==================== design 1
==> src/rtl/pipe_stage_skid.sv <==
// Elastic pipeline stage register with a 2-entry skid buffer and flush bubble.
// Optional perf counters are enabled by defining PIPE_STAGE_PERF_EN.
module pipe_stage_skid #(
    parameter int CTRL_W = 7,
    parameter int DATA_W = 137
`ifdef PIPE_STAGE_PERF_EN
    ,
    parameter int CNT_W  = 32
`endif
) (
    input  logic              clk,
    input  logic              rst,
    input  logic              in_valid,
    output logic              in_ready,
    input  logic [CTRL_W-1:0] in_ctrl,
    input  logic [DATA_W-1:0] in_data,
    input  logic              flush,
    output logic              out_valid,
    input  logic              out_ready,
    output logic [CTRL_W-1:0] out_ctrl,
    output logic [DATA_W-1:0] out_data,
`ifdef PIPE_STAGE_PERF_EN
    input  logic              perf_clr,
    output logic [CNT_W-1:0]  stall_cnt,
    output logic [CNT_W-1:0]  bubble_cnt,
`endif
    output logic [1:0]        occupancy
);

    typedef enum logic [1:0] {
        EMPTY = 2'd0,
        ONE   = 2'd1,
        FULL  = 2'd2
    } state_t;

    state_t            state;
    logic [CTRL_W-1:0] main_ctrl;
    logic [DATA_W-1:0] main_data;
    logic [CTRL_W-1:0] skid_ctrl;
    logic [DATA_W-1:0] skid_data;
    logic              push;
    logic              pop;

    // Handshake flags come straight off the state register.
    assign in_ready  = (state != FULL);
    assign out_valid = (state != EMPTY);
    assign occupancy = state;
    assign out_ctrl  = main_ctrl;
    assign out_data  = main_data;

    assign push = in_valid & in_ready;
    assign pop  = out_valid & out_ready;

    always_ff @(posedge clk) begin
        if (rst) begin
            state     <= EMPTY;
            main_ctrl <= '0;
            main_data <= '0;
            skid_ctrl <= '0;
            skid_data <= '0;
        end else if (flush) begin
            // Payloads are kept; only control is killed.
            state     <= EMPTY;
            main_ctrl <= '0;
            skid_ctrl <= '0;
        end else begin
            unique case (state)
                EMPTY: begin
                    if (push) begin
                        state     <= ONE;
                        main_ctrl <= in_ctrl;
                        main_data <= in_data;
                    end
                end
                ONE: begin
                    if (push && !pop) begin
                        state     <= FULL;
                        skid_ctrl <= in_ctrl;
                        skid_data <= in_data;
                    end else if (pop && !push) begin
                        state     <= EMPTY;
                        main_ctrl <= '0;
                    end else if (push && pop) begin
                        main_ctrl <= in_ctrl;
                        main_data <= in_data;
                    end
                end
                FULL: begin
                    if (pop) begin
                        state     <= ONE;
                        main_ctrl <= skid_ctrl;
                        main_data <= skid_data;
                        skid_ctrl <= '0;
                    end
                end
                default: begin
                    state <= EMPTY;
                end
            endcase
        end
    end

`ifdef PIPE_STAGE_PERF_EN
    logic stall;
    logic bubble;

    assign stall  = out_valid & ~out_ready;
    assign bubble = ~out_valid;

    always_ff @(posedge clk) begin
        if (rst || perf_clr) begin
            stall_cnt  <= '0;
            bubble_cnt <= '0;
        end else begin
            if (stall && (stall_cnt != '1)) begin
                stall_cnt <= stall_cnt + 1'b1;
            end
            if (bubble && (bubble_cnt != '1)) begin
                bubble_cnt <= bubble_cnt + 1'b1;
            end
        end
    end
`endif

endmodule

==> config.mk <==
export PLATFORM = sky130hd
export DESIGN_NAME = pipe_stage_skid
export DESIGN_NICKNAME = d
export VERILOG_FILES = /design/src/rtl/pipe_stage_skid.sv
export SDC_FILE = /design/constraint.sdc
export NUM_CORES = 1
export LEC_CHECK = 0
export CAP_MARGIN = 10
export CELL_PAD_IN_SITES_DETAIL_PLACEMENT = 0
export CELL_PAD_IN_SITES_GLOBAL_PLACEMENT = 2
export CORE_MARGIN = 3
export CORE_UTILIZATION = 31
export CTS_CLUSTER_DIAMETER = 100
export DETAILED_ROUTE_END_ITERATION = 12
export PLACE_DENSITY_LB_ADDON = 0.1
export SLEW_MARGIN = 30
export SYNTH_ARGS = -nofsm -noshare
export SYNTH_HDL_FRONTEND = slang
export SYNTH_SLANG_ARGS = --single-unit
==> constraint.sdc <==
create_clock -name clk -period 4.8 [get_ports clk]
set_input_delay 0.96 -clock clk [delete_from_list [all_inputs] [get_ports clk]]
set_output_delay 0.96 -clock clk [all_outputs]
set_load 0.02 [all_outputs]
==================== design 2
[src/rtl/branch_pkg.sv]
// Shared types and constants for the branch unit: condition codes, FSM states
// and the flag-based condition evaluator.
package branch_pkg;

  localparam int LUT_DEPTH = 16;
  localparam int ADDR_W    = 10;
  localparam int LC_W      = 8;

  typedef enum logic [2:0] {
    COND_ALWAYS = 3'd0,
    COND_Z      = 3'd1,
    COND_NZ     = 3'd2,
    COND_N      = 3'd3,
    COND_NN     = 3'd4,
    COND_C      = 3'd5,
    COND_NC     = 3'd6,
    COND_DJNZ   = 3'd7
  } cond_e;

  typedef enum logic {
    BU_LOAD = 1'b0,
    BU_RUN  = 1'b1
  } bu_state_e;

  // DJNZ is not a flag condition; the loop counter logic resolves it.
  function automatic logic flag_cond(input cond_e c, input logic z, input logic n,
                                     input logic cy);
    logic res;
    res = 1'b0;
    case (c)
      COND_ALWAYS: res = 1'b1;
      COND_Z:      res = z;
      COND_NZ:     res = !z;
      COND_N:      res = n;
      COND_NN:     res = !n;
      COND_C:      res = cy;
      COND_NC:     res = !cy;
      default:     res = 1'b0;
    endcase
    return res;
  endfunction

endpackage

[src/rtl/jump_lut.sv]
// Jump-target register file: one write port, asynchronous read port.
// Entries not written since the last clear read as zero; storage itself is never reset.
module jump_lut #(
  parameter int DEPTH = 16,
  parameter int WIDTH = 10,
  parameter int IDX_W = $clog2(DEPTH)
) (
  input  logic             clk,
  input  logic             i_clr,
  input  logic             i_we,
  input  logic [IDX_W-1:0] i_waddr,
  input  logic [WIDTH-1:0] i_wdata,
  input  logic [IDX_W-1:0] i_raddr,
  output logic [WIDTH-1:0] o_rdata
);

  logic [WIDTH-1:0] r_mem [DEPTH];
  logic [DEPTH-1:0] r_valid;

  always_ff @(posedge clk) begin
    if (i_we) begin
      r_mem[i_waddr] <= i_wdata;
    end
  end

  always_ff @(posedge clk) begin
    if (i_clr) begin
      r_valid <= '0;
    end else if (i_we) begin
      r_valid[i_waddr] <= 1'b1;
    end
  end

  assign o_rdata = r_valid[i_raddr] ? r_mem[i_raddr] : '0;

endmodule

[src/rtl/branch_unit.sv]
// Jump/skip resolver feeding the PC stage. Optional hardware loop counter
// (DJNZ, cond 7) is enabled with `define BRANCH_LOOP_CNT_EN.
module branch_unit #(
  parameter int LUT_DEPTH = branch_pkg::LUT_DEPTH,
  parameter int ADDR_W    = branch_pkg::ADDR_W
) (
  input  logic                         clk,
  input  logic                         init,
  input  logic                         lut_valid,
  output logic                         lut_ready,
  input  logic [ADDR_W-1:0]            lut_data,
  input  logic                         is_jump,
  input  logic                         is_skip,
  input  logic [2:0]                   cond,
  input  logic [$clog2(LUT_DEPTH)-1:0] lut_idx,
  input  logic                         flag_we,
  input  logic                         z_in,
  input  logic                         n_in,
  input  logic                         c_in,
  input  logic                         lc_we,
  input  logic [7:0]                   lc_data,
  output logic                         jump_en,
  output logic                         branch_taken,
  output logic                         branch_skip,
  output logic [ADDR_W-1:0]            jump_addr,
  output logic                         stall
);

  import branch_pkg::*;

  localparam int IDX_W = $clog2(LUT_DEPTH);

  bu_state_e        r_state;
  logic [IDX_W-1:0] r_ptr;
  logic             r_z;
  logic             r_n;
  logic             r_c;

  logic  w_run;
  logic  w_lut_we;
  logic  w_cond_true;
  cond_e w_cond;

  assign w_cond   = cond_e'(cond);
  assign w_run    = (r_state == BU_RUN);
  assign w_lut_we = !w_run && lut_valid && !init;

  always_ff @(posedge clk) begin
    if (init) begin
      r_state <= BU_LOAD;
      r_ptr   <= '0;
      r_z     <= 1'b0;
      r_n     <= 1'b0;
      r_c     <= 1'b0;
    end else if (!w_run) begin
      if (lut_valid) begin
        r_ptr <= r_ptr + 1'b1;
        if (r_ptr == IDX_W'(LUT_DEPTH - 1)) begin
          r_state <= BU_RUN;
        end
      end
    end else if (flag_we) begin
      r_z <= z_in;
      r_n <= n_in;
      r_c <= c_in;
    end
  end

`ifdef BRANCH_LOOP_CNT_EN
  logic [LC_W-1:0] r_lc;
  logic            w_djnz_jump;

  // A counter load in the same cycle pre-empts the DJNZ entirely.
  assign w_djnz_jump = w_run && is_jump && (w_cond == COND_DJNZ) && !lc_we;

  always_ff @(posedge clk) begin
    if (init) begin
      r_lc <= '0;
    end else if (lc_we) begin
      r_lc <= lc_data;
    end else if (w_djnz_jump && (r_lc != '0)) begin
      r_lc <= r_lc - 1'b1;
    end
  end

  // Taken when the post-decrement value is nonzero, i.e. the counter is above 1.
  assign w_cond_true = (w_cond == COND_DJNZ) ? (!lc_we && (r_lc > LC_W'(1)))
                                             : flag_cond(w_cond, r_z, r_n, r_c);
`else
  logic w_unused_lc;

  assign w_unused_lc = ^{lc_we, lc_data};
  assign w_cond_true = flag_cond(w_cond, r_z, r_n, r_c);
`endif

  assign jump_en      = w_run && is_jump && w_cond_true;
  assign branch_skip  = w_run && is_skip && w_cond_true && !is_jump;
  assign branch_taken = jump_en || branch_skip;
  assign lut_ready    = !w_run;
  assign stall        = !w_run;

  jump_lut #(
    .DEPTH (LUT_DEPTH),
    .WIDTH (ADDR_W),
    .IDX_W (IDX_W)
  ) u_jump_lut (
    .clk     (clk),
    .i_clr   (init),
    .i_we    (w_lut_we),
    .i_waddr (r_ptr),
    .i_wdata (lut_data),
    .i_raddr (lut_idx),
    .o_rdata (jump_addr)
  );

endmodule

[config.mk]
export PLATFORM = sky130hd
export DESIGN_NAME = branch_unit
export DESIGN_NICKNAME = d
export VERILOG_FILES = /design/src/rtl/branch_pkg.sv /design/src/rtl/jump_lut.sv /design/src/rtl/branch_unit.sv
export SDC_FILE = /design/constraint.sdc
export NUM_CORES = 1
export LEC_CHECK = 0
export CAP_MARGIN = 20
export CORE_MARGIN = 2
export CORE_UTILIZATION = 28
export CTS_CLUSTER_DIAMETER = 200
export CTS_CLUSTER_SIZE = 20
export DETAILED_ROUTE_END_ITERATION = 6
export PLACE_DENSITY = 0.44
export SKIP_LAST_GASP = 1
export SLEW_MARGIN = 20
export SYNTH_ARGS = -nofsm -noshare
export SYNTH_HDL_FRONTEND = slang
export SYNTH_HIERARCHICAL = 1
export SYNTH_SLANG_ARGS = --single-unit
export TNS_END_PERCENT = 1
[constraint.sdc]
create_clock -name clk -period 7.1 [get_ports clk]
set_input_delay 1.775 -clock clk [delete_from_list [all_inputs] [get_ports clk]]
set_output_delay 1.775 -clock clk [all_outputs]
set_load 0.01 [all_outputs]
==> design_2/layers.png <==
Scale: 2 px per um. Two of the layers only.
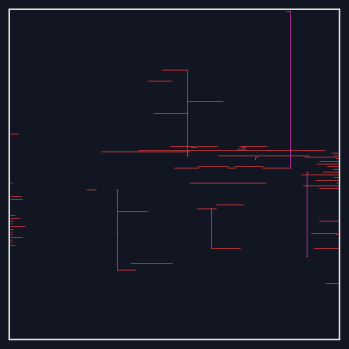
layer	color	wire length
M4	magenta	223 um
M3	red	684 um

==> reports/writeup.txt, design 2 <==
The via count of the first global-routing pass was 3983; the clock group total power was 0.000900 W. The run gives 0.2170 for the fraction of power spent switching nets. The run gives 0.02612 as the fraction of met3 tracks used by global routing. The fill cell instance count of the final layout is 2410, and the number of DRC violations after detailed-routing iteration 0 is 206. The internal power component came out at 0.001720 W. The main logic family after synthesis is multiplexers. Per the OpenROAD floorplan log, the height of the die is 164.4 um. The synthesis log from Yosys contains 6 warnings. Detailed routing inserted a total of 3700 vias. Mux share of post-synthesis cell area: 0.1376.

Share of synthesized cell area in full adder, half adder and majority cells: 0.001737. The endpoint kind of the worst setup timing path is an output pin. The run finished with clean final reports.

The combinational fraction of design power came out at 0.049. The post-synthesis simple-gate area fraction came out at 0.05663. The most common cell in the synthesized netlist is sky130_fd_sc_hd__edfxtp_1. Once placement finished, the instance area stood at 8097 sq um. In this run the remaining antenna-violating nets after routing total 0.

The tools report the number of gates resized after CTS as 0. After floorplanning, the die was sized to cover 27020 sq um. The sequential power reported by the tool is 0.00119 W. Adding up every negative setup slack in the final design gives 0 ns.

For the final instance count without filler cells, the log shows 786. The timing report shows that the slowest cell on the worst path is sky130_fd_sc_hd__clkdlybuf4s50_1. TritonCTS built the clock tree. Counting flops per register, the top entry is u_jump_lut/r_mem. The number of hold buffers added after cts is 0. The worst setup path category was input pin to output pin.
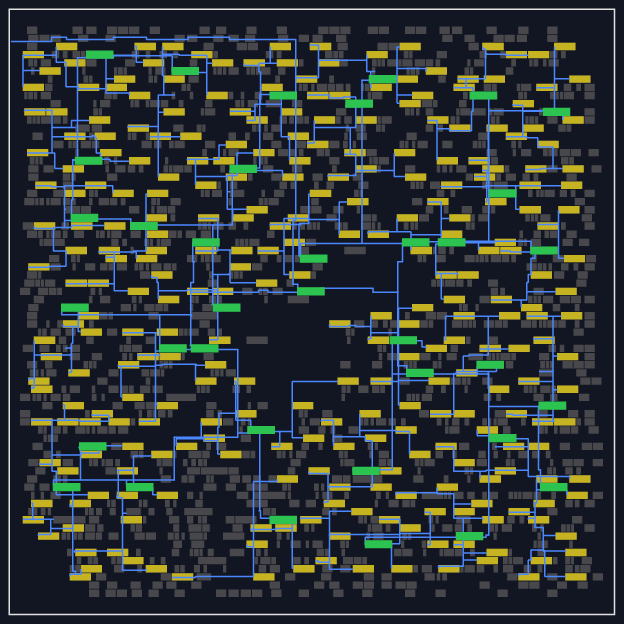
(design_1/clock_wires.png)
Scale: 3 px per um.
[clock-net drivers] green | count: 36
[flip-flops] yellow | count: 290
[clock wires] blue | length: 4310 um
routed clock nets	37

==> reports/writeup.txt, design 1 <==
The depth of the critical timing path with buffers and inverters included was 10. The critical path goes through inv_1 -> ha_4 -> inv_2 -> nand2_1 -> inv_1 -> ha_1 -> a221oi_4 -> buf_12 -> a21oi_1 -> a211oi_1. The report gives the cell count of the worst hold path as 2. With the share of synthesized cell area in full adder, half adder and majority cells at 0.007414, the maximum root-to-sink buffer count is 3. The tools report the accumulated negative setup slack as 0 ns. The top power consumer group was clock. Clock buffers in the final layout number 58.

The path with the worst hold slack has its endpoint at skid_data[27]. Yosys chip area: 11810 sq um. The most repeated library cell on the critical path is sky130_fd_sc_hd__inv_1. The commonest cells after synthesis are sky130_fd_sc_hd__dfxtp_1, sky130_fd_sc_hd__a21oi_1, sky130_fd_sc_hd__nand2_1, sky130_fd_sc_hd__a211oi_1, sky130_fd_sc_hd__mux2i_1.

The number of well taps came out at 504. The completed layout was analyzed and its total power is 0.006255 W. With the count of flip-flops with a built-in enable after synthesis at 0, the power density over cell area is 385.1 nW/um^2. The minimum clock period is 3.233 ns. Signal nets in the final route climb as high as met5. Once the clock tree was built, the setup fixing pass inserted 0 buffers. The endpoint of the lowest-slack register-to-register path is out_data[77]. After detailed routing, the met2 layer carries 17490 um of wire. Before any placement, the netlist area is recorded as 11810 sq um. After technology mapping, the gate count stands at 1326. The proportion of final cell area spent on non-clock buffers was 0.1978.

The fraction of the yosys area taken by sequential cells came out at 0.4914. Top cell type by total area after synthesis: sky130_fd_sc_hd__dfxtp_1. Yosys reported a register bit count of 290. The fraction of final layout cells sized beyond drive strength 1 works out to 0.04898.

The design has 290 sequential cells. The average detailed-routed wire length per instance is 18.43 um, and the data arrival at the endpoint of the critical path is 3.64 ns. Amount of wire on met3 after detailed routing: 3022 um. The post-synthesis simple-gate area fraction is 0.1081.

The worst hold slack after final layout was 0.4519 ns. By instance count, the leading cell after synthesis is sky130_fd_sc_hd__dfxtp_1. The cell class with the largest area share was registers. The leakage component of the power was reported as 5.169 nW.

The logic gate fraction of the total cell area was 0.3312. The flow ran to the end, and the final reports show no timing, DRC or antenna violations. Post-synth the commonest register cell is sky130_fd_sc_hd__dfxtp_1. The tools report the layout net count as 1702.

Once placement finished, the instance area stood at 15000 sq um. The floorplan die width is 201.2 um, and the net count after synthesis is 1482. The flip-flop and latch share of the layout cell area was 0.3575.

==> gallery <==
Supply network.
Scale: 2 px per um. Pins as bars on the die edge.
picture 1
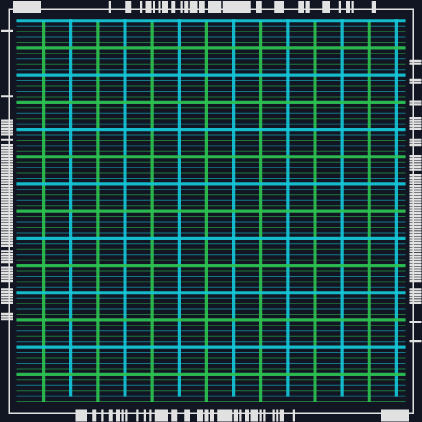
picture 2
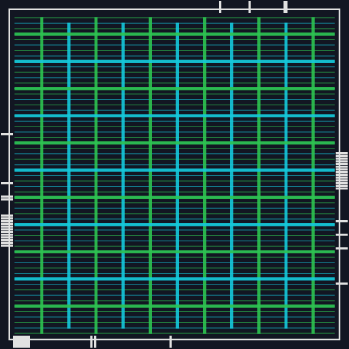
design 2 -> picture 2
design 1 -> picture 1
Of these, largest die: picture 1

Key to picture 2:
net	color
VSS	green
VDD	cyan
met1 rails	59
met4 straps	11
rows	58
signal pins	50
met5 straps	11


==================== design 3
<file path="config.mk">
export PLATFORM = sky130hd
export DESIGN_NAME = mem_port_arbiter
export DESIGN_NICKNAME = d
export VERILOG_FILES = /design/src/rtl/mem_port_arbiter.sv
export SDC_FILE = /design/constraint.sdc
export NUM_CORES = 1
export LEC_CHECK = 0
export CAP_MARGIN = 25
export CORE_AREA = 3 3 129 106
export CTS_BUF_LIST = sky130_fd_sc_hd__clkbuf_4 sky130_fd_sc_hd__clkbuf_8 sky130_fd_sc_hd__clkbuf_16
export CTS_CLUSTER_DIAMETER = 200
export DETAILED_ROUTE_END_ITERATION = 12
export DIE_AREA = 0 0 132 109
export GPL_TIMING_DRIVEN = 1
export PLACE_DENSITY_LB_ADDON = 0.15
export SYNTH_ARGS = -nofsm -noshare
export SYNTH_HDL_FRONTEND = slang
export SYNTH_SLANG_ARGS = --single-unit
export TNS_END_PERCENT = 1
</file>
<file path="constraint.sdc">
create_clock -name clk -period 2 [get_ports clk]
set_input_delay 0.4 -clock clk [delete_from_list [all_inputs] [get_ports clk]]
set_output_delay 0.4 -clock clk [all_outputs]
set_load 0.02 [all_outputs]
</file>
<file path="src/rtl/mem_port_arbiter.sv">
// Arbitrates the single memsys port between instruction fetch and exec_unit data accesses,
// tracking one outstanding read. Define MEM_ARB_RR_EN for round-robin tie-breaking.
module mem_port_arbiter #(
  parameter int ADDR_W     = 32,
  parameter int DATA_W     = 32,
  parameter int RD_LATENCY = 1
) (
  input  logic              clk,
  input  logic              reset_n,
  input  logic              if_req,
  input  logic [ADDR_W-1:0] if_addr,
  output logic              if_gnt,
  output logic              if_rvalid,
  output logic [DATA_W-1:0] if_rdata,
  input  logic              d_req,
  input  logic              d_we,
  input  logic [ADDR_W-1:0] d_addr,
  input  logic [DATA_W-1:0] d_wdata,
  output logic              d_gnt,
  output logic              d_rvalid,
  output logic [DATA_W-1:0] d_rdata,
  output logic              mem_rd_en,
  output logic [ADDR_W-1:0] mem_rd_addr,
  input  logic [DATA_W-1:0] mem_rd_data,
  output logic              mem_wr_en,
  output logic [ADDR_W-1:0] mem_wr_addr,
  output logic [DATA_W-1:0] mem_wr_data
);

  localparam logic [0:0] IDLE      = 1'b0;
  localparam logic [0:0] BUSY      = 1'b1;
  localparam logic       OWN_FETCH = 1'b0;
  localparam logic       OWN_DATA  = 1'b1;
  localparam logic [2:0] LAT_C     = 3'(RD_LATENCY);

  logic [0:0] state;
  logic [2:0] cnt;
  logic       owner;
  logic       data_wins;
  logic       grant_d;
  logic       grant_f;
  logic       rd_issue;
  logic       cap_p0;

`ifdef MEM_ARB_RR_EN
  logic last_gnt;

  // On a tie the port not granted last time wins; updated on every grant.
  assign data_wins = (last_gnt == OWN_FETCH);

  always_ff @(posedge clk or negedge reset_n) begin
    if (!reset_n) begin
      last_gnt <= OWN_FETCH;
    end else if (grant_d || grant_f) begin
      last_gnt <= grant_d ? OWN_DATA : OWN_FETCH;
    end
  end
`else
  assign data_wins = 1'b1;
`endif

  // Grants are combinational and forced low while reset is asserted.
  always_comb begin
    grant_d = 1'b0;
    grant_f = 1'b0;
    if (reset_n && state == IDLE) begin
      if (d_req && (!if_req || data_wins)) begin
        grant_d = 1'b1;
      end else if (if_req) begin
        grant_f = 1'b1;
      end
    end
  end

  assign if_gnt      = grant_f;
  assign d_gnt       = grant_d;
  assign rd_issue    = grant_f || (grant_d && !d_we);
  assign mem_rd_en   = rd_issue;
  assign mem_rd_addr = grant_f ? if_addr : ((grant_d && !d_we) ? d_addr : '0);
  assign mem_wr_en   = grant_d && d_we;
  assign mem_wr_addr = (grant_d && d_we) ? d_addr : '0;
  assign mem_wr_data = (grant_d && d_we) ? d_wdata : '0;

  assign cap_p0 = (state == BUSY) && (cnt == LAT_C);

  always_ff @(posedge clk or negedge reset_n) begin
    if (!reset_n) begin
      state     <= IDLE;
      cnt       <= '0;
      owner     <= OWN_FETCH;
      if_rvalid <= 1'b0;
      d_rvalid  <= 1'b0;
    end else begin
      if_rvalid <= cap_p0 && (owner == OWN_FETCH);
      d_rvalid  <= cap_p0 && (owner == OWN_DATA);
      case (state)
        IDLE: begin
          if (rd_issue) begin
            state <= BUSY;
            cnt   <= 3'd1;
            owner <= grant_d ? OWN_DATA : OWN_FETCH;
          end
        end
        default: begin
          if (cap_p0) begin
            state <= IDLE;
            cnt   <= '0;
          end else begin
            cnt <= cnt + 3'd1;
          end
        end
      endcase
    end
  end

  // Capture stage: returned data lands in the owner's register, which holds until its next read.
  always_ff @(posedge clk or negedge reset_n) begin
    if (!reset_n) begin
      if_rdata <= '0;
      d_rdata  <= '0;
    end else if (cap_p0) begin
      if (owner == OWN_DATA) begin
        d_rdata <= mem_rd_data;
      end else begin
        if_rdata <= mem_rd_data;
      end
    end
  end

endmodule

</file>
==================== design 4
**src/rtl/mem_port_arbiter.sv**
```systemverilog
// Shares one single-ported, variable-latency memory between the fetch port and the data port.
// Define MEM_ARB_IBUF_EN to compile in a one-entry fetch buffer (tag/data/valid).
module mem_port_arbiter #(
  parameter int WORD_SIZE = 16
) (
  input  logic                 clk,
  input  logic                 reset_n,
  input  logic                 i_req,
  input  logic [WORD_SIZE-1:0] i_addr,
  output logic [WORD_SIZE-1:0] i_rdata,
  output logic                 i_done,
  output logic                 i_stall,
  input  logic                 d_read,
  input  logic                 d_write,
  input  logic [WORD_SIZE-1:0] d_addr,
  input  logic [WORD_SIZE-1:0] d_wdata,
  output logic [WORD_SIZE-1:0] d_rdata,
  output logic                 d_done,
  output logic                 d_stall,
  output logic                 mem_req,
  output logic                 mem_we,
  output logic [WORD_SIZE-1:0] mem_addr,
  output logic [WORD_SIZE-1:0] mem_wdata,
  input  logic [WORD_SIZE-1:0] mem_rdata,
  input  logic                 mem_ready,
  output logic                 busy
);

  typedef enum logic [1:0] {
    IDLE   = 2'd0,
    I_BUSY = 2'd1,
    D_BUSY = 2'd2,
    RESP   = 2'd3
  } state_e;

  localparam logic GRANT_FETCH = 1'b0;
  localparam logic GRANT_DATA  = 1'b1;

  state_e               state_q, state_d;
  logic                 last_grant_q, last_grant_d;
  logic                 mem_req_q, mem_req_d;
  logic                 mem_we_q, mem_we_d;
  logic [WORD_SIZE-1:0] mem_addr_q, mem_addr_d;
  logic [WORD_SIZE-1:0] mem_wdata_q, mem_wdata_d;
  logic [WORD_SIZE-1:0] i_rdata_q, i_rdata_d;
  logic [WORD_SIZE-1:0] d_rdata_q, d_rdata_d;
  logic                 i_done_q, i_done_d;
  logic                 d_done_q, d_done_d;

  logic                 d_pend_s;
  logic                 arb_s;
  logic                 grant_d_s;
  logic                 grant_i_s;
  logic                 ibuf_hit_s;
  logic [WORD_SIZE-1:0] ibuf_data_s;

  // Data wins a tie unless it also won the previous grant, so neither side starves.
  assign d_pend_s  = d_read | d_write;
  assign arb_s     = (state_q == IDLE) || (state_q == RESP);
  assign grant_d_s = arb_s & d_pend_s & (~i_req | (last_grant_q == GRANT_FETCH));
  assign grant_i_s = arb_s & i_req & ~grant_d_s;

`ifdef MEM_ARB_IBUF_EN
  logic                 ibuf_valid_q, ibuf_valid_d;
  logic [WORD_SIZE-1:0] ibuf_tag_q, ibuf_tag_d;
  logic [WORD_SIZE-1:0] ibuf_data_q, ibuf_data_d;

  assign ibuf_hit_s  = grant_i_s & ibuf_valid_q & (i_addr == ibuf_tag_q);
  assign ibuf_data_s = ibuf_data_q;

  // Refill on every completed memory fetch; a store to the buffered address invalidates it.
  always_comb begin
    ibuf_valid_d = ibuf_valid_q;
    ibuf_tag_d   = ibuf_tag_q;
    ibuf_data_d  = ibuf_data_q;
    if ((state_q == I_BUSY) && mem_ready) begin
      ibuf_valid_d = 1'b1;
      ibuf_tag_d   = mem_addr_q;
      ibuf_data_d  = mem_rdata;
    end else if (grant_d_s && d_write && (d_addr == ibuf_tag_q)) begin
      ibuf_valid_d = 1'b0;
    end else begin
      ibuf_valid_d = ibuf_valid_q;
    end
  end

  // Fetch buffer registers.
  always_ff @(posedge clk or negedge reset_n) begin
    if (!reset_n) begin
      ibuf_valid_q <= 1'b0;
      ibuf_tag_q   <= {WORD_SIZE{1'b0}};
      ibuf_data_q  <= {WORD_SIZE{1'b0}};
    end else begin
      ibuf_valid_q <= ibuf_valid_d;
      ibuf_tag_q   <= ibuf_tag_d;
      ibuf_data_q  <= ibuf_data_d;
    end
  end
`else
  assign ibuf_hit_s  = 1'b0;
  assign ibuf_data_s = {WORD_SIZE{1'b0}};
`endif

  // State and output registers.
  always_ff @(posedge clk or negedge reset_n) begin
    if (!reset_n) begin
      state_q      <= IDLE;
      last_grant_q <= GRANT_FETCH;
      mem_req_q    <= 1'b0;
      mem_we_q     <= 1'b0;
      mem_addr_q   <= {WORD_SIZE{1'b0}};
      mem_wdata_q  <= {WORD_SIZE{1'b0}};
      i_rdata_q    <= {WORD_SIZE{1'b0}};
      d_rdata_q    <= {WORD_SIZE{1'b0}};
      i_done_q     <= 1'b0;
      d_done_q     <= 1'b0;
    end else begin
      state_q      <= state_d;
      last_grant_q <= last_grant_d;
      mem_req_q    <= mem_req_d;
      mem_we_q     <= mem_we_d;
      mem_addr_q   <= mem_addr_d;
      mem_wdata_q  <= mem_wdata_d;
      i_rdata_q    <= i_rdata_d;
      d_rdata_q    <= d_rdata_d;
      i_done_q     <= i_done_d;
      d_done_q     <= d_done_d;
    end
  end

  // Next-state logic; a buffered fetch skips straight to RESP.
  always_comb begin
    state_d = state_q;
    case (state_q)
      IDLE, RESP: begin
        if (grant_d_s) begin
          state_d = D_BUSY;
        end else if (grant_i_s) begin
          state_d = ibuf_hit_s ? RESP : I_BUSY;
        end else begin
          state_d = IDLE;
        end
      end
      I_BUSY: begin
        if (mem_ready) begin
          state_d = RESP;
        end else begin
          state_d = I_BUSY;
        end
      end
      D_BUSY: begin
        if (mem_ready) begin
          state_d = RESP;
        end else begin
          state_d = D_BUSY;
        end
      end
      default: state_d = IDLE;
    endcase
  end

  // Output and datapath logic: latch the access on grant, capture read data on completion.
  always_comb begin
    last_grant_d = last_grant_q;
    mem_req_d    = mem_req_q;
    mem_we_d     = mem_we_q;
    mem_addr_d   = mem_addr_q;
    mem_wdata_d  = mem_wdata_q;
    i_rdata_d    = i_rdata_q;
    d_rdata_d    = d_rdata_q;
    i_done_d     = 1'b0;
    d_done_d     = 1'b0;
    case (state_q)
      IDLE, RESP: begin
        if (grant_d_s) begin
          last_grant_d = GRANT_DATA;
          mem_req_d    = 1'b1;
          mem_we_d     = d_write;
          mem_addr_d   = d_addr;
          mem_wdata_d  = d_wdata;
        end else if (grant_i_s) begin
          last_grant_d = GRANT_FETCH;
          if (ibuf_hit_s) begin
            i_done_d  = 1'b1;
            i_rdata_d = ibuf_data_s;
          end else begin
            mem_req_d  = 1'b1;
            mem_we_d   = 1'b0;
            mem_addr_d = i_addr;
          end
        end else begin
          mem_req_d = 1'b0;
          mem_we_d  = 1'b0;
        end
      end
      I_BUSY: begin
        if (mem_ready) begin
          mem_req_d = 1'b0;
          i_done_d  = 1'b1;
          i_rdata_d = mem_rdata;
        end else begin
          mem_req_d = 1'b1;
        end
      end
      D_BUSY: begin
        if (mem_ready) begin
          mem_req_d = 1'b0;
          mem_we_d  = 1'b0;
          d_done_d  = 1'b1;
          if (!mem_we_q) begin
            d_rdata_d = mem_rdata;
          end else begin
            d_rdata_d = d_rdata_q;
          end
        end else begin
          mem_req_d = 1'b1;
        end
      end
      default: begin
        mem_req_d = 1'b0;
        mem_we_d  = 1'b0;
      end
    endcase
  end

  assign i_rdata   = i_rdata_q;
  assign d_rdata   = d_rdata_q;
  assign i_done    = i_done_q;
  assign d_done    = d_done_q;
  assign mem_req   = mem_req_q;
  assign mem_we    = mem_we_q;
  assign mem_addr  = mem_addr_q;
  assign mem_wdata = mem_wdata_q;
  assign busy      = (state_q != IDLE);
  assign i_stall   = i_req & ~i_done_q;
  assign d_stall   = d_pend_s & ~d_done_q;

endmodule

```
**config.mk**
```make
export PLATFORM = sky130hd
export DESIGN_NAME = mem_port_arbiter
export DESIGN_NICKNAME = d
export VERILOG_FILES = /design/src/rtl/mem_port_arbiter.sv
export SDC_FILE = /design/constraint.sdc
export NUM_CORES = 1
export LEC_CHECK = 0
export CAP_MARGIN = 20
export CORE_AREA = 2 2 113 115
export DETAILED_ROUTE_END_ITERATION = 12
export DIE_AREA = 0 0 115 117
export MAX_ROUTING_LAYER = met4
export PLACE_DENSITY_LB_ADDON = 0.3
export SETUP_SLACK_MARGIN = 0.2
export SKIP_LAST_GASP = 1
export SLEW_MARGIN = 40
export SYNTH_ARGS = -nofsm -noshare
export SYNTH_HDL_FRONTEND = slang
export SYNTH_SLANG_ARGS = --single-unit
```
**constraint.sdc**
```tcl
create_clock -name clk -period 2.4 [get_ports clk]
set_clock_uncertainty 0.1 [all_clocks]
set_input_delay 0.36 -clock clk [delete_from_list [all_inputs] [get_ports clk]]
set_output_delay 0.36 -clock clk [all_outputs]
set_load 0.005 [all_outputs]
```
==================== design 5
`config.mk`:
```
export PLATFORM = sky130hd
export DESIGN_NAME = rx_bd_sync
export DESIGN_NICKNAME = d
export VERILOG_FILES = /design/src/rtl/rx_bd_sync.sv
export SDC_FILE = /design/constraint.sdc
export NUM_CORES = 1
export LEC_CHECK = 0
export ABC_AREA = 1
export CAP_MARGIN = 0
export CORE_ASPECT_RATIO = 1.1
export CORE_MARGIN = 2
export CORE_UTILIZATION = 25
export DETAILED_ROUTE_END_ITERATION = 10
export SYNTH_ARGS = -nofsm -noshare
export SYNTH_HDL_FRONTEND = slang
export SYNTH_SLANG_ARGS = --single-unit
export TNS_END_PERCENT = 1
```
`constraint.sdc`:
```
create_clock -name clk -period 2.5 [get_ports clk]
set_clock_uncertainty 0.05 [all_clocks]
set_input_delay 0.5 -clock clk [delete_from_list [all_inputs] [get_ports clk]]
set_output_delay 0.5 -clock clk [all_outputs]
set_load 0.02 [all_outputs]
```
`src/rtl/rx_bd_sync.sv`:
```
// Symbol-boundary detector: counts a run of alternating BPSK decisions, accepts the first
// repeated symbol as a boundary, then confirms it over a window of further alternations.
module rx_bd_sync #(
    parameter int MAX_WINDOW_WIDTH = 8,
    parameter int PRE_WIDTH        = 8
) (
    input  logic                        clk,
    input  logic                        rst,
    input  logic [MAX_WINDOW_WIDTH-1:0] RX_BD_WINDOW,
    input  logic [PRE_WIDTH-1:0]        RX_BD_MIN_PRE,
    input  logic                        BPSK,
    input  logic                        sym_vld,
    input  logic                        PD_flag,
    input  logic                        disassert_BD,
    output logic                        BD_init,
    output logic                        BD_flag,
    output logic                        BD_sgn,
    output logic                        BD_err,
    output logic [1:0]                  BD_state
);

    typedef enum logic [1:0] {
        S_IDLE    = 2'd0,
        S_PRE     = 2'd1,
        S_CONFIRM = 2'd2,
        S_LOCK    = 2'd3
    } state_t;

    state_t                      r_state;
    logic [PRE_WIDTH-1:0]        r_pre_cnt;
    logic [MAX_WINDOW_WIDTH-1:0] r_cnt;
    logic                        r_bpsk_reg;

    logic                        w_abort;
    logic                        w_diff;
    logic                        w_pre_sat;
    logic                        w_pre_ok;
    logic                        w_win_le1;
    logic [MAX_WINDOW_WIDTH:0]   w_cnt_nxt;
    logic                        w_cnt_done;

    assign w_abort   = disassert_BD | ~PD_flag;
    // diff=0 means the symbol repeated, i.e. a boundary candidate
    assign w_diff    = BPSK ^ r_bpsk_reg;
    assign w_pre_sat = &r_pre_cnt;
    assign w_pre_ok  = (r_pre_cnt >= RX_BD_MIN_PRE);
    assign w_win_le1 = (RX_BD_WINDOW <= MAX_WINDOW_WIDTH'(1));

    // one extra bit so a maximal window never wraps in the compare
    assign w_cnt_nxt  = {1'b0, r_cnt} + (MAX_WINDOW_WIDTH+1)'(1);
    assign w_cnt_done = (w_cnt_nxt >= {1'b0, RX_BD_WINDOW});

    assign BD_state = r_state;

    always_ff @(posedge clk) begin
        if (rst) begin
            r_state    <= S_IDLE;
            r_pre_cnt  <= '0;
            r_cnt      <= '0;
            r_bpsk_reg <= 1'b0;
            BD_init    <= 1'b0;
            BD_flag    <= 1'b0;
            BD_sgn     <= 1'b0;
            BD_err     <= 1'b0;
        end else begin
            BD_init <= 1'b0;
            BD_err  <= 1'b0;
            if (sym_vld)
                r_bpsk_reg <= BPSK;

            if (w_abort) begin
                r_state   <= S_IDLE;
                r_pre_cnt <= '0;
                r_cnt     <= '0;
                BD_flag   <= 1'b0;
                BD_sgn    <= 1'b0;
            end else begin
                case (r_state)
                    S_IDLE: begin
                        r_state   <= S_PRE;
                        r_pre_cnt <= '0;
                        r_cnt     <= '0;
                    end

                    S_PRE: begin
                        if (sym_vld) begin
                            if (w_diff) begin
                                if (!w_pre_sat)
                                    r_pre_cnt <= r_pre_cnt + PRE_WIDTH'(1);
                            end else if (w_pre_ok) begin
                                BD_init   <= 1'b1;
                                BD_sgn    <= BPSK;
                                r_cnt     <= MAX_WINDOW_WIDTH'(1);
                                r_pre_cnt <= '0;
                                if (w_win_le1) begin
                                    r_state <= S_LOCK;
                                    BD_flag <= 1'b1;
                                end else begin
                                    r_state <= S_CONFIRM;
                                end
                            end else begin
                                r_pre_cnt <= '0;
                            end
                        end
                    end

                    S_CONFIRM: begin
                        if (sym_vld) begin
                            if (w_diff) begin
                                r_cnt <= w_cnt_nxt[MAX_WINDOW_WIDTH-1:0];
                                if (w_cnt_done) begin
                                    r_state <= S_LOCK;
                                    BD_flag <= 1'b1;
                                end
                            end else begin
                                // repeat inside the window: the accepted boundary was false
                                BD_err    <= 1'b1;
                                r_cnt     <= '0;
                                r_pre_cnt <= '0;
                                BD_sgn    <= 1'b0;
                                r_state   <= S_PRE;
                            end
                        end
                    end

                    S_LOCK: begin
                        BD_flag <= 1'b1;
                    end

                    default: r_state <= S_IDLE;
                endcase
            end
        end
    end

endmodule
```
==================== design 6
## config.mk

```make
export PLATFORM = sky130hd
export DESIGN_NAME = shift_arbiter
export DESIGN_NICKNAME = d
export VERILOG_FILES = /design/src/rtl/shift_arbiter.sv
export SDC_FILE = /design/constraint.sdc
export NUM_CORES = 1
export LEC_CHECK = 0
export CELL_PAD_IN_SITES_DETAIL_PLACEMENT = 0
export CELL_PAD_IN_SITES_GLOBAL_PLACEMENT = 1
export CORE_ASPECT_RATIO = 2
export CORE_MARGIN = 2
export CORE_UTILIZATION = 26
export DETAILED_ROUTE_END_ITERATION = 7
export MAX_ROUTING_LAYER = met4
export PLACE_DENSITY = 0.76
export REMOVE_ABC_BUFFERS = 1
export SYNTH_ARGS = -nofsm -noshare
export SYNTH_HDL_FRONTEND = slang
export SYNTH_SLANG_ARGS = --single-unit
```

## constraint.sdc

```tcl
create_clock -name clk -period 1.6 [get_ports clk]
set_input_delay 0.24 -clock clk [delete_from_list [all_inputs] [get_ports clk]]
set_output_delay 0.24 -clock clk [all_outputs]
set_load 0.01 [all_outputs]
```

## src/rtl/shift_arbiter.sv

```systemverilog
// Two-requester arbiter in front of a shared, external combinational shifter.
// Each accepted request spends one cycle presenting operands (SHIFT) and then
// holds its result on the response channel (RESP) until the consumer takes it.
// Optional feature: define SHIFT_ARB_RR_EN for round-robin arbitration;
// the default build uses fixed priority with requester 0 highest.
module shift_arbiter #(
  parameter int unsigned DATA_W = 32,
  parameter int unsigned AMT_W  = 5
) (
  input  logic                  clk,
  input  logic                  reset_n,
  input  logic [1:0]            req_valid,
  output logic [1:0]            req_ready,
  input  logic [3:0]            req_op,
  input  logic [2*DATA_W-1:0]   req_a,
  input  logic [2*AMT_W-1:0]    req_amt,
  output logic [1:0]            sh_op,
  output logic [DATA_W-1:0]     sh_a,
  output logic [AMT_W-1:0]      sh_b,
  input  logic [DATA_W-1:0]     sh_out,
  output logic                  rsp_valid,
  input  logic                  rsp_ready,
  output logic [DATA_W-1:0]     rsp_data,
  output logic                  rsp_id,
  output logic                  busy
);

  typedef enum logic [1:0] {
    IDLE  = 2'd0,
    SHIFT = 2'd1,
    RESP  = 2'd2
  } state_t;

  state_t              r_state;
  state_t              w_next;
  logic                w_win;
  logic                w_accept;
  logic [1:0]          w_ready;
  logic [1:0]          w_op;
  logic [DATA_W-1:0]   w_a;
  logic [AMT_W-1:0]    w_amt;

  logic [1:0]          r_sh_op;
  logic [DATA_W-1:0]   r_sh_a;
  logic [AMT_W-1:0]    r_sh_b;
  logic                r_rsp_valid;
  logic [DATA_W-1:0]   r_rsp_data;
  logic                r_rsp_id;

`ifdef SHIFT_ARB_RR_EN
  logic r_ptr;

  // Round-robin winner: the pointed-to requester if valid, otherwise the other one
  always_comb begin
    w_win = r_ptr;
    if (!req_valid[r_ptr]) w_win = ~r_ptr;
  end

  // Pointer moves away from the requester just served
  always_ff @(posedge clk or negedge reset_n) begin
    if (!reset_n)      r_ptr <= 1'b0;
    else if (w_accept) r_ptr <= ~w_win;
  end
`else
  // Fixed priority: requester 0 wins whenever it is valid
  always_comb begin
    w_win = ~req_valid[0];
  end
`endif

  // Winner's payload
  always_comb begin
    w_op  = w_win ? req_op[3:2]                : req_op[1:0];
    w_a   = w_win ? req_a[2*DATA_W-1:DATA_W]   : req_a[DATA_W-1:0];
    w_amt = w_win ? req_amt[2*AMT_W-1:AMT_W]   : req_amt[AMT_W-1:0];
  end

  // State register
  always_ff @(posedge clk or negedge reset_n) begin
    if (!reset_n) r_state <= IDLE;
    else          r_state <= w_next;
  end

  // Next state and grant; grants only in IDLE and never while reset is held
  always_comb begin
    w_next   = r_state;
    w_accept = 1'b0;
    w_ready  = 2'b00;
    case (r_state)
      IDLE: begin
        if ((|req_valid) && reset_n) begin
          w_ready  = w_win ? 2'b10 : 2'b01;
          w_accept = 1'b1;
          w_next   = SHIFT;
        end
      end
      SHIFT: w_next = RESP;
      RESP: begin
        if (r_rsp_valid && rsp_ready) w_next = IDLE;
      end
      default: w_next = IDLE;
    endcase
  end

  // Shifter operands load on accept and hold otherwise
  always_ff @(posedge clk or negedge reset_n) begin
    if (!reset_n) begin
      r_sh_op  <= 2'b00;
      r_sh_a   <= '0;
      r_sh_b   <= '0;
      r_rsp_id <= 1'b0;
    end else if (w_accept) begin
      r_sh_op  <= w_op;
      r_sh_a   <= w_a;
      r_sh_b   <= w_amt;
      r_rsp_id <= w_win;
    end
  end

  // Response capture at the end of SHIFT, release on handshake
  always_ff @(posedge clk or negedge reset_n) begin
    if (!reset_n) begin
      r_rsp_valid <= 1'b0;
      r_rsp_data  <= '0;
    end else if (r_state == SHIFT) begin
      r_rsp_valid <= 1'b1;
      r_rsp_data  <= sh_out;
    end else if (r_rsp_valid && rsp_ready) begin
      r_rsp_valid <= 1'b0;
    end
  end

  assign req_ready = w_ready;
  assign sh_op     = r_sh_op;
  assign sh_a      = r_sh_a;
  assign sh_b      = r_sh_b;
  assign rsp_valid = r_rsp_valid;
  assign rsp_data  = r_rsp_data;
  assign rsp_id    = r_rsp_id;
  assign busy      = (r_state != IDLE);

endmodule

```

==================== design 7
`src/rtl/dsp_accum.sv`:
```
// Signed multiply-accumulate for the fit unit: a constant word loads ACC, product words add to it,
// and the last word of an event produces one scaled, saturated RESULT.
module dsp_accum #(
    parameter int CW   = 18,
    parameter int XW   = 12,
    parameter int AW   = 48,
    parameter int OW   = 32,
    parameter int FRAC = 0
) (
    input  logic          CLOCK,
    input  logic          RESET,
    input  logic          MODECP,
    input  logic          FREEZE,
    input  logic          DVout,
    input  logic [CW-1:0] COEF,
    input  logic [XW-1:0] COORD,
    output logic [OW-1:0] RESULT,
    output logic          RESULT_VALID,
    output logic          OVERFLOW
);
    localparam int PW     = CW + XW;
    localparam int STAGES = 3;

    // vld_pipe[k]: word held at stage k is unfrozen; lst_pipe[k]: it ends the event
    logic [STAGES:1]       vld_pipe;
    logic [STAGES:1]       lst_pipe;
    logic                  s1_mode, s2_mode;
    logic signed [CW-1:0]  s1_coef;
    logic signed [XW-1:0]  s1_coord;
    logic signed [PW-1:0]  s2_val;
    logic signed [AW-1:0]  acc;
    logic                  sticky;

    logic signed [PW-1:0]  prod;
    logic signed [PW-1:0]  coef_ext;
    logic signed [AW-1:0]  s2_ext;
    logic signed [AW-1:0]  acc_sum;
    logic                  add_ovf;
    logic signed [AW-1:0]  t_shift;
    logic [AW-OW:0]        t_hi;
    logic                  in_range;
    logic [OW-1:0]         res_sat;
    logic                  fire;

    always_comb begin
        prod     = s1_coef * s1_coord;
        coef_ext = {{XW{s1_coef[CW-1]}}, s1_coef};
        s2_ext   = {{(AW-PW){s2_val[PW-1]}}, s2_val};
        acc_sum  = acc + s2_ext;
        add_ovf  = (acc[AW-1] == s2_ext[AW-1]) && (acc_sum[AW-1] != acc[AW-1]);
        t_shift  = acc >>> FRAC;
        // T fits in OW bits only if its top AW-OW+1 bits are all copies of the sign
        t_hi     = t_shift[AW-1:OW-1];
        in_range = (&t_hi) | ~(|t_hi);
        if (in_range)
            res_sat = t_shift[OW-1:0];
        else if (t_shift[AW-1])
            res_sat = {1'b1, {(OW-1){1'b0}}};
        else
            res_sat = {1'b0, {(OW-1){1'b1}}};
        fire     = vld_pipe[STAGES] & lst_pipe[STAGES];
    end

    always_ff @(posedge CLOCK) begin
        if (RESET) begin
            vld_pipe     <= '0;
            lst_pipe     <= '0;
            s1_mode      <= 1'b0;
            s2_mode      <= 1'b0;
            s1_coef      <= '0;
            s1_coord     <= '0;
            s2_val       <= '0;
            acc          <= '0;
            sticky       <= 1'b0;
            RESULT       <= '0;
            RESULT_VALID <= 1'b0;
            OVERFLOW     <= 1'b0;
        end else begin
            vld_pipe <= {vld_pipe[STAGES-1:1], ~FREEZE};
            lst_pipe <= {lst_pipe[STAGES-1:1], DVout};
            s1_mode  <= MODECP;
            s1_coef  <= COEF;
            s1_coord <= COORD;
            s2_mode  <= s1_mode;
            // the constant rides the product path so S3 sees a single operand
            s2_val   <= s1_mode ? coef_ext : prod;
            if (vld_pipe[2]) begin
                if (s2_mode) begin
                    acc    <= s2_ext;
                    sticky <= 1'b0;
                end else begin
                    acc    <= acc_sum;
                    sticky <= sticky | add_ovf;
                end
            end
            RESULT_VALID <= fire;
            if (fire) begin
                RESULT   <= res_sat;
                OVERFLOW <= ~in_range | sticky;
            end
        end
    end
endmodule

```
`config.mk`:
```
export PLATFORM = sky130hd
export DESIGN_NAME = dsp_accum
export DESIGN_NICKNAME = d
export VERILOG_FILES = /design/src/rtl/dsp_accum.sv
export SDC_FILE = /design/constraint.sdc
export NUM_CORES = 1
export LEC_CHECK = 0
export CORE_ASPECT_RATIO = 1.1
export CORE_MARGIN = 4
export CORE_UTILIZATION = 55
export CTS_CLUSTER_DIAMETER = 150
export DETAILED_ROUTE_END_ITERATION = 8
export PLACE_DENSITY = 0.76
export REMOVE_ABC_BUFFERS = 1
export SLEW_MARGIN = 15
export SYNTH_ARGS = -nofsm -noshare
export SYNTH_HDL_FRONTEND = slang
export SYNTH_SLANG_ARGS = --single-unit
```
`constraint.sdc`:
```
create_clock -name CLOCK -period 5.7 [get_ports CLOCK]
set_input_delay 0.57 -clock CLOCK [delete_from_list [all_inputs] [get_ports CLOCK]]
set_output_delay 0.57 -clock CLOCK [all_outputs]
set_load 0.02 [all_outputs]
```
==> design_4/floorplan.png <==
Scale: 3 px per um. Pins as bars on the die edge.
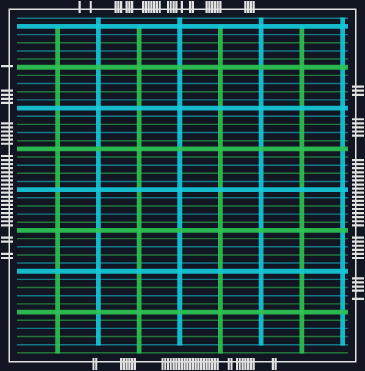
net	color
VDD	cyan
VSS	green
met5 straps	8
met1 rails	42
rows	41

==> reports/writeup.txt, design 4 <==
The run finished with clean final reports. For the row count, the log shows 41. The startpoint identified for the worst hold timing path is mem_wdata[1].

The run gives 1 for the number of cells on the worst hold path. TritonCTS built the clock tree. The fraction of met3 tracks used by global routing is 0.05098, and the number of distinct library cells after synthesis is 28.

The chip height is 117 um, and the count of warnings emitted by yosys is 0. The tools report the kind of start point of the critical path as an input pin. The maximum root-to-sink buffer count was 2; the number of hold buffers added after cts was 1. Per the GRT congestion report, total overflow comes to 0.

Per the detail_route report, DRC violations left total 0. The aggregate global-route resource usage was 0.1274. With the total clock sinks at 71, the share of synthesized cell area in full adder, half adder and majority cells is 0.01249. Summing all multi-input logic gate instances after layout gives 1132 sq um. Summed over all nets, wire length on met2 after detailed routing comes to 3654 um. With the count of flip-flops with a built-in enable after synthesis at 0, the number of OpenROAD warnings is 28. Looking at the setup timing report, the critical path kind is input pin to output pin.

Among cell families on the critical path, the largest total delay comes from buffers and inverters. The fraction of final layout cells sized beyond drive strength 1 came out at 0.1464. Setup repair after global routing left no endpoint under its margin. The flow reports power dissipated in sequential cells as 0.00214 W.

The tools report the endpoint of the lowest-slack register-to-register path as mem_addr[1]. The number of endpoints failing setup at the final stage came out at 0. Per the synth stats, the flop cell with the highest instance count is sky130_fd_sc_hd__dfrtp_1. Clock tree synthesis selected as its root buffer the cell sky130_fd_sc_hd__clkbuf_16.

The largest fanout on the critical path works out to 6. The run gives 4877 sq um as the total non-filler cell area in the finished layout. Summing every instance area after synthesis gives 3004 sq um. The non-clock inverter total of the final layout was 4; the total of clock buffers placed in the layout was 12.

For the power share of the clock group, the log shows 0.197. The portion of the layout cell area used by clock cells works out to 0.05977. The longest individual stage delay on the worst path is 0.64 ns.

Looking at area per cell type in the netlist, the leader is sky130_fd_sc_hd__dfrtp_1. The tools report the count of inserted antenna diode cells as 0. The most critical hold endpoint after final layout shows a slack of 0.3831 ns. Summed over all layers, the routed wires come to 7886 um. The power density over cell area works out to 1363 nW/um^2. In the post-synthesis netlist, the biggest area contributors are sky130_fd_sc_hd__dfrtp_1, sky130_fd_sc_hd__mux2_1, sky130_fd_sc_hd__mux2_2.

Async set or reset register ratio after synthesis: 1.000. In this run the static leakage power is 1.994 nW. The detail route stage leaves a number of antenna-violating nets equal to 0. The report lists the cells along the critical path as clkdlybuf4s50_1 -> nor2b_1 -> clkdlybuf4s50_1.

The first global-routing pass estimated 12590 um of wire. The logs give 212 for the cell count in the Yosys report and 0.2440 for the floorplan core density. Across all setup checks in the final design, the least slack found is 0.2618 ns. The Yosys chip area was 3004 sq um; the area of the die was 13460 sq um. According to the tapcell log, the count of inserted taps is 150.

Per the OpenROAD power report, switching power amounts to 0.001998 W. The buffer and inverter count on the worst path works out to 2. The tools report the required time at the worst-slack endpoint as 1.94 ns.

Per the post-synthesis stats, the area per cell is 14.17 sq um. Most frequent standard cell in the layout excluding fill and tap cells: sky130_fd_sc_hd__clkdlybuf4s50_1.
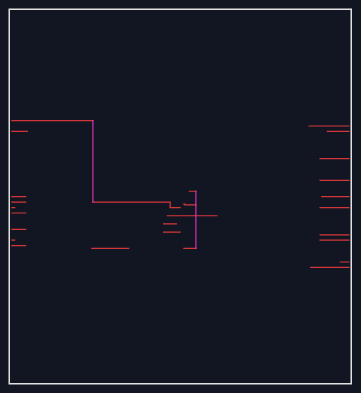
(design_5/layers.png)
Scale: 4 px per um. Two of the layers only.
layer	color	wire length
M3	red	173 um
M4	magenta	34.7 um

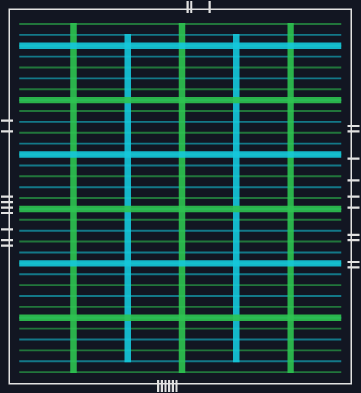
(design_5/floorplan.png)
Scale: 4 px per um. Pins as bars on the die edge.
net	color
VDD	cyan
VSS	green
met5 straps	6
met4 straps	5

==> reports/writeup.txt, design 5 <==
The flow ran to the end, and the final reports show no timing, DRC or antenna violations. The worst setup path is launched from an input pin. The routing usage on met2 was 0.1966. Wire segments on met3 add up to 172 um in the final route. With the clock-pin slew on the worst setup and hold paths at 0.09 ns, the fraction of power consumed by sequential logic is 0.500. The number of OpenROAD warnings was 29; the final count of hold timing violations was 0. For this run the aggregate overflow at the end of global routing stands at 0. Counting the warning lines in the Yosys log gives 0.

The minimum clock period was 2.263 ns. The cell class with the largest area share is combinational gates. In the final layout, flip-flops and latches occupy 464.2 sq um.

The fraction of the yosys area taken by sequential cells was 0.2543. The floorplan die width was 85.14 um. The headroom to the max-slew limit was 0.7382; the leakage power figure was 1.018 nW. Once iteration 0 of detailed routing completed, the report listed 40 DRC markers. The top cell type's share of synthesized area was 0.2543.

Counting every net in the synthesized netlist gives 303. The clock network consumes a total of 0.000238 W. The global routing stage identified its most utilized layer as met2.

The logs give 0.1243 for the met1 usage and 1692 for the total number of vias. The run gives 0 as the max-capacitance violation count. The run gives 7940 sq um for the area of the die.
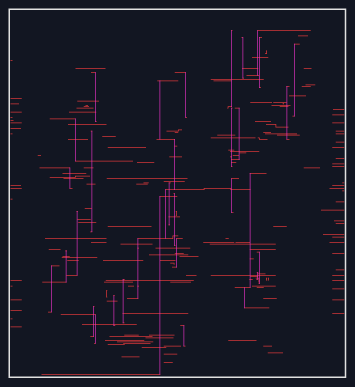
(design_7/layers.png)
Scale: 2 px per um. Two of the layers only.
layer	color	wire length
M4	magenta	862 um
M3	red	1720 um

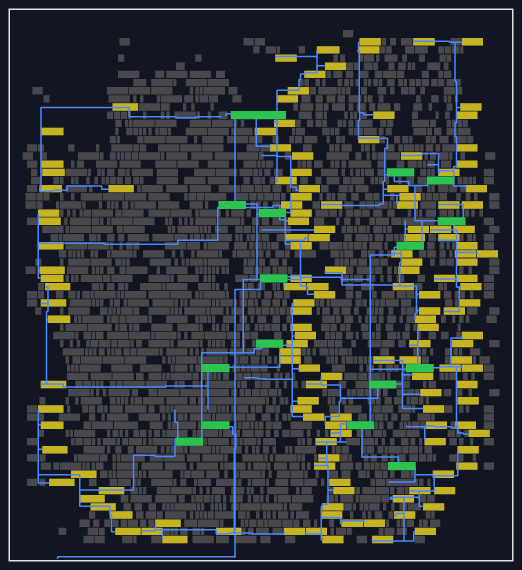
(design_7/clock_wires.png)
Scale: 3 px per um.
[clock wires] blue | length: 2210 um
[clock-net drivers] green | count: 17
[flip-flops] yellow | count: 151
routed clock nets	18

==> reports/writeup.txt, design 7 <==
The flow ran to the end, and the final reports show no timing, DRC or antenna violations. The number of DRC violations after detailed-routing iteration 0 came out at 730. After global routing, the most crowded layer is met2. The transition time at the pin with the least slew margin is 0.7633 ns. The synthesis stats list as the most numerous cell sky130_fd_sc_hd__inv_1. Counting only logic cells after layout, the most numerous master is sky130_fd_sc_hd__inv_1.

Counting buffers and inverters, the worst setup path is 23 cells deep. The fraction of final layout cells sized beyond drive strength 1 is 0.1061. The longest individual stage delay on the worst path came out at 0.54 ns. The worst register-to-register path depth is 23. Initial antenna violation count: 0. Looking at the reg2reg group, the worst path ends at s2_val[29]. The run gives 19 for the total of clock buffers placed in the layout.

The tools report the origin of the worst min-delay path as vld_pipe[1]. The top cell type by total area after synthesis was sky130_fd_sc_hd__fa_1. The final layout reports a setup TNS of 0 ns. As logged by OpenROAD, the buffers inserted on ports number 68.

The combinational group power was 0.00212 W. Per the post-route antenna check, the number of violating nets is 0. The tools report the total overflow reported by the global router as 0.
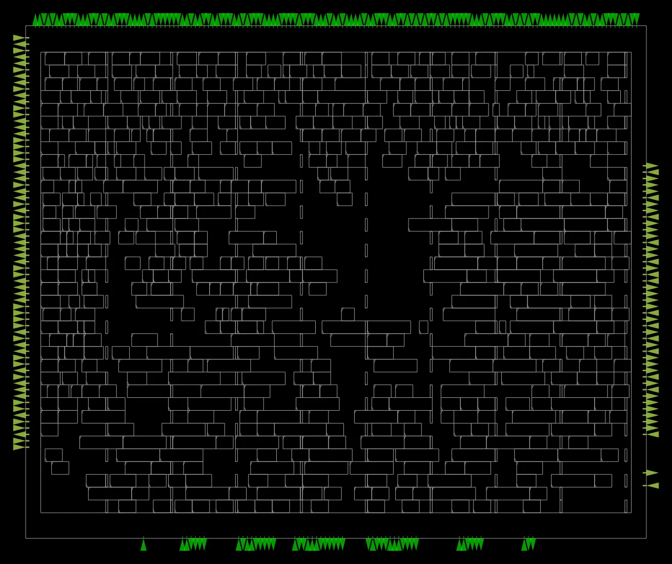
(design_3/placed.png)
final design utilization: 0.6221
number of sequential cells in the layout: 71
well tap count: 171

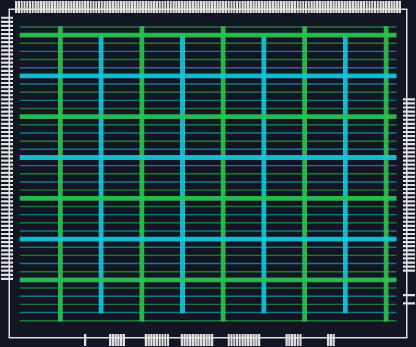
(design_3/floorplan.png)
Scale: 3 px per um. Pins as bars on the die edge.
net	color
VDD	cyan
VSS	green
met4 straps	9
rows	36
signal pins	299

==> reports/writeup.txt, design 3 <==
The number of endpoints failing setup at the final stage was 56; the least setup slack across all paths after layout was -0.1055 ns. The run gives 0.3502 for the fraction of final layout cells sized beyond drive strength 1. After synthesis the cells add up to 3717 sq um. The run gives 217 as the combinational gate count.

Entering global routing, the biggest net connects 70 pins. The detailed router reports a met3 wire length of 1004 um. The row count came out at 36. At the pin with the least slew margin, the transition time is 0.8560 ns. The run gives 0.2499 for the logic gate fraction of the total cell area. Setup total negative slack on the finished layout was measured at -3.443 ns. The post-synthesis cell count was 316. The critical path crosses 6 cells after its start point. The endpoint of the lowest-slack register-to-register path was if_rdata[1].

The commonest register cell is sky130_fd_sc_hd__dfrtp_1. The run finished, with violations left. Wire segments on met2 add up to 7427 um in the final route. The aggregate global-route resource usage was 0.1909. The run gives 4.440 for the number of vias per cell. The design draws 0.009104 W. The checks that failed: setup timing.

With the fraction of met3 tracks used by global routing at 0.06227, the number of hold buffers added after cts is 0. From synthesis to final layout, the design area changed by 105.8%. The antenna violation net count after detailed routing was 0.

Recorded from the global router log, the overflow total was 0. The final max-slew violation count recorded for this run is 0. Leaving out the clock tree, the finished layout contains a buffer count of 326. The registers reported with the highest flop counts are d_rdata (32), if_rdata (32), cnt (3). TritonCTS built the clock tree. In the synthesized netlist, the cells that appear most often are sky130_fd_sc_hd__dfrtp_1, sky130_fd_sc_hd__and2_1, sky130_fd_sc_hd__nand2_1, sky130_fd_sc_hd__mux2_1, sky130_fd_sc_hd__mux2_4.

Counting the buffers created by CTS gives 9.
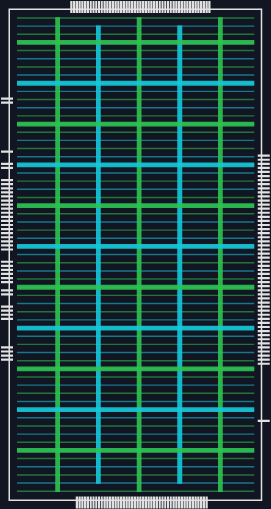
(design_6/floorplan.png)
Scale: 3 px per um. Pins as bars on the die edge.
net	color
VSS	green
VDD	cyan
rows	58
signal pins	191
met1 rails	59
met4 straps	5

==> reports/writeup.txt, design 6 <==
The run finished, with violations left. The final reports fail on setup timing. The layout buffer count excluding clock buffers was 207. Setup repair after global routing could not meet its margin everywhere.

The routing usage on met2 came out at 0.2589. The count of flip-flops with a built-in enable after synthesis works out to 0. Per the GRT log, the top usage layer is met2. The power share of the clock group was 0.222.

Summed over all nets, wire length on met3 after detailed routing comes to 470 um. The share of synthesized cell area in full adder, half adder and majority cells was 0. The area share of xor/xnor cells in the synthesized design is 0.

For the final database, setup skew stands at 0.008706 ns. The worst path needs 1.753 ns of the cycle, external delays included. The wire length the detailed router placed on met1 is 3304 um, and the post-synthesis cell count is 211. The layout contains a multi-input combinational cell count of 121.

The commonest register cell is sky130_fd_sc_hd__dfrtp_1. The combinational group power is 0.00478 W, and the final count of hold timing violations is 0. Per the CTS log, the buffer count on the longest clock path is 2.

The end-of-flow timing check tallies setup violations at 42. The antenna violation net count after detailed routing is 0. The largest part of the power goes to combinational cells. TritonCTS reports the number of clock sinks as 75. The timing report attributes the biggest portion of critical-path delay to simple AND/OR/NAND/NOR gates. Among all stages on the critical path, the largest delay is contributed by sky130_fd_sc_hd__dfrtp_1. Summing all non-filler instances in the final layout gives an area of 5948 sq um. The number of gates resized after CTS was 10. After routing, the total negative slack on setup checks comes to -2.771 ns. Looking at the max-slew report, the worst-margin pin has a slew of 0.5001 ns.

Counting the inverters off the clock network in the layout gives 2. The clock-pin slew on the worst setup and hold paths is 0.06 ns, and the count of sequential standard cells is 75. The fraction of power spent switching nets is 0.2736. The tools report the fraction of power consumed by sequential logic as 0.321. TritonCTS built the clock tree. The run gives 2763 as the via count of the first global-routing pass. Pins over their slew limit in the final report were tallied at 0.

Per STA, the highest per-stage delay on the worst path measures 0.37 ns. Number of vias per cell: 4.405. The tools report the combinational fraction of design power as 0.458. The initial antenna violation count was 0; the count of TritonRoute iterations in the first routing pass was 2. Ranked by total cell area, the synthesized netlist is headed by sky130_fd_sc_hd__dfrtp_1, sky130_fd_sc_hd__mux2_2, sky130_fd_sc_hd__buf_6.

Summing all flip-flop and latch instances after layout gives 1877 sq um. The logs give 0.6666 for the headroom to the max-slew limit and 13630 sq um for the area of the die. The clock group total power is 0.00231 W. The fraction of the yosys area taken by sequential cells is 0.5701, and the clock buffer count from CTS is 9. The logic gate fraction of the total cell area is 0.2425. The post-route core utilization is 0.4765. Logged for this run, the post-placement worst setup slack is -0.3576 ns. As logged by OpenROAD, the buffers inserted on ports number 190.

The fraction of final layout cells sized beyond drive strength 1 was 0.3492. The mean area per synthesized cell is 15.60 sq um. With the mux share of post-synthesis cell area at 0.3793, the fill cell instance count of the final layout is 1166. In this run, placement finished with an instance count of 548.

The run gives 0.01824 for the post-synthesis simple-gate area fraction. Global routing finished with a remaining overflow of 0. The floorplan die width is 83.57 um, and the cell count in the Yosys report is 211. The run gives 0.1370 as the aggregate global-route resource usage. The run gives 1 for the count of buffers added by post-CTS timing repair for setup.

The least setup slack across all paths after layout is -0.1527 ns.

==> notes/layouts.md <==
Pictures saved along the way, in no particular order.

Placed cells, one color a class.
panel A
Scale: 3 px per um. Fill, decap, tap and diode cells in gray.
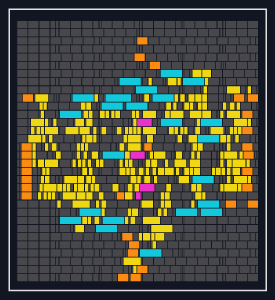
panel B
Scale: 2 px per um. Fill, decap, tap and diode cells in gray.
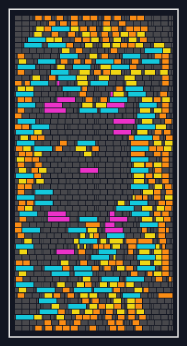
panel C
Scale: 1.5 px per um. Fill, decap, tap and diode cells in gray.
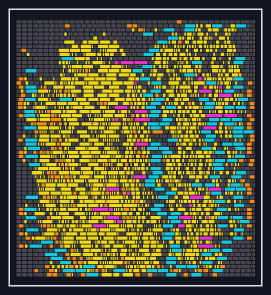
panel D
Scale: 2 px per um. Fill, decap, tap and diode cells in gray.
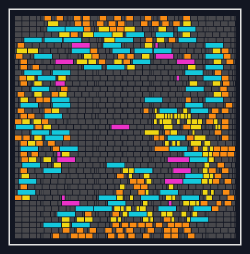
panel E
Scale: 2 px per um. Fill, decap, tap and diode cells in gray.
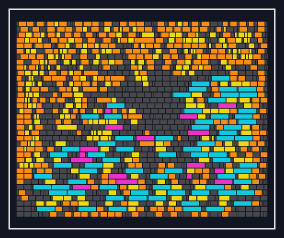
- design 5 = panel A
- design 3 = panel E
- design 6 = panel B
- design 7 = panel C
- design 4 = panel D


==================== design 8
==> design_8/class_map.png <==
Scale: 3 px per um. Fill, decap, tap and diode cells in gray.
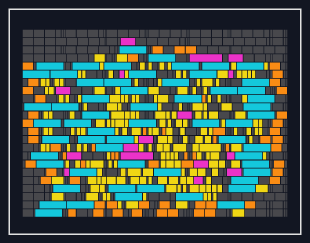

$ cat config.mk
export PLATFORM = sky130hd
export DESIGN_NAME = agg_act_packer
export DESIGN_NICKNAME = d
export VERILOG_FILES = /design/src/rtl/agg_act_packer.sv
export SDC_FILE = /design/constraint.sdc
export NUM_CORES = 1
export LEC_CHECK = 0
export CORE_ASPECT_RATIO = 0.75
export CORE_MARGIN = 4
export CORE_UTILIZATION = 45
export CTS_CLUSTER_SIZE = 25
export DETAILED_ROUTE_END_ITERATION = 10
export GPL_TIMING_DRIVEN = 0
export PLACE_DENSITY = 0.8
export SLEW_MARGIN = 20
export SYNTH_ARGS = -nofsm -noshare
export SYNTH_HDL_FRONTEND = slang
export SYNTH_SLANG_ARGS = --single-unit
$ cat constraint.sdc
create_clock -name clk -period 4.6 [get_ports clk]
set_clock_uncertainty 0.15 [all_clocks]
set_input_delay 0.92 -clock clk [delete_from_list [all_inputs] [get_ports clk]]
set_output_delay 0.92 -clock clk [all_outputs]
set_load 0.02 [all_outputs]
$ cat src/rtl/agg_act_packer.sv
// Packs the aggregator's 1-bit activation stream into PACK_W-bit words and
// writes them to the activation buffer at auto-incrementing word addresses.
module agg_act_packer #(
    parameter int PACK_W = 16,
    parameter int ADDR_W = 8,
    localparam int CW    = $clog2(PACK_W) + 1
) (
    input  logic              clk,
    input  logic              rst,
    input  logic              act_valid,
    input  logic              act_in,
    output logic              act_ready,
    input  logic              layer_start,
    input  logic [ADDR_W-1:0] base_addr,
    input  logic              flush,
    output logic              wr_valid,
    input  logic              wr_ready,
    output logic [PACK_W-1:0] wr_data,
    output logic [ADDR_W-1:0] wr_addr,
    output logic [CW-1:0]     wr_cnt,
    output logic              busy
);
    localparam int CNT_W = $clog2(PACK_W);

    logic [PACK_W-1:0] pk, pk_acc;
    logic [CNT_W-1:0]  cnt;
    logic [CW-1:0]     cnt_acc;
    logic [ADDR_W-1:0] addr_ptr;
    logic              flush_pend;
    logic              out_free, last, accept, complete;
    logic              flush_req, partial, flush_load, load;

    assign out_free  = !wr_valid || wr_ready;
    assign last      = (cnt == CNT_W'(PACK_W - 1));
    assign act_ready = !layer_start && !flush_pend && (!last || out_free);
    assign accept    = act_valid && act_ready;
    assign complete  = accept && last;

    // Pack register and count as they stand after this cycle's accepted bit.
    always_comb begin
        pk_acc = pk;
        if (accept) pk_acc[cnt] = act_in;
    end
    assign cnt_acc = CW'(cnt) + CW'(accept);

    // A completing bit leaves nothing behind, so a same-cycle flush is a no-op.
    assign flush_req  = (flush || flush_pend) && !layer_start;
    assign partial    = flush_req && !complete && (cnt_acc != '0);
    assign flush_load = partial && out_free;
    assign load       = complete || flush_load;

    always_ff @(posedge clk or negedge rst) begin
        if (!rst) begin
            pk         <= '0;
            cnt        <= '0;
            addr_ptr   <= '0;
            flush_pend <= 1'b0;
        end else if (layer_start) begin
            pk         <= '0;
            cnt        <= '0;
            addr_ptr   <= base_addr;
            flush_pend <= 1'b0;
        end else if (load) begin
            pk         <= '0;
            cnt        <= '0;
            addr_ptr   <= addr_ptr + ADDR_W'(1);
            flush_pend <= 1'b0;
        end else begin
            pk         <= pk_acc;
            cnt        <= cnt_acc[CNT_W-1:0];
            flush_pend <= partial;
        end
    end

    // One-entry output register; payload only changes on a load.
    always_ff @(posedge clk or negedge rst) begin
        if (!rst) begin
            wr_valid <= 1'b0;
            wr_data  <= '0;
            wr_addr  <= '0;
            wr_cnt   <= '0;
        end else if (load) begin
            wr_valid <= 1'b1;
            wr_data  <= pk_acc;
            wr_addr  <= addr_ptr;
            wr_cnt   <= cnt_acc;
        end else if (wr_ready) begin
            wr_valid <= 1'b0;
        end
    end

    assign busy = (cnt != '0) || wr_valid || flush_pend;

endmodule

==================== design 9
`config.mk`:
```
export PLATFORM = sky130hd
export DESIGN_NAME = memctrl
export DESIGN_NICKNAME = d
export VERILOG_FILES = /design/src/rtl/memctrl_defs.sv /design/src/rtl/memctrl.sv
export SDC_FILE = /design/constraint.sdc
export NUM_CORES = 1
export LEC_CHECK = 0
export CAP_MARGIN = 40
export CORE_MARGIN = 2
export CORE_UTILIZATION = 45
export CTS_CLUSTER_DIAMETER = 60
export DETAILED_ROUTE_END_ITERATION = 6
export PLACE_DENSITY = 0.73
export SYNTH_ARGS = -nofsm -noshare
export SYNTH_HDL_FRONTEND = slang
export SYNTH_SLANG_ARGS = --single-unit
```
`constraint.sdc`:
```
create_clock -name clk_in -period 6.55 [get_ports clk_in]
set_clock_uncertainty 0.15 [all_clocks]
set_input_delay 1.31 -clock clk_in [delete_from_list [all_inputs] [get_ports clk_in]]
set_output_delay 1.31 -clock clk_in [all_outputs]
set_load 0.01 [all_outputs]
```
`src/rtl/memctrl_defs.sv`:
```
// Shared definitions for the memory controller and its clients.
// The store/load buffer uses the same encodings, so the two must stay in step.
package memctrl_defs;

    // Controller sequencing states
    typedef enum logic [1:0] {
        IDLE    = 2'b00,
        DATA_RD = 2'b01,
        DATA_WR = 2'b10,
        FETCH   = 2'b11
    } state_t;

    // Direction of a data-port request, also the value driven on mem_wr
    localparam logic RAM_READ  = 1'b0;
    localparam logic RAM_WRITE = 1'b1;

    // Byte counts carried on length_from_slbuffer
    localparam logic [2:0] ZERO_LENGTH     = 3'd0;
    localparam logic [2:0] BYTE_LENGTH     = 3'd1;
    localparam logic [2:0] HALFWORD_LENGTH = 3'd2;
    localparam logic [2:0] WORD_LENGTH     = 3'd4;

    // Request-valid levels
    localparam logic TRANSMIT_ENABLE  = 1'b1;
    localparam logic TRANSMIT_DISABLE = 1'b0;

endpackage

```
`src/rtl/memctrl.sv`:
```
// Memory controller: serialises data-port loads/stores and instruction
// fetches onto a byte-wide single-port RAM and reassembles read data
// little-endian. The data port has priority over fetch; a flush only
// aborts an in-flight fetch.
module memctrl
    import memctrl_defs::*;
#(
    parameter int ADDR_W = 32,
    parameter int DATA_W = 32,
    parameter int LEN_W  = 3
) (
    input  logic              clk_in,
    input  logic              rst_in,
    input  logic              rdy_in,
    input  logic              transmit_from_slbuffer,
    input  logic              rw_from_slbuffer,
    input  logic [ADDR_W-1:0] addr_from_slbuffer,
    input  logic [DATA_W-1:0] data_from_slbuffer,
    input  logic [LEN_W-1:0]  length_from_slbuffer,
    output logic              data_rdy_to_slbuffer,
    output logic [DATA_W-1:0] data_to_slbuffer,
    input  logic              transmit_from_if,
    input  logic [ADDR_W-1:0] pc_from_if,
    output logic              data_rdy_to_if,
    output logic [DATA_W-1:0] inst_to_if,
    input  logic              flush_from_commit,
    input  logic [7:0]        mem_din,
    output logic [7:0]        mem_dout,
    output logic [ADDR_W-1:0] mem_a,
    output logic              mem_wr
);

    state_t            state_r;
    logic [2:0]        cnt_r;        // bytes issued so far in the current access
    logic [2:0]        nbytes_r;     // byte count of the accepted request
    logic [ADDR_W-1:0] addr_r;       // latched base address
    logic [DATA_W-1:0] wdata_r;      // latched store data
    logic [DATA_W-1:0] rbuf_r;       // read assembly buffer, zero-filled

    logic [2:0]        req_n_s;      // decoded byte count of the incoming request
    logic [ADDR_W-1:0] next_addr_s;  // address of the next byte to issue
    logic [1:0]        wr_lane_s;    // lane of the next store byte
    logic [1:0]        cap_lane_s;   // lane of the byte currently on mem_din
    logic [7:0]        next_wbyte_s; // next store byte
    logic [DATA_W-1:0] cap_buf_s;    // assembly buffer with mem_din merged in
    logic              last_issue_s; // no further byte addresses to present

    // Decode the requested length; anything unsupported becomes zero bytes
    always_comb begin
        req_n_s = 3'd0;
        case (length_from_slbuffer)
            LEN_W'(ZERO_LENGTH):     req_n_s = 3'd0;
            LEN_W'(BYTE_LENGTH):     req_n_s = 3'd1;
            LEN_W'(HALFWORD_LENGTH): req_n_s = 3'd2;
            LEN_W'(WORD_LENGTH):     req_n_s = 3'd4;
            default:                 req_n_s = 3'd0;
        endcase
    end

    // Byte-lane addressing, store byte selection and read-byte merging
    always_comb begin
        next_addr_s  = addr_r + ADDR_W'(cnt_r + 3'd1);
        wr_lane_s    = 2'(cnt_r + 3'd1);
        cap_lane_s   = 2'(cnt_r - 3'd1);
        next_wbyte_s = 8'(wdata_r >> {wr_lane_s, 3'b000});
        cap_buf_s    = rbuf_r | (DATA_W'(mem_din) << {cap_lane_s, 3'b000});
        if ((cnt_r + 3'd1) >= nbytes_r) begin
            last_issue_s = 1'b1;
        end else begin
            last_issue_s = 1'b0;
        end
    end

    // Main sequencer: acceptance, byte issue, capture and completion pulses
    always_ff @(posedge clk_in) begin
        if (rst_in) begin
            state_r              <= IDLE;
            cnt_r                <= 3'd0;
            nbytes_r             <= 3'd0;
            addr_r               <= '0;
            wdata_r              <= '0;
            rbuf_r               <= '0;
            data_rdy_to_slbuffer <= 1'b0;
            data_to_slbuffer     <= '0;
            data_rdy_to_if       <= 1'b0;
            inst_to_if           <= '0;
            mem_dout             <= 8'h00;
            mem_a                <= '0;
            mem_wr               <= 1'b0;
        end else if (rdy_in) begin
            data_rdy_to_slbuffer <= 1'b0;
            data_rdy_to_if       <= 1'b0;
            case (state_r)
                IDLE: begin
                    mem_wr <= RAM_READ;
                    if (transmit_from_slbuffer == TRANSMIT_ENABLE) begin
                        addr_r   <= addr_from_slbuffer;
                        wdata_r  <= data_from_slbuffer;
                        nbytes_r <= req_n_s;
                        cnt_r    <= 3'd0;
                        rbuf_r   <= '0;
                        if (req_n_s == 3'd0) begin
                            // Nothing to move: complete immediately with no RAM access
                            data_rdy_to_slbuffer <= 1'b1;
                            data_to_slbuffer     <= '0;
                        end else if (rw_from_slbuffer == RAM_WRITE) begin
                            mem_a    <= addr_from_slbuffer;
                            mem_dout <= data_from_slbuffer[7:0];
                            mem_wr   <= RAM_WRITE;
                            state_r  <= DATA_WR;
                        end else begin
                            mem_a   <= addr_from_slbuffer;
                            state_r <= DATA_RD;
                        end
                    end else if ((transmit_from_if != TRANSMIT_DISABLE) && !flush_from_commit) begin
                        addr_r   <= pc_from_if;
                        nbytes_r <= WORD_LENGTH;
                        cnt_r    <= 3'd0;
                        rbuf_r   <= '0;
                        mem_a    <= pc_from_if;
                        state_r  <= FETCH;
                    end
                end
                DATA_WR: begin
                    if (!last_issue_s) begin
                        mem_a    <= next_addr_s;
                        mem_dout <= next_wbyte_s;
                        mem_wr   <= RAM_WRITE;
                        cnt_r    <= cnt_r + 3'd1;
                    end else begin
                        mem_wr               <= RAM_READ;
                        data_rdy_to_slbuffer <= 1'b1;
                        data_to_slbuffer     <= '0;
                        state_r              <= IDLE;
                    end
                end
                DATA_RD, FETCH: begin
                    mem_wr <= RAM_READ;
                    if ((state_r == FETCH) && flush_from_commit) begin
                        // Speculative fetch abandoned; drop it silently
                        state_r <= IDLE;
                    end else begin
                        // mem_din carries the byte addressed one cycle earlier
                        if (cnt_r != 3'd0) begin
                            rbuf_r <= cap_buf_s;
                        end
                        if (cnt_r == nbytes_r) begin
                            state_r <= IDLE;
                            if (state_r == FETCH) begin
                                inst_to_if     <= cap_buf_s;
                                data_rdy_to_if <= 1'b1;
                            end else begin
                                data_to_slbuffer     <= cap_buf_s;
                                data_rdy_to_slbuffer <= 1'b1;
                            end
                        end else begin
                            if (!last_issue_s) begin
                                mem_a <= next_addr_s;
                            end
                            cnt_r <= cnt_r + 3'd1;
                        end
                    end
                end
                default: begin
                    state_r <= IDLE;
                end
            endcase
        end
    end

endmodule

```
==================== design 10
[config.mk]
export PLATFORM = sky130hd
export DESIGN_NAME = assignment
export DESIGN_NICKNAME = d
export VERILOG_FILES = /design/src/rtl/assignment.sv
export SDC_FILE = /design/constraint.sdc
export NUM_CORES = 1
export LEC_CHECK = 0
export CORE_MARGIN = 2
export CORE_UTILIZATION = 60
export CTS_BUF_LIST = sky130_fd_sc_hd__clkbuf_4
export DETAILED_ROUTE_END_ITERATION = 8
export PLACE_DENSITY = 0.91
export SLEW_MARGIN = 25
export SYNTH_ARGS = -nofsm -noshare
export SYNTH_HDL_FRONTEND = slang
export SYNTH_SLANG_ARGS = --single-unit
[constraint.sdc]
create_clock -name clk -period 3.2 [get_ports clk]
set_input_delay 0.8 -clock clk [delete_from_list [all_inputs] [get_ports clk]]
set_output_delay 0.8 -clock clk [all_outputs]
set_load 0.05 [all_outputs]
[src/rtl/assignment.sv]
// Four-word flip-flop register file with a single shared write/read port.
// Loads write through to the registered output; reads return the selected word one edge later.
module assignment #(
    parameter int WIDTH = 6,
    parameter int DEPTH = 4,
    parameter int AW    = 2
) (
    input  logic [AW-1:0]    sel,
    input  logic [WIDTH-1:0] memin,
    output logic [WIDTH-1:0] memout,
    input  logic             clk,
    input  logic             ld,
    input  logic             rst
);

    logic [WIDTH-1:0] mem [DEPTH];

    // Reset clears storage and output alike and wins over a pending load.
    always_ff @(posedge clk) begin
        if (rst) begin
            for (int i = 0; i < DEPTH; i++) begin
                mem[i] <= '0;
            end
            memout <= '0;
        end else if (ld) begin
            mem[sel] <= memin;
            memout   <= memin;
        end else begin
            memout <= mem[sel];
        end
    end

endmodule

==> design_8/floorplan.png <==
Scale: 4 px per um. Pins as bars on the die edge.
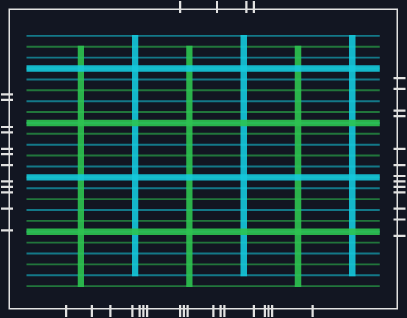
net	color
VSS	green
VDD	cyan
signal pins	47
met1 rails	24
met5 straps	4
rows	23

Notes on design_8/class_map.png above:
class	color	cells
remaining buffers and delay cells	orange	60
clock drivers and dummy loads	magenta	16
remaining logic cells	yellow	188
registers	cyan	59

==> reports/writeup.txt, design 8 <==
The run finished with clean final reports. Count of warnings emitted by yosys: 0. The proportion of final cell area spent on non-clock buffers came out at 0.1541.

The number of antenna diodes in the final layout is 0. Combinational group power: 0.000277 W. The script logs the ratio of routed vias to standard cells as 5.475.

The power density over cell area came out at 408.0 nW/um^2. Per the detailed-route log, wirelength across all metal layers totals 6309 um. The run gives 0.199 as the combinational fraction of design power. The flip-flop and latch share of the layout cell area came out at 0.4319. For the power share of the clock group, the log shows 0.367.

The most common cell in the synthesized netlist is sky130_fd_sc_hd__dfrtp_1. The run gives 1.522 nW for the leakage power figure. Main logic family after synthesis: simple AND/OR/NAND/NOR gates. The worst register-to-register path has a setup slack of 1.07 ns. In this run, synthesis inferred 0 flip-flops with an integrated enable. The run gives 0.1057 for the share of synthesized cell area in and-or and or-and compound cells. Ranked by instance count, the synthesized netlist is headed by sky130_fd_sc_hd__dfrtp_1, sky130_fd_sc_hd__nand2_1, sky130_fd_sc_hd__nor2_1, sky130_fd_sc_hd__o21ai_0, sky130_fd_sc_hd__mux2i_1.

TritonRoute output was used to compute an average wire per cell of 15.85 um. The run gives 4.68 ns for the required time at the worst-slack endpoint. After the first detailed-routing iteration, the DRC count stood at 170. The tools report the number of remaining DRC errors as 0. The wire length the detailed router placed on met1 was 3113 um; the layout net count was 336.

With the top cell type's share of synthesized area at 0.5569, the worst hold slack after final layout is 0.3324 ns. The startpoint of the most critical register-to-register path is cnt[1]. The critical path goes through clkdlybuf4s50_1 -> or3b_1 -> buf_6 -> nor2_1 -> ha_1 -> ha_1 -> nor3_1 -> nor3_1 -> o31ai_2 -> buf_6 -> buf_2 -> mux2_2. The fraction of final layout cells sized beyond drive strength 1 was 0.08978.

The clock group total power is 0.000512 W. After filler insertion, the fill cell instance count of the layout stands at 464. With the mux share of post-synthesis cell area at 0.09014, the number of gates resized after CTS is 0. The tools report the combinational gate count as 183. Setup repair after global routing left no endpoint under its margin. TritonCTS built the clock tree.

On the critical path the data arrives at 4.19 ns. From left edge to right edge, the die measures 96.63 um. Yosys stat counts 261 cells in the synthesized netlist.

The initial antenna violation count came out at 0. The most common logic cells in the final layout are sky130_fd_sc_hd__dfrtp_1, sky130_fd_sc_hd__clkdlybuf4s50_1, sky130_fd_sc_hd__nand2_1, sky130_fd_sc_hd__nor2_1, sky130_fd_sc_hd__o21ai_0. With the amount of wire on met3 after detailed routing at 485 um, the net count after synthesis is 279.

Sorting the Yosys area breakdown by cell type puts at the top sky130_fd_sc_hd__dfrtp_1. The tools report the endpoint of the lowest-slack register-to-register path as wr_addr[4]. Wire segments on met2 add up to 2632 um in the final route. Logic gate fraction of the total cell area: 0.3181.
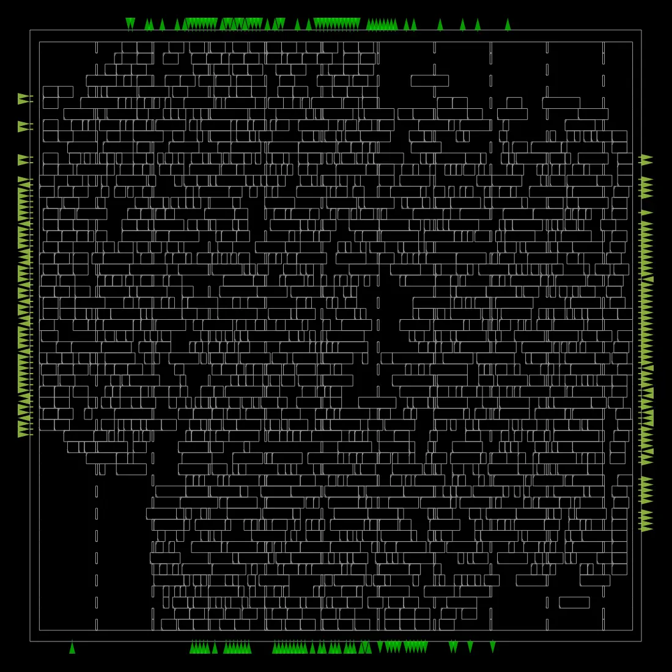
(design_9/placed.png)
Rows: 53
non-filler instance count after layout: 1601
Filler cells: 1852
number of sequential cells in the layout: 211
final design utilization: 0.6044

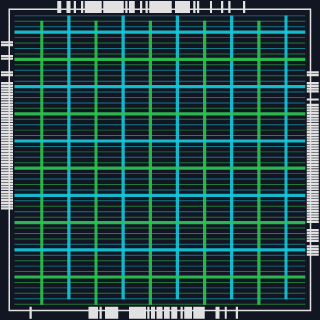
(design_9/floorplan.png)
Scale: 2 px per um. Pins as bars on the die edge.
net	color
VSS	green
VDD	cyan
signal pins	221
rows	53
met1 rails	54
met5 straps	10
met4 straps	10

==> reports/writeup.txt, design 9 <==
With the total overflow reported by the global router at 0, the number of distinct library cells after synthesis is 62. Terminating pin of the worst hold path: mem_a[1]. The run gives 0.3856 for the logic gate fraction of the total cell area. With the count of buffers added by post-CTS timing repair for setup at 0, the transition time at the pin with the least slew margin is 0.8353 ns. Per the detail_route log, the uppermost layer with routed signals is met4. Via count of the first global-routing pass: 8090. The share of synthesized cell area in and-or and or-and compound cells was 0.1763. The tools report the maximum number of pins on one net before global-route repair as 100. The flow measured a signed area growth from synthesis to layout of 32.37%.

After global routing, the most crowded layer is met2. At floorplan, the net count of the design was reported as 1261. Number of endpoints failing setup at the final stage: 0.

Most repeated library cell on the critical path: sky130_fd_sc_hd__ha_1. In the routed layout, each cell is associated on average with a via count of 5.364. The area of the die is 22440 sq um. The most critical min-delay path falls under register to register. The routing usage on met2 was 0.3842.

Portion of the layout cell area used by clock cells: 0.05928. Looking at the critical path, the single cell with the biggest stage delay is sky130_fd_sc_hd__dfxtp_1. The async set or reset register ratio after synthesis is 0, and the number of remaining DRC errors is 0. The post-synthesis cell area is 9568 sq um, and the maximum root-to-sink buffer count is 3.

The tools report the clock insertion delay at the later pin of the skew report as 0.52 ns. After synthesis, the design contains 1138 cells according to Yosys. The met1 usage was 0.2913. The post-synthesis simple-gate area fraction was 0.1917; the share of synthesized cell area in full adder, half adder and majority cells was 0.01255.

Per the OpenROAD floorplan log, the area of the core is 20960 sq um. The clock buffer count from CTS was 23. Ranking logic cells in the layout by count gives the top entries sky130_fd_sc_hd__clkdlybuf4s50_1, sky130_fd_sc_hd__dfxtp_1, sky130_fd_sc_hd__nand2_1, sky130_fd_sc_hd__nor2_1, sky130_fd_sc_hd__a21oi_1.

For this run, the number of Yosys warnings is 0. The kind of cell with the highest combined delay along the critical path is adder cells. The power report lists the sequential group at 0.00138 W.

The top power consumer group is sequential cells. The flow ran to the end, and the final reports show no timing, DRC or antenna violations. The logs give 4224 sq um for the area of all sequential standard cells and 0.146 for the combinational fraction of design power. Power density over cell area: 246.6 nW/um^2. The total number of H-tree levels is 1, and the post-synthesis cell count is 1138. The leakage power in the latest report is 4.427 nW. Traced cell by cell, the critical path runs through inv_1 -> ha_1 -> ha_1 -> nand2_1 -> o21a_1 -> o2111ai_4 -> buf_4 -> or3_1 -> o211ai_1. The last element of the critical path is mem_a[23]. With the headroom to the max-slew limit at 0.4424, the accumulated negative setup slack is 0 ns. The main area contributors are sky130_fd_sc_hd__dfxtp_1, sky130_fd_sc_hd__mux2i_1, sky130_fd_sc_hd__a21oi_1. The highest clock frequency the design can meet is 256.6 MHz. The mux share of post-synthesis cell area came out at 0.09533. The final max-slew violation count recorded for this run is 0. Counting the inverters off the clock network in the layout gives 15. For reference, the most critical setup path is categorized as register to register.

The count of buffers added on input and output ports is 220. Once synthesis finished, the tally of register bits stood at 211. In the layout the tool counted multi-input logic cells amounting to 825.
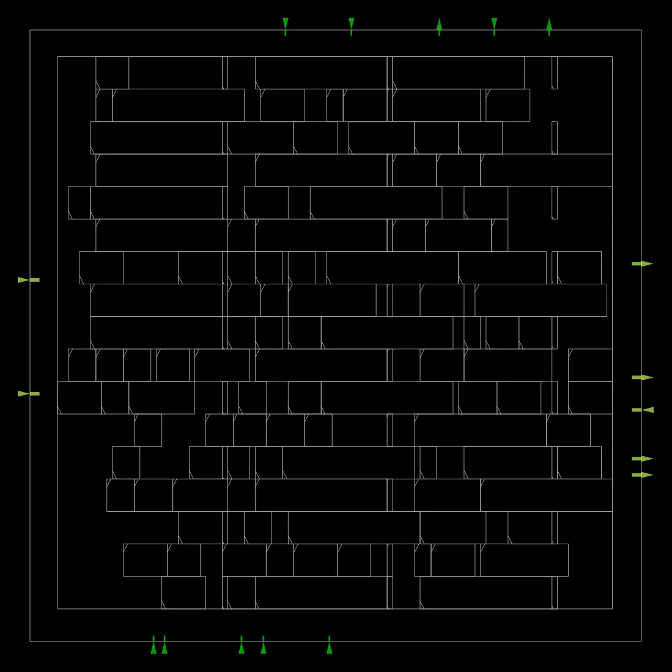
(design_10/placed.png)
number of sequential cells in the layout: 30
sequential share of cell area: 0.5296

==> reports/writeup.txt, design 10 <==
Global routing put the most usage on met2. With the number of vias per cell at 5.679, the count of buffers added by post-CTS timing repair for setup is 0. For this run, the post-layout net count is 122. The chip height is 51.19 um.

The fraction of met3 tracks used by global routing was 0.06140. Per the final report, max-transition violations number 0. The fraction of the cycle the final worst path needs works out to 0.7072. According to the timing report, the data required time at the worst endpoint equals 2.40 ns. The plain and repair buffers instantiated in the layout total 17.

Summed over all instances, the cell type with the most area after synthesis is sky130_fd_sc_hd__edfxtp_1. The run gives 0.2314 for the fraction of power spent switching nets. Synthesis handed over a netlist of 93 instances.

The top cell type by instance count after synthesis was sky130_fd_sc_hd__edfxtp_1. Per the post-place timing report, worst setup slack is 0.7061 ns. The mux share of post-synthesis cell area is 0.08989.

The final antenna diode tally reported by the flow is 0. Path depth of the worst reg2reg path: 2. The share of synthesized cell area in full adder, half adder and majority cells is 0, and the number of endpoints failing setup at the final stage is 0.

TritonRoute reported its final design rule violation total as 0. With the transition time at the pin with the least slew margin at 0.4951 ns, the total wire length after detailed routing is 2395 um. The largest fanout on the critical path works out to 1.

The main logic family after synthesis was simple AND/OR/NAND/NOR gates. The flow ran to the end, and the final reports show no timing, DRC or antenna violations. For flop-to-flop paths, the worst setup slack is 2.36 ns. The placed instances occupy a cell area of 1510 sq um. Logic gate fraction of the total cell area: 0.2797.

==================== design 11
<file path="config.mk">
export PLATFORM = sky130hd
export DESIGN_NAME = ras_ctrl
export DESIGN_NICKNAME = d
export VERILOG_FILES = /design/src/rtl/ras_ctrl.sv
export SDC_FILE = /design/constraint.sdc
export NUM_CORES = 1
export LEC_CHECK = 0
export CAP_MARGIN = 40
export CORE_ASPECT_RATIO = 0.8
export CORE_MARGIN = 5
export CORE_UTILIZATION = 55
export CTS_BUF_LIST = sky130_fd_sc_hd__clkbuf_4 sky130_fd_sc_hd__clkbuf_8 sky130_fd_sc_hd__clkbuf_16
export DETAILED_ROUTE_END_ITERATION = 8
export GPL_ROUTABILITY_DRIVEN = 0
export PLACE_DENSITY = 0.77
export SYNTH_ARGS = -nofsm -noshare
export SYNTH_HDL_FRONTEND = slang
export SYNTH_SLANG_ARGS = --single-unit
export TNS_END_PERCENT = 50
</file>
<file path="constraint.sdc">
create_clock -name CLK -period 5.98 [get_ports CLK]
set_input_delay 0.598 -clock CLK [delete_from_list [all_inputs] [get_ports CLK]]
set_output_delay 0.598 -clock CLK [all_outputs]
set_load 0.02 [all_outputs]
</file>
<file path="src/rtl/ras_ctrl.sv">
// Return-address stack for the fetch predictor: a circular stack of PC38 targets
// with pointer/occupancy state that is checkpointed by the BCB and restored on restart.
module ras_ctrl #(
  parameter int RAS_ENTRIES     = 16,
  parameter int LOG_RAS_ENTRIES = 4
) (
  input  logic                       CLK,
  input  logic                       rst,
  input  logic                       req_valid,
  input  logic [2:0]                 req_action,
  input  logic [37:0]                req_link_pc38,
  input  logic                       stall,
  input  logic                       restart_valid,
  input  logic [LOG_RAS_ENTRIES-1:0] restart_ras_index,
  input  logic [LOG_RAS_ENTRIES:0]   restart_ras_count,
  output logic [37:0]                ret_pc38,
  output logic                       ret_valid,
  output logic [LOG_RAS_ENTRIES-1:0] ras_index,
  output logic [LOG_RAS_ENTRIES:0]   ras_count
);

  localparam logic [2:0] ACT_JUMP_L     = 3'b011;
  localparam logic [2:0] ACT_RET        = 3'b100;
  localparam logic [2:0] ACT_RET_L      = 3'b101;
  localparam logic [2:0] ACT_INDIRECT_L = 3'b111;

  localparam logic [LOG_RAS_ENTRIES-1:0] SP_ONE   = (LOG_RAS_ENTRIES)'(1);
  localparam logic [LOG_RAS_ENTRIES:0]   CNT_ONE  = (LOG_RAS_ENTRIES+1)'(1);
  localparam logic [LOG_RAS_ENTRIES:0]   CNT_ZERO = (LOG_RAS_ENTRIES+1)'(0);
  localparam logic [LOG_RAS_ENTRIES:0]   CNT_FULL = (LOG_RAS_ENTRIES+1)'(RAS_ENTRIES);

  logic [37:0]                stack_q [RAS_ENTRIES];
  logic [LOG_RAS_ENTRIES-1:0] sp_q, sp_d;
  logic [LOG_RAS_ENTRIES:0]   cnt_q, cnt_d;
  logic                       wr_en_d;
  logic [LOG_RAS_ENTRIES-1:0] wr_idx_d;

  // Next-state: restart beats the request; the request is dropped when stalled.
  always_comb begin
    sp_d     = sp_q;
    cnt_d    = cnt_q;
    wr_en_d  = 1'b0;
    wr_idx_d = sp_q;
    if (restart_valid) begin
      sp_d  = restart_ras_index;
      cnt_d = (restart_ras_count > CNT_FULL) ? CNT_FULL : restart_ras_count;
    end else if (req_valid && !stall) begin
      case (req_action)
        ACT_JUMP_L, ACT_INDIRECT_L: begin
          // Overflow silently overwrites the oldest entry; count saturates.
          sp_d     = sp_q + SP_ONE;
          wr_en_d  = 1'b1;
          wr_idx_d = sp_q + SP_ONE;
          cnt_d    = (cnt_q == CNT_FULL) ? CNT_FULL : cnt_q + CNT_ONE;
        end
        ACT_RET: begin
          if (cnt_q != CNT_ZERO) begin
            sp_d  = sp_q - SP_ONE;
            cnt_d = cnt_q - CNT_ONE;
          end else begin
            sp_d  = sp_q;
            cnt_d = cnt_q;
          end
        end
        ACT_RET_L: begin
          wr_en_d = 1'b1;
          cnt_d   = (cnt_q == CNT_ZERO) ? CNT_ONE : cnt_q;
        end
        default: begin
          sp_d  = sp_q;
          cnt_d = cnt_q;
        end
      endcase
    end else begin
      sp_d  = sp_q;
      cnt_d = cnt_q;
    end
  end

  // State registers and stack storage with synchronous reset.
  always_ff @(posedge CLK) begin
    if (rst) begin
      sp_q  <= '0;
      cnt_q <= '0;
      for (int i = 0; i < RAS_ENTRIES; i++) begin
        stack_q[i] <= 38'h0;
      end
    end else begin
      sp_q  <= sp_d;
      cnt_q <= cnt_d;
      if (wr_en_d) begin
        stack_q[wr_idx_d] <= req_link_pc38;
      end
    end
  end

  // Reads see pre-update state, so a RET/RET_L gets the old top in its own cycle.
  assign ret_pc38  = stack_q[sp_q];
  assign ret_valid = (cnt_q != CNT_ZERO);
  assign ras_index = sp_q;
  assign ras_count = cnt_q;

endmodule

</file>
==================== design 12
**src/rtl/mat_pkg.sv**
```systemverilog
// Shared types and constants for the 3x3 sliding-window generator.
package mat_pkg;

    typedef enum logic [1:0] {
        S_IDLE  = 2'd0,
        S_FLUSH = 2'd1,
        S_FILL  = 2'd2,
        S_RUN   = 2'd3
    } state_t;

    // Line-buffer FIFO read data arrives this many cycles after rd_en.
    localparam int RD_LAT = 1;

    // Number of cycles the line buffers are held in reset at frame start.
    localparam int FLUSH_CYCLES = 2;

    // Window packing: {p11,p12,p13,p21,p22,p23,p31,p32,p33}, p11 in the MSBs;
    // row 1 is the oldest line, column 1 the leftmost pixel.
    localparam int WIN_TAPS   = 3;
    localparam int WIN_PIXELS = WIN_TAPS * WIN_TAPS;

endpackage

```
**src/rtl/mat_win_shift3.sv**
```systemverilog
// One window row: two stored columns plus the incoming pixel form the
// three taps, presented as they will be after the next enabled shift.
module mat_win_shift3
    import mat_pkg::*;
#(
    parameter int DATA_WIDTH = 8
) (
    input  logic                           clk,
    input  logic                           rst_n,
    input  logic                           en,
    input  logic [DATA_WIDTH-1:0]          din,
    output logic [WIN_TAPS*DATA_WIDTH-1:0] taps_next
);

    logic [DATA_WIDTH-1:0] tap_mid;
    logic [DATA_WIDTH-1:0] tap_old;

    always_ff @(posedge clk or negedge rst_n) begin
        if (!rst_n) begin
            tap_mid <= '0;
            tap_old <= '0;
        end else if (en) begin
            tap_mid <= din;
            tap_old <= tap_mid;
        end
    end

    // Leftmost (oldest) column first, so the row packs straight into the window.
    assign taps_next = {tap_old, tap_mid, din};

endmodule

```
**src/rtl/mat_win3x3_gen.sv**
```systemverilog
// Builds a sliding 3x3 pixel window from a raster stream using two external
// cascaded line-buffer FIFOs (FIFO0 = previous line, FIFO1 = line before that).
module mat_win3x3_gen
    import mat_pkg::*;
#(
    parameter int DATA_WIDTH = 8,
    parameter int IMG_WIDTH  = 640,
    parameter int IMG_HEIGHT = 480,
    parameter int CNT_WIDTH  = 11
) (
    input  logic                             clk,
    input  logic                             rst_n,
    input  logic                             pix_vsync,
    input  logic                             pix_de,
    input  logic [DATA_WIDTH-1:0]            pix_data,
    output logic                             fifo_rst,
    output logic                             f0_wr_en,
    output logic                             f0_rd_en,
    output logic [DATA_WIDTH-1:0]            f0_wr_data,
    input  logic [DATA_WIDTH-1:0]            f0_rd_data,
    input  logic                             f0_full,
    input  logic                             f0_empty,
    output logic                             f1_wr_en,
    output logic                             f1_rd_en,
    output logic [DATA_WIDTH-1:0]            f1_wr_data,
    input  logic [DATA_WIDTH-1:0]            f1_rd_data,
    input  logic                             f1_full,
    input  logic                             f1_empty,
    output logic                             mat_vld,
    output logic [WIN_PIXELS*DATA_WIDTH-1:0] mat_data,
    output logic [1:0]                       err
);

    localparam logic [CNT_WIDTH-1:0] COL_LAST   = CNT_WIDTH'(IMG_WIDTH - 1);
    localparam logic [CNT_WIDTH-1:0] ROW_LAST   = CNT_WIDTH'(IMG_HEIGHT - 1);
    localparam logic [1:0]           FLUSH_LAST = 2'(FLUSH_CYCLES - 1);

    state_t                 state;
    state_t                 state_next;
    logic                   vsync_d;
    logic                   vsync_rise;
    logic                   accept;
    logic                   col_wrap;
    logic                   row_ge1;
    logic                   row_ge2;
    logic                   win_vld;
    logic                   fifo_rst_next;
    logic [1:0]             flush_cnt;
    logic [CNT_WIDTH-1:0]   col;
    logic [CNT_WIDTH-1:0]   row;

    logic [RD_LAT-1:0]                 acc_pipe;
    logic [RD_LAT-1:0]                 ge1_pipe;
    logic [RD_LAT-1:0]                 ge2_pipe;
    logic [RD_LAT-1:0]                 vld_pipe;
    logic [RD_LAT-1:0][DATA_WIDTH-1:0] pix_pipe;

    logic                            shift_en;
    logic [DATA_WIDTH-1:0]           row1_din;
    logic [DATA_WIDTH-1:0]           row2_din;
    logic [WIN_TAPS*DATA_WIDTH-1:0]  row1_taps;
    logic [WIN_TAPS*DATA_WIDTH-1:0]  row2_taps;
    logic [WIN_TAPS*DATA_WIDTH-1:0]  row3_taps;

    // A pixel arriving together with a frame-sync edge belongs to no frame.
    assign vsync_rise = pix_vsync & ~vsync_d;
    assign accept     = pix_de & ~vsync_rise & ((state == S_FILL) | (state == S_RUN));
    assign col_wrap   = (col == COL_LAST);
    assign row_ge1    = (row != '0);
    assign row_ge2    = (row >= CNT_WIDTH'(2));

    always_ff @(posedge clk or negedge rst_n) begin
        if (!rst_n) begin
            state <= S_IDLE;
        end else begin
            state <= state_next;
        end
    end

    always_comb begin
        state_next = state;
        if (vsync_rise) begin
            state_next = S_FLUSH;
        end else begin
            case (state)
                S_IDLE:  state_next = S_IDLE;
                S_FLUSH: if (flush_cnt == FLUSH_LAST) state_next = S_FILL;
                S_FILL:  if (accept && col_wrap && row == CNT_WIDTH'(1)) state_next = S_RUN;
                S_RUN:   if (accept && col_wrap && row == ROW_LAST) state_next = S_IDLE;
                default: state_next = S_IDLE;
            endcase
        end
    end

    // FIFO0 receives every line; FIFO1 is fed from FIFO0's output one read later.
    always_comb begin
        fifo_rst_next = (state_next == S_FLUSH);
        f0_wr_en      = accept;
        f0_wr_data    = pix_data;
        f0_rd_en      = accept & row_ge1;
        f1_rd_en      = accept & row_ge2;
        f1_wr_en      = acc_pipe[RD_LAT-1] & ge1_pipe[RD_LAT-1];
        f1_wr_data    = f0_rd_data;
        win_vld       = accept & row_ge2 & (col >= CNT_WIDTH'(2));
    end

    always_ff @(posedge clk or negedge rst_n) begin
        if (!rst_n) begin
            vsync_d  <= 1'b0;
            fifo_rst <= 1'b1;
        end else begin
            vsync_d  <= pix_vsync;
            fifo_rst <= fifo_rst_next;
        end
    end

    always_ff @(posedge clk or negedge rst_n) begin
        if (!rst_n) begin
            col       <= '0;
            row       <= '0;
            flush_cnt <= '0;
        end else if (vsync_rise) begin
            col       <= '0;
            row       <= '0;
            flush_cnt <= '0;
        end else begin
            flush_cnt <= (state == S_FLUSH) ? flush_cnt + 2'd1 : 2'd0;
            if (accept) begin
                if (col_wrap) begin
                    col <= '0;
                    row <= (row == ROW_LAST) ? '0 : row + CNT_WIDTH'(1);
                end else begin
                    col <= col + CNT_WIDTH'(1);
                end
            end
        end
    end

    // Delay the accepted pixel and its row context to meet the FIFO read data.
    always_ff @(posedge clk or negedge rst_n) begin
        if (!rst_n) begin
            acc_pipe <= '0;
            ge1_pipe <= '0;
            ge2_pipe <= '0;
            vld_pipe <= '0;
            pix_pipe <= '0;
        end else begin
            acc_pipe[0] <= accept;
            ge1_pipe[0] <= row_ge1;
            ge2_pipe[0] <= row_ge2;
            vld_pipe[0] <= win_vld & ~vsync_rise;
            pix_pipe[0] <= pix_data;
            for (int i = 1; i < RD_LAT; i++) begin
                acc_pipe[i] <= acc_pipe[i-1];
                ge1_pipe[i] <= ge1_pipe[i-1];
                ge2_pipe[i] <= ge2_pipe[i-1];
                vld_pipe[i] <= vld_pipe[i-1] & ~vsync_rise;
                pix_pipe[i] <= pix_pipe[i-1];
            end
        end
    end

    assign shift_en = acc_pipe[RD_LAT-1];
    assign row1_din = ge2_pipe[RD_LAT-1] ? f1_rd_data : '0;
    assign row2_din = ge1_pipe[RD_LAT-1] ? f0_rd_data : '0;

    mat_win_shift3 #(.DATA_WIDTH(DATA_WIDTH)) u_row1 (
        .clk       (clk),
        .rst_n     (rst_n),
        .en        (shift_en),
        .din       (row1_din),
        .taps_next (row1_taps)
    );

    mat_win_shift3 #(.DATA_WIDTH(DATA_WIDTH)) u_row2 (
        .clk       (clk),
        .rst_n     (rst_n),
        .en        (shift_en),
        .din       (row2_din),
        .taps_next (row2_taps)
    );

    mat_win_shift3 #(.DATA_WIDTH(DATA_WIDTH)) u_row3 (
        .clk       (clk),
        .rst_n     (rst_n),
        .en        (shift_en),
        .din       (pix_pipe[RD_LAT-1]),
        .taps_next (row3_taps)
    );

    // The window is captured only for valid positions so it holds between strobes.
    always_ff @(posedge clk or negedge rst_n) begin
        if (!rst_n) begin
            mat_vld  <= 1'b0;
            mat_data <= '0;
        end else begin
            mat_vld <= vld_pipe[RD_LAT-1] & ~vsync_rise;
            if (vld_pipe[RD_LAT-1]) begin
                mat_data <= {row1_taps, row2_taps, row3_taps};
            end
        end
    end

    always_ff @(posedge clk or negedge rst_n) begin
        if (!rst_n) begin
            err <= 2'b00;
        end else begin
            err[0] <= err[0] | (f0_rd_en & f0_empty) | (f1_rd_en & f1_empty);
            err[1] <= err[1] | (f0_wr_en & f0_full) | (f1_wr_en & f1_full);
        end
    end

endmodule

```
**config.mk**
```make
export PLATFORM = sky130hd
export DESIGN_NAME = mat_win3x3_gen
export DESIGN_NICKNAME = d
export VERILOG_FILES = /design/src/rtl/mat_pkg.sv /design/src/rtl/mat_win_shift3.sv /design/src/rtl/mat_win3x3_gen.sv
export SDC_FILE = /design/constraint.sdc
export NUM_CORES = 1
export LEC_CHECK = 0
export CAP_MARGIN = 30
export CORE_MARGIN = 2
export CORE_UTILIZATION = 25
export DETAILED_ROUTE_END_ITERATION = 8
export PLACE_DENSITY = 0.45
export SLEW_MARGIN = 5
export SYNTH_ARGS = -nofsm -noshare
export SYNTH_HDL_FRONTEND = slang
export SYNTH_SLANG_ARGS = --single-unit
export TNS_END_PERCENT = 1
```
**constraint.sdc**
```tcl
create_clock -name clk -period 1.8 [get_ports clk]
set_clock_uncertainty 0.2 [all_clocks]
set_input_delay 0.18 -clock clk [delete_from_list [all_inputs] [get_ports clk]]
set_output_delay 0.18 -clock clk [all_outputs]
set_load 0.05 [all_outputs]
```
==================== design 13
$ cat src/rtl/fft_twiddle_fetch.sv
`default_nettype none
// ============================================================================
//  Module      : fft_twiddle_fetch
//  Description : Twiddle ROM read sequencer for a radix-2 DIT FFT. Walks every
//                stage/butterfly, reads the ROM and streams tagged twiddles.
//  Revision    : 1.0 - initial release
// ============================================================================
module fft_twiddle_fetch #(
    parameter int TWIDDLE_WIDTH = 64,
    parameter int ADDR_WIDTH    = 8,
    parameter int LOG2N         = 10
) (
    input  logic                     clk,
    input  logic                     rst,
    input  logic                     start,
    output logic                     busy,
    output logic                     done,
    output logic                     tw_en,
    output logic [ADDR_WIDTH:0]      tw_addr,
    input  logic [TWIDDLE_WIDTH-1:0] tw_data,
    output logic                     m_valid,
    input  logic                     m_ready,
    output logic [TWIDDLE_WIDTH-1:0] m_twiddle,
    output logic [3:0]               m_stage,
    output logic [ADDR_WIDTH:0]      m_bfly,
    output logic                     m_last
);

    localparam int              c_BW         = ADDR_WIDTH + 1;
    localparam int              c_ENT_W      = TWIDDLE_WIDTH + 4 + c_BW + 1;
    localparam logic [3:0]      c_LAST_STAGE = 4'(LOG2N - 1);
    localparam logic [c_BW-1:0] c_LAST_BFLY  = '1;

    localparam logic [1:0] c_IDLE  = 2'd0;
    localparam logic [1:0] c_RUN   = 2'd1;
    localparam logic [1:0] c_DRAIN = 2'd2;

    logic [1:0]         r_state;
    logic [3:0]         r_stage;
    logic [c_BW-1:0]    r_bfly;
    logic               r_inflight;
    logic [3:0]         r_tag_stage;
    logic [c_BW-1:0]    r_tag_bfly;
    logic               r_tag_last;
    logic [c_ENT_W-1:0] r_mem [2];
    logic               r_wptr;
    logic               r_rptr;
    logic [1:0]         r_count;
    logic               r_done;

    logic               w_pop;
    logic [2:0]         w_occ;
    logic               w_issue;
    logic [3:0]         w_shift;
    logic [c_BW-1:0]    w_mask;
    logic               w_is_last;
    logic [c_ENT_W-1:0] w_head;

    assign w_pop   = (r_count != 2'd0) && m_ready;
    // Slots committed after this edge: stored words plus the read in flight.
    assign w_occ   = {1'b0, r_count} + {2'b00, r_inflight} - {2'b00, w_pop};
    assign w_issue = (r_state == c_RUN) && (w_occ < 3'd2);

    // Twiddle index for stage s is (b mod 2^s) scaled by 2^(LOG2N-1-s).
    assign w_shift   = c_LAST_STAGE - r_stage;
    assign w_mask    = {c_BW{1'b1}} >> w_shift;
    assign tw_addr   = (r_bfly & w_mask) << w_shift;
    assign w_is_last = (r_stage == c_LAST_STAGE) && (r_bfly == c_LAST_BFLY);

    assign tw_en     = w_issue;
    assign busy      = (r_state != c_IDLE);
    assign done      = r_done;
    assign m_valid   = (r_count != 2'd0);
    assign w_head    = r_mem[r_rptr];
    assign m_twiddle = w_head[c_ENT_W-1 -: TWIDDLE_WIDTH];
    assign m_stage   = w_head[c_BW+1 +: 4];
    assign m_bfly    = w_head[1 +: c_BW];
    assign m_last    = w_head[0];

    always_ff @(posedge clk or posedge rst) begin
        if (rst) begin
            r_state <= c_IDLE;
            r_stage <= '0;
            r_bfly  <= '0;
            r_done  <= 1'b0;
        end else begin
            r_done <= 1'b0;
            case (r_state)
                c_IDLE: begin
                    if (start) begin
                        r_state <= c_RUN;
                        r_stage <= '0;
                        r_bfly  <= '0;
                    end
                end
                c_RUN: begin
                    if (w_issue) begin
                        if (r_bfly == c_LAST_BFLY) begin
                            r_bfly <= '0;
                            if (r_stage == c_LAST_STAGE) begin
                                r_stage <= '0;
                                r_state <= c_DRAIN;
                            end else begin
                                r_stage <= r_stage + 4'd1;
                            end
                        end else begin
                            r_bfly <= r_bfly + 1'b1;
                        end
                    end
                end
                c_DRAIN: begin
                    if (w_pop && m_last) begin
                        r_state <= c_IDLE;
                        r_done  <= 1'b1;
                    end
                end
                default: r_state <= c_IDLE;
            endcase
        end
    end

    // Tag travels one cycle behind the read so it lines up with ROM data.
    always_ff @(posedge clk or posedge rst) begin
        if (rst) begin
            r_inflight  <= 1'b0;
            r_tag_stage <= '0;
            r_tag_bfly  <= '0;
            r_tag_last  <= 1'b0;
        end else begin
            r_inflight <= w_issue;
            if (w_issue) begin
                r_tag_stage <= r_stage;
                r_tag_bfly  <= r_bfly;
                r_tag_last  <= w_is_last;
            end
        end
    end

    always_ff @(posedge clk or posedge rst) begin
        if (rst) begin
            r_mem[0] <= '0;
            r_mem[1] <= '0;
            r_wptr   <= 1'b0;
            r_rptr   <= 1'b0;
            r_count  <= '0;
        end else begin
            if (r_inflight) begin
                r_mem[r_wptr] <= {tw_data, r_tag_stage, r_tag_bfly, r_tag_last};
                r_wptr        <= ~r_wptr;
            end
            if (w_pop) begin
                r_rptr <= ~r_rptr;
            end
            r_count <= r_count + 2'(r_inflight) - 2'(w_pop);
        end
    end

endmodule
`default_nettype wire

$ cat config.mk
export PLATFORM = sky130hd
export DESIGN_NAME = fft_twiddle_fetch
export DESIGN_NICKNAME = d
export VERILOG_FILES = /design/src/rtl/fft_twiddle_fetch.sv
export SDC_FILE = /design/constraint.sdc
export NUM_CORES = 1
export LEC_CHECK = 0
export CAP_MARGIN = 25
export CORE_MARGIN = 10
export CORE_UTILIZATION = 45
export CTS_BUF_LIST = sky130_fd_sc_hd__clkbuf_4 sky130_fd_sc_hd__clkbuf_8
export DETAILED_ROUTE_END_ITERATION = 10
export HOLD_SLACK_MARGIN = 0.05
export PLACE_DENSITY = 0.79
export SYNTH_ARGS = -nofsm -noshare
export SYNTH_HDL_FRONTEND = slang
export SYNTH_SLANG_ARGS = --single-unit
$ cat constraint.sdc
create_clock -name clk -period 9.3 [get_ports clk]
set_clock_uncertainty 0.05 [all_clocks]
set_input_delay 1.86 -clock clk [delete_from_list [all_inputs] [get_ports clk]]
set_output_delay 1.86 -clock clk [all_outputs]
set_load 0.005 [all_outputs]
==================== design 14
File: src/rtl/pll_reset_seq.sv
// PLL lock qualifier: synchronizes LOCK, waits STABLE_CYCLES of steady lock, then releases reset.
// Optional lock-loss counter enabled by defining PLL_RESET_LOSS_CNT_EN.
module pll_reset_seq #(
  parameter int SYNC_STAGES    = 2,
  parameter int STABLE_CYCLES  = 1024,
  parameter int LOSS_CNT_WIDTH = 8
) (
  input  logic clk_i,
  input  logic rst_n,
  input  logic pll_lock_i,
  output logic rst_n_o,
  output logic ready_o,
  output logic lock_lost_o
`ifdef PLL_RESET_LOSS_CNT_EN
  ,
  output logic [LOSS_CNT_WIDTH-1:0] lock_loss_cnt_o
`endif
);

  localparam int CNT_W = $clog2(STABLE_CYCLES + 1);

  typedef enum logic [1:0] {IDLE, WAIT_LOCK, STABLE, RUN} state_t;

  logic [SYNC_STAGES-1:0] r_sync;
  logic                   w_lock_s;
  state_t                 r_state;
  logic [CNT_W-1:0]       r_cnt;
  logic                   r_rst_n_o;
  logic                   r_ready;
  logic                   r_lock_lost;

  // Synchronizer: pll_lock_i is asynchronous, only the last stage is trusted
  always_ff @(posedge clk_i) begin
    if (!rst_n) begin
      r_sync <= '0;
    end else begin
      r_sync <= {r_sync[SYNC_STAGES-2:0], pll_lock_i};
    end
  end

  assign w_lock_s = r_sync[SYNC_STAGES-1];

  // FSM; outputs are set on the same edge the state moves so rst_n_o tracks RUN exactly
  always_ff @(posedge clk_i) begin
    if (!rst_n) begin
      r_state     <= IDLE;
      r_cnt       <= '0;
      r_rst_n_o   <= 1'b0;
      r_ready     <= 1'b0;
      r_lock_lost <= 1'b0;
    end else begin
      r_rst_n_o   <= 1'b0;
      r_ready     <= 1'b0;
      r_lock_lost <= 1'b0;
      case (r_state)
        IDLE: begin
          r_state <= WAIT_LOCK;
          r_cnt   <= '0;
        end
        WAIT_LOCK: begin
          r_cnt <= '0;
          if (w_lock_s) r_state <= STABLE;
        end
        STABLE: begin
          if (!w_lock_s) begin
            r_state <= WAIT_LOCK;
            r_cnt   <= '0;
          end else if (r_cnt == CNT_W'(STABLE_CYCLES - 1)) begin
            r_state   <= RUN;
            r_rst_n_o <= 1'b1;
            r_ready   <= r_rst_n_o;
          end else begin
            r_cnt <= r_cnt + CNT_W'(1);
          end
        end
        RUN: begin
          if (w_lock_s) begin
            r_rst_n_o <= 1'b1;
            r_ready   <= r_rst_n_o;
          end else begin
            r_state     <= WAIT_LOCK;
            r_cnt       <= '0;
            r_lock_lost <= 1'b1;
          end
        end
        default: begin
          r_state <= IDLE;
          r_cnt   <= '0;
        end
      endcase
    end
  end

  assign rst_n_o     = r_rst_n_o;
  assign ready_o     = r_ready;
  assign lock_lost_o = r_lock_lost;

`ifdef PLL_RESET_LOSS_CNT_EN
  logic [LOSS_CNT_WIDTH-1:0] r_loss_cnt;

  function automatic logic [LOSS_CNT_WIDTH-1:0] sat_inc(input logic [LOSS_CNT_WIDTH-1:0] v);
    return (&v) ? v : v + LOSS_CNT_WIDTH'(1);
  endfunction

  // Counts on the RUN->WAIT_LOCK edge so it moves together with lock_lost_o
  always_ff @(posedge clk_i) begin
    if (!rst_n) begin
      r_loss_cnt <= '0;
    end else if (r_state == RUN && !w_lock_s) begin
      r_loss_cnt <= sat_inc(r_loss_cnt);
    end
  end

  assign lock_loss_cnt_o = r_loss_cnt;
`endif

endmodule

File: config.mk
export PLATFORM = sky130hd
export DESIGN_NAME = pll_reset_seq
export DESIGN_NICKNAME = d
export VERILOG_FILES = /design/src/rtl/pll_reset_seq.sv
export SDC_FILE = /design/constraint.sdc
export NUM_CORES = 1
export LEC_CHECK = 0
export ABC_AREA = 1
export CAP_MARGIN = 20
export CORE_UTILIZATION = 60
export DETAILED_ROUTE_END_ITERATION = 12
export DONT_BUFFER_PORTS = 1
export PLACE_DENSITY = 0.73
export SETUP_SLACK_MARGIN = 0.5
export SLEW_MARGIN = 5
export SYNTH_ARGS = -nofsm -noshare
export SYNTH_HDL_FRONTEND = slang
export SYNTH_SLANG_ARGS = --single-unit
File: constraint.sdc
create_clock -name clk_i -period 1.67 [get_ports clk_i]
set_input_delay 0.334 -clock clk_i [delete_from_list [all_inputs] [get_ports clk_i]]
set_output_delay 0.334 -clock clk_i [all_outputs]
set_load 0.02 [all_outputs]
==> design_13/clock_wires.png <==
Scale: 4 px per um.
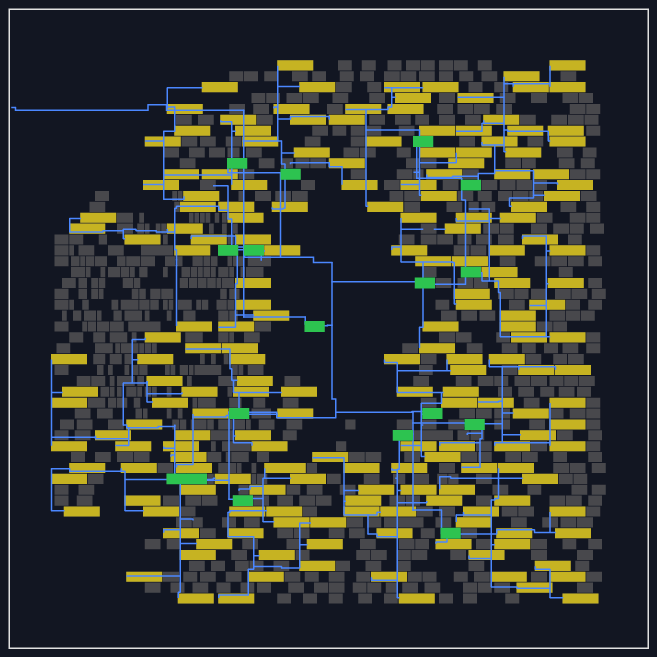
[flip-flops] yellow | count: 191
[clock wires] blue | length: 2150 um
[clock-net drivers] green | count: 17
flops lie	all over the die

==> reports/writeup.txt, design 13 <==
Yosys mapped a number of flops with a built-in enable equal to 0. With the top cell type's share of synthesized area at 0.5468, the data arrival at the endpoint of the critical path is 5.36 ns. Of all power groups, the one with the highest power is combinational cells. Per the layout report, the design carries 13 non-clock inverters. The run gives 0.04364 for the fraction of met3 tracks used by global routing.

Summed over all nets, the half-perimeter wirelength after detailed placement is 13150 um. The overall die size recorded for this design is 25400 sq um. In this design, the largest share of critical-path delay is due to buffers and inverters. The worst hold path terminates at r_mem[4].

The worst setup path is captured at an output pin. The post-route core utilization came out at 0.5795. The run gives 1062 as the final instance count without filler cells. In the per-layer summary, the met1 wirelength comes to 8893 um. The register with the most flip-flops in the layout has 156 of them. Once detail routing completed, the nets flagged for antenna violations numbered 0. The first element of the critical path is m_ready.

Class of the worst hold path: register to register. The slowest stage of the critical path belongs to the cell sky130_fd_sc_hd__clkdlybuf4s50_1. 402 cells are multi-input combinational gates.

The flow reports an fmax of 137.6 MHz. The fraction of power spent switching nets came out at 0.3213. For the worst reg-to-reg path, the startpoint reported by OpenROAD is r_count[1]. Cell class with the largest area share: registers. In this run the clock root is driven by a sky130_fd_sc_hd__clkbuf_8. Share of synthesized cell area in and-or and or-and compound cells: 0.03836. The power share of the clock group is 0.143. Maximum number of pins on one net before global-route repair: 113. Total of clock buffers placed in the layout: 18. Per the run report, area growth between synthesis and finish was 25.25%.

The fraction of the yosys area taken by sequential cells was 0.5468; the post-synthesis cell count was 645. Per the placement log, port buffering inserted 158 buffers. The logs give 0 for the count of buffers added by post-CTS timing repair for setup and 0.390 for the fraction of power consumed by sequential logic. For the required time at the worst-slack endpoint, the log shows 7.39 ns. The mux share of post-synthesis cell area was 0.3113. Among the non-sequential cells, multiplexers take the most area.

Counting the fill cells in the layout gives 1578. The flow ran to the end, and the final reports show no timing, DRC or antenna violations. In the synthesis report, Yosys lists the chip area as 8741 sq um.

The number of max-slew violations in the final report came out at 0. Counting instances in the post-synthesis netlist gives the leading cell types as sky130_fd_sc_hd__mux2_2, sky130_fd_sc_hd__dfrtp_1, sky130_fd_sc_hd__nand2_1, sky130_fd_sc_hd__o21ai_0, sky130_fd_sc_hd__buf_2. The async set or reset register ratio after synthesis is 1.000, and the initial antenna violation count is 0. The clock insertion delay at the later pin of the skew report came out at 0.46 ns. The top cell type in the final layout, fill and taps aside, is sky130_fd_sc_hd__mux2_2. Per the OpenROAD power report, switching power amounts to 0.001148 W. TritonCTS built the clock tree. The worst setup path category was input pin to output pin. The number of gates resized after CTS is 0.

The logic gate fraction of the total cell area is 0.3424.
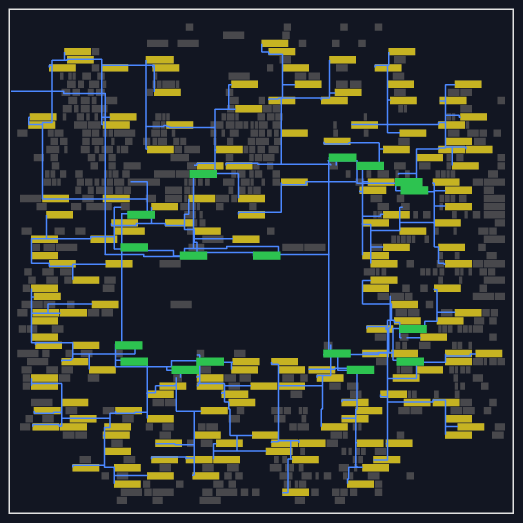
(design_12/clock_wires.png)
Scale: 3 px per um.
[clock wires] blue | length: 2290 um
[flip-flops] yellow | count: 163
[clock-net drivers] green | count: 17
flops lie	all over the die
routed clock nets	18

==> reports/writeup.txt, design 12 <==
The top cell type's share of synthesized area is 0.6063, and the combinational group power is 0.00176 W. The count of warnings emitted by yosys was 0; the portion of the layout cell area used by clock cells was 0.06203. With the final weighted congestion in routability-driven placement at 0.7653, the post-synthesis cell area is 6686 sq um. Counting tap cells, the placed design contains a total of 1002 instances.

The least setup slack across all paths after layout was -0.1912 ns. STA lists the endpoint of the worst register-to-register path as row[6]. The aggregate global-route resource usage was 0.1160.

The top cell type by instance count after synthesis was sky130_fd_sc_hd__dfrtp_1. The tools report the number of remaining DRC errors as 11. Of all power groups, the one with the highest power is sequential cells.

The report lists the number of cells resized after CTS as 17. The final reports fail on DRC, setup timing. The combinational fraction of design power was 0.178; the headroom to the max-slew limit was 0.5765.

Hold-check failures listed in the final report amount to 0. The clock-pin slew on the worst setup and hold paths was 0.07 ns. The flow ran to the end, but the final reports show violations. For this run, the final setup violation count is recorded as 15. Last element of the critical path: f1_rd_en. The design received a total of 335 well taps at floorplan.

The tools report the area of all sequential standard cells as 4085 sq um. The worst setup path is launched from a register. With the net count after synthesis at 577, the clock group total power is 0.00360 W.
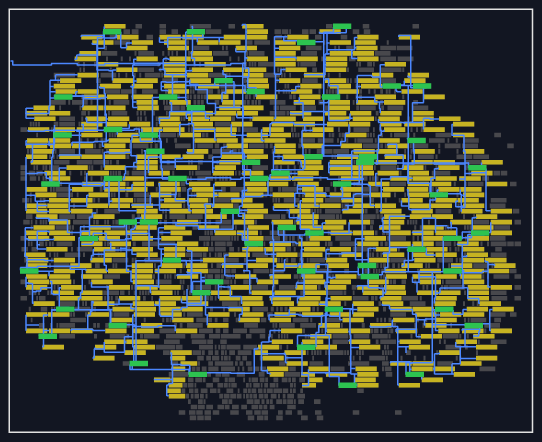
(design_11/clock_wires.png)
Scale: 2 px per um.
[clock wires] blue | length: 6840 um
[clock-net drivers] green | count: 58
[flip-flops] yellow | count: 621
routed clock nets	59

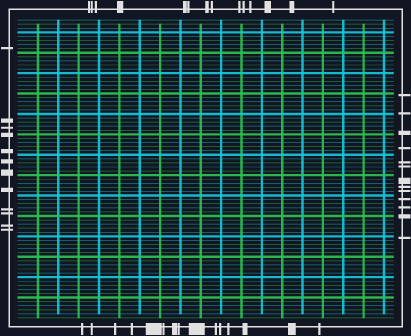
(design_11/floorplan.png)
Scale: 1.5 px per um. Pins as bars on the die edge.
net	color
VDD	cyan
VSS	green
met4 straps	18
rows	73
met1 rails	74
signal pins	103
met5 straps	14

==> reports/writeup.txt, design 11 <==
The flow ran to the end, and the final reports show no timing, DRC or antenna violations. The run gives 0.05653 as the fraction of met3 tracks used by global routing. The tools report the maximum number of pins on one net before global-route repair as 153. The biggest slice of the area belongs to registers. The fill cell instance count of the final layout is 3424, and the headroom to the max-slew limit is 0.3644.

The register with the most flip-flops in the layout has 608 of them. The count of inserted antenna diode cells was 0. The aggregate global-route resource usage was 0.2668; the number of vias per cell was 6.564. For the highest clock frequency the design can meet, the log shows 239.6 MHz. The worst setup path is captured at a register.

Yosys mapped a number of flops with a built-in enable equal to 608. Summed over the clock group, the power is 0.00360 W. Looking at the post-CTS report, the setup buffer insertion count equals 0.

The run gives 31410 sq um for the total non-filler cell area in the finished layout. Top cell type by instance count after synthesis: sky130_fd_sc_hd__edfxtp_1. The flip-flop and latch share of the layout cell area works out to 0.5899.

The iteration count recorded for the first detailed-route pass is 6. The detailed router reports a met3 wire length of 8997 um.
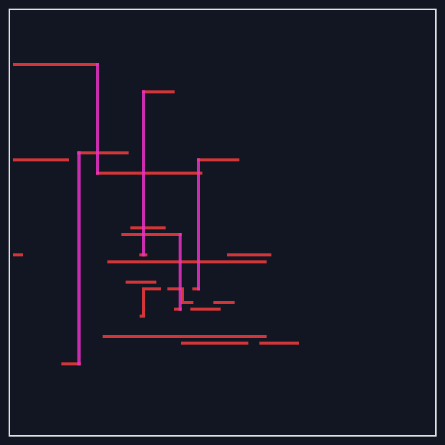
(design_14/layers.png)
Scale: 10 px per um. Two of the layers only.
layer	color	wire length
M3	red	109 um
M4	magenta	68.7 um

==> reports/writeup.txt, design 14 <==
The flow ran to the end, and the final reports show no timing, DRC or antenna violations. The tools report the power share of the clock group as 0.318. TritonCTS built the clock tree. According to the floorplan report, the total die area is 1807 sq um.

The post-synthesis cell count came out at 142. STA classifies the critical path endpoint as a register. The area share of xor/xnor cells in the synthesized design is 0, and the maximum number of pins on one net before global-route repair is 11.

Across the placement rows, the number of tap cells is 16. The script parses the final routing iteration and logs DRC violations as 0. For the combinational fraction of design power, the log shows 0.144. Per STA, the worst path accumulates the most delay in the family simple AND/OR/NAND/NOR gates. The run gives 0.0006294 W for the internal power component. The last timing report of the flow puts the setup violation total at 0. The power density over cell area came out at 663.5 nW/um^2. The tools report the startpoint of the most critical register-to-register path as r_cnt[1]. Once placement finished, the instance area stood at 1041 sq um.

Per the hold report, the tightest min-delay path originates at rst_n. The worst setup path category was register to register. The share of synthesized cell area in full adder, half adder and majority cells came out at 0.06353.

The detailed router reports a met2 wire length of 1142 um. Summed over all failing endpoints, the final setup total negative slack is 0 ns. The tools report the fraction of power consumed by sequential logic as 0.538. The timing report shows that the slowest cell on the worst path is sky130_fd_sc_hd__dfxtp_4. For the completed layout, the total cell area is recorded as 1275 sq um. With the flip-flop and latch share of the layout cell area at 0.2964, the number of distinct library cells after synthesis is 18. According to the floorplan report, the die width is 42.51 um.

Once iteration 0 of detailed routing completed, the report listed 25 DRC markers. The top cell type's share of synthesized area came out at 0.3659. Per the area breakdown, the dominant cell category is combinational gates. Routed signal wires occupy layers up through met4. Hold-check failures listed in the final report amount to 0. The reg-to-reg setup timing slack was 0.29 ns. The run gives 1.86 ns as the required time at the worst-slack endpoint. Number of cells on the worst hold path: 2.

The run gives 142 as the cell count in the Yosys report. The share of synthesized cell area in and-or and or-and compound cells is 0.05083, and the total number of vias is 936. The mux share of post-synthesis cell area was 0; the net count after synthesis was 150. The mean area per synthesized cell is 6.934 sq um. For the number of max-slew violations in the final report, the log shows 0.

With the buffer and inverter count on the worst path at 0, the number of I/O pins is 6. The cell sitting at the root of the clock tree is a sky130_fd_sc_hd__clkbuf_4. Class of the worst hold path: input pin to register. Compared with the post-synthesis result, the final layout area differs by 29.48%. Per the detail_route report, routed wire per instance is 13.46 um.

Setup repair after global routing could not meet its margin everywhere. The registers reported with the highest flop counts are r_cnt (11), r_state (2), r_sync (2). The headroom to the max-slew limit was 0.8098.

The longest individual stage delay on the worst path is 0.37 ns, and the antenna violation net count after detailed routing is 0. After layout, the buffer instance count without clock buffers stands at 11. The total number of H-tree levels came out at 1. For the post-route core utilization, the log shows 0.8366.

==================== design 15
==> design_15/floorplan.png <==
Scale: 1 px per um. Pins as bars on the die edge.
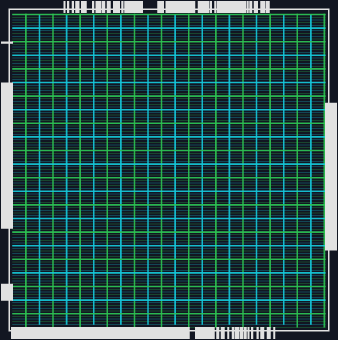

==> config.mk <==
export PLATFORM = sky130hd
export DESIGN_NAME = fft_result_unloader
export DESIGN_NICKNAME = d
export VERILOG_FILES = /design/src/rtl/fft_result_unloader_pkg.sv /design/src/rtl/fft_round_shift.sv /design/src/rtl/fft_result_unloader.sv
export SDC_FILE = /design/constraint.sdc
export NUM_CORES = 1
export LEC_CHECK = 0
export ABC_CLOCK_PERIOD_IN_PS = 29200
export CAP_MARGIN = 20
export CORE_AREA = 2 2 316 318
export DETAILED_ROUTE_END_ITERATION = 8
export DIE_AREA = 0 0 318 320
export GPL_TIMING_DRIVEN = 0
export PLACE_DENSITY = 0.58
export SYNTH_ARGS = -nofsm -noshare
export SYNTH_HDL_FRONTEND = slang
export SYNTH_SLANG_ARGS = --single-unit
==> constraint.sdc <==
create_clock -name clk -period 29.2 [get_ports clk]
set_clock_uncertainty 0.05 [all_clocks]
set_input_delay 5.84 -clock clk [delete_from_list [all_inputs] [get_ports clk]]
set_output_delay 5.84 -clock clk [all_outputs]
set_load 0.05 [all_outputs]
==> src/rtl/fft_result_unloader_pkg.sv <==
// Shared constants, read-side state encoding and index helper for the FFT result unloader.
package fft_result_unloader_pkg;

   localparam int   INST_WIDTH    = 32;
   localparam int   DEF_FRAC_BITS = 8;
   localparam int   FRAME_LEN     = 8;
   localparam logic FUN_ENABLE    = 1'b1;
   localparam logic FUN_DISABLE   = 1'b0;

   typedef enum logic {
      IDLE   = 1'b0,
      STREAM = 1'b1
   } rd_state_e;

   function automatic logic [2:0] bitrev3(input logic [2:0] i_idx);
      return {i_idx[0], i_idx[1], i_idx[2]};
   endfunction

endpackage

==> src/rtl/fft_round_shift.sv <==
// Round-half-up arithmetic right shift removing Q8 scaling, with optional extra /8 for IFFT.
module fft_round_shift
   import fft_result_unloader_pkg::*;
#(
   parameter int DATA_W    = INST_WIDTH,
   parameter int FRAC_BITS = DEF_FRAC_BITS
) (
   input  logic signed [DATA_W-1:0] i_x,
   input  logic                     i_ifft,
   output logic signed [DATA_W-1:0] o_y
);

   localparam int                     NORM_SHIFT = FRAC_BITS + 3;
   localparam logic signed [DATA_W:0] RND_FFT    = (DATA_W+1)'(1) << (FRAC_BITS - 1);
   localparam logic signed [DATA_W:0] RND_IFFT   = (DATA_W+1)'(1) << (NORM_SHIFT - 1);

   logic signed [DATA_W:0] w_ext;
   logic signed [DATA_W:0] w_sum;
   logic signed [DATA_W:0] w_shifted;

   // One guard bit keeps the rounding add of the largest positive input from wrapping.
   always_comb begin
      w_ext     = {i_x[DATA_W-1], i_x};
      w_sum     = w_ext + (i_ifft ? RND_IFFT : RND_FFT);
      w_shifted = i_ifft ? (w_sum >>> NORM_SHIFT) : (w_sum >>> FRAC_BITS);
      o_y       = w_shifted[DATA_W-1:0];
   end

endmodule

==> src/rtl/fft_result_unloader.sv <==
// Captures parallel 8-sample FFT frames into a ping-pong store and streams them out one beat per cycle.
module fft_result_unloader
   import fft_result_unloader_pkg::*;
#(
   parameter int DATA_W    = INST_WIDTH,
   parameter int FRAC_BITS = DEF_FRAC_BITS,
   parameter bit BITREV    = 1'b0
) (
   input  logic                     clk,
   input  logic                     rst,
   input  logic                     butterfly3_ready,
   input  logic signed [DATA_W-1:0] fft_d1_real_o,
   input  logic signed [DATA_W-1:0] fft_d1_imag_o,
   input  logic signed [DATA_W-1:0] fft_d2_real_o,
   input  logic signed [DATA_W-1:0] fft_d2_imag_o,
   input  logic signed [DATA_W-1:0] fft_d3_real_o,
   input  logic signed [DATA_W-1:0] fft_d3_imag_o,
   input  logic signed [DATA_W-1:0] fft_d4_real_o,
   input  logic signed [DATA_W-1:0] fft_d4_imag_o,
   input  logic signed [DATA_W-1:0] fft_d5_real_o,
   input  logic signed [DATA_W-1:0] fft_d5_imag_o,
   input  logic signed [DATA_W-1:0] fft_d6_real_o,
   input  logic signed [DATA_W-1:0] fft_d6_imag_o,
   input  logic signed [DATA_W-1:0] fft_d7_real_o,
   input  logic signed [DATA_W-1:0] fft_d7_imag_o,
   input  logic signed [DATA_W-1:0] fft_d8_real_o,
   input  logic signed [DATA_W-1:0] fft_d8_imag_o,
   input  logic                     ifft_mode,
   output logic                     out_valid,
   input  logic                     out_ready,
   output logic signed [DATA_W-1:0] out_real,
   output logic signed [DATA_W-1:0] out_imag,
   output logic [2:0]               out_index,
   output logic                     out_last,
   output logic                     overflow,
   input  logic                     overflow_clr
);

   logic signed [DATA_W-1:0] w_in_re [FRAME_LEN];
   logic signed [DATA_W-1:0] w_in_im [FRAME_LEN];

   assign w_in_re[0] = fft_d1_real_o;  assign w_in_im[0] = fft_d1_imag_o;
   assign w_in_re[1] = fft_d2_real_o;  assign w_in_im[1] = fft_d2_imag_o;
   assign w_in_re[2] = fft_d3_real_o;  assign w_in_im[2] = fft_d3_imag_o;
   assign w_in_re[3] = fft_d4_real_o;  assign w_in_im[3] = fft_d4_imag_o;
   assign w_in_re[4] = fft_d5_real_o;  assign w_in_im[4] = fft_d5_imag_o;
   assign w_in_re[5] = fft_d6_real_o;  assign w_in_im[5] = fft_d6_imag_o;
   assign w_in_re[6] = fft_d7_real_o;  assign w_in_im[6] = fft_d7_imag_o;
   assign w_in_re[7] = fft_d8_real_o;  assign w_in_im[7] = fft_d8_imag_o;

   logic signed [DATA_W-1:0] r_bank_re [2][FRAME_LEN];
   logic signed [DATA_W-1:0] r_bank_im [2][FRAME_LEN];
   logic [1:0]               r_full;
   logic [1:0]               r_mode;
   logic                     r_wr_bank;
   logic                     r_rd_bank;
   logic [2:0]               r_rd_idx;
   logic                     r_overflow;
   rd_state_e                r_state;
   rd_state_e                w_next_state;

   logic                     w_out_valid;
   logic                     w_pop;
   logic                     w_pop_last;
   logic                     w_accept;
   logic                     w_drop;
   logic                     w_other_ready;
   logic [2:0]               w_index;
   logic signed [DATA_W-1:0] w_y_re;
   logic signed [DATA_W-1:0] w_y_im;

   assign w_out_valid = (r_state == STREAM);
   assign w_pop       = w_out_valid & out_ready;
   assign w_pop_last  = w_pop & (r_rd_idx == 3'd7);
   // A bank being drained by its final pop this cycle may be refilled in the same cycle.
   assign w_accept    = butterfly3_ready
                        & (~r_full[r_wr_bank] | (w_pop_last & (r_rd_bank == r_wr_bank)));
   assign w_drop      = butterfly3_ready & ~w_accept;
   assign w_other_ready = r_full[~r_rd_bank] | (w_accept & (r_wr_bank != r_rd_bank));

   always_comb begin
      w_next_state = r_state;
      case (r_state)
         IDLE: begin
            if (r_full[r_rd_bank] || (w_accept && (r_wr_bank == r_rd_bank)))
               w_next_state = STREAM;
         end
         STREAM: begin
            if (w_pop_last && !w_other_ready)
               w_next_state = IDLE;
         end
         default: w_next_state = IDLE;
      endcase
   end

   always_ff @(posedge clk or posedge rst) begin
      if (rst) begin
         r_state    <= IDLE;
         r_full     <= 2'b00;
         r_mode     <= 2'b00;
         r_wr_bank  <= 1'b0;
         r_rd_bank  <= 1'b0;
         r_rd_idx   <= 3'd0;
         r_overflow <= 1'b0;
      end else begin
         r_state <= w_next_state;
         if (w_pop)
            r_rd_idx <= r_rd_idx + 3'd1;
         if (w_pop_last) begin
            r_full[r_rd_bank] <= 1'b0;
            r_rd_bank         <= ~r_rd_bank;
         end
         // NOTE: the later non-blocking set overrides the clear above when a freed bank is refilled.
         if (w_accept) begin
            r_full[r_wr_bank] <= 1'b1;
            r_mode[r_wr_bank] <= ifft_mode;
            r_wr_bank         <= ~r_wr_bank;
         end
         if (w_drop)
            r_overflow <= 1'b1;
         else if (overflow_clr)
            r_overflow <= 1'b0;
      end
   end

   // NOTE: sample storage has no reset; the full flags decide whether its contents are meaningful.
   always_ff @(posedge clk) begin
      if (w_accept) begin
         for (int k = 0; k < FRAME_LEN; k++) begin
            r_bank_re[r_wr_bank][k] <= w_in_re[k];
            r_bank_im[r_wr_bank][k] <= w_in_im[k];
         end
      end
   end

   assign w_index = BITREV ? bitrev3(r_rd_idx) : r_rd_idx;

   fft_round_shift #(.DATA_W(DATA_W), .FRAC_BITS(FRAC_BITS)) u_round_re (
      .i_x    (r_bank_re[r_rd_bank][w_index]),
      .i_ifft (r_mode[r_rd_bank]),
      .o_y    (w_y_re)
   );

   fft_round_shift #(.DATA_W(DATA_W), .FRAC_BITS(FRAC_BITS)) u_round_im (
      .i_x    (r_bank_im[r_rd_bank][w_index]),
      .i_ifft (r_mode[r_rd_bank]),
      .o_y    (w_y_im)
   );

   assign out_valid = w_out_valid;
   assign out_real  = w_out_valid ? w_y_re : '0;
   assign out_imag  = w_out_valid ? w_y_im : '0;
   assign out_index = w_index;
   assign out_last  = w_out_valid & (r_rd_idx == 3'd7);
   assign overflow  = r_overflow;

endmodule

==================== design 16
## src/rtl/vram_fill_dma.sv

```systemverilog
// vram_fill_dma: CPU-programmed block fill engine for video RAM.
// A CPU port register file (8 bytes at BASE_ADDR) sets start address,
// length and fill byte. A start command streams one byte per clock into
// video RAM until the length is exhausted or the CPU aborts.
// Optional macro FILL_PATTERN_EN adds a second fill byte (FILL_B) and
// alternates FILL_A / FILL_B on successive writes.
module vram_fill_dma #(
    parameter logic [15:0] BASE_ADDR = 16'hF000
) (
    input  logic        clk,
    input  logic        rst,
    input  logic [15:0] Port_Add,
    input  logic [7:0]  Port_In,
    input  logic        Port_we,
    output logic [7:0]  Port_Out,
    output logic [14:0] Video_Add,
    output logic [7:0]  Video_Data,
    output logic        Video_we,
    output logic        busy
);

    typedef enum logic {IDLE, RUN} state_t;

    state_t      state_reg, state_next;

    logic [7:0]  addr_lo_reg;
    logic [6:0]  addr_hi_reg;
    logic [7:0]  len_lo_reg;
    logic [7:0]  len_hi_reg;
    logic [7:0]  fill_a_reg;
    logic        done_reg;
    logic [14:0] cur_addr_reg;
    logic [15:0] remain_reg;

    logic [7:0]  reg_sel;
    logic [7:0]  cfg_we;
    logic        ctrl_wr;
    logic        start_req;
    logic        abort_req;
    logic        last_beat;
    logic [15:0] len_val;
    logic [15:0] eff_len;

    // One decode line per register offset; at most one is ever active.
    generate
        for (genvar gi = 0; gi < 8; gi++) begin : g_dec
            assign reg_sel[gi] = (Port_Add == 16'(BASE_ADDR + gi));
        end
    endgenerate

    // Configuration registers are frozen while a fill is running.
    assign cfg_we    = reg_sel & {8{Port_we}} & {8{state_reg == IDLE}};
    assign ctrl_wr   = Port_we && reg_sel[5];
    assign start_req = ctrl_wr && Port_In[0];
    assign abort_req = ctrl_wr && Port_In[1];
    assign len_val   = {len_hi_reg, len_lo_reg};
    assign eff_len   = (len_val > 16'h8000) ? 16'h8000 : len_val;
    assign last_beat = (remain_reg == 16'd1);

    // State register.
    always_ff @(posedge clk) begin
        if (rst) state_reg <= IDLE;
        else     state_reg <= state_next;
    end

    // Next-state: start needs a non-zero length; abort or last byte ends a run.
    always_comb begin
        state_next = state_reg;
        case (state_reg)
            IDLE: if (start_req && (len_val != 16'd0)) state_next = RUN;
            RUN:  if (abort_req || last_beat)          state_next = IDLE;
            default: state_next = IDLE;
        endcase
    end

    // CPU-writable configuration registers.
    always_ff @(posedge clk) begin
        if (rst) begin
            addr_lo_reg <= '0;
            addr_hi_reg <= '0;
            len_lo_reg  <= '0;
            len_hi_reg  <= '0;
            fill_a_reg  <= '0;
        end else begin
            if (cfg_we[0]) addr_lo_reg <= Port_In;
            if (cfg_we[1]) addr_hi_reg <= Port_In[6:0];
            if (cfg_we[2]) len_lo_reg  <= Port_In;
            if (cfg_we[3]) len_hi_reg  <= Port_In;
            if (cfg_we[4]) fill_a_reg  <= Port_In;
        end
    end

    // Fill datapath: address pointer, remaining count and completion flag.
    always_ff @(posedge clk) begin
        if (rst) begin
            cur_addr_reg <= '0;
            remain_reg   <= '0;
            done_reg     <= 1'b0;
        end else begin
            case (state_reg)
                IDLE: begin
                    if (start_req) begin
                        cur_addr_reg <= {addr_hi_reg, addr_lo_reg};
                        remain_reg   <= eff_len;
                        // A zero-length start completes immediately.
                        done_reg     <= (len_val == 16'd0);
                    end
                end
                RUN: begin
                    cur_addr_reg <= cur_addr_reg + 15'd1;
                    remain_reg   <= remain_reg - 16'd1;
                    if (last_beat && !abort_req) done_reg <= 1'b1;
                end
                default: ;
            endcase
        end
    end

`ifdef FILL_PATTERN_EN
    logic [7:0] fill_b_reg;
    logic       phase_reg;

    // Second fill byte and the alternation phase (first byte uses FILL_A).
    always_ff @(posedge clk) begin
        if (rst) begin
            fill_b_reg <= '0;
            phase_reg  <= 1'b0;
        end else begin
            if (cfg_we[7]) fill_b_reg <= Port_In;
            if (state_reg == IDLE) phase_reg <= 1'b0;
            else                   phase_reg <= ~phase_reg;
        end
    end

    assign Video_Data = phase_reg ? fill_b_reg : fill_a_reg;
`else
    assign Video_Data = fill_a_reg;
`endif

    assign busy      = (state_reg == RUN);
    assign Video_we  = (state_reg == RUN);
    assign Video_Add = cur_addr_reg;

    // Readback mux; zero outside the decoded window so buses can be OR-ed.
    always_comb begin
        Port_Out = 8'h00;
        if (reg_sel[0]) Port_Out = addr_lo_reg;
        if (reg_sel[1]) Port_Out = {1'b0, addr_hi_reg};
        if (reg_sel[2]) Port_Out = len_lo_reg;
        if (reg_sel[3]) Port_Out = len_hi_reg;
        if (reg_sel[4]) Port_Out = fill_a_reg;
        if (reg_sel[6]) Port_Out = {6'b0, done_reg, busy};
`ifdef FILL_PATTERN_EN
        if (reg_sel[7]) Port_Out = fill_b_reg;
`endif
    end

endmodule

```

## config.mk

```make
export PLATFORM = sky130hd
export DESIGN_NAME = vram_fill_dma
export DESIGN_NICKNAME = d
export VERILOG_FILES = /design/src/rtl/vram_fill_dma.sv
export SDC_FILE = /design/constraint.sdc
export NUM_CORES = 1
export LEC_CHECK = 0
export CAP_MARGIN = 20
export CORE_ASPECT_RATIO = 1.2
export CORE_MARGIN = 2
export CORE_UTILIZATION = 50
export CTS_BUF_LIST = sky130_fd_sc_hd__clkbuf_8
export CTS_CLUSTER_DIAMETER = 60
export DETAILED_ROUTE_END_ITERATION = 8
export MAX_ROUTING_LAYER = met4
export PLACE_DENSITY = 0.76
export SETUP_SLACK_MARGIN = 0.4
export SYNTH_ARGS = -nofsm -noshare
export SYNTH_HDL_FRONTEND = slang
export SYNTH_SLANG_ARGS = --single-unit
```

## constraint.sdc

```tcl
create_clock -name clk -period 2.3 [get_ports clk]
set_clock_uncertainty 0.15 [all_clocks]
set_input_delay 0.345 -clock clk [delete_from_list [all_inputs] [get_ports clk]]
set_output_delay 0.345 -clock clk [all_outputs]
set_load 0.03 [all_outputs]
```

==> design_15/clock_wires.png <==
Scale: 2 px per um.
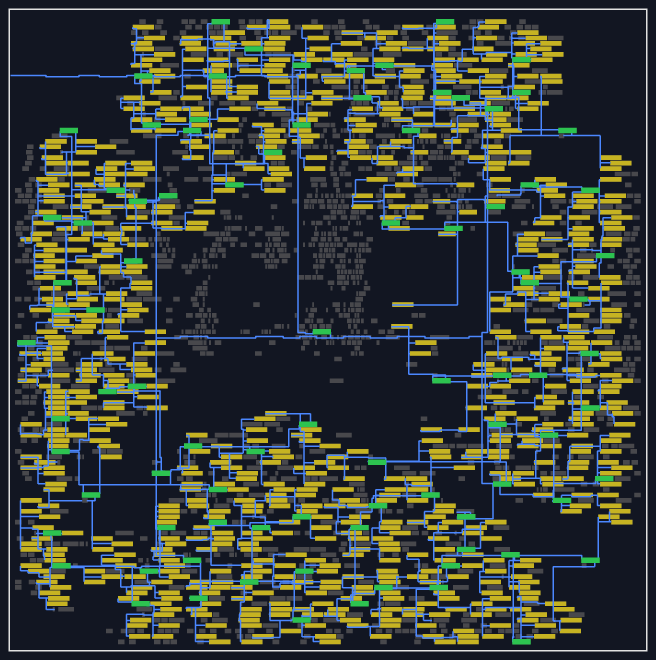
[flip-flops] yellow | count: 811
[clock-net drivers] green | count: 89
[clock wires] blue | length: 10100 um
flops lie	all over the die

Notes on design_15/floorplan.png above:
net	color
VDD	cyan
VSS	green
met4 straps	23
rows	115

==> reports/writeup.txt, design 15 <==
The run finished with clean final reports. The capture point of the critical path was reported as out_real[18]. The top cell type's share of synthesized area works out to 0.7234.

According to the dpl log, the detail-placed design has an HPWL of 72390 um. The share of synthesized cell area in and-or and or-and compound cells works out to 0.03169. The largest cell class by area is registers. The post-route core utilization was 0.4378; the mux share of post-synthesis cell area was 0.1608.

Summed over all layers, the routed wires come to 98760 um. The logs give 115 for the row count and 49790 um for the met2 wire length. Worst setup path category: register to output pin. Per report_power, the Clock row totals 0.00111 W.

The number of hold buffers added after cts was 0; the placed instance count was 3358. The run gives 5 for the count of TritonRoute iterations in the first routing pass. Per the post-synthesis report, the nets total 2100.

For the number of DRC violations after detailed-routing iteration 0, the log shows 1582. The number of remaining DRC errors is 0, and the number of port buffers is 475. The proportion of final cell area spent on non-clock buffers works out to 0.1397. The sequential cell power is 0.00152 W.

The launch point of the worst register-to-register path is recorded as r_rd_bank. The synthesized design contains 800 enable-type register cells. The combinational fraction of design power was 0.500; the least setup slack across all paths after layout was 14.75 ns. Synthesis produced 1576 cells.

The layout report lists the combined flip-flop and latch area as 24300 sq um.
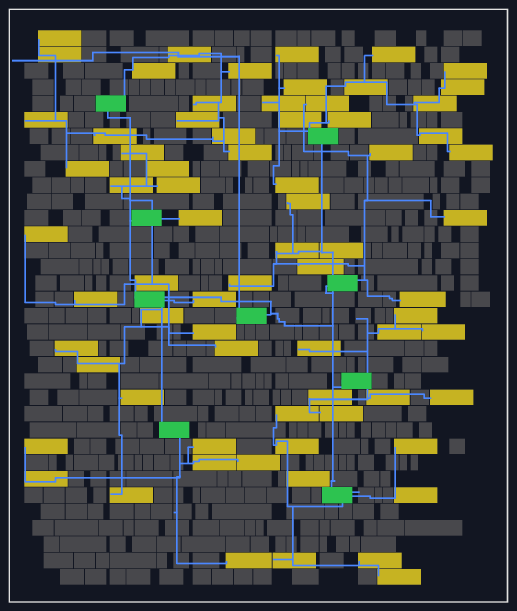
(design_16/clock_wires.png)
Scale: 6 px per um.
[flip-flops] yellow | count: 72
[clock-net drivers] green | count: 9
[clock wires] blue | length: 985 um
routed clock nets	10
flops lie	all over the die

==> reports/writeup.txt, design 16 <==
The flip-flop and latch share of the layout cell area came out at 0.2385. Counting instances in the post-synthesis netlist gives the leading cell types as sky130_fd_sc_hd__dfxtp_1, sky130_fd_sc_hd__nand2_1, sky130_fd_sc_hd__nor2_1, sky130_fd_sc_hd__nand3_1, sky130_fd_sc_hd__mux2i_1. With the least setup slack across all paths after layout at -0.2003 ns, the layout overhead on the synthesized area is 62.65%.

OpenSTA lists the critical path startpoint as Port_Add[0]. The area of all sequential standard cells is 1445 sq um. The last timing report of the flow puts the setup violation total at 35. The total number of vias came out at 4508. In this build the clock could be raised as far as 399.9 MHz. After the last flow step, the layout net total stands at 579. The share of synthesized cell area in and-or and or-and compound cells came out at 0.1545. For the clock group total power, the log shows 0.00115 W. The number of cells on the worst hold path works out to 2.

The analysis reports a worst IR drop on VDD of 478.2 uV. For the number of remaining DRC errors, the log shows 1. The mux share of post-synthesis cell area is 0.1233. The chip height came out at 98.55 um. With the depth of the critical timing path with buffers and inverters included at 7, the area of the die is 8159 sq um.

The final reports fail on DRC, setup timing. The number of flip-flops in the largest register was 16. The combinational group power came out at 0.000178 W. Counting cells, the worst reg-to-reg path comes to 5.

The logic gate fraction of the total cell area was 0.4732; the minimum clock period was 2.500 ns. Nets still carrying antenna violations after routing amount to 0. The post-synth count of flops with an enable pin is 0.

The number of port buffers is 59. The run gives 20 for the count of buffers added by post-CTS timing repair for setup. The flow ran to the end, but the final reports show violations. The fraction of the yosys area taken by sequential cells was 0.3870; the net count after synthesis was 464. The run gives 1.80 ns as the required time at the worst-slack endpoint.

==> layout pictures side by side <==
Placement view.
shot_01.png
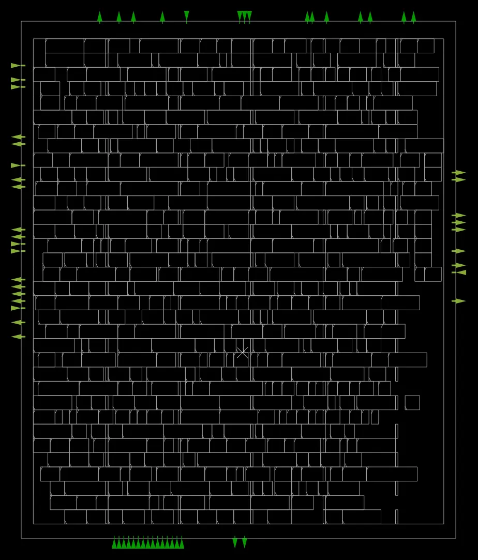
shot_02.png
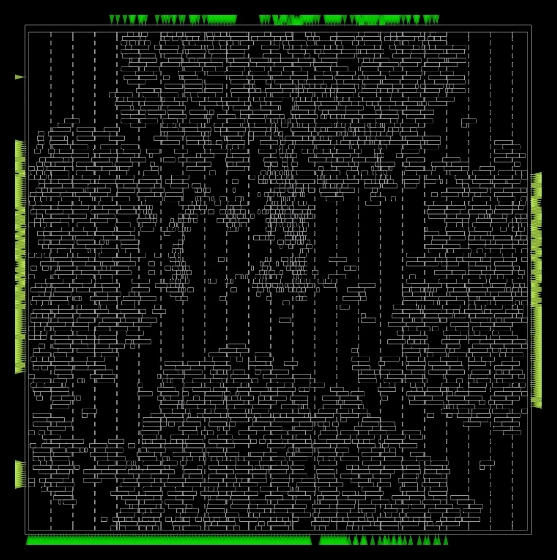
The one with the highest utilization is shot_01.png.
The one with the most sequential cells is shot_02.png.
- design 15 = shot_02.png
- design 16 = shot_01.png


==================== design 17
==> design_17/placed.png <==
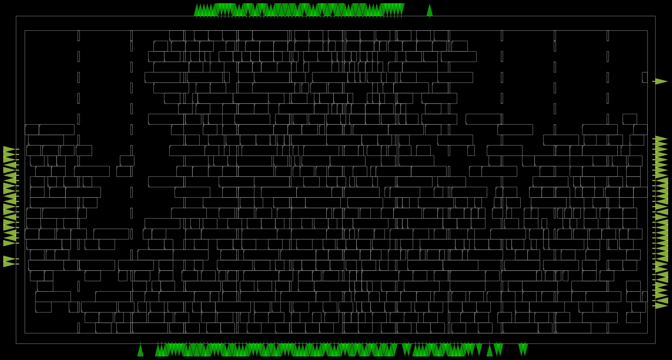

File: src/rtl/load_store_unit.sv
// load_store_unit: multi-cycle byte-enabled data-memory access with load extension and fault detection
module load_store_unit #(
  parameter int WIDTH = 32
) (
  input  logic             clk,
  input  logic             rst,
  input  logic             start,
  input  logic             is_store,
  input  logic [2:0]       funct3,
  input  logic [WIDTH-1:0] addr,
  input  logic [WIDTH-1:0] store_data,
  output logic             busy,
  output logic             done,
  output logic             fault,
  output logic [WIDTH-1:0] load_data,
  output logic             mem_req,
  output logic             mem_we,
  output logic [WIDTH-1:0] mem_addr,
  output logic [3:0]       mem_be,
  output logic [WIDTH-1:0] mem_wdata,
  input  logic             mem_ack,
  input  logic [WIDTH-1:0] mem_rdata
);
  typedef enum logic [1:0] {IDLE, ACCESS, DONE} state_t;
  state_t state_q, state_d;
  logic [WIDTH-1:0] addr_q, addr_d, sdata_q, sdata_d, load_data_q, load_data_d;
  logic [2:0] f3_q, f3_d;
  logic st_q, st_d, fault_q, fault_d;
  logic legal, acc;
  logic [WIDTH-1:0] sh, ext, wd;
  logic [3:0] be;
  always_comb begin
    legal = (is_store ? funct3 <= 3'd2 : (funct3 != 3'd3 && funct3 <= 3'd5))
            && !(funct3[1:0] == 2'd1 && addr[0])
            && !(funct3[1:0] == 2'd2 && addr[1:0] != 2'd0);
    sh = mem_rdata >> {addr_q[1:0], 3'b000};
    ext = f3_q[1:0] == 2'd0 ? {{24{sh[7] & ~f3_q[2]}}, sh[7:0]} :
          f3_q[1:0] == 2'd1 ? {{16{sh[15] & ~f3_q[2]}}, sh[15:0]} : sh;
    be = (!st_q || f3_q[1:0] == 2'd2) ? 4'hf :
         f3_q[1:0] == 2'd0 ? 4'b0001 << addr_q[1:0] :
         addr_q[1] ? 4'b1100 : 4'b0011;
    wd = f3_q[1:0] == 2'd0 ? {4{sdata_q[7:0]}} :
         f3_q[1:0] == 2'd1 ? {2{sdata_q[15:0]}} : sdata_q;
    state_d = state_q;
    addr_d = addr_q;
    sdata_d = sdata_q;
    f3_d = f3_q;
    st_d = st_q;
    fault_d = fault_q;
    load_data_d = load_data_q;
    if (state_q == IDLE && start) begin
      addr_d = addr;
      sdata_d = store_data;
      f3_d = funct3;
      st_d = is_store;
      state_d = legal ? ACCESS : DONE;
      fault_d = legal ? fault_q : 1'b1;
      load_data_d = legal ? load_data_q : '0;
    end else if (state_q == ACCESS && mem_ack) begin
      state_d = DONE;
      fault_d = 1'b0;
      load_data_d = st_q ? '0 : ext;
    end else if (state_q == DONE) begin
      state_d = IDLE;
    end
  end
  always_ff @(posedge clk or posedge rst) begin
    if (rst) begin
      state_q <= IDLE;
      addr_q <= '0;
      sdata_q <= '0;
      f3_q <= '0;
      st_q <= 1'b0;
      fault_q <= 1'b0;
      load_data_q <= '0;
    end else begin
      state_q <= state_d;
      addr_q <= addr_d;
      sdata_q <= sdata_d;
      f3_q <= f3_d;
      st_q <= st_d;
      fault_q <= fault_d;
      load_data_q <= load_data_d;
    end
  end
  // memory port is quiet outside ACCESS so reset and faults show all-zero
  assign acc = state_q == ACCESS;
  assign busy = state_q != IDLE;
  assign done = state_q == DONE;
  assign fault = fault_q;
  assign load_data = load_data_q;
  assign mem_req = acc;
  assign mem_we = acc & st_q;
  assign mem_addr = acc ? {addr_q[WIDTH-1:2], 2'b00} : '0;
  assign mem_be = acc ? be : 4'h0;
  assign mem_wdata = acc ? wd : '0;
endmodule

File: config.mk
export PLATFORM = sky130hd
export DESIGN_NAME = load_store_unit
export DESIGN_NICKNAME = d
export VERILOG_FILES = /design/src/rtl/load_store_unit.sv
export SDC_FILE = /design/constraint.sdc
export NUM_CORES = 1
export LEC_CHECK = 0
export CAP_MARGIN = 25
export CORE_ASPECT_RATIO = 0.5
export CORE_MARGIN = 2
export CORE_UTILIZATION = 39
export CTS_CLUSTER_SIZE = 12
export DETAILED_ROUTE_END_ITERATION = 7
export PLACE_DENSITY = 0.84
export SETUP_SLACK_MARGIN = 0.02
export SYNTH_ARGS = -nofsm -noshare
export SYNTH_HDL_FRONTEND = slang
export SYNTH_SLANG_ARGS = --single-unit
File: constraint.sdc
create_clock -name clk -period 3.37 [get_ports clk]
set_clock_uncertainty 0.15 [all_clocks]
set_input_delay 0.674 -clock clk [delete_from_list [all_inputs] [get_ports clk]]
set_output_delay 0.674 -clock clk [all_outputs]
set_load 0.005 [all_outputs]
==================== design 18
### config.mk
export PLATFORM = sky130hd
export DESIGN_NAME = anchor_capture_ctrl
export DESIGN_NICKNAME = d
export VERILOG_FILES = /design/src/rtl/anchor_capture_ctrl.sv
export SDC_FILE = /design/constraint.sdc
export NUM_CORES = 1
export LEC_CHECK = 0
export CAP_MARGIN = 20
export CELL_PAD_IN_SITES_DETAIL_PLACEMENT = 0
export CELL_PAD_IN_SITES_GLOBAL_PLACEMENT = 1
export CORE_ASPECT_RATIO = 1.5
export CORE_MARGIN = 2
export CORE_UTILIZATION = 37
export CTS_BUF_LIST = sky130_fd_sc_hd__clkbuf_4 sky130_fd_sc_hd__clkbuf_8
export DETAILED_ROUTE_END_ITERATION = 10
export GPL_ROUTABILITY_DRIVEN = 0
export HOLD_SLACK_MARGIN = 0.12
export PLACE_DENSITY_LB_ADDON = 0.12
export SYNTH_ARGS = -nofsm -noshare
export SYNTH_HDL_FRONTEND = slang
export SYNTH_SLANG_ARGS = --single-unit
### constraint.sdc
create_clock -name clk -period 3.5 [get_ports clk]
set_input_delay 0.7 -clock clk [delete_from_list [all_inputs] [get_ports clk]]
set_output_delay 0.7 -clock clk [all_outputs]
set_load 0.01 [all_outputs]
### src/rtl/anchor_capture_ctrl.sv
// anchor_capture_ctrl: sequences one capture burst from the dual-AD9361 sample
// stream into samp_buff. The MCU arms the block and a sync_in edge starts the
// burst. After a programmable delay, cfg_len samples are gated into the buffer.
// The block then holds ready until the EBI reader has drained every 16-bit word.
//
// Handshake: there is no backpressure anywhere. s_valid marks a sample in the
// cycle it is presented. cap_valid is a one-cycle write strobe into samp_buff.
// rd_ena is one pulse per 16-bit word popped by the reader. Neither side can
// stall the other.
module anchor_capture_ctrl #(
  parameter int SAMP_WIDTH = 128,
  parameter int CNT_WIDTH  = 16,
  parameter int WPS_LOG2   = 3
) (
  input  logic                  clk,
  input  logic                  rst_n,
  input  logic                  arm,
  input  logic                  abort,
  input  logic                  trig,
  input  logic [CNT_WIDTH-1:0]  cfg_delay,
  input  logic [CNT_WIDTH-1:0]  cfg_len,
  input  logic                  s_valid,
  input  logic [SAMP_WIDTH-1:0] s_data,
  input  logic                  rd_ena,
  output logic                  cap_valid,
  output logic [SAMP_WIDTH-1:0] cap_data,
  output logic                  cap_last,
  output logic                  ready,
  output logic                  busy,
  output logic                  done,
  output logic [2:0]            err,
  output logic [2:0]            dbg_state
);

  localparam int WCNT_WIDTH = CNT_WIDTH + WPS_LOG2;

  localparam logic [2:0] ST_IDLE    = 3'd0;
  localparam logic [2:0] ST_ARMED   = 3'd1;
  localparam logic [2:0] ST_DELAY   = 3'd2;
  localparam logic [2:0] ST_CAPTURE = 3'd3;
  localparam logic [2:0] ST_DRAIN   = 3'd4;

  localparam logic [CNT_WIDTH-1:0]  CNT_ONE  = {{(CNT_WIDTH-1){1'b0}}, 1'b1};
  localparam logic [WCNT_WIDTH-1:0] WCNT_ONE = {{(WCNT_WIDTH-1){1'b0}}, 1'b1};

  logic [2:0]            state;
  logic [2:0]            state_nxt;
  logic                  trig_q;
  logic [CNT_WIDTH-1:0]  delay_q;
  logic [CNT_WIDTH-1:0]  len_q;
  logic [CNT_WIDTH-1:0]  dly_cnt;
  logic [CNT_WIDTH-1:0]  samp_cnt;
  logic [WCNT_WIDTH-1:0] word_cnt;
  logic [WCNT_WIDTH-1:0] len_words;

  logic trig_edge;
  logic arm_ok;
  logic arm_bad;
  logic dly_last;
  logic take_sample;
  logic last_sample;
  logic take_word;
  logic last_word;

  // Event decode; abort masks every event that would advance the burst.
  always_comb begin
    trig_edge   = trig & ~trig_q;
    arm_ok      = (state == ST_IDLE) & arm & ~abort & (cfg_len != '0);
    arm_bad     = (state == ST_IDLE) & arm & ~abort & (cfg_len == '0);
    dly_last    = (dly_cnt == (delay_q - CNT_ONE));
    take_sample = (state == ST_CAPTURE) & s_valid & ~abort;
    last_sample = take_sample & (samp_cnt == (len_q - CNT_ONE));
    len_words   = {len_q, {WPS_LOG2{1'b0}}};
    take_word   = (state == ST_DRAIN) & rd_ena & ~abort;
    last_word   = take_word & (word_cnt == (len_words - WCNT_ONE));
  end

  // Next-state logic; abort has priority over everything else.
  always_comb begin
    state_nxt = state;
    if (abort) begin
      state_nxt = ST_IDLE;
    end else begin
      case (state)
        ST_IDLE:    if (arm_ok) state_nxt = ST_ARMED;
        ST_ARMED:   if (trig_edge) state_nxt = (delay_q != '0) ? ST_DELAY : ST_CAPTURE;
        ST_DELAY:   if (dly_last) state_nxt = ST_CAPTURE;
        ST_CAPTURE: if (last_sample) state_nxt = ST_DRAIN;
        ST_DRAIN:   if (last_word) state_nxt = ST_IDLE;
        default:    state_nxt = ST_IDLE;
      endcase
    end
  end

  // State register and trigger edge history (tracked in every state).
  always_ff @(posedge clk or negedge rst_n) begin
    if (!rst_n) begin
      state  <= ST_IDLE;
      trig_q <= 1'b0;
    end else begin
      state  <= state_nxt;
      trig_q <= trig;
    end
  end

  // Configuration is captured only on an accepted arm so it is stable for the burst.
  always_ff @(posedge clk or negedge rst_n) begin
    if (!rst_n) begin
      delay_q <= '0;
      len_q   <= '0;
    end else if (arm_ok) begin
      delay_q <= cfg_delay;
      len_q   <= cfg_len;
    end
  end

  // Delay, sample and word counters; each idles at zero outside its own state.
  always_ff @(posedge clk or negedge rst_n) begin
    if (!rst_n) begin
      dly_cnt  <= '0;
      samp_cnt <= '0;
      word_cnt <= '0;
    end else begin
      if ((state == ST_DELAY) && !abort && !dly_last) dly_cnt <= dly_cnt + CNT_ONE;
      else                                            dly_cnt <= '0;

      if (take_sample && !last_sample)                samp_cnt <= samp_cnt + CNT_ONE;
      else if ((state != ST_CAPTURE) || abort || last_sample) samp_cnt <= '0;

      if (take_word && !last_word)                    word_cnt <= word_cnt + WCNT_ONE;
      else if ((state != ST_DRAIN) || abort || last_word) word_cnt <= '0;
    end
  end

  // Registered write port into samp_buff plus the drain-complete pulse.
  always_ff @(posedge clk or negedge rst_n) begin
    if (!rst_n) begin
      cap_valid <= 1'b0;
      cap_last  <= 1'b0;
      cap_data  <= '0;
      done      <= 1'b0;
    end else begin
      cap_valid <= take_sample;
      cap_last  <= last_sample;
      if (take_sample) cap_data <= s_data;
      done      <= last_word;
    end
  end

  // Sticky error flags, cleared only by reset.
  always_ff @(posedge clk or negedge rst_n) begin
    if (!rst_n) begin
      err <= 3'b000;
    end else begin
      if (arm_bad) err[0] <= 1'b1;
      if (rd_ena && (state != ST_DRAIN)) err[1] <= 1'b1;
      if (trig_edge && ((state == ST_DELAY) || (state == ST_CAPTURE))) err[2] <= 1'b1;
    end
  end

  assign ready     = (state == ST_DRAIN);
  assign busy      = (state != ST_IDLE);
  assign dbg_state = state;

endmodule

==================== design 19
## src/rtl/multi_vc_status_buffer_pkg.sv

```systemverilog
// Shared types and defaults for the multi-VC router input buffer.
//   flit_label_t : HEAD / BODY / TAIL / HEADTAIL packet position
//   port_t       : routed output port
//   flit_t       : {label, vc, payload}
//   vc_state_t   : per-VC packet state (IDLE -> VA -> SA)
package multi_vc_status_buffer_pkg;

  localparam int NUM_VC_DEF        = 4;
  localparam int BUFFER_SIZE_DEF   = 8;
  localparam int ON_OFF_MARGIN_DEF = 2;
  localparam int VC_W              = $clog2(NUM_VC_DEF);
  localparam int PAYLOAD_W         = 16;

  typedef enum logic [1:0] {
    HEAD     = 2'd0,
    BODY     = 2'd1,
    TAIL     = 2'd2,
    HEADTAIL = 2'd3
  } flit_label_t;

  typedef enum logic [2:0] {
    LOCAL = 3'd0,
    NORTH = 3'd1,
    SOUTH = 3'd2,
    EAST  = 3'd3,
    WEST  = 3'd4
  } port_t;

  typedef struct packed {
    flit_label_t          label;
    logic [VC_W-1:0]      vc;
    logic [PAYLOAD_W-1:0] payload;
  } flit_t;

  typedef enum logic [1:0] {
    IDLE = 2'd0,
    VA   = 2'd1,
    SA   = 2'd2
  } vc_state_t;

  // Opens a packet (HEAD or single-flit HEADTAIL).
  function automatic logic is_head(flit_label_t l);
    return (l == HEAD) || (l == HEADTAIL);
  endfunction

  // Closes a packet (TAIL or single-flit HEADTAIL).
  function automatic logic is_tail(flit_label_t l);
    return (l == TAIL) || (l == HEADTAIL);
  endfunction

endpackage

```

## src/rtl/multi_vc_status_buffer_if.sv

```systemverilog
// Link/allocator-side bundle for the multi-VC input buffer.
//   master : upstream link + allocators (drive *_i, observe *_o)
//   slave  : the buffer itself
interface multi_vc_status_buffer_if #(
  parameter int NUM_VC = multi_vc_status_buffer_pkg::NUM_VC_DEF
);
  import multi_vc_status_buffer_pkg::*;

  logic                         wr_valid_i;
  flit_t                        wr_flit_i;
  port_t                        wr_port_i;
  logic [NUM_VC-1:0]            rd_i;
  logic [NUM_VC-1:0]            vc_grant_i;
  logic [NUM_VC-1:0][VC_W-1:0]  vc_new_i;

  flit_t [NUM_VC-1:0]           flit_o;
  port_t [NUM_VC-1:0]           port_o;
  logic [NUM_VC-1:0]            vc_req_o;
  logic [NUM_VC-1:0]            sw_req_o;
  logic [NUM_VC-1:0]            empty_o;
  logic [NUM_VC-1:0]            full_o;
  logic [NUM_VC-1:0]            on_off_o;
  logic [NUM_VC-1:0]            err_o;

  modport master (
    output wr_valid_i, wr_flit_i, wr_port_i, rd_i, vc_grant_i, vc_new_i,
    input  flit_o, port_o, vc_req_o, sw_req_o, empty_o, full_o, on_off_o, err_o
  );

  modport slave (
    input  wr_valid_i, wr_flit_i, wr_port_i, rd_i, vc_grant_i, vc_new_i,
    output flit_o, port_o, vc_req_o, sw_req_o, empty_o, full_o, on_off_o, err_o
  );

endinterface

```

## src/rtl/multi_vc_status_buffer_vc_flit_fifo.sv

```systemverilog
// Single-VC circular flit FIFO with occupancy count.
//   clk, rst : clock, async active-high reset
//   push_i   : store data_i (caller guarantees not full)
//   pop_i    : drop head (caller guarantees not empty)
//   head_o   : flit at the read pointer
//   count_o  : occupancy, 0..DEPTH
module multi_vc_status_buffer_vc_flit_fifo
  import multi_vc_status_buffer_pkg::*;
#(
  parameter int DEPTH = 8
) (
  input  logic                     clk,
  input  logic                     rst,
  input  logic                     push_i,
  input  logic                     pop_i,
  input  flit_t                    data_i,
  output flit_t                    head_o,
  output logic [$clog2(DEPTH):0]   count_o
);

  localparam int AW = $clog2(DEPTH);

  flit_t          mem_q [DEPTH];
  logic [AW-1:0]  wr_ptr_q, wr_ptr_d;
  logic [AW-1:0]  rd_ptr_q, rd_ptr_d;
  logic [AW:0]    count_q, count_d;

  // Power-of-two depth: pointers simply wrap.
  always_comb begin
    wr_ptr_d = wr_ptr_q;
    rd_ptr_d = rd_ptr_q;
    count_d  = count_q;
    if (push_i) wr_ptr_d = wr_ptr_q + AW'(1);
    if (pop_i)  rd_ptr_d = rd_ptr_q + AW'(1);
    case ({push_i, pop_i})
      2'b10:   count_d = count_q + (AW+1)'(1);
      2'b01:   count_d = count_q - (AW+1)'(1);
      default: count_d = count_q;
    endcase
  end

  always_ff @(posedge clk) begin
    if (push_i) mem_q[wr_ptr_q] <= data_i;
  end

  always_ff @(posedge clk or posedge rst) begin
    if (rst) begin
      wr_ptr_q <= '0;
      rd_ptr_q <= '0;
      count_q  <= '0;
    end else begin
      wr_ptr_q <= wr_ptr_d;
      rd_ptr_q <= rd_ptr_d;
      count_q  <= count_d;
    end
  end

  assign head_o  = mem_q[rd_ptr_q];
  assign count_o = count_q;

endmodule

```

## src/rtl/multi_vc_status_buffer.sv

```systemverilog
// Router input-port buffer with NUM_VC virtual channels, each with its own
// flit FIFO and packet FSM. Issues VC/switch allocation requests, stamps the
// granted downstream VC on outgoing flits and returns on/off backpressure.
//   clk, rst : clock, async active-high reset
//   vc_bus   : link/allocator bundle (slave side)
//
// state | meaning
// IDLE  | no packet; waiting for HEAD/HEADTAIL into an empty FIFO
// VA    | head stored; requesting a downstream VC
// SA    | downstream VC held; requesting the switch while flits are queued
module multi_vc_status_buffer
  import multi_vc_status_buffer_pkg::*;
#(
  parameter int NUM_VC        = NUM_VC_DEF,
  parameter int BUFFER_SIZE   = BUFFER_SIZE_DEF,
  parameter int ON_OFF_MARGIN = ON_OFF_MARGIN_DEF
) (
  input  logic                      clk,
  input  logic                      rst,
  multi_vc_status_buffer_if.slave   vc_bus
);

  localparam int CW = $clog2(BUFFER_SIZE) + 1;

  for (genvar v = 0; v < NUM_VC; v++) begin : g_vc
    vc_state_t        state_q, state_d;
    logic             tail_seen_q, tail_seen_d;
    logic             err_q, err_d;
    logic [VC_W-1:0]  down_vc_q, down_vc_d;
    port_t            port_q, port_d;

    logic [CW-1:0]    count;
    flit_t            head, stamped;
    logic             empty, full, wr_sel, label_ok, push, pop;

    multi_vc_status_buffer_vc_flit_fifo #(.DEPTH(BUFFER_SIZE)) u_fifo (
      .clk     (clk),
      .rst     (rst),
      .push_i  (push),
      .pop_i   (pop),
      .data_i  (vc_bus.wr_flit_i),
      .head_o  (head),
      .count_o (count)
    );

    // Full is judged on the registered count, so a same-cycle pop never
    // makes room for a write.
    assign empty  = (count == '0);
    assign full   = (count == CW'(BUFFER_SIZE));
    assign wr_sel = vc_bus.wr_valid_i && (vc_bus.wr_flit_i.vc == VC_W'(v));

    always_comb begin
      state_d     = state_q;
      tail_seen_d = tail_seen_q;
      err_d       = err_q;
      down_vc_d   = down_vc_q;
      port_d      = port_q;
      label_ok    = 1'b0;
      pop         = 1'b0;

      case (state_q)
        IDLE:    label_ok = is_head(vc_bus.wr_flit_i.label) && empty;
        VA, SA:  label_ok = !is_head(vc_bus.wr_flit_i.label);
        default: label_ok = 1'b0;
      endcase

      // Only one packet per VC may be in flight: nothing after its tail.
      push = wr_sel && !full && label_ok && !tail_seen_q;
      if (wr_sel && !push) err_d = 1'b1;
      if (push && is_tail(vc_bus.wr_flit_i.label)) tail_seen_d = 1'b1;

      case (state_q)
        IDLE: begin
          if (push) begin
            port_d  = port_t'(vc_bus.wr_port_i);
            state_d = VA;
          end
          if (vc_bus.vc_grant_i[v] || vc_bus.rd_i[v]) err_d = 1'b1;
        end
        VA: begin
          if (vc_bus.vc_grant_i[v]) begin
            down_vc_d = vc_bus.vc_new_i[v];
            state_d   = SA;
          end
          if (vc_bus.rd_i[v]) err_d = 1'b1;
        end
        SA: begin
          if (vc_bus.vc_grant_i[v]) err_d = 1'b1;
          if (vc_bus.rd_i[v]) begin
            if (empty) begin
              err_d = 1'b1;
            end else begin
              pop = 1'b1;
              if (is_tail(head.label)) begin
                state_d     = IDLE;
                tail_seen_d = 1'b0;
              end
            end
          end
        end
        default: state_d = IDLE;
      endcase
    end

    always_ff @(posedge clk or posedge rst) begin
      if (rst) begin
        state_q     <= IDLE;
        tail_seen_q <= 1'b0;
        err_q       <= 1'b0;
        down_vc_q   <= '0;
        port_q      <= LOCAL;
      end else begin
        state_q     <= state_d;
        tail_seen_q <= tail_seen_d;
        err_q       <= err_d;
        down_vc_q   <= down_vc_d;
        port_q      <= port_d;
      end
    end

    always_comb begin
      stamped    = head;
      stamped.vc = down_vc_q;
    end

    // Gating with empty keeps flit_o at zero out of reset even though the
    // storage array itself is not reset.
    assign vc_bus.flit_o[v]   = empty ? flit_t'('0) : stamped;
    assign vc_bus.port_o[v]   = port_q;
    assign vc_bus.vc_req_o[v] = (state_q == VA);
    assign vc_bus.sw_req_o[v] = (state_q == SA) && !empty;
    assign vc_bus.empty_o[v]  = empty;
    assign vc_bus.full_o[v]   = full;
    assign vc_bus.on_off_o[v] = (count >= CW'(BUFFER_SIZE - ON_OFF_MARGIN));
    assign vc_bus.err_o[v]    = err_q;
  end

endmodule

```

## src/flat_wrapper.sv

```systemverilog
// flat-port wrapper written by rule: the top's interface ports become plain ports
module multi_vc_status_buffer_flat import multi_vc_status_buffer_pkg::*;
#(
  parameter int NUM_VC        = NUM_VC_DEF,
  parameter int BUFFER_SIZE   = BUFFER_SIZE_DEF,
  parameter int ON_OFF_MARGIN = ON_OFF_MARGIN_DEF
)
  (clk, rst, vc_bus_wr_valid_i, vc_bus_wr_flit_i, vc_bus_wr_port_i, vc_bus_rd_i, vc_bus_vc_grant_i, vc_bus_vc_new_i, vc_bus_flit_o, vc_bus_port_o, vc_bus_vc_req_o, vc_bus_sw_req_o, vc_bus_empty_o, vc_bus_full_o, vc_bus_on_off_o, vc_bus_err_o);
  multi_vc_status_buffer_if #(.NUM_VC(NUM_VC)) vc_bus_i ();
  input  logic clk;
  input  logic rst;
  input wire logic [$bits(vc_bus_i.wr_valid_i)-1:0] vc_bus_wr_valid_i;
  input wire logic [$bits(vc_bus_i.wr_flit_i)-1:0] vc_bus_wr_flit_i;
  input wire logic [$bits(vc_bus_i.wr_port_i)-1:0] vc_bus_wr_port_i;
  input wire logic [$bits(vc_bus_i.rd_i)-1:0] vc_bus_rd_i;
  input wire logic [$bits(vc_bus_i.vc_grant_i)-1:0] vc_bus_vc_grant_i;
  input wire logic [$bits(vc_bus_i.vc_new_i)-1:0] vc_bus_vc_new_i;
  output wire logic [$bits(vc_bus_i.flit_o)-1:0] vc_bus_flit_o;
  output wire logic [$bits(vc_bus_i.port_o)-1:0] vc_bus_port_o;
  output wire logic [$bits(vc_bus_i.vc_req_o)-1:0] vc_bus_vc_req_o;
  output wire logic [$bits(vc_bus_i.sw_req_o)-1:0] vc_bus_sw_req_o;
  output wire logic [$bits(vc_bus_i.empty_o)-1:0] vc_bus_empty_o;
  output wire logic [$bits(vc_bus_i.full_o)-1:0] vc_bus_full_o;
  output wire logic [$bits(vc_bus_i.on_off_o)-1:0] vc_bus_on_off_o;
  output wire logic [$bits(vc_bus_i.err_o)-1:0] vc_bus_err_o;
  assign vc_bus_i.wr_valid_i = vc_bus_wr_valid_i;
  assign vc_bus_i.wr_flit_i = vc_bus_wr_flit_i;
  assign vc_bus_i.wr_port_i = vc_bus_wr_port_i;
  assign vc_bus_i.rd_i = vc_bus_rd_i;
  assign vc_bus_i.vc_grant_i = vc_bus_vc_grant_i;
  assign vc_bus_i.vc_new_i = vc_bus_vc_new_i;
  assign vc_bus_flit_o = vc_bus_i.flit_o;
  assign vc_bus_port_o = vc_bus_i.port_o;
  assign vc_bus_vc_req_o = vc_bus_i.vc_req_o;
  assign vc_bus_sw_req_o = vc_bus_i.sw_req_o;
  assign vc_bus_empty_o = vc_bus_i.empty_o;
  assign vc_bus_full_o = vc_bus_i.full_o;
  assign vc_bus_on_off_o = vc_bus_i.on_off_o;
  assign vc_bus_err_o = vc_bus_i.err_o;
  multi_vc_status_buffer #(.NUM_VC(NUM_VC), .BUFFER_SIZE(BUFFER_SIZE), .ON_OFF_MARGIN(ON_OFF_MARGIN)) u_core (.clk(clk), .rst(rst), .vc_bus(vc_bus_i));
endmodule
```

## config.mk

```make
export PLATFORM = sky130hd
export DESIGN_NAME = multi_vc_status_buffer_flat
export DESIGN_NICKNAME = d
export VERILOG_FILES = /design/src/rtl/multi_vc_status_buffer_pkg.sv /design/src/rtl/multi_vc_status_buffer_if.sv /design/src/rtl/multi_vc_status_buffer_vc_flit_fifo.sv /design/src/rtl/multi_vc_status_buffer.sv /design/src/flat_wrapper.sv
export SDC_FILE = /design/constraint.sdc
export NUM_CORES = 1
export LEC_CHECK = 0
export ABC_AREA = 1
export ABC_CLOCK_PERIOD_IN_PS = 3800
export CAP_MARGIN = 15
export CELL_PAD_IN_SITES_DETAIL_PLACEMENT = 0
export CELL_PAD_IN_SITES_GLOBAL_PLACEMENT = 1
export CORE_MARGIN = 2
export CORE_UTILIZATION = 48
export DETAILED_ROUTE_END_ITERATION = 16
export PLACE_DENSITY_LB_ADDON = 0.1
export SYNTH_ARGS = -nofsm -noshare
export SYNTH_HDL_FRONTEND = slang
export SYNTH_SLANG_ARGS = --single-unit
```

## constraint.sdc

```tcl
create_clock -name clk -period 3.8 [get_ports clk]
set_clock_uncertainty 0.1 [all_clocks]
set_input_delay 0.95 -clock clk [delete_from_list [all_inputs] [get_ports clk]]
set_output_delay 0.95 -clock clk [all_outputs]
set_load 0.01 [all_outputs]
```

==================== design 20
<file path="src/rtl/spi_ram_pkg.sv">
// spi_ram_pkg: shared opcodes, default sizes and a command-word builder for spi_ram, its SPI slave and benches
package spi_ram_pkg;
  localparam int DEF_MEM_DEPTH = 256;
  localparam int DEF_ADDR_SIZE = 8;
  localparam int CMD_W = 10;
  typedef enum logic [1:0] {
    WR_ADDR = 2'b00,
    WR_DATA = 2'b01,
    RD_ADDR = 2'b10,
    RD_DATA = 2'b11
  } opcode_e;
  function automatic logic [CMD_W-1:0] cmd(input opcode_e op, input logic [7:0] payload);
    return {op, payload};
  endfunction
endpackage

</file>
<file path="src/rtl/spi_ram_if.sv">
// spi_ram_if: SPI-slave <-> RAM link; din/rx_valid toward the RAM, dout/tx_valid/err back (master = SPI slave, slave = RAM)
interface spi_ram_if;
  import spi_ram_pkg::*;
  logic [CMD_W-1:0] din;
  logic rx_valid;
  logic [7:0] dout;
  logic tx_valid;
  logic err;
  modport master(output din, rx_valid, input dout, tx_valid, err);
  modport slave(input din, rx_valid, output dout, tx_valid, err);
endinterface

</file>
<file path="src/rtl/spi_ram_mem.sv">
// spi_ram_mem: byte storage, one sync write port (we/wr_addr/wr_data) and one sync read port (re/rd_addr -> rd_data)
module spi_ram_mem
  import spi_ram_pkg::*;
#(
  parameter int MEM_DEPTH = DEF_MEM_DEPTH,
  parameter int ADDR_SIZE = DEF_ADDR_SIZE
) (
  input  logic                 clk,
  input  logic                 we,
  input  logic [ADDR_SIZE-1:0] wr_addr,
  input  logic [7:0]           wr_data,
  input  logic                 re,
  input  logic [ADDR_SIZE-1:0] rd_addr,
  output logic [7:0]           rd_data
);
  logic [7:0] mem [MEM_DEPTH];
  always_ff @(posedge clk) begin
    if (we) mem[wr_addr] <= wr_data;
    if (re) rd_data <= mem[rd_addr];
  end
endmodule

</file>
<file path="src/rtl/spi_ram.sv">
// spi_ram: command decoder in front of spi_ram_mem; clk, rst (sync, active-high), bus = spi_ram_if.slave (din/rx_valid in, dout/tx_valid/err out)
module spi_ram
  import spi_ram_pkg::*;
#(
  parameter int MEM_DEPTH = DEF_MEM_DEPTH,
  parameter int ADDR_SIZE = DEF_ADDR_SIZE,
  parameter int AUTO_INC  = 0
) (
  input logic      clk,
  input logic      rst,
  spi_ram_if.slave bus
);
  opcode_e op;
  logic [ADDR_SIZE-1:0] wr_addr, rd_addr;
  logic wr_addr_ok, rd_addr_ok, we, re, tx_valid, err;
  logic [7:0] rd_data;
  assign op = opcode_e'(bus.din[9:8]);
  assign we = bus.rx_valid && !rst && op == WR_DATA && wr_addr_ok;
  assign re = bus.rx_valid && !rst && op == RD_DATA && rd_addr_ok;
  // rd_data only moves on a valid read, so masking with tx_valid gives hold-until-next-command and clear-on-other-command
  assign bus.dout = tx_valid ? rd_data : 8'h00;
  assign bus.tx_valid = tx_valid;
  assign bus.err = err;
  always_ff @(posedge clk) begin
    if (rst) begin
      wr_addr <= '0;
      rd_addr <= '0;
      wr_addr_ok <= 1'b0;
      rd_addr_ok <= 1'b0;
      tx_valid <= 1'b0;
      err <= 1'b0;
    end else begin
      err <= bus.rx_valid && ((op == WR_DATA && !wr_addr_ok) || (op == RD_DATA && !rd_addr_ok));
      if (bus.rx_valid) begin
        tx_valid <= re;
        if (op == WR_ADDR) begin
          wr_addr <= bus.din[ADDR_SIZE-1:0];
          wr_addr_ok <= 1'b1;
        end else if (we && AUTO_INC != 0) begin
          wr_addr <= wr_addr + ADDR_SIZE'(1);
        end
        if (op == RD_ADDR) begin
          rd_addr <= bus.din[ADDR_SIZE-1:0];
          rd_addr_ok <= 1'b1;
        end else if (re && AUTO_INC != 0) begin
          rd_addr <= rd_addr + ADDR_SIZE'(1);
        end
      end
    end
  end
  spi_ram_mem #(.MEM_DEPTH(MEM_DEPTH), .ADDR_SIZE(ADDR_SIZE)) u_mem (
    .clk(clk),
    .we(we),
    .wr_addr(wr_addr),
    .wr_data(bus.din[7:0]),
    .re(re),
    .rd_addr(rd_addr),
    .rd_data(rd_data)
  );
endmodule

</file>
<file path="src/flat_wrapper.sv">
// flat-port wrapper written by rule: the top's interface ports become plain ports
module spi_ram_flat import spi_ram_pkg::*;
#(
  parameter int MEM_DEPTH = DEF_MEM_DEPTH,
  parameter int ADDR_SIZE = DEF_ADDR_SIZE,
  parameter int AUTO_INC  = 0
)
  (clk, rst, bus_din, bus_rx_valid, bus_dout, bus_tx_valid, bus_err);
  spi_ram_if bus_i ();
  input logic clk;
  input logic rst;
  input wire logic [$bits(bus_i.din)-1:0] bus_din;
  input wire logic [$bits(bus_i.rx_valid)-1:0] bus_rx_valid;
  output wire logic [$bits(bus_i.dout)-1:0] bus_dout;
  output wire logic [$bits(bus_i.tx_valid)-1:0] bus_tx_valid;
  output wire logic [$bits(bus_i.err)-1:0] bus_err;
  assign bus_i.din = bus_din;
  assign bus_i.rx_valid = bus_rx_valid;
  assign bus_dout = bus_i.dout;
  assign bus_tx_valid = bus_i.tx_valid;
  assign bus_err = bus_i.err;
  spi_ram #(.MEM_DEPTH(MEM_DEPTH), .ADDR_SIZE(ADDR_SIZE), .AUTO_INC(AUTO_INC)) u_core (.clk(clk), .rst(rst), .bus(bus_i));
endmodule
</file>
<file path="config.mk">
export PLATFORM = sky130hd
export DESIGN_NAME = spi_ram_flat
export DESIGN_NICKNAME = d
export VERILOG_FILES = /design/src/rtl/spi_ram_pkg.sv /design/src/rtl/spi_ram_if.sv /design/src/rtl/spi_ram_mem.sv /design/src/rtl/spi_ram.sv /design/src/flat_wrapper.sv
export SDC_FILE = /design/constraint.sdc
export NUM_CORES = 2
export LEC_CHECK = 0
export CAP_MARGIN = 20
export CORE_MARGIN = 10
export CORE_UTILIZATION = 50
export DETAILED_ROUTE_END_ITERATION = 12
export PLACE_DENSITY = 0.79
export SYNTH_ARGS = -nofsm -noshare
export SYNTH_HDL_FRONTEND = slang
export SYNTH_SLANG_ARGS = --single-unit
</file>
<file path="constraint.sdc">
create_clock -name clk -period 2.2 [get_ports clk]
set_input_delay 0.33 -clock clk [delete_from_list [all_inputs] [get_ports clk]]
set_output_delay 0.33 -clock clk [all_outputs]
set_load 0.03 [all_outputs]
</file>
==> design_19/class_map.png <==
Scale: 1 px per um. Fill, decap, tap and diode cells in gray.
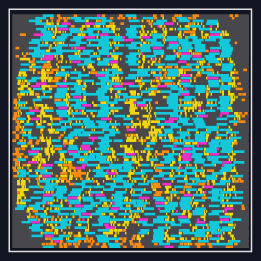
class	color	cells
registers	cyan	652
remaining buffers and delay cells	orange	275
remaining logic cells	yellow	1478
clock drivers and dummy loads	magenta	124

==> reports/writeup.txt, design 19 <==
The logs give 0.4145 for the routing usage on met2 and 0.5909 for the post-route core utilization. The final layout contains a sequential cell count of 652. The least setup slack across all paths after layout was 0.1036 ns.

Looking at the post-CTS report, the setup buffer insertion count equals 3. The async set or reset register ratio after synthesis was 0.1166. The total wire length after detailed routing was 69730 um. For this design the top-level I/O count stands at 158. The routed layout reports a DRC error count of 0.

In this run, synthesis inferred 576 flip-flops with an integrated enable. The warning tally printed by Yosys for this design is 0. Looking at the VDD voltage map, the peak drop is 338.6 uV. The layout has 126 inverters outside the clock class. The number of clock sinks came to 652.

Most utilized layer in the global route result: met2. Per the synth stats, the flop cell with the highest instance count is sky130_fd_sc_hd__edfxtp_1. The run gives 3 for the maximum root-to-sink buffer count. More flip-flops sit in one register than any other, and that register is u_core.g_vc.u_fifo.mem_q. Power attributed to sequential cells is 0.00780 W.

The final layout reports a setup TNS of 0 ns. The run gives 0.523 as the fraction of power consumed by sequential logic. The run gives 26920 sq um for the Yosys chip area. The worst hold slack after final layout was 0.4002 ns; the global-route wire length before repair was 105400 um. The run gives 4512 as the fill cell instance count of the final layout.

The run finished with clean final reports. Headroom to the max-slew limit: 0.5344. The tree is rooted in a sky130_fd_sc_hd__clkbuf_16.

The tools report the placed instance count as 3145. Prior to clock tree synthesis, the placed netlist has a worst setup slack of -0.1080 ns. Last element of the critical path: vc_bus_sw_req_o[3].

Area share of xor/xnor cells in the synthesized design: 0.007808. The wire length the detailed router placed on met1 was 29940 um. Proportion of final cell area spent on non-clock buffers: 0.09012. The portion of the layout cell area used by clock cells came out at 0.07067. The floorplan report lists the tap cell count as 748. The timing report shows the most common cell along the critical path to be sky130_fd_sc_hd__nor2_1. The script extracted a net switching power of 0.002879 W. The largest delay contributor family on the critical path is buffers and inverters. Detailed routing inserted a total of 17940 vias.
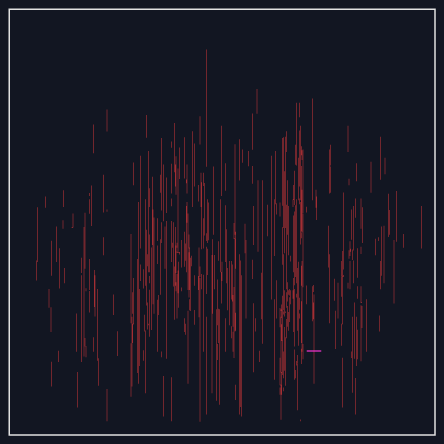
(design_20/layers.png)
Scale: 1 px per um. Two of the layers only.
layer	color	wire length
M5	magenta	12.9 um
M4	red	13800 um

==> reports/writeup.txt, design 20 <==
The Yosys chip area came out at 81730 sq um. For the aggregate global-route resource usage, the log shows 0.2441. The run gives 3 for the count of inserted antenna diode cells. The run gives 0.044 as the combinational fraction of design power. The script logs the mean routed wire length per placed instance as 31.93 um.

The least setup slack across all paths after layout is -0.7714 ns, and the via count of the first global-routing pass is 46160. The number of port buffers was 22. The run finished, with violations left. The final layout contains 4898 nets. The run gives 0.03334 for the share of synthesized cell area in and-or and or-and compound cells. After synthesis, the cell types taking the most area are sky130_fd_sc_hd__edfxtp_1, sky130_fd_sc_hd__mux4_2, sky130_fd_sc_hd__mux2i_1. Count of buffers added by post-CTS timing repair for setup: 31. The checks that failed: DRC, setup timing. The fraction of power spent switching nets was 0.2070; the post-synthesis cell area was 81730 sq um.

The number of remaining DRC errors was 3. Top power consumer group: sequential cells. At floorplan, the net count of the design was reported as 3993. The cell at the slowest stage of the critical path is sky130_fd_sc_hd__mux4_2. In this run the most critical hold path is launched from bus_din[4]. The tools report the sequential cell power as 0.0435 W. Hold analysis lists the worst path endpoint as u_core.u_mem.mem[216][4]. For the clock group, total power comes out at 0.0328 W. Signal routing reaches up to met5. For this block, wires on met1 add up to 77970 um. The area growth from synthesis to layout is 20.70%. The kind of cell with the highest combined delay along the critical path is buffers and inverters. Per the finish-stage timing summary, setup violations number 8.
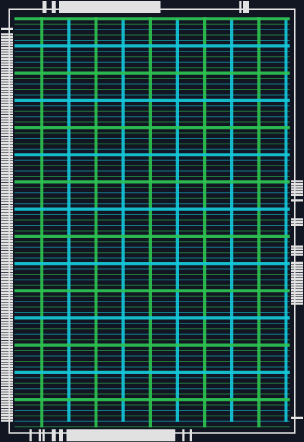
(design_18/floorplan.png)
Scale: 2 px per um. Pins as bars on the die edge.
net	color
VSS	green
VDD	cyan
rows	75
met1 rails	76
met4 straps	10
met5 straps	15

==> reports/writeup.txt, design 18 <==
The reg-to-reg setup timing slack was 0.37 ns; the number of well taps was 346. The average detailed-routed wire length per instance came out at 17.94 um. The flow ran to the end, and the final reports show no timing, DRC or antenna violations.

The largest single stage delay on the critical path is 0.51 ns. Leaving out buffers and inverters, the combinational logic in the layout accounts for 4705 sq um. The cell sequence reported for the critical path is inv_1 -> ha_1 -> nor3b_1 -> buf_4 -> xnor2_1 -> o21ai_0 -> o211ai_1 -> nor4b_2 -> a21oi_2 -> buf_12 -> and3_1 -> a221o_1. The share of synthesized cell area in and-or and or-and compound cells was 0.06978. For reference, the critical path is launched at len_q[0]. The tools report the clock insertion delay at the later pin of the skew report as 0.58 ns. The tools report the combinational fraction of design power as 0.397.

The logs give 0.3987 for the headroom to the max-slew limit and 0.5228 for the fraction of the yosys area taken by sequential cells. Total power normalized to cell area comes to 762.3 nW/um^2. Summing all flip-flop and latch instances after layout gives 5530 sq um. Entering global routing, the biggest net connects 129 pins. The non-clock inverter total of the final layout is 17. Most frequent standard cell in the layout excluding fill and tap cells: sky130_fd_sc_hd__nand2_1. The power share of the clock group came out at 0.234. The path class of the tightest hold or removal check is register to register.

Most common flop cell mapped by yosys: sky130_fd_sc_hd__dfrtp_1. The data arrival at the endpoint of the critical path is 3.58 ns, and the number of DRC violations after detailed-routing iteration 0 is 452. The final report gives the standard cell area, fillers excluded, as 14960 sq um.

The tools report the Yosys chip area as 10580 sq um. Chip height: 211.1 um. The number of hold buffers added after cts was 1; the internal power component was 0.007425 W. The chip occupies 29990 sq um. With the final instance count without filler cells at 1823, the highest clock frequency the design can meet is 319.4 MHz. The transition time at the pin with the least slew margin is 0.8951 ns.

The count of TritonRoute iterations in the first routing pass was 4. The clock root buffer is sky130_fd_sc_hd__clkbuf_8. After clock tree synthesis, the repair step resized 0 gates. Counting along the longest clock path gives a buffer depth of 3. The tools report the switching power of the nets as 0.003977 W. At the worst endpoint, the required time is 3.95 ns. The layout net count came out at 1616. The max-capacitance violation count was 0; the wire length the detailed router placed on met1 was 12580 um. The run gives 12 for the path depth of the worst reg2reg path. The largest registers in the layout are cap_data (128), word_cnt (19). The tools report the total overflow reported by the global router as 0.

Per the cell usage report, the commonest logic cells after layout are sky130_fd_sc_hd__nand2_1, sky130_fd_sc_hd__clkdlybuf4s50_1, sky130_fd_sc_hd__dfrtp_1, sky130_fd_sc_hd__xnor2_1, sky130_fd_sc_hd__clkbuf_8. The buffer and inverter count on the worst path was 3. The run gives 0.02708 ns as the worst clock skew. The final power report lists total power as 0.01140 W. The proportion of final cell area spent on non-clock buffers was 0.2235; the depth of the critical timing path with buffers and inverters included was 12. The fraction of final layout cells sized beyond drive strength 1 was 0.1064. The run gives 142.1 um for the floorplan die width. With the instance area at placement at 14070 sq um, the leakage power figure is 6.755 nW.

For this run the detailed placement stage logged an HPWL of 23330 um. Net count after synthesis: 1304. The largest fanout on the critical path works out to 36. The area growth from synthesis to layout is 41.38%.
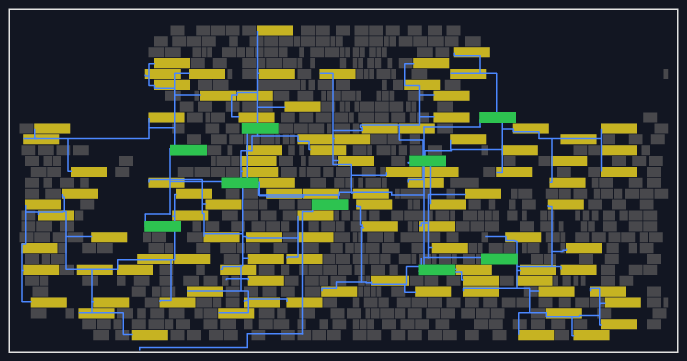
(design_17/clock_wires.png)
Scale: 4 px per um.
[clock wires] blue | length: 1270 um
[clock-net drivers] green | count: 9
[flip-flops] yellow | count: 103
routed clock nets	10

## Picture notes: design_17/placed.png
Rows: 29
well tap count: 170
number of sequential cells in the layout: 103
final design utilization: 0.6005

==> reports/writeup.txt, design 17 <==
With the post-synthesis cell count at 458, the number of cells on the worst hold path is 1. Share of synthesized cell area in and-or and or-and compound cells: 0.1277. The run finished with clean final reports.

For the total design power, the log shows 0.006753 W. From left edge to right edge, the die measures 166.7 um. The post-synthesis simple-gate area fraction was 0.1277. The run gives 2 as the maximum root-to-sink buffer count. The wire length the detailed router placed on met1 was 6128 um. The vertical die dimension reported for this design is 85.37 um. The largest fanout on the critical path is 14. For this design, the sink count on the clock tree is 103.

The count of TritonRoute iterations in the first routing pass was 5. The final design was reported to hold multi-input combinational gates totalling 318. The flip-flop and latch share of the layout cell area is 0.3353. The tools report the combinational fraction of design power as 0.499. With the longest individual stage delay on the worst path at 0.56 ns, the clock buffer count from CTS is 9. The final weighted congestion in routability-driven placement came out at 0.8856. The via count of the first global-routing pass is 4455, and the switching power of the nets is 0.002357 W. The power share of the clock group is 0.156. The minimum clock period came out at 3.044 ns.

With the power density over cell area at 878.1 nW/um^2, the async set or reset register ratio after synthesis is 1.000. With the fraction of the cycle the final worst path needs at 0.9033, the number of distinct library cells after synthesis is 41. The tools report the antenna violation net count after detailed routing as 0.

The largest delay contributor family on the critical path is simple AND/OR/NAND/NOR gates. The number of gates resized after CTS is 0, and the worst hold slack after final layout is 0.3484 ns. The initial antenna violation count was 0; the proportion of final cell area spent on non-clock buffers was 0.2821.

Summed over all combinational cells, the power is 0.00337 W. The portion of the layout cell area used by clock cells is 0.03839.

## Gallery

Placement view.
(a)
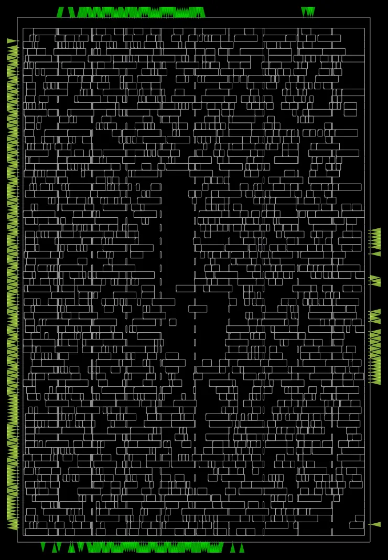
(b)
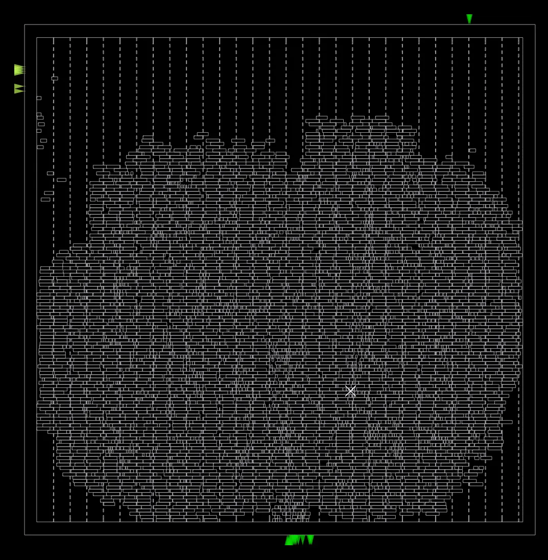
(c)
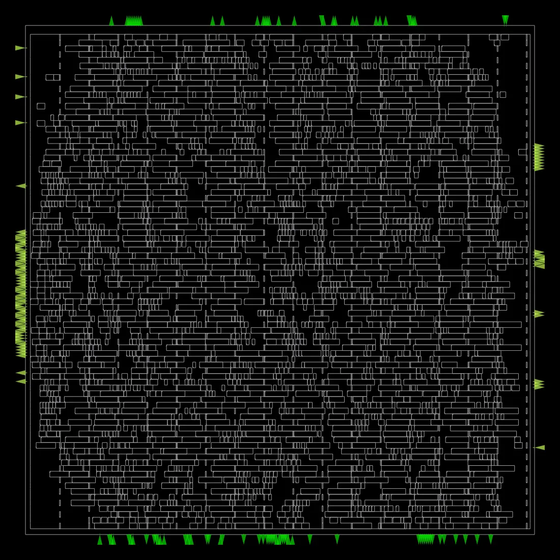
design 19 -> (c)
design 18 -> (a)
design 20 -> (b)
- most cells: (b)


==================== design 21
==> design_21/clock_wires.png <==
Scale: 4 px per um.
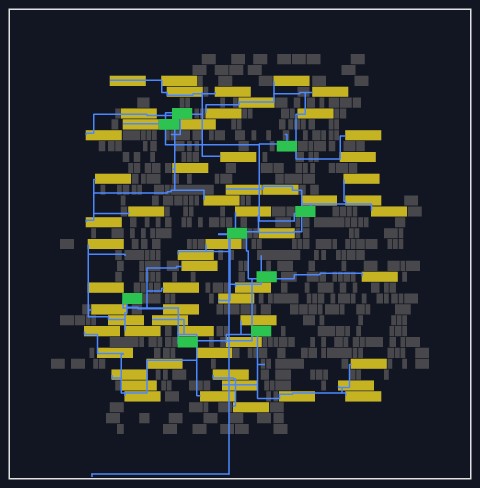

## src/rtl/char_ram_writer_pkg.sv

```systemverilog
// Shared text-display definitions: geometry, control codes, states.
// Imported by the RAM writer and by the display read side.
package char_ram_writer_pkg;

  localparam int         COLS_DEF  = 80;
  localparam int         ROWS_DEF  = 60;
  localparam logic [7:0] BLANK_DEF = 8'h00;

  localparam logic [7:0] CH_BS = 8'h08;
  localparam logic [7:0] CH_LF = 8'h0A;
  localparam logic [7:0] CH_FF = 8'h0C;
  localparam logic [7:0] CH_CR = 8'h0D;

  typedef enum logic {
    ST_CLEAR = 1'b0,
    ST_IDLE  = 1'b1
  } state_t;

endpackage

```

## src/rtl/char_ram_writer_cursor.sv

```systemverilog
// Row/column position counter with wrap against COLS/ROWS.
// Used both for the text cursor and for the clear sweep.
module char_cursor #(
  parameter int COLS = 80,
  parameter int ROWS = 60
) (
  input  logic       clk,
  input  logic       reset,
  input  logic       home,
  input  logic       inc,
  input  logic       nl,
  input  logic       cr,
  input  logic       bs,
  output logic [6:0] row,
  output logic [6:0] col
);

  logic [6:0] row_d;
  logic [6:0] col_d;
  logic [6:0] row_nx;

  // next position; commands are mutually exclusive
  always_comb begin
    row_nx = (row == 7'(ROWS - 1)) ? 7'd0 : row + 7'd1;
    row_d  = row;
    col_d  = col;
    unique case (1'b1)
      home: begin
        row_d = 7'd0;
        col_d = 7'd0;
      end
      inc: begin
        if (col == 7'(COLS - 1)) begin
          col_d = 7'd0;
          row_d = row_nx;
        end else begin
          col_d = col + 7'd1;
        end
      end
      nl: begin
        col_d = 7'd0;
        row_d = row_nx;
      end
      cr: col_d = 7'd0;
      bs: if (col != 7'd0) col_d = col - 7'd1;
      default: ;
    endcase
  end

  // position register
  always_ff @(posedge clk or negedge reset) begin
    if (!reset) begin
      row <= 7'd0;
      col <= 7'd0;
    end else begin
      row <= row_d;
      col <= col_d;
    end
  end

endmodule

```

## src/rtl/char_ram_writer.sv

```systemverilog
// Character stream to text RAM writer: cursor handling,
// control codes and full-screen clear sweep.
module char_ram_writer
  import char_ram_writer_pkg::*;
#(
  parameter int         COLS  = COLS_DEF,
  parameter int         ROWS  = ROWS_DEF,
  parameter logic [7:0] BLANK = BLANK_DEF
) (
  input  logic        clk,
  input  logic        reset,
  input  logic        in_valid,
  output logic        in_ready,
  input  logic [7:0]  in_char,
  output logic [13:0] ram_addr,
  output logic [7:0]  ram_din,
  output logic        ram_we,
  output logic [6:0]  cur_row,
  output logic [6:0]  cur_col,
  output logic        busy
);

  state_t      state_q;
  state_t      state_d;
  logic        p_valid;
  logic [7:0]  p_char;
  logic [6:0]  s_row;
  logic [6:0]  s_col;
  logic        s_end;
  logic        take;
  logic        done;
  logic        is_lf;
  logic        is_cr;
  logic        is_bs;
  logic        do_inc;
  logic        do_nl;
  logic        do_cr;
  logic        do_bs;
  logic        wr_en;
  logic [13:0] wr_addr;
  logic [7:0]  wr_din;

  assign in_ready = (state_q == ST_IDLE);
  assign busy     = (state_q == ST_CLEAR);
  assign take     = in_valid && in_ready;
  assign s_end    = (s_row == 7'(ROWS - 1)) &&
                    (s_col == 7'(COLS - 1));
  assign done     = busy && s_end;
  assign is_lf    = (p_char == CH_LF);
  assign is_cr    = (p_char == CH_CR);
  assign is_bs    = (p_char == CH_BS);

  // state register
  always_ff @(posedge clk or negedge reset) begin
    if (!reset) state_q <= ST_CLEAR;
    else        state_q <= state_d;
  end

  // FF switches to CLEAR on acceptance so in_ready drops at once
  always_comb begin
    state_d = state_q;
    unique case (state_q)
      ST_CLEAR: if (s_end) state_d = ST_IDLE;
      ST_IDLE:  if (take && in_char == CH_FF) state_d = ST_CLEAR;
      default:  state_d = ST_CLEAR;
    endcase
  end

  // accepted character stage; FF is consumed by the FSM
  always_ff @(posedge clk or negedge reset) begin
    if (!reset) begin
      p_valid <= 1'b0;
      p_char  <= 8'h00;
    end else begin
      p_valid <= take && (in_char != CH_FF);
      p_char  <= in_char;
    end
  end

  // decode the staged character against the current cursor
  always_comb begin
    do_inc  = 1'b0;
    do_nl   = 1'b0;
    do_cr   = 1'b0;
    do_bs   = 1'b0;
    wr_en   = 1'b0;
    wr_addr = {cur_row, cur_col};
    wr_din  = p_char;
    if (p_valid) begin
      unique case (1'b1)
        is_lf: do_nl = 1'b1;
        is_cr: do_cr = 1'b1;
        is_bs: begin
          if (cur_col != 7'd0) begin
            do_bs   = 1'b1;
            wr_en   = 1'b1;
            wr_addr = {cur_row, cur_col - 7'd1};
            wr_din  = BLANK;
          end
        end
        default: begin
          do_inc = 1'b1;
          wr_en  = 1'b1;
        end
      endcase
    end
  end

  char_cursor #(
    .COLS (COLS),
    .ROWS (ROWS)
  ) u_cursor (
    .clk   (clk),
    .reset (reset),
    .home  (done),
    .inc   (do_inc),
    .nl    (do_nl),
    .cr    (do_cr),
    .bs    (do_bs),
    .row   (cur_row),
    .col   (cur_col)
  );

  char_cursor #(
    .COLS (COLS),
    .ROWS (ROWS)
  ) u_sweep (
    .clk   (clk),
    .reset (reset),
    .home  (done),
    .inc   (busy && !s_end),
    .nl    (1'b0),
    .cr    (1'b0),
    .bs    (1'b0),
    .row   (s_row),
    .col   (s_col)
  );

  // registered RAM write port; sweep has priority
  always_ff @(posedge clk or negedge reset) begin
    if (!reset) begin
      ram_we   <= 1'b0;
      ram_addr <= 14'd0;
      ram_din  <= BLANK;
    end else begin
      ram_we <= busy || wr_en;
      if (busy) begin
        ram_addr <= {s_row, s_col};
        ram_din  <= BLANK;
      end else if (wr_en) begin
        ram_addr <= wr_addr;
        ram_din  <= wr_din;
      end
    end
  end

endmodule

```

## config.mk

```make
export PLATFORM = sky130hd
export DESIGN_NAME = char_ram_writer
export DESIGN_NICKNAME = d
export VERILOG_FILES = /design/src/rtl/char_ram_writer_pkg.sv /design/src/rtl/char_ram_writer_cursor.sv /design/src/rtl/char_ram_writer.sv
export SDC_FILE = /design/constraint.sdc
export NUM_CORES = 1
export LEC_CHECK = 0
export ABC_AREA = 1
export CORE_AREA = 10 10 105 107
export CTS_CLUSTER_DIAMETER = 60
export CTS_CLUSTER_SIZE = 10
export DETAILED_ROUTE_END_ITERATION = 8
export DIE_AREA = 0 0 115 117
export SLEW_MARGIN = 20
export SYNTH_ARGS = -nofsm -noshare
export SYNTH_HDL_FRONTEND = slang
export SYNTH_SLANG_ARGS = --single-unit
```

## constraint.sdc

```tcl
create_clock -name clk -period 2.5 [get_ports clk]
set_input_delay 0.375 -clock clk [delete_from_list [all_inputs] [get_ports clk]]
set_output_delay 0.375 -clock clk [all_outputs]
set_load 0.05 [all_outputs]
```

==================== design 22
<file path="src/rtl/fpu_cmd_sequencer.sv">
// Sequences one FPU operation per accepted command over the CSR strobe bus and
// holds the captured result and flags until the downstream side takes them.
module fpu_cmd_sequencer #(
    parameter int unsigned RESULT_WAIT = 4
) (
    input  logic        Clk,
    input  logic        Rst,
    input  logic        cmd_valid,
    output logic        cmd_ready,
    input  logic [31:0] cmd_a,
    input  logic [31:0] cmd_b,
    input  logic [3:0]  cmd_op,
    output logic        rsp_valid,
    input  logic        rsp_ready,
    output logic [31:0] rsp_result,
    output logic [2:0]  rsp_flags,
    output logic        busy,
    output logic [15:0] op_count,
    output logic        ChipSelect,
    output logic        Write,
    output logic        Read,
    output logic [1:0]  Address,
    output logic [31:0] WriteData,
    input  logic [31:0] ReadData
);

    typedef enum logic [3:0] {
        S_IDLE, S_WR_A, S_WR_B, S_WR_OP, S_WAIT, S_RD_RES, S_RD_FLG, S_CAP_FLG, S_DONE
    } state_e;

    localparam logic [7:0] WAIT_LOAD = 8'(RESULT_WAIT);

    state_e      state_q, state_d;
    logic [31:0] a_q, a_d, b_q, b_d;
    logic [3:0]  op_q, op_d;
    logic [7:0]  wait_cnt_q, wait_cnt_d;
    logic [31:0] result_q, result_d;
    logic [2:0]  flags_q, flags_d;
    logic [15:0] op_count_q, op_count_d;
    logic        cs_q, cs_d, write_q, write_d, read_q, read_d;
    logic [1:0]  addr_q, addr_d;
    logic [31:0] wdata_q, wdata_d;
    logic        cmd_ready_q, cmd_ready_d, busy_q, busy_d, rsp_valid_q, rsp_valid_d;

    always_comb begin
        // NOTE: every signal gets a default here so no path through the case infers a latch.
        state_d    = state_q;
        a_d        = a_q;
        b_d        = b_q;
        op_d       = op_q;
        wait_cnt_d = wait_cnt_q;
        result_d   = result_q;
        flags_d    = flags_q;
        op_count_d = op_count_q;

        unique case (state_q)
            S_IDLE: begin
                if (cmd_valid) begin
                    a_d     = cmd_a;
                    b_d     = cmd_b;
                    op_d    = cmd_op;
                    state_d = S_WR_A;
                end
            end
            S_WR_A:  state_d = S_WR_B;
            S_WR_B:  state_d = S_WR_OP;
            S_WR_OP: begin
                wait_cnt_d = WAIT_LOAD;
                state_d    = S_WAIT;
            end
            S_WAIT: begin
                if (wait_cnt_q == 8'd1) state_d = S_RD_RES;
                else                    wait_cnt_d = wait_cnt_q - 8'd1;
            end
            S_RD_RES: state_d = S_RD_FLG;
            // Read data lags the Read strobe by one cycle, so each capture sits one state later.
            S_RD_FLG: begin
                result_d = ReadData;
                state_d  = S_CAP_FLG;
            end
            S_CAP_FLG: begin
                flags_d = ReadData[2:0];
                state_d = S_DONE;
            end
            S_DONE: begin
                if (rsp_ready) begin
                    state_d = S_IDLE;
                    if (op_count_q != 16'hFFFF) op_count_d = op_count_q + 16'd1;
                end
            end
            default: state_d = S_IDLE;
        endcase

        // Bus strobes are decoded from the next state so they appear registered alongside it.
        write_d = 1'b0;
        read_d  = 1'b0;
        addr_d  = addr_q;
        wdata_d = wdata_q;
        unique case (state_d)
            S_WR_A:   begin write_d = 1'b1; addr_d = 2'd0; wdata_d = a_d; end
            S_WR_B:   begin write_d = 1'b1; addr_d = 2'd1; wdata_d = b_d; end
            S_WR_OP:  begin write_d = 1'b1; addr_d = 2'd2; wdata_d = {28'd0, op_d}; end
            S_RD_RES: begin read_d  = 1'b1; addr_d = 2'd3; end
            S_RD_FLG: begin read_d  = 1'b1; addr_d = 2'd2; end
            default:  ;
        endcase
        cs_d        = write_d | read_d;
        cmd_ready_d = (state_d == S_IDLE);
        busy_d      = (state_d != S_IDLE);
        rsp_valid_d = (state_d == S_DONE);
    end

    // NOTE: sequential state uses non-blocking assignments so every flop samples pre-edge values.
    always_ff @(posedge Clk) begin
        if (Rst) begin
            state_q     <= S_IDLE;
            a_q         <= '0;
            b_q         <= '0;
            op_q        <= '0;
            wait_cnt_q  <= '0;
            result_q    <= '0;
            flags_q     <= '0;
            op_count_q  <= '0;
            cs_q        <= 1'b0;
            write_q     <= 1'b0;
            read_q      <= 1'b0;
            addr_q      <= '0;
            wdata_q     <= '0;
            cmd_ready_q <= 1'b1;
            busy_q      <= 1'b0;
            rsp_valid_q <= 1'b0;
        end else begin
            state_q     <= state_d;
            a_q         <= a_d;
            b_q         <= b_d;
            op_q        <= op_d;
            wait_cnt_q  <= wait_cnt_d;
            result_q    <= result_d;
            flags_q     <= flags_d;
            op_count_q  <= op_count_d;
            cs_q        <= cs_d;
            write_q     <= write_d;
            read_q      <= read_d;
            addr_q      <= addr_d;
            wdata_q     <= wdata_d;
            cmd_ready_q <= cmd_ready_d;
            busy_q      <= busy_d;
            rsp_valid_q <= rsp_valid_d;
        end
    end

    assign cmd_ready  = cmd_ready_q;
    assign busy       = busy_q;
    assign rsp_valid  = rsp_valid_q;
    assign rsp_result = result_q;
    assign rsp_flags  = flags_q;
    assign op_count   = op_count_q;
    assign ChipSelect = cs_q;
    assign Write      = write_q;
    assign Read       = read_q;
    assign Address    = addr_q;
    assign WriteData  = wdata_q;

endmodule

</file>
<file path="config.mk">
export PLATFORM = sky130hd
export DESIGN_NAME = fpu_cmd_sequencer
export DESIGN_NICKNAME = d
export VERILOG_FILES = /design/src/rtl/fpu_cmd_sequencer.sv
export SDC_FILE = /design/constraint.sdc
export NUM_CORES = 1
export LEC_CHECK = 0
export CAP_MARGIN = 10
export CORE_MARGIN = 3
export CORE_UTILIZATION = 62
export CTS_BUF_LIST = sky130_fd_sc_hd__clkbuf_16
export CTS_CLUSTER_SIZE = 12
export DETAILED_ROUTE_END_ITERATION = 8
export DONT_BUFFER_PORTS = 1
export PLACE_DENSITY = 0.84
export SLEW_MARGIN = 5
export SYNTH_ARGS = -nofsm -noshare
export SYNTH_HDL_FRONTEND = slang
export SYNTH_SLANG_ARGS = --single-unit
</file>
<file path="constraint.sdc">
create_clock -name Clk -period 4.5 [get_ports Clk]
set_input_delay 0.9 -clock Clk [delete_from_list [all_inputs] [get_ports Clk]]
set_output_delay 0.9 -clock Clk [all_outputs]
set_load 0.02 [all_outputs]
</file>
==================== design 23
--- config.mk ---
export PLATFORM = sky130hd
export DESIGN_NAME = mem_responder
export DESIGN_NICKNAME = d
export VERILOG_FILES = /design/src/rtl/mem_responder.sv
export SDC_FILE = /design/constraint.sdc
export NUM_CORES = 2
export LEC_CHECK = 0
export CORE_MARGIN = 2
export CORE_UTILIZATION = 40
export DETAILED_ROUTE_END_ITERATION = 10
export GPL_ROUTABILITY_DRIVEN = 0
export PLACE_DENSITY_LB_ADDON = 0.3
export SLEW_MARGIN = 20
export SYNTH_ARGS = -nofsm -noshare
export SYNTH_HDL_FRONTEND = slang
export SYNTH_SLANG_ARGS = --single-unit
export TNS_END_PERCENT = 20
--- constraint.sdc ---
create_clock -name I_clk -period 9.1 [get_ports I_clk]
set_input_delay 1.82 -clock I_clk [delete_from_list [all_inputs] [get_ports I_clk]]
set_output_delay 1.82 -clock I_clk [all_outputs]
set_load 0.01 [all_outputs]
--- src/rtl/mem_responder.sv ---
// Byte-addressed memory responder: one request per handshake, fixed wait, one-cycle completion pulse.
// Optional MEM_RESP_ERR_EN adds O_error for invalid size or odd-address word access.
//
// state | meaning
// IDLE  | ready to accept a request
// WAIT  | request latched, counting down to the access edge
// RESP  | completion pulse on O_data_ready
module mem_responder #(
    parameter int ADDR_WIDTH  = 8,
    parameter int WAIT_CYCLES = 2
) (
    input  logic        I_clk,
    input  logic        I_reset,
    input  logic        I_exec,
    input  logic        I_write,
    input  logic [1:0]  I_size,
    input  logic [15:0] I_addr,
    input  logic [15:0] I_data,
    output logic        O_ready,
    output logic [15:0] O_data,
    output logic        O_data_ready
`ifdef MEM_RESP_ERR_EN
    ,
    output logic        O_error
`endif
);

    localparam int DEPTH = 1 << ADDR_WIDTH;
    localparam int CW    = (WAIT_CYCLES > 0) ? $clog2(WAIT_CYCLES + 1) : 1;

    typedef enum logic [1:0] {IDLE, WAIT, RESP} state_t;

    state_t                state;
    logic [CW-1:0]         count;
    logic                  write_q;
    logic [1:0]            size_q;
    logic [ADDR_WIDTH-1:0] addr_q;
    logic [15:0]           data_q;
    logic [7:0]            mem [DEPTH];

    logic                  access;
    logic                  size_byte;
    logic                  size_word;
    logic [ADDR_WIDTH-1:0] addr_hi;
    logic [15:0]           rdata;
    logic                  unused_addr;

    assign unused_addr = ^I_addr[15:ADDR_WIDTH];
    assign access      = (state == WAIT) && (count == '0);
    assign size_byte   = (size_q == 2'd1);
    assign size_word   = (size_q == 2'd2);
    // High byte of a word wraps naturally at the top of the array.
    assign addr_hi     = addr_q + ADDR_WIDTH'(1);

    always_comb begin
        rdata = 16'h0000;
        if (size_byte)
            rdata = {8'h00, mem[addr_q]};
        else if (size_word)
            rdata = {mem[addr_hi], mem[addr_q]};
    end

    // Storage is never reset; a reset on the access edge suppresses the write.
    always_ff @(posedge I_clk) begin
        if (access && !I_reset && write_q) begin
            if (size_byte || size_word)
                mem[addr_q] <= data_q[7:0];
            if (size_word)
                mem[addr_hi] <= data_q[15:8];
        end
    end

    always_ff @(posedge I_clk) begin
        if (I_reset) begin
            state        <= IDLE;
            count        <= '0;
            O_ready      <= 1'b1;
            O_data       <= 16'h0000;
            O_data_ready <= 1'b0;
            write_q      <= 1'b0;
            size_q       <= 2'd0;
            addr_q       <= '0;
            data_q       <= 16'h0000;
        end else begin
            case (state)
                IDLE: begin
                    if (I_exec) begin
                        write_q <= I_write;
                        size_q  <= I_size;
                        addr_q  <= I_addr[ADDR_WIDTH-1:0];
                        data_q  <= I_data;
                        count   <= CW'(WAIT_CYCLES);
                        O_ready <= 1'b0;
                        state   <= WAIT;
                    end
                end
                WAIT: begin
                    if (count != '0) begin
                        count <= count - CW'(1);
                    end else begin
                        if (!write_q)
                            O_data <= rdata;
                        O_data_ready <= 1'b1;
                        state        <= RESP;
                    end
                end
                RESP: begin
                    O_data_ready <= 1'b0;
                    O_ready      <= 1'b1;
                    state        <= IDLE;
                end
                default: begin
                    O_data_ready <= 1'b0;
                    O_ready      <= 1'b1;
                    state        <= IDLE;
                end
            endcase
        end
    end

`ifdef MEM_RESP_ERR_EN
    always_ff @(posedge I_clk) begin
        if (I_reset)
            O_error <= 1'b0;
        else
            O_error <= access && (!(size_byte || size_word) || (size_word && addr_q[0]));
    end
`endif

endmodule
==================== design 24
File: src/rtl/serial_tx_pkg.sv
// Shared definitions for the serial transmitter: FSM encodings and width helpers.
package serial_tx_pkg;

  typedef enum logic [1:0] {
    ST_IDLE   = 2'd0,
    ST_SHIFT  = 2'd1,
    ST_PARITY = 2'd2,
    ST_GAP    = 2'd3
  } state_t;

  localparam int unsigned GAP_W = 4;

  // Ceiling log2; returns 0 for inputs of 0 or 1.
  function automatic int unsigned clog2(input int unsigned v);
    int unsigned r;
    r = 0;
    for (int i = 0; i < 32; i++) begin
      if ((33'd1 << i) < 33'(v)) r = 32'(i + 1);
    end
    return r;
  endfunction

  // Bit counter width: clog2 with a floor of one bit.
  function automatic int unsigned cnt_width(input int unsigned v);
    int unsigned c;
    c = clog2(v);
    return (c < 1) ? 1 : c;
  endfunction

endpackage

File: src/rtl/serial_tx_shifter.sv
// Load/shift register, bit counter and running even-parity accumulator for serial_tx.
module serial_tx_shifter
  import serial_tx_pkg::*;
#(
  parameter int unsigned DATA_W = 8
) (
  input  logic              CLK,
  input  logic              RST,
  input  logic              load,
  input  logic              shift,
  input  logic [DATA_W-1:0] din,
  output logic              next_bit_c,
  output logic              last_bit_c,
  output logic              parity
);

  localparam int unsigned CNT_W = cnt_width(DATA_W);

  logic [DATA_W-1:0] sreg;
  logic [CNT_W-1:0]  count;

  // sreg[0] mirrors the bit currently on the line; sreg[1] is the one to send next.
  generate
    if (DATA_W > 1) begin : g_multi
      assign next_bit_c = sreg[1];
    end else begin : g_single
      assign next_bit_c = 1'b0;
    end
  endgenerate

  assign last_bit_c = (count == CNT_W'(DATA_W - 1));

  always_ff @(posedge CLK or negedge RST) begin
    if (!RST) begin
      sreg   <= '0;
      count  <= '0;
      parity <= 1'b0;
    end else if (load) begin
      sreg   <= din;
      count  <= '0;
      parity <= din[0];
    end else if (shift) begin
      sreg   <= sreg >> 1;
      count  <= count + CNT_W'(1);
      parity <= parity ^ next_bit_c;
    end
  end

endmodule

File: src/rtl/serial_tx.sv
// Parallel-to-serial transmitter: LSB-first payload, optional even parity, idle gap per frame.
module serial_tx
  import serial_tx_pkg::*;
#(
  parameter int unsigned DATA_W    = 8,
  parameter int unsigned PARITY_EN = 0,
  parameter int unsigned GAP_CYC   = 1
) (
  input  logic              CLK,
  input  logic              RST,
  input  logic [DATA_W-1:0] DIN,
  input  logic              DIN_VALID,
  output logic              DIN_READY,
  output logic              OUT,
  output logic              OUT_EN,
  output logic              BUSY,
  output logic              DONE
);

  state_t           state;
  logic [GAP_W-1:0] gap_cnt;
  logic             load_c;
  logic             shift_c;
  logic             next_bit_c;
  logic             last_bit_c;
  logic             parity;

  assign DIN_READY = (state == ST_IDLE);
  assign BUSY      = (state != ST_IDLE);
  assign load_c    = (state == ST_IDLE) && DIN_VALID;
  assign shift_c   = (state == ST_SHIFT) && !last_bit_c;

  serial_tx_shifter #(
    .DATA_W(DATA_W)
  ) u_shifter (
    .CLK       (CLK),
    .RST       (RST),
    .load      (load_c),
    .shift     (shift_c),
    .din       (DIN),
    .next_bit_c(next_bit_c),
    .last_bit_c(last_bit_c),
    .parity    (parity)
  );

  // Frame sequencer with registered line outputs.
  always_ff @(posedge CLK or negedge RST) begin
    if (!RST) begin
      state   <= ST_IDLE;
      gap_cnt <= '0;
      OUT     <= 1'b0;
      OUT_EN  <= 1'b0;
      DONE    <= 1'b0;
    end else begin
      DONE <= 1'b0;
      case (state)
        ST_IDLE: begin
          if (DIN_VALID) begin
            OUT    <= DIN[0];
            OUT_EN <= 1'b1;
            state  <= ST_SHIFT;
          end
        end
        ST_SHIFT: begin
          if (!last_bit_c) begin
            OUT <= next_bit_c;
          end else if (PARITY_EN != 0) begin
            OUT   <= parity;
            state <= ST_PARITY;
          end else if (GAP_CYC != 0) begin
            OUT     <= 1'b0;
            OUT_EN  <= 1'b0;
            gap_cnt <= '0;
            state   <= ST_GAP;
          end else begin
            OUT    <= 1'b0;
            OUT_EN <= 1'b0;
            DONE   <= 1'b1;
            state  <= ST_IDLE;
          end
        end
        ST_PARITY: begin
          OUT    <= 1'b0;
          OUT_EN <= 1'b0;
          if (GAP_CYC != 0) begin
            gap_cnt <= '0;
            state   <= ST_GAP;
          end else begin
            DONE  <= 1'b1;
            state <= ST_IDLE;
          end
        end
        ST_GAP: begin
          if (gap_cnt == GAP_W'(GAP_CYC - 1)) begin
            DONE  <= 1'b1;
            state <= ST_IDLE;
          end else begin
            gap_cnt <= gap_cnt + GAP_W'(1);
          end
        end
        default: state <= ST_IDLE;
      endcase
    end
  end

endmodule
File: config.mk
export PLATFORM = sky130hd
export DESIGN_NAME = serial_tx
export DESIGN_NICKNAME = d
export VERILOG_FILES = /design/src/rtl/serial_tx_pkg.sv /design/src/rtl/serial_tx_shifter.sv /design/src/rtl/serial_tx.sv
export SDC_FILE = /design/constraint.sdc
export NUM_CORES = 1
export LEC_CHECK = 0
export CAP_MARGIN = 20
export CORE_ASPECT_RATIO = 0.7
export CORE_MARGIN = 2
export CORE_UTILIZATION = 44
export DETAILED_ROUTE_END_ITERATION = 12
export HOLD_SLACK_MARGIN = 0.06
export PLACE_DENSITY = 0.68
export SLEW_MARGIN = 20
export SYNTH_ARGS = -nofsm -noshare
export SYNTH_HDL_FRONTEND = slang
export SYNTH_SLANG_ARGS = --single-unit
File: constraint.sdc
create_clock -name CLK -period 3.3 [get_ports CLK]
set_input_delay 0.33 -clock CLK [delete_from_list [all_inputs] [get_ports CLK]]
set_output_delay 0.33 -clock CLK [all_outputs]
set_load 0.005 [all_outputs]
==> design_22/placed.png <==
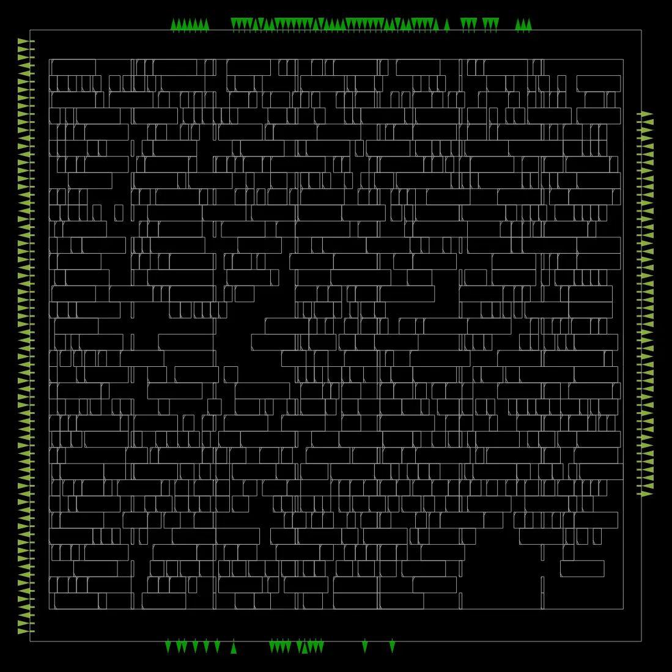
Rows: 34
placeable core area: 8934 sq um
non-filler instance count after layout: 818

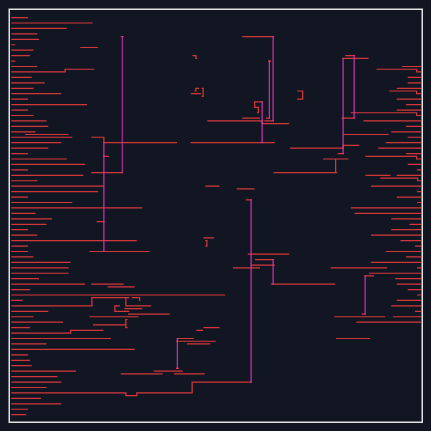
(design_22/layers.png)
Scale: 4 px per um. Two of the layers only.
layer	color	wire length
M4	magenta	215 um
M3	red	1620 um

==> reports/writeup.txt, design 22 <==
In the synthesized netlist, the number of instances is 731. Leaving out the clock tree, the finished layout contains an inverter count of 11. By instance count after routing, the leading logic cell type is sky130_fd_sc_hd__nand2_1. The number of setup buffers added after CTS is 0. In this run, distinct cell masters in the synthesized netlist total 51.

The run finished with clean final reports. The slowest stage of the critical path is the sky130_fd_sc_hd__o32ai_4 cell. The tools report the fraction of met3 tracks used by global routing as 0.1245. The run gives 0.7140 as the post-route core utilization.

In this design, the largest share of critical-path delay is due to AND-OR/OR-AND gates. The fraction of final layout cells sized beyond drive strength 1 came out at 0.08169. Among the non-sequential cells, simple AND/OR/NAND/NOR gates take the most area.

The async set or reset register ratio after synthesis was 0; the number of vias per cell was 6.143. Leaving out fill and tap cells, the most frequent cells in the layout are sky130_fd_sc_hd__nand2_1, sky130_fd_sc_hd__dfxtp_1, sky130_fd_sc_hd__a21oi_1, sky130_fd_sc_hd__nor2_1, sky130_fd_sc_hd__a311oi_1. The tools report the multi-input logic area as 2773 sq um. The finished design was reported to have a net count of 804. The run gives 5818 sq um as the Yosys chip area.

For the fraction of the yosys area taken by sequential cells, the log shows 0.4817. The clock tree synthesis step divided the H-tree into 4 levels. The via count of the first global-routing pass came out at 4746. Entering global routing, the biggest net connects 138 pins.

The total of clock buffers placed in the layout was 17. The chip height is 102.9 um. The cell type that accounts for the most area after synthesis is sky130_fd_sc_hd__dfxtp_1. Floorplan die width: 102.9 um.

Setup repair after global routing left no endpoint under its margin. The first detailed-routing pass ran for 5 iterations. The top cell type's share of synthesized area works out to 0.4817. Hold-check failures listed in the final report amount to 0. The last element of the critical path is WriteData[19].

The startpoint identified for the worst register-to-register timing path is state_q[0]. In the post-route analysis, the smallest setup slack over all paths is 1.775 ns. The tools report the endpoint of the lowest-slack register-to-register path as WriteData[19].

For the worst setup path, the data arrival time is 3.03 ns. With the area share of xor/xnor cells in the synthesized design at 0.006022, the area of all sequential standard cells is 2803 sq um. For this block, wires on met1 add up to 5444 um. Across the run, the number of max-cap violations was 0. Per the log, the first TritonRoute iteration ended with a DRC count of 295. Summing all non-filler instances in the final layout gives an area of 6379 sq um. Number of max-slew violations in the final report: 0. In this run the critical path is formed by or2_2 -> o32ai_4 -> buf_4 -> nor2_1 -> a311oi_1.

Final hold analysis gives a worst-case slack of 0.4469 ns. The number of port buffers is 0. The first global-routing pass estimated 21950 um of wire. The count of sequential standard cells is 140.
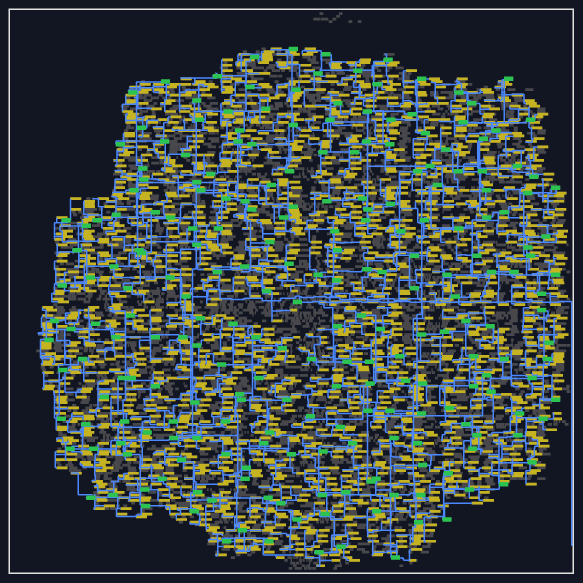
(design_23/clock_wires.png)
Scale: 1 px per um.
[clock wires] blue | length: 30.0 mm
[clock-net drivers] green | count: 235
[flip-flops] yellow | count: 2105
flops lie	all over the die
routed clock nets	236

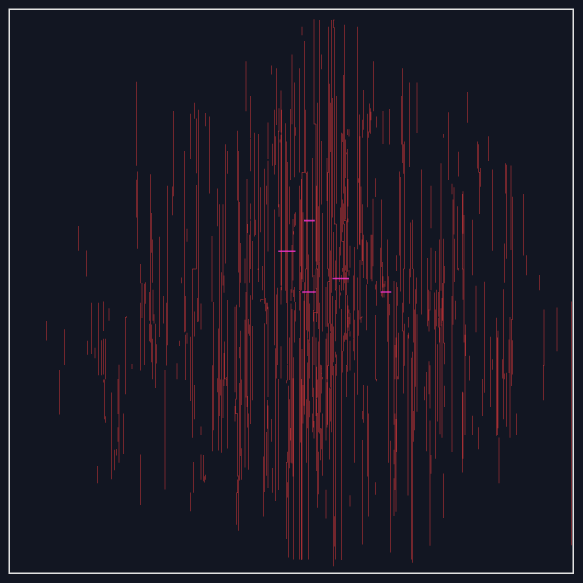
(design_23/layers.png)
Scale: 1 px per um. Two of the layers only.
layer	color	wire length
M5	magenta	60.7 um
M4	red	31.8 mm

==> reports/writeup.txt, design 23 <==
The flow ran to the end, and the final reports show no timing, DRC or antenna violations. The layout contains a multi-input combinational cell count of 4667. The logic gate fraction of the total cell area came out at 0.4251. The most critical hold endpoint after final layout shows a slack of 0.4915 ns. In this run the deepest clock path goes through 4 buffers. The register with the most flip-flops in the layout has 2048 of them.

The final instance count without filler cells came out at 11840. The number of cells reported by Yosys stat comes to 7686. The critical path crosses 8 cells after its start point. The async set or reset register ratio after synthesis came out at 0. For the fraction of power consumed by sequential logic, the log shows 0.448.

In this run, synthesis inferred 2048 flip-flops with an integrated enable. The area of the die is 316400 sq um, and the number of DRC violations after detailed-routing iteration 0 is 13120. Per the layout area report, the combinational gate area comes to 58570 sq um. The core region is 311100 sq um. For the pin with the worst max-slew slack, the measured transition is 1.273 ns. In the final layout, flip-flops and latches occupy 62720 sq um. The most critical min-delay path falls under register to register. The least setup slack across all paths after layout is 3.334 ns, and the post-synthesis cell area is 124800 sq um. Post-CTS timing repair inserted 0 buffers for setup.

Post-synthesis simple-gate area fraction: 0.02748. In the final routing, the length of wire on met1 measures 173100 um. For the aggregate global-route resource usage, the log shows 0.2960. During placement, the flow inserted port buffers numbering 47. The total non-filler cell area in the finished layout is 137800 sq um. The cell sequence reported for the critical path is buf_4 -> nand4_2 -> or3_1 -> and2_1 -> nor3_4 -> buf_4 -> nand2_1 -> o21ai_1. The run gives 0.05465 for the portion of the layout cell area used by clock cells.

Among the non-sequential cells, multiplexers take the most area. Among logic cells in the layout, the one with the most instances is sky130_fd_sc_hd__edfxtp_1. The number of OpenROAD warnings came out at 88. The run gives 2105 as the total clock sinks. The last element of the critical path was mem[173][2]. The top cell type's share of synthesized area is 0.4928.

The cell class with the largest area share is registers. The layout overhead on the synthesized area came out at 10.42%. Flip-flop and latch share of the layout cell area: 0.4552.

The chip height was 562.5 um. The run gives 82450 for the total number of vias.
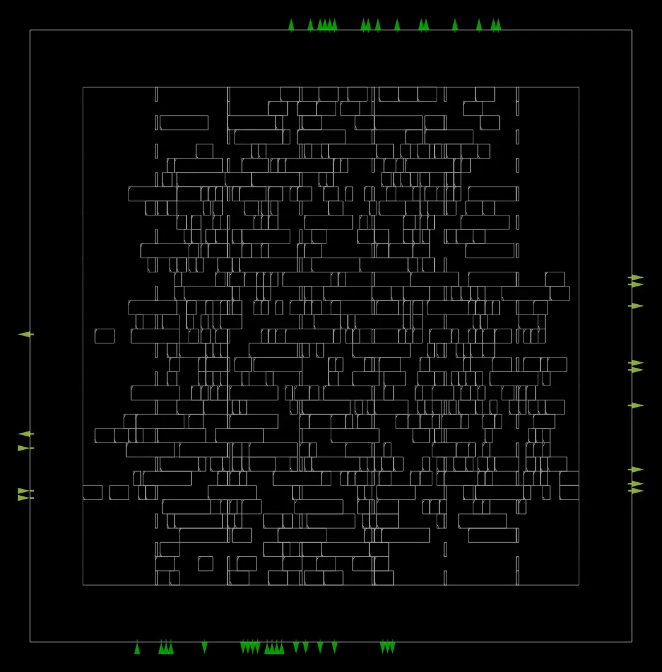
(design_21/placed.png)
Rows: 35
sequential share of cell area: 0.3582
non-filler instance count after layout: 597
well tap count: 111

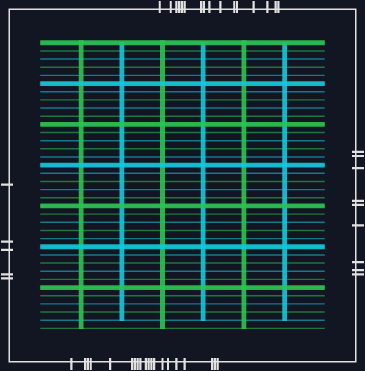
(design_21/floorplan.png)
Scale: 3 px per um. Pins as bars on the die edge.
net	color
VDD	cyan
VSS	green
met4 straps	6
signal pins	50
rows	35
met5 straps	7
met1 rails	36

Notes on design_21/clock_wires.png above:
[clock wires] blue | length: 925 um
[flip-flops] yellow | count: 61
[clock-net drivers] green | count: 9
routed clock nets	10

==> reports/writeup.txt, design 21 <==
Headroom to the max-slew limit: 0.5395. Following the worst setup path forward leads to its endpoint at cur_col[4]. The DRC violation total left in the routed layout is recorded as 0. The run gives 2.092 nW for the leakage power figure.

The worst VDD IR drop from the latest analysis is 308.7 uV. With the combinational gate count at 312, the required time at the worst-slack endpoint is 2.12 ns. The synthesized design contains 0 enable-type register cells. Counting the buffers created by CTS gives 9.

With fillers left out, the area of the finished cells amounts to 4262 sq um. The registers reported with the highest flop counts are ram_addr (14), p_char (8), ram_din (8). The mux share of post-synthesis cell area came out at 0.

The most common flop cell mapped by yosys is sky130_fd_sc_hd__dfrtp_1. The depth of the critical timing path with buffers and inverters included was 1. The top power consumer group was combinational cells. The power report lists the combinational group at 0.00139 W. Counting I/O delays and the setup requirement, the final critical path takes 2.196 ns. The portion of the layout cell area used by clock cells came out at 0.05285.

Ranked by total area, the top cell class in this layout is combinational gates. The path depth of the worst reg2reg path came out at 11. The logs give 37 for the number of distinct library cells after synthesis and 0 for the antenna violation net count after detailed routing. The fraction of power spent switching nets is 0.4065. The critical path is of the register to output pin type. The run finished with clean final reports.

Signal nets in the final route climb as high as met4. The tools report the endpoint kind of the worst setup timing path as an output pin. In the synthesized netlist, the number of instances is 432. Hold is met by 0.08189 ns.

Per the timing report, the achievable frequency comes out to 455.5 MHz. In this run, power in the clock network comes to 0.00101 W. For the number of hold buffers added after cts, the log shows 0. Ranked by instance count, the synthesized netlist is headed by sky130_fd_sc_hd__nand2_1, sky130_fd_sc_hd__dfrtp_1, sky130_fd_sc_hd__inv_1, sky130_fd_sc_hd__nand3_1, sky130_fd_sc_hd__nor2_1. With the count of inserted antenna diode cells at 0, the number of I/O pins is 50. The area share of xor/xnor cells in the synthesized design was 0.02242. The synthesized netlist was found by Yosys to have 432 cells. TritonCTS built the clock tree.

The share of synthesized cell area in and-or and or-and compound cells was 0.08577; the mean area per synthesized cell was 8.139 sq um. The first global-routing pass estimated 14260 um of wire. The tools report the reg-to-reg setup timing slack as 0.42 ns. In the CTS report, the clock slew at the register clock pins of the worst setup and hold paths is listed as 0.07 ns. Counting the warning lines in the Yosys log gives 0. The max-capacitance violation count is 0, and the count of sequential standard cells is 61. The combinational fraction of design power came out at 0.371.
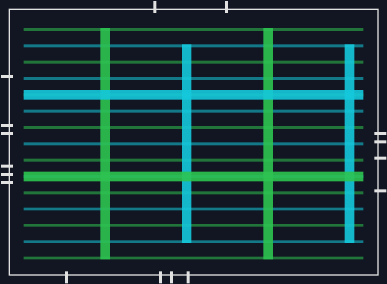
(design_24/floorplan.png)
Scale: 6 px per um. Pins as bars on the die edge.
net	color
VDD	cyan
VSS	green
met1 rails	15
signal pins	16
met4 straps	4
rows	14

==> reports/writeup.txt, design 24 <==
The run finished with clean final reports. Looking at the cell usage after synthesis, the top flip-flop cell is sky130_fd_sc_hd__dfrtp_1. Entering global routing, the biggest net connects 20 pins. The power density over cell area is 813.1 nW/um^2, and the layout overhead on the synthesized area is 19.35%. Yosys mapped a number of flops with a built-in enable equal to 0. The fraction of the cycle the final worst path needs came out at 0.6240. Detailed routing placed a total of 122 um of wire on met3. The average detailed-routed wire length per instance was 12.33 um; the number of endpoints failing setup at the final stage was 0. Across all layers, the routed design uses 724 vias.

The share of synthesized cell area in and-or and or-and compound cells is 0.1439. Clock root buffer: sky130_fd_sc_hd__clkbuf_4. With the non-clock inverter total of the final layout at 8, the post-synthesis cell area is 1008 sq um.

The tools report the reg-to-reg setup timing slack as 1.47 ns.

==> gallery <==
Placed cells, one color a class.
image #1
Scale: 2 px per um. Fill, decap, tap and diode cells in gray.
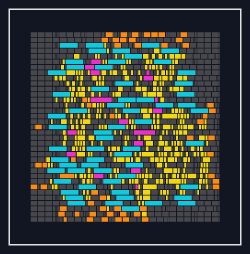
image #2
Scale: 4 px per um. Fill, decap, tap and diode cells in gray.
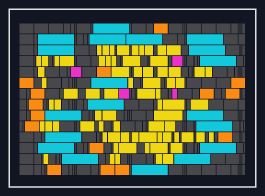
image #3
Scale: 3 px per um. Fill, decap, tap and diode cells in gray.
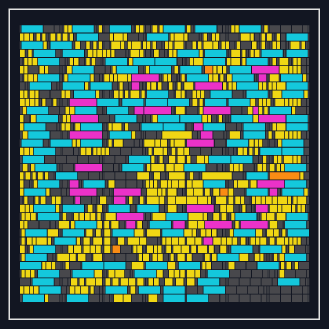
image #4
Scale: 1 px per um. Fill, decap, tap and diode cells in gray.
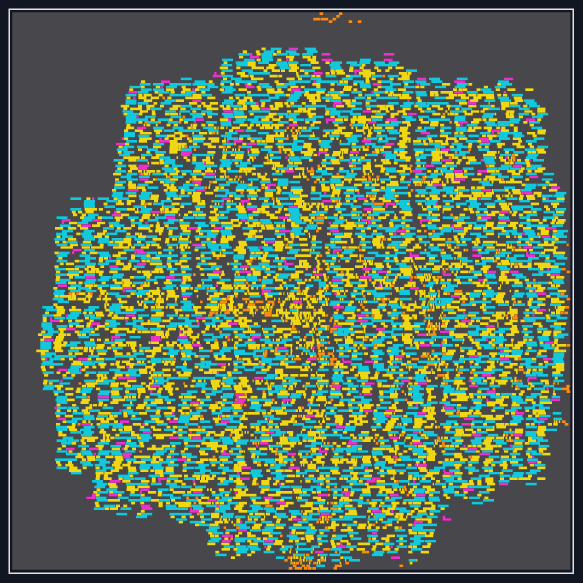
| from | picture |
|---|---|
| design 22 | image #3 |
| design 24 | image #2 |
| design 21 | image #1 |
| design 23 | image #4 |


==================== design 25
==> design_25/placed.png <==
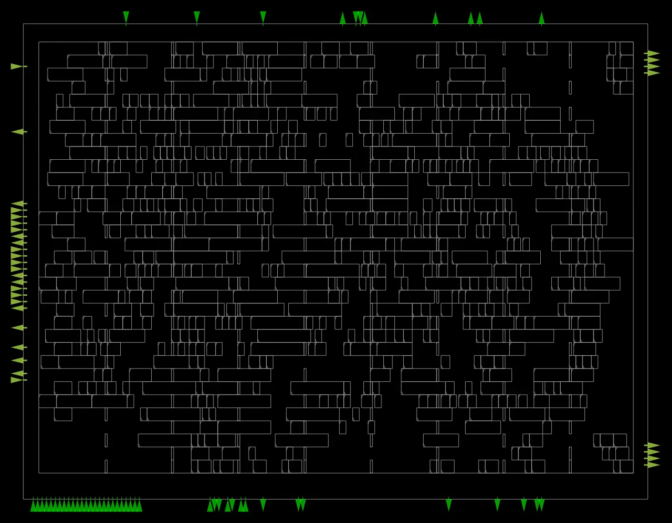

### config.mk
export PLATFORM = sky130hd
export DESIGN_NAME = m_wbled_pwm
export DESIGN_NICKNAME = d
export VERILOG_FILES = /design/src/rtl/m_wbled_pwm_pkg.sv /design/src/rtl/m_wbled_pwm_chan.sv /design/src/rtl/m_wbled_pwm.sv
export SDC_FILE = /design/constraint.sdc
export NUM_CORES = 1
export LEC_CHECK = 0
export ABC_AREA = 1
export CAP_MARGIN = 20
export CORE_ASPECT_RATIO = 0.75
export CORE_MARGIN = 3
export CORE_UTILIZATION = 40
export DETAILED_ROUTE_END_ITERATION = 8
export GPL_TIMING_DRIVEN = 0
export PLACE_DENSITY_LB_ADDON = 0.15
export SYNTH_ARGS = -nofsm -noshare
export SYNTH_HDL_FRONTEND = slang
export SYNTH_SLANG_ARGS = --single-unit
### constraint.sdc
create_clock -name CLK_I -period 1.7 [get_ports CLK_I]
set_input_delay 0.17 -clock CLK_I [delete_from_list [all_inputs] [get_ports CLK_I]]
set_output_delay 0.17 -clock CLK_I [all_outputs]
set_load 0.01 [all_outputs]
### src/rtl/m_wbled_pwm_pkg.sv
// Shared definitions for the m_wbled_pwm LED/GPIO channel controller:
// register word indices, channel mode encodings and a byte-lane merge helper.
package m_wbled_pwm_pkg;

  // Register word indices (byte address bits [4:2]); DUTY[i] lives at REG_DUTY0+i
  localparam logic [2:0] REG_LEVEL = 3'd0;
  localparam logic [2:0] REG_MODE  = 3'd1;
  localparam logic [2:0] REG_PRESC = 3'd2;
  localparam logic [2:0] REG_DUTY0 = 3'd3;

  // Per-channel output source, two bits per channel in the MODE register
  typedef enum logic [1:0] {
    MODE_DIRECT = 2'b00,
    MODE_PWM    = 2'b01,
    MODE_MIR    = 2'b10,
    MODE_MIRN   = 2'b11
  } chan_mode_e;

  // Replace only the byte lanes whose select bit is set
  function automatic logic [31:0] sel_merge(input logic [31:0] old_val,
                                            input logic [31:0] new_val,
                                            input logic [3:0]  sel);
    logic [31:0] res;
    for (int b = 0; b < 4; b++) begin
      res[8*b +: 8] = sel[b] ? new_val[8*b +: 8] : old_val[8*b +: 8];
    end
    return res;
  endfunction

endpackage

### src/rtl/m_wbled_pwm_chan.sv
// m_pwm_chan: one output channel of m_wbled_pwm.
// Holds the shadow duty, the PWM comparator, a 2-flop synchroniser for the
// mirror input and the registered output mux.
// Ports:
//   clk, rst      clock, synchronous active-high reset
//   en            prescaler enable; PWM level forced low while 0
//   load_shadow   copy duty into shadow (period wrap step, or while disabled)
//   cnt           shared PWM counter
//   duty          programmed duty (DUTY register)
//   mode          channel mode (see chan_mode_e)
//   level         direct level (LEVEL register bit)
//   mirror_i      asynchronous input to mirror
//   pwm_o         registered channel output
import m_wbled_pwm_pkg::*;

module m_pwm_chan #(
  parameter int PWMW = 8
) (
  input  logic            clk,
  input  logic            rst,
  input  logic            en,
  input  logic            load_shadow,
  input  logic [PWMW-1:0] cnt,
  input  logic [PWMW-1:0] duty,
  input  logic [1:0]      mode,
  input  logic            level,
  input  logic            mirror_i,
  output logic            pwm_o
);

  logic [PWMW-1:0] shadow;
  logic [1:0]      mir_sync;
  logic            pwm_lvl;
  logic            out_next;

  always_ff @(posedge clk) begin
    if (rst) begin
      shadow   <= '0;
      mir_sync <= '0;
      pwm_o    <= 1'b0;
    end else begin
      // Shadow only changes at the wrap step, so a duty write never glitches a period
      if (load_shadow) shadow <= duty;
      mir_sync <= {mir_sync[0], mirror_i};
      pwm_o    <= out_next;
    end
  end

  always_comb begin
    pwm_lvl  = en && (cnt < shadow);
    out_next = level;
    case (mode)
      MODE_DIRECT: out_next = level;
      MODE_PWM:    out_next = pwm_lvl;
      MODE_MIR:    out_next = mir_sync[1];
      MODE_MIRN:   out_next = ~mir_sync[1];
      default:     out_next = level;
    endcase
  end

endmodule

### src/rtl/m_wbled_pwm.sv
// m_wbled_pwm: Wishbone-classic slave driving NCH output channels, each a
// direct level, PWM, or (inverted) mirror of a synchronised input.
// Ports:
//   CLK_I, RST_I          clock, synchronous active-high reset
//   CYC_I, STB_I, WE_I    Wishbone cycle / strobe / write enable
//   ADR_I                 word address (byte address bits [4:2])
//   SEL_I, DAT_I          write byte lanes and data
//   DAT_O, ACK_O          read data (valid with ACK_O), one-cycle acknowledge
//   mirror_i              asynchronous per-channel mirror inputs
//   pwm_o                 registered channel outputs
import m_wbled_pwm_pkg::*;

module m_wbled_pwm #(
  parameter int NCH    = 3,
  parameter int PWMW   = 8,
  parameter int PRESCW = 4
) (
  input  logic           CLK_I,
  input  logic           RST_I,
  input  logic           CYC_I,
  input  logic           STB_I,
  input  logic           WE_I,
  input  logic [2:0]     ADR_I,
  input  logic [3:0]     SEL_I,
  input  logic [31:0]    DAT_I,
  output logic [31:0]    DAT_O,
  output logic           ACK_O,
  input  logic [NCH-1:0] mirror_i,
  output logic [NCH-1:0] pwm_o
);

  logic [NCH-1:0]    level_r;
  logic [2*NCH-1:0]  mode_r;
  logic [PRESCW-1:0] presc_r;
  logic              en_r;
  logic [PWMW-1:0]   duty_r [NCH];

  logic [PRESCW-1:0] presc_cnt;
  logic [PWMW-1:0]   pwm_cnt;

  logic        req;
  logic [31:0] rd_data;
  logic [31:0] wr_val;
  logic        unused_wr;
  logic        step;
  logic        load_shadow;

  // ACK_O in the request term forces a gap between back-to-back transfers
  assign req = CYC_I & STB_I & ~ACK_O;

  // Read view of the addressed register; unimplemented bits and indices read 0
  always_comb begin
    rd_data = '0;
    case (ADR_I)
      REG_LEVEL: rd_data[NCH-1:0]   = level_r;
      REG_MODE:  rd_data[2*NCH-1:0] = mode_r;
      REG_PRESC: begin
        rd_data[PRESCW-1:0] = presc_r;
        rd_data[31]         = en_r;
      end
      default: begin
        for (int i = 0; i < NCH; i++) begin
          if (ADR_I == REG_DUTY0 + 3'(i)) rd_data[PWMW-1:0] = duty_r[i];
        end
      end
    endcase
  end

  // Merging against the current read view keeps deselected lanes unchanged
  assign wr_val    = sel_merge(rd_data, DAT_I, SEL_I);
  assign unused_wr = ^wr_val;

  always_ff @(posedge CLK_I) begin
    if (RST_I) begin
      level_r <= '0;
      mode_r  <= '0;
      presc_r <= '0;
      en_r    <= 1'b0;
      for (int i = 0; i < NCH; i++) duty_r[i] <= '0;
      ACK_O   <= 1'b0;
      DAT_O   <= '0;
    end else begin
      ACK_O <= req;
      if (req) DAT_O <= rd_data;
      if (req && WE_I) begin
        case (ADR_I)
          REG_LEVEL: level_r <= wr_val[NCH-1:0];
          REG_MODE:  mode_r  <= wr_val[2*NCH-1:0];
          REG_PRESC: begin
            presc_r <= wr_val[PRESCW-1:0];
            en_r    <= wr_val[31];
          end
          default: begin
            for (int i = 0; i < NCH; i++) begin
              if (ADR_I == REG_DUTY0 + 3'(i)) duty_r[i] <= wr_val[PWMW-1:0];
            end
          end
        endcase
      end
    end
  end

  // Prescaler down-counter; terminal count advances the shared PWM counter
  assign step        = en_r && (presc_cnt == '0);
  assign load_shadow = ~en_r | (step & (&pwm_cnt));

  always_ff @(posedge CLK_I) begin
    if (RST_I || !en_r) begin
      presc_cnt <= '0;
      pwm_cnt   <= '0;
    end else if (step) begin
      presc_cnt <= presc_r;
      pwm_cnt   <= pwm_cnt + 1'b1;
    end else begin
      presc_cnt <= presc_cnt - 1'b1;
    end
  end

  for (genvar g = 0; g < NCH; g++) begin : g_chan
    m_pwm_chan #(.PWMW(PWMW)) u_chan (
      .clk         (CLK_I),
      .rst         (RST_I),
      .en          (en_r),
      .load_shadow (load_shadow),
      .cnt         (pwm_cnt),
      .duty        (duty_r[g]),
      .mode        (mode_r[2*g +: 2]),
      .level       (level_r[g]),
      .mirror_i    (mirror_i[g]),
      .pwm_o       (pwm_o[g])
    );
  end

endmodule

==================== design 26
File: src/rtl/hls_test1_hlsm_if.sv
// Start/Done job handshake bundle for hls_test1_hlsm.
// Busy is present only when HLSM_BUSY_EN is defined.
interface hls_test1_hlsm_if #(
   parameter int unsigned DATA_W = 16,
   parameter int unsigned Z_W    = 8
);
   logic              Start;
   logic [DATA_W-1:0] a;
   logic [DATA_W-1:0] b;
   logic [DATA_W-1:0] c;
   logic              Done;
   logic [Z_W-1:0]    z;
   logic [DATA_W-1:0] x;
`ifdef HLSM_BUSY_EN
   logic              Busy;
`endif

   modport master (
      output Start, a, b, c,
`ifdef HLSM_BUSY_EN
      input  Busy,
`endif
      input  Done, z, x
   );

   modport slave (
      input  Start, a, b, c,
`ifdef HLSM_BUSY_EN
      output Busy,
`endif
      output Done, z, x
   );
endinterface

File: src/rtl/hls_test1_hlsm.sv
// Scheduled HLSM: z = max(a+b, a+c)[Z_W-1:0], x = a*c - (a+b), one job per MUL_LAT+4 cycles.
// Optional Busy output enabled by defining HLSM_BUSY_EN.
module hls_test1_hlsm #(
   parameter int unsigned DATA_W  = 16,
   parameter int unsigned Z_W     = 8,
   parameter int unsigned MUL_LAT = 2
) (
   input logic             Clk,
   input logic             Rst,
   hls_test1_hlsm_if.slave bus
);

   typedef enum logic [2:0] {StWait, StAdd, StMul, StCmp, StFinal} state_e;

   localparam int unsigned    CntW    = (MUL_LAT > 1) ? $clog2(MUL_LAT) : 1;
   localparam logic [CntW-1:0] CntLast = CntW'(MUL_LAT - 1);

   state_e r_state, w_state_next;

   logic [DATA_W-1:0] r_a, r_b, r_c;
   logic [DATA_W-1:0] r_t1, r_t2, r_t3;
   logic [Z_W-1:0]    r_z;
   logic [DATA_W-1:0] r_x;
   logic [CntW-1:0]   r_cnt;

   logic [DATA_W-1:0] w_sum_ab, w_sum_ac, w_prod;
   logic              w_mul_last;

   assign w_sum_ab   = r_a + r_b;
   assign w_sum_ac   = r_a + r_c;
   assign w_prod     = r_a * r_c;
   assign w_mul_last = (r_cnt == CntLast);

   always_comb begin
      w_state_next = r_state;
      unique case (r_state)
         StWait:  if (bus.Start) w_state_next = StAdd;
         StAdd:   w_state_next = StMul;
         StMul:   if (w_mul_last) w_state_next = StCmp;
         StCmp:   w_state_next = StFinal;
         StFinal: w_state_next = StWait;
         default: w_state_next = StWait;
      endcase
   end

   always_ff @(posedge Clk) begin
      if (!Rst) begin
         r_state <= StWait;
      end else begin
         r_state <= w_state_next;
      end
   end

   // Reset also discards any job in flight.
   always_ff @(posedge Clk) begin
      if (!Rst) begin
         r_a   <= '0;
         r_b   <= '0;
         r_c   <= '0;
         r_t1  <= '0;
         r_t2  <= '0;
         r_t3  <= '0;
         r_z   <= '0;
         r_x   <= '0;
         r_cnt <= '0;
      end else begin
         case (r_state)
            StWait: begin
               if (bus.Start) begin
                  r_a <= bus.a;
                  r_b <= bus.b;
                  r_c <= bus.c;
               end
            end
            StAdd: begin
               r_t1  <= w_sum_ab;
               r_t2  <= w_sum_ac;
               r_cnt <= '0;
            end
            StMul: begin
               r_cnt <= r_cnt + CntW'(1);
               if (w_mul_last) r_t3 <= w_prod;
            end
            StCmp: begin
               r_z <= (r_t1 > r_t2) ? r_t1[Z_W-1:0] : r_t2[Z_W-1:0];
               r_x <= r_t3 - r_t1;
            end
            default: ;
         endcase
      end
   end

   assign bus.Done = (r_state == StFinal);
   assign bus.z    = r_z;
   assign bus.x    = r_x;
`ifdef HLSM_BUSY_EN
   assign bus.Busy = (r_state != StWait);
`endif

endmodule
File: src/flat_wrapper.sv
// flat-port wrapper written by rule: the top's interface ports become plain ports
module hls_test1_hlsm_flat 
#(
   parameter int unsigned DATA_W  = 16,
   parameter int unsigned Z_W     = 8,
   parameter int unsigned MUL_LAT = 2
)
  (Clk, Rst, bus_Start, bus_a, bus_b, bus_c, bus_Done, bus_z, bus_x);
  hls_test1_hlsm_if #(.DATA_W(DATA_W), .Z_W(Z_W)) bus_i ();
  input logic Clk;
  input logic Rst;
  input wire logic [$bits(bus_i.Start)-1:0] bus_Start;
  input wire logic [$bits(bus_i.a)-1:0] bus_a;
  input wire logic [$bits(bus_i.b)-1:0] bus_b;
  input wire logic [$bits(bus_i.c)-1:0] bus_c;
  output wire logic [$bits(bus_i.Done)-1:0] bus_Done;
  output wire logic [$bits(bus_i.z)-1:0] bus_z;
  output wire logic [$bits(bus_i.x)-1:0] bus_x;
  assign bus_i.Start = bus_Start;
  assign bus_i.a = bus_a;
  assign bus_i.b = bus_b;
  assign bus_i.c = bus_c;
  assign bus_Done = bus_i.Done;
  assign bus_z = bus_i.z;
  assign bus_x = bus_i.x;
  hls_test1_hlsm #(.DATA_W(DATA_W), .Z_W(Z_W), .MUL_LAT(MUL_LAT)) u_core (.Clk(Clk), .Rst(Rst), .bus(bus_i));
endmodule
File: config.mk
export PLATFORM = sky130hd
export DESIGN_NAME = hls_test1_hlsm_flat
export DESIGN_NICKNAME = d
export VERILOG_FILES = /design/src/rtl/hls_test1_hlsm_if.sv /design/src/rtl/hls_test1_hlsm.sv /design/src/flat_wrapper.sv
export SDC_FILE = /design/constraint.sdc
export NUM_CORES = 1
export LEC_CHECK = 0
export ABC_AREA = 1
export CORE_MARGIN = 10
export CORE_UTILIZATION = 66
export CTS_CLUSTER_SIZE = 30
export DETAILED_ROUTE_END_ITERATION = 16
export GPL_ROUTABILITY_DRIVEN = 0
export MAX_ROUTING_LAYER = met4
export PLACE_DENSITY = 0.88
export SYNTH_ARGS = -nofsm -noshare
export SYNTH_HDL_FRONTEND = slang
export SYNTH_SLANG_ARGS = --single-unit
File: constraint.sdc
create_clock -name Clk -period 8.4 [get_ports Clk]
set_input_delay 1.68 -clock Clk [delete_from_list [all_inputs] [get_ports Clk]]
set_output_delay 1.68 -clock Clk [all_outputs]
set_load 0.005 [all_outputs]
==> design_25/class_map.png <==
Scale: 2 px per um. Fill, decap, tap and diode cells in gray.
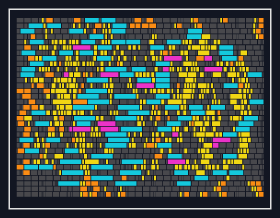
class	color	cells
remaining logic cells	yellow	468
registers	cyan	93
clock drivers and dummy loads	magenta	16
remaining buffers and delay cells	orange	89

About design_25/placed.png:
number of sequential cells in the layout: 93
Rows: 33
sequential share of cell area: 0.3683

==> reports/writeup.txt, design 25 <==
The setup check on the worst reg-to-reg path leaves a slack of 0.08 ns. Setup repair after global routing could not meet its margin everywhere. Summing all flip-flop and latch instances after layout gives 2105 sq um.

Per report_power, the Sequential row totals 0.00238 W. The logs give 0.490 for the fraction of power consumed by sequential logic and 864 um for the amount of wire on met3 after detailed routing. The timing report attributes the biggest portion of critical-path delay to simple AND/OR/NAND/NOR gates.

For the count of TritonRoute iterations in the first routing pass, the log shows 5. The buffer and inverter count on the worst path is 2. Last element of the critical path: duty_r[0][2].

Per the layout report, the design carries 83 non-clock inverters. The run gives 3727 for the via count of the first global-routing pass. The flow ran to the end, and the final reports show no timing, DRC or antenna violations. The number of gates resized after CTS came out at 17. Post-synthesis, Yosys gives the total cell area as 4611 sq um. The CTS report gives the tree buffer count as 9.

The biggest slice of the total power is consumed by sequential cells. Count of buffers added by post-CTS timing repair for setup: 1. The routed design uses 5140 um of met2 wire. TritonCTS built the clock tree. The number of I/O pins is 83, and the instance area at placement is 5209 sq um.

Looking at the area split, the leading class of cells is registers. The tool warning count for the run is 53. The clock passes through at most 2 buffers. With the combinational fraction of design power at 0.094, the minimum clock period is 1.654 ns. Share of synthesized cell area in and-or and or-and compound cells: 0.1313. For the worst reg-to-reg path, the endpoint reported by OpenROAD is pwm_cnt[7]. The tools report the data arrival at the endpoint of the critical path as 1.73 ns. The power density over cell area works out to 851.5 nW/um^2. The tools report the terminating pin of the worst hold path as ACK_O.
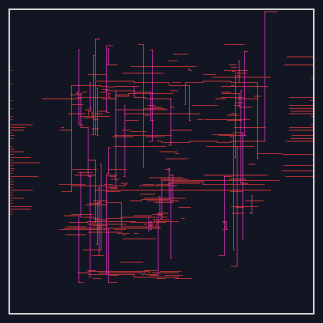
(design_26/layers.png)
Scale: 2 px per um. Two of the layers only.
layer	color	wire length
M3	red	2520 um
M4	magenta	1500 um

==> reports/writeup.txt, design 26 <==
The depth of the critical timing path with buffers and inverters included was 24. Clock-pin slew was measured on the worst setup and hold paths at 0.06 ns. The standard cell core area is 17120 sq um.

The critical path goes through ha_1 -> xnor2_1 -> ha_1 -> a31o_2 -> inv_1 -> fa_1 -> fa_1 -> fa_1 -> inv_1 -> fa_1 -> inv_1 -> fa_1 -> inv_1 -> ha_1 -> nand2_1 -> nor3_1 -> nand2_1 -> nand3_1 -> a31oi_1 -> inv_1 -> nand3_1 -> nand3_1 -> nand2_1 -> inv_1. 0 antenna diodes ended up in the layout. The worst register-to-register path begins at u_core.r_a[5].

The run gives 0.03221 for the area share of xor/xnor cells in the synthesized design. The floorplan die width was 151.6 um; the net count after synthesis was 1855. Power attributed to sequential cells is 0.000716 W. The run gives 0.05019 for the fraction of met3 tracks used by global routing.

The fraction of final layout cells sized beyond drive strength 1 works out to 0.04036. In the final layout, excluding clock buffers the buffer count is 79. The OpenROAD report gives the critical path a required time of 8.74 ns. The detailed router finished its first iteration with 898 violations. Post-route core utilization: 0.7477. The flow ran to the end, and the final reports show no timing, DRC or antenna violations. The reg-to-reg setup timing slack is 2.90 ns.

Per the OpenROAD power report, leakage power amounts to 6.890 nW. The via count of the first global-routing pass is 10290. The post-synthesis simple-gate area fraction came out at 0.1717.

The tree built by TritonCTS fans out to 124 sinks. Summed over all combinational cells, the power is 0.000727 W. The critical path in the final layout is reported with a setup slack of 2.898 ns. For the combinational fraction of design power, the log shows 0.336.

In this run the remaining antenna-violating nets after routing total 0. CTS placed an instance of sky130_fd_sc_hd__clkbuf_16 at the clock tree root. The run gives 0 for the number of remaining DRC errors. The layout overhead on the synthesized area came out at 12.05%.

The layout report lists the multi-input gate area as 7193 sq um. The run gives 1610 as the cell count in the Yosys report. Per the placement report, the placed cell count is 1853. For the post-synthesis cell count, the log shows 1610. The buffer and inverter count on the worst path was 6. Hold repair after CTS inserted 0 buffers. For the final instance count without filler cells, the log shows 1885. The worst setup path is launched from a register. The number of distinct library cells after synthesis was 45. The run gives 12220 sq um as the instance area at placement. The tools report the combinational gate count as 1028. The portion of the layout cell area used by clock cells is 0.04497, and the final count of hold timing violations is 0. For this floorplan the total number of well-tap instances is 225. For the worst setup slack after placement, the log shows 2.988 ns. The run gives 4 as the total number of H-tree levels.


==> notes/layouts.md <==
Pictures saved along the way, in no particular order.

Signal wires by layer.
Plate I
Scale: 1.5 px per um. Two of the layers only.
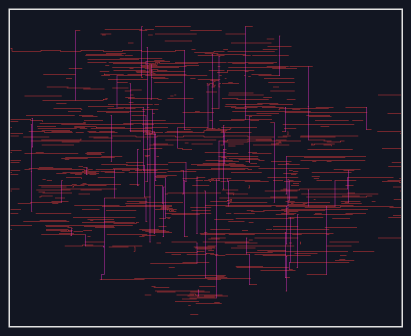
Plate II
Scale: 4 px per um. Two of the layers only.
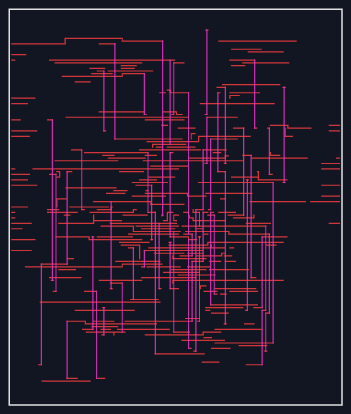
Plate III
Scale: 4 px per um. Two of the layers only.
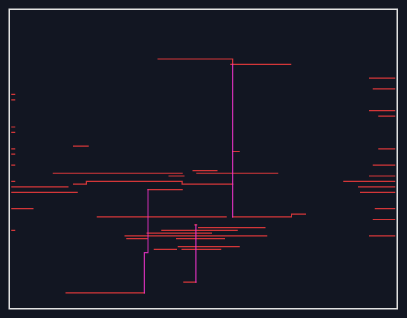
Plate IV
Scale: 2 px per um. Two of the layers only.
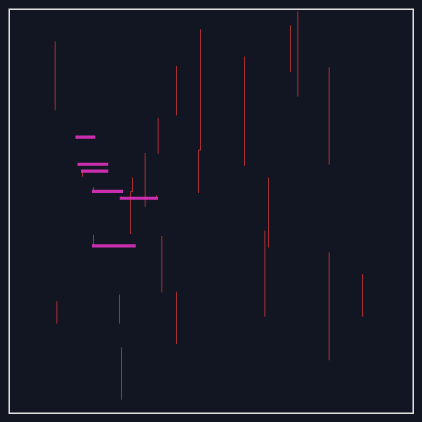
Plate V
Scale: 8 px per um. Two of the layers only.
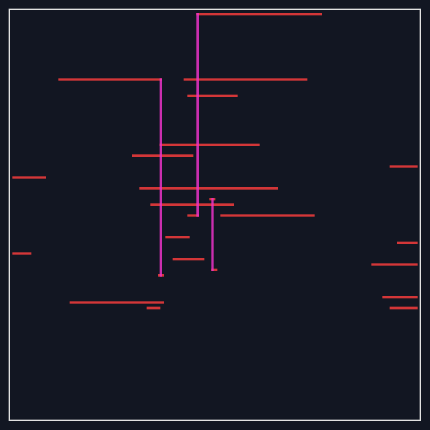
Plate VI
Scale: 2 px per um. Two of the layers only.
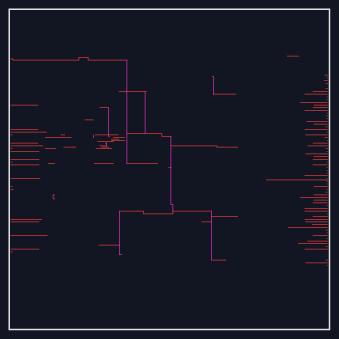
| from | picture |
|---|---|
| design 8 | Plate III |
| design 16 | Plate II |
| design 11 | Plate I |
| design 13 | Plate VI |
| design 10 | Plate V |
| design 1 | Plate IV |
- smallest die: Plate V


==> layout pictures side by side <==
Supply network.
image #1
Scale: 1.5 px per um. Pins as bars on the die edge.
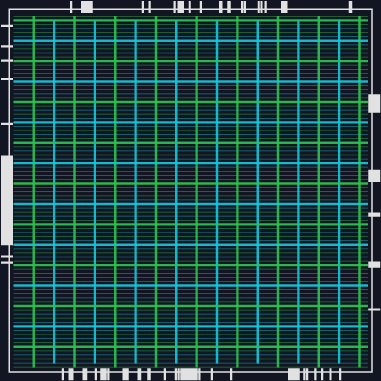
image #2
Scale: 8 px per um. Pins as bars on the die edge.
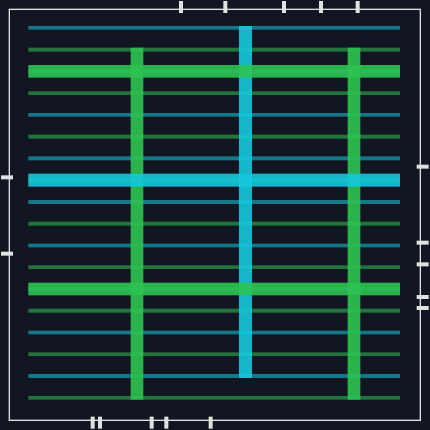
image #3
Scale: 10 px per um. Pins as bars on the die edge.
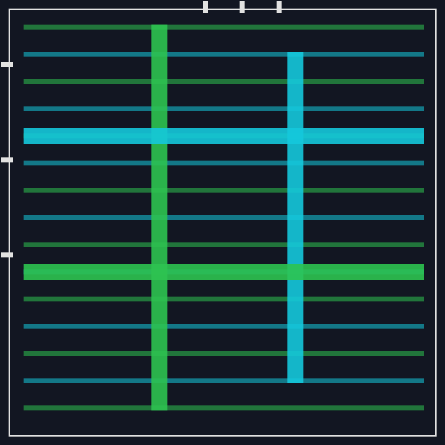
image #4
Scale: 2 px per um. Pins as bars on the die edge.
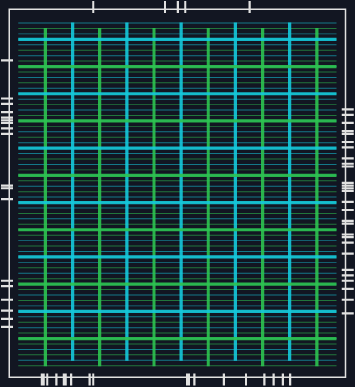
image #5
Scale: 2 px per um. Pins as bars on the die edge.
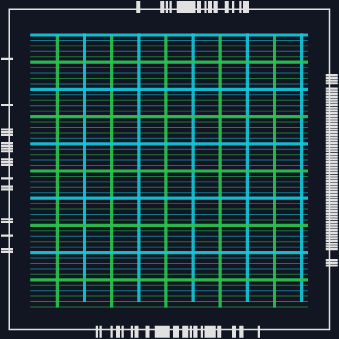
image #6
Scale: 0.5 px per um. Pins as bars on the die edge.
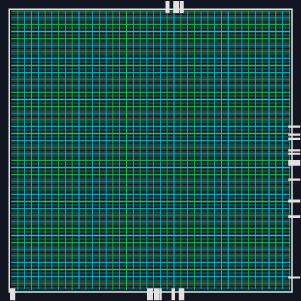
Image #4 is design 7.
Image #2 is design 10.
Image #6 is design 23.
Image #3 is design 14.
Image #1 is design 19.
Image #5 is design 13.
Of these, smallest die: image #3
Of these, fewest pins: image #3

Power figures rest on the tool's default switching activity, not on a simulated workload.
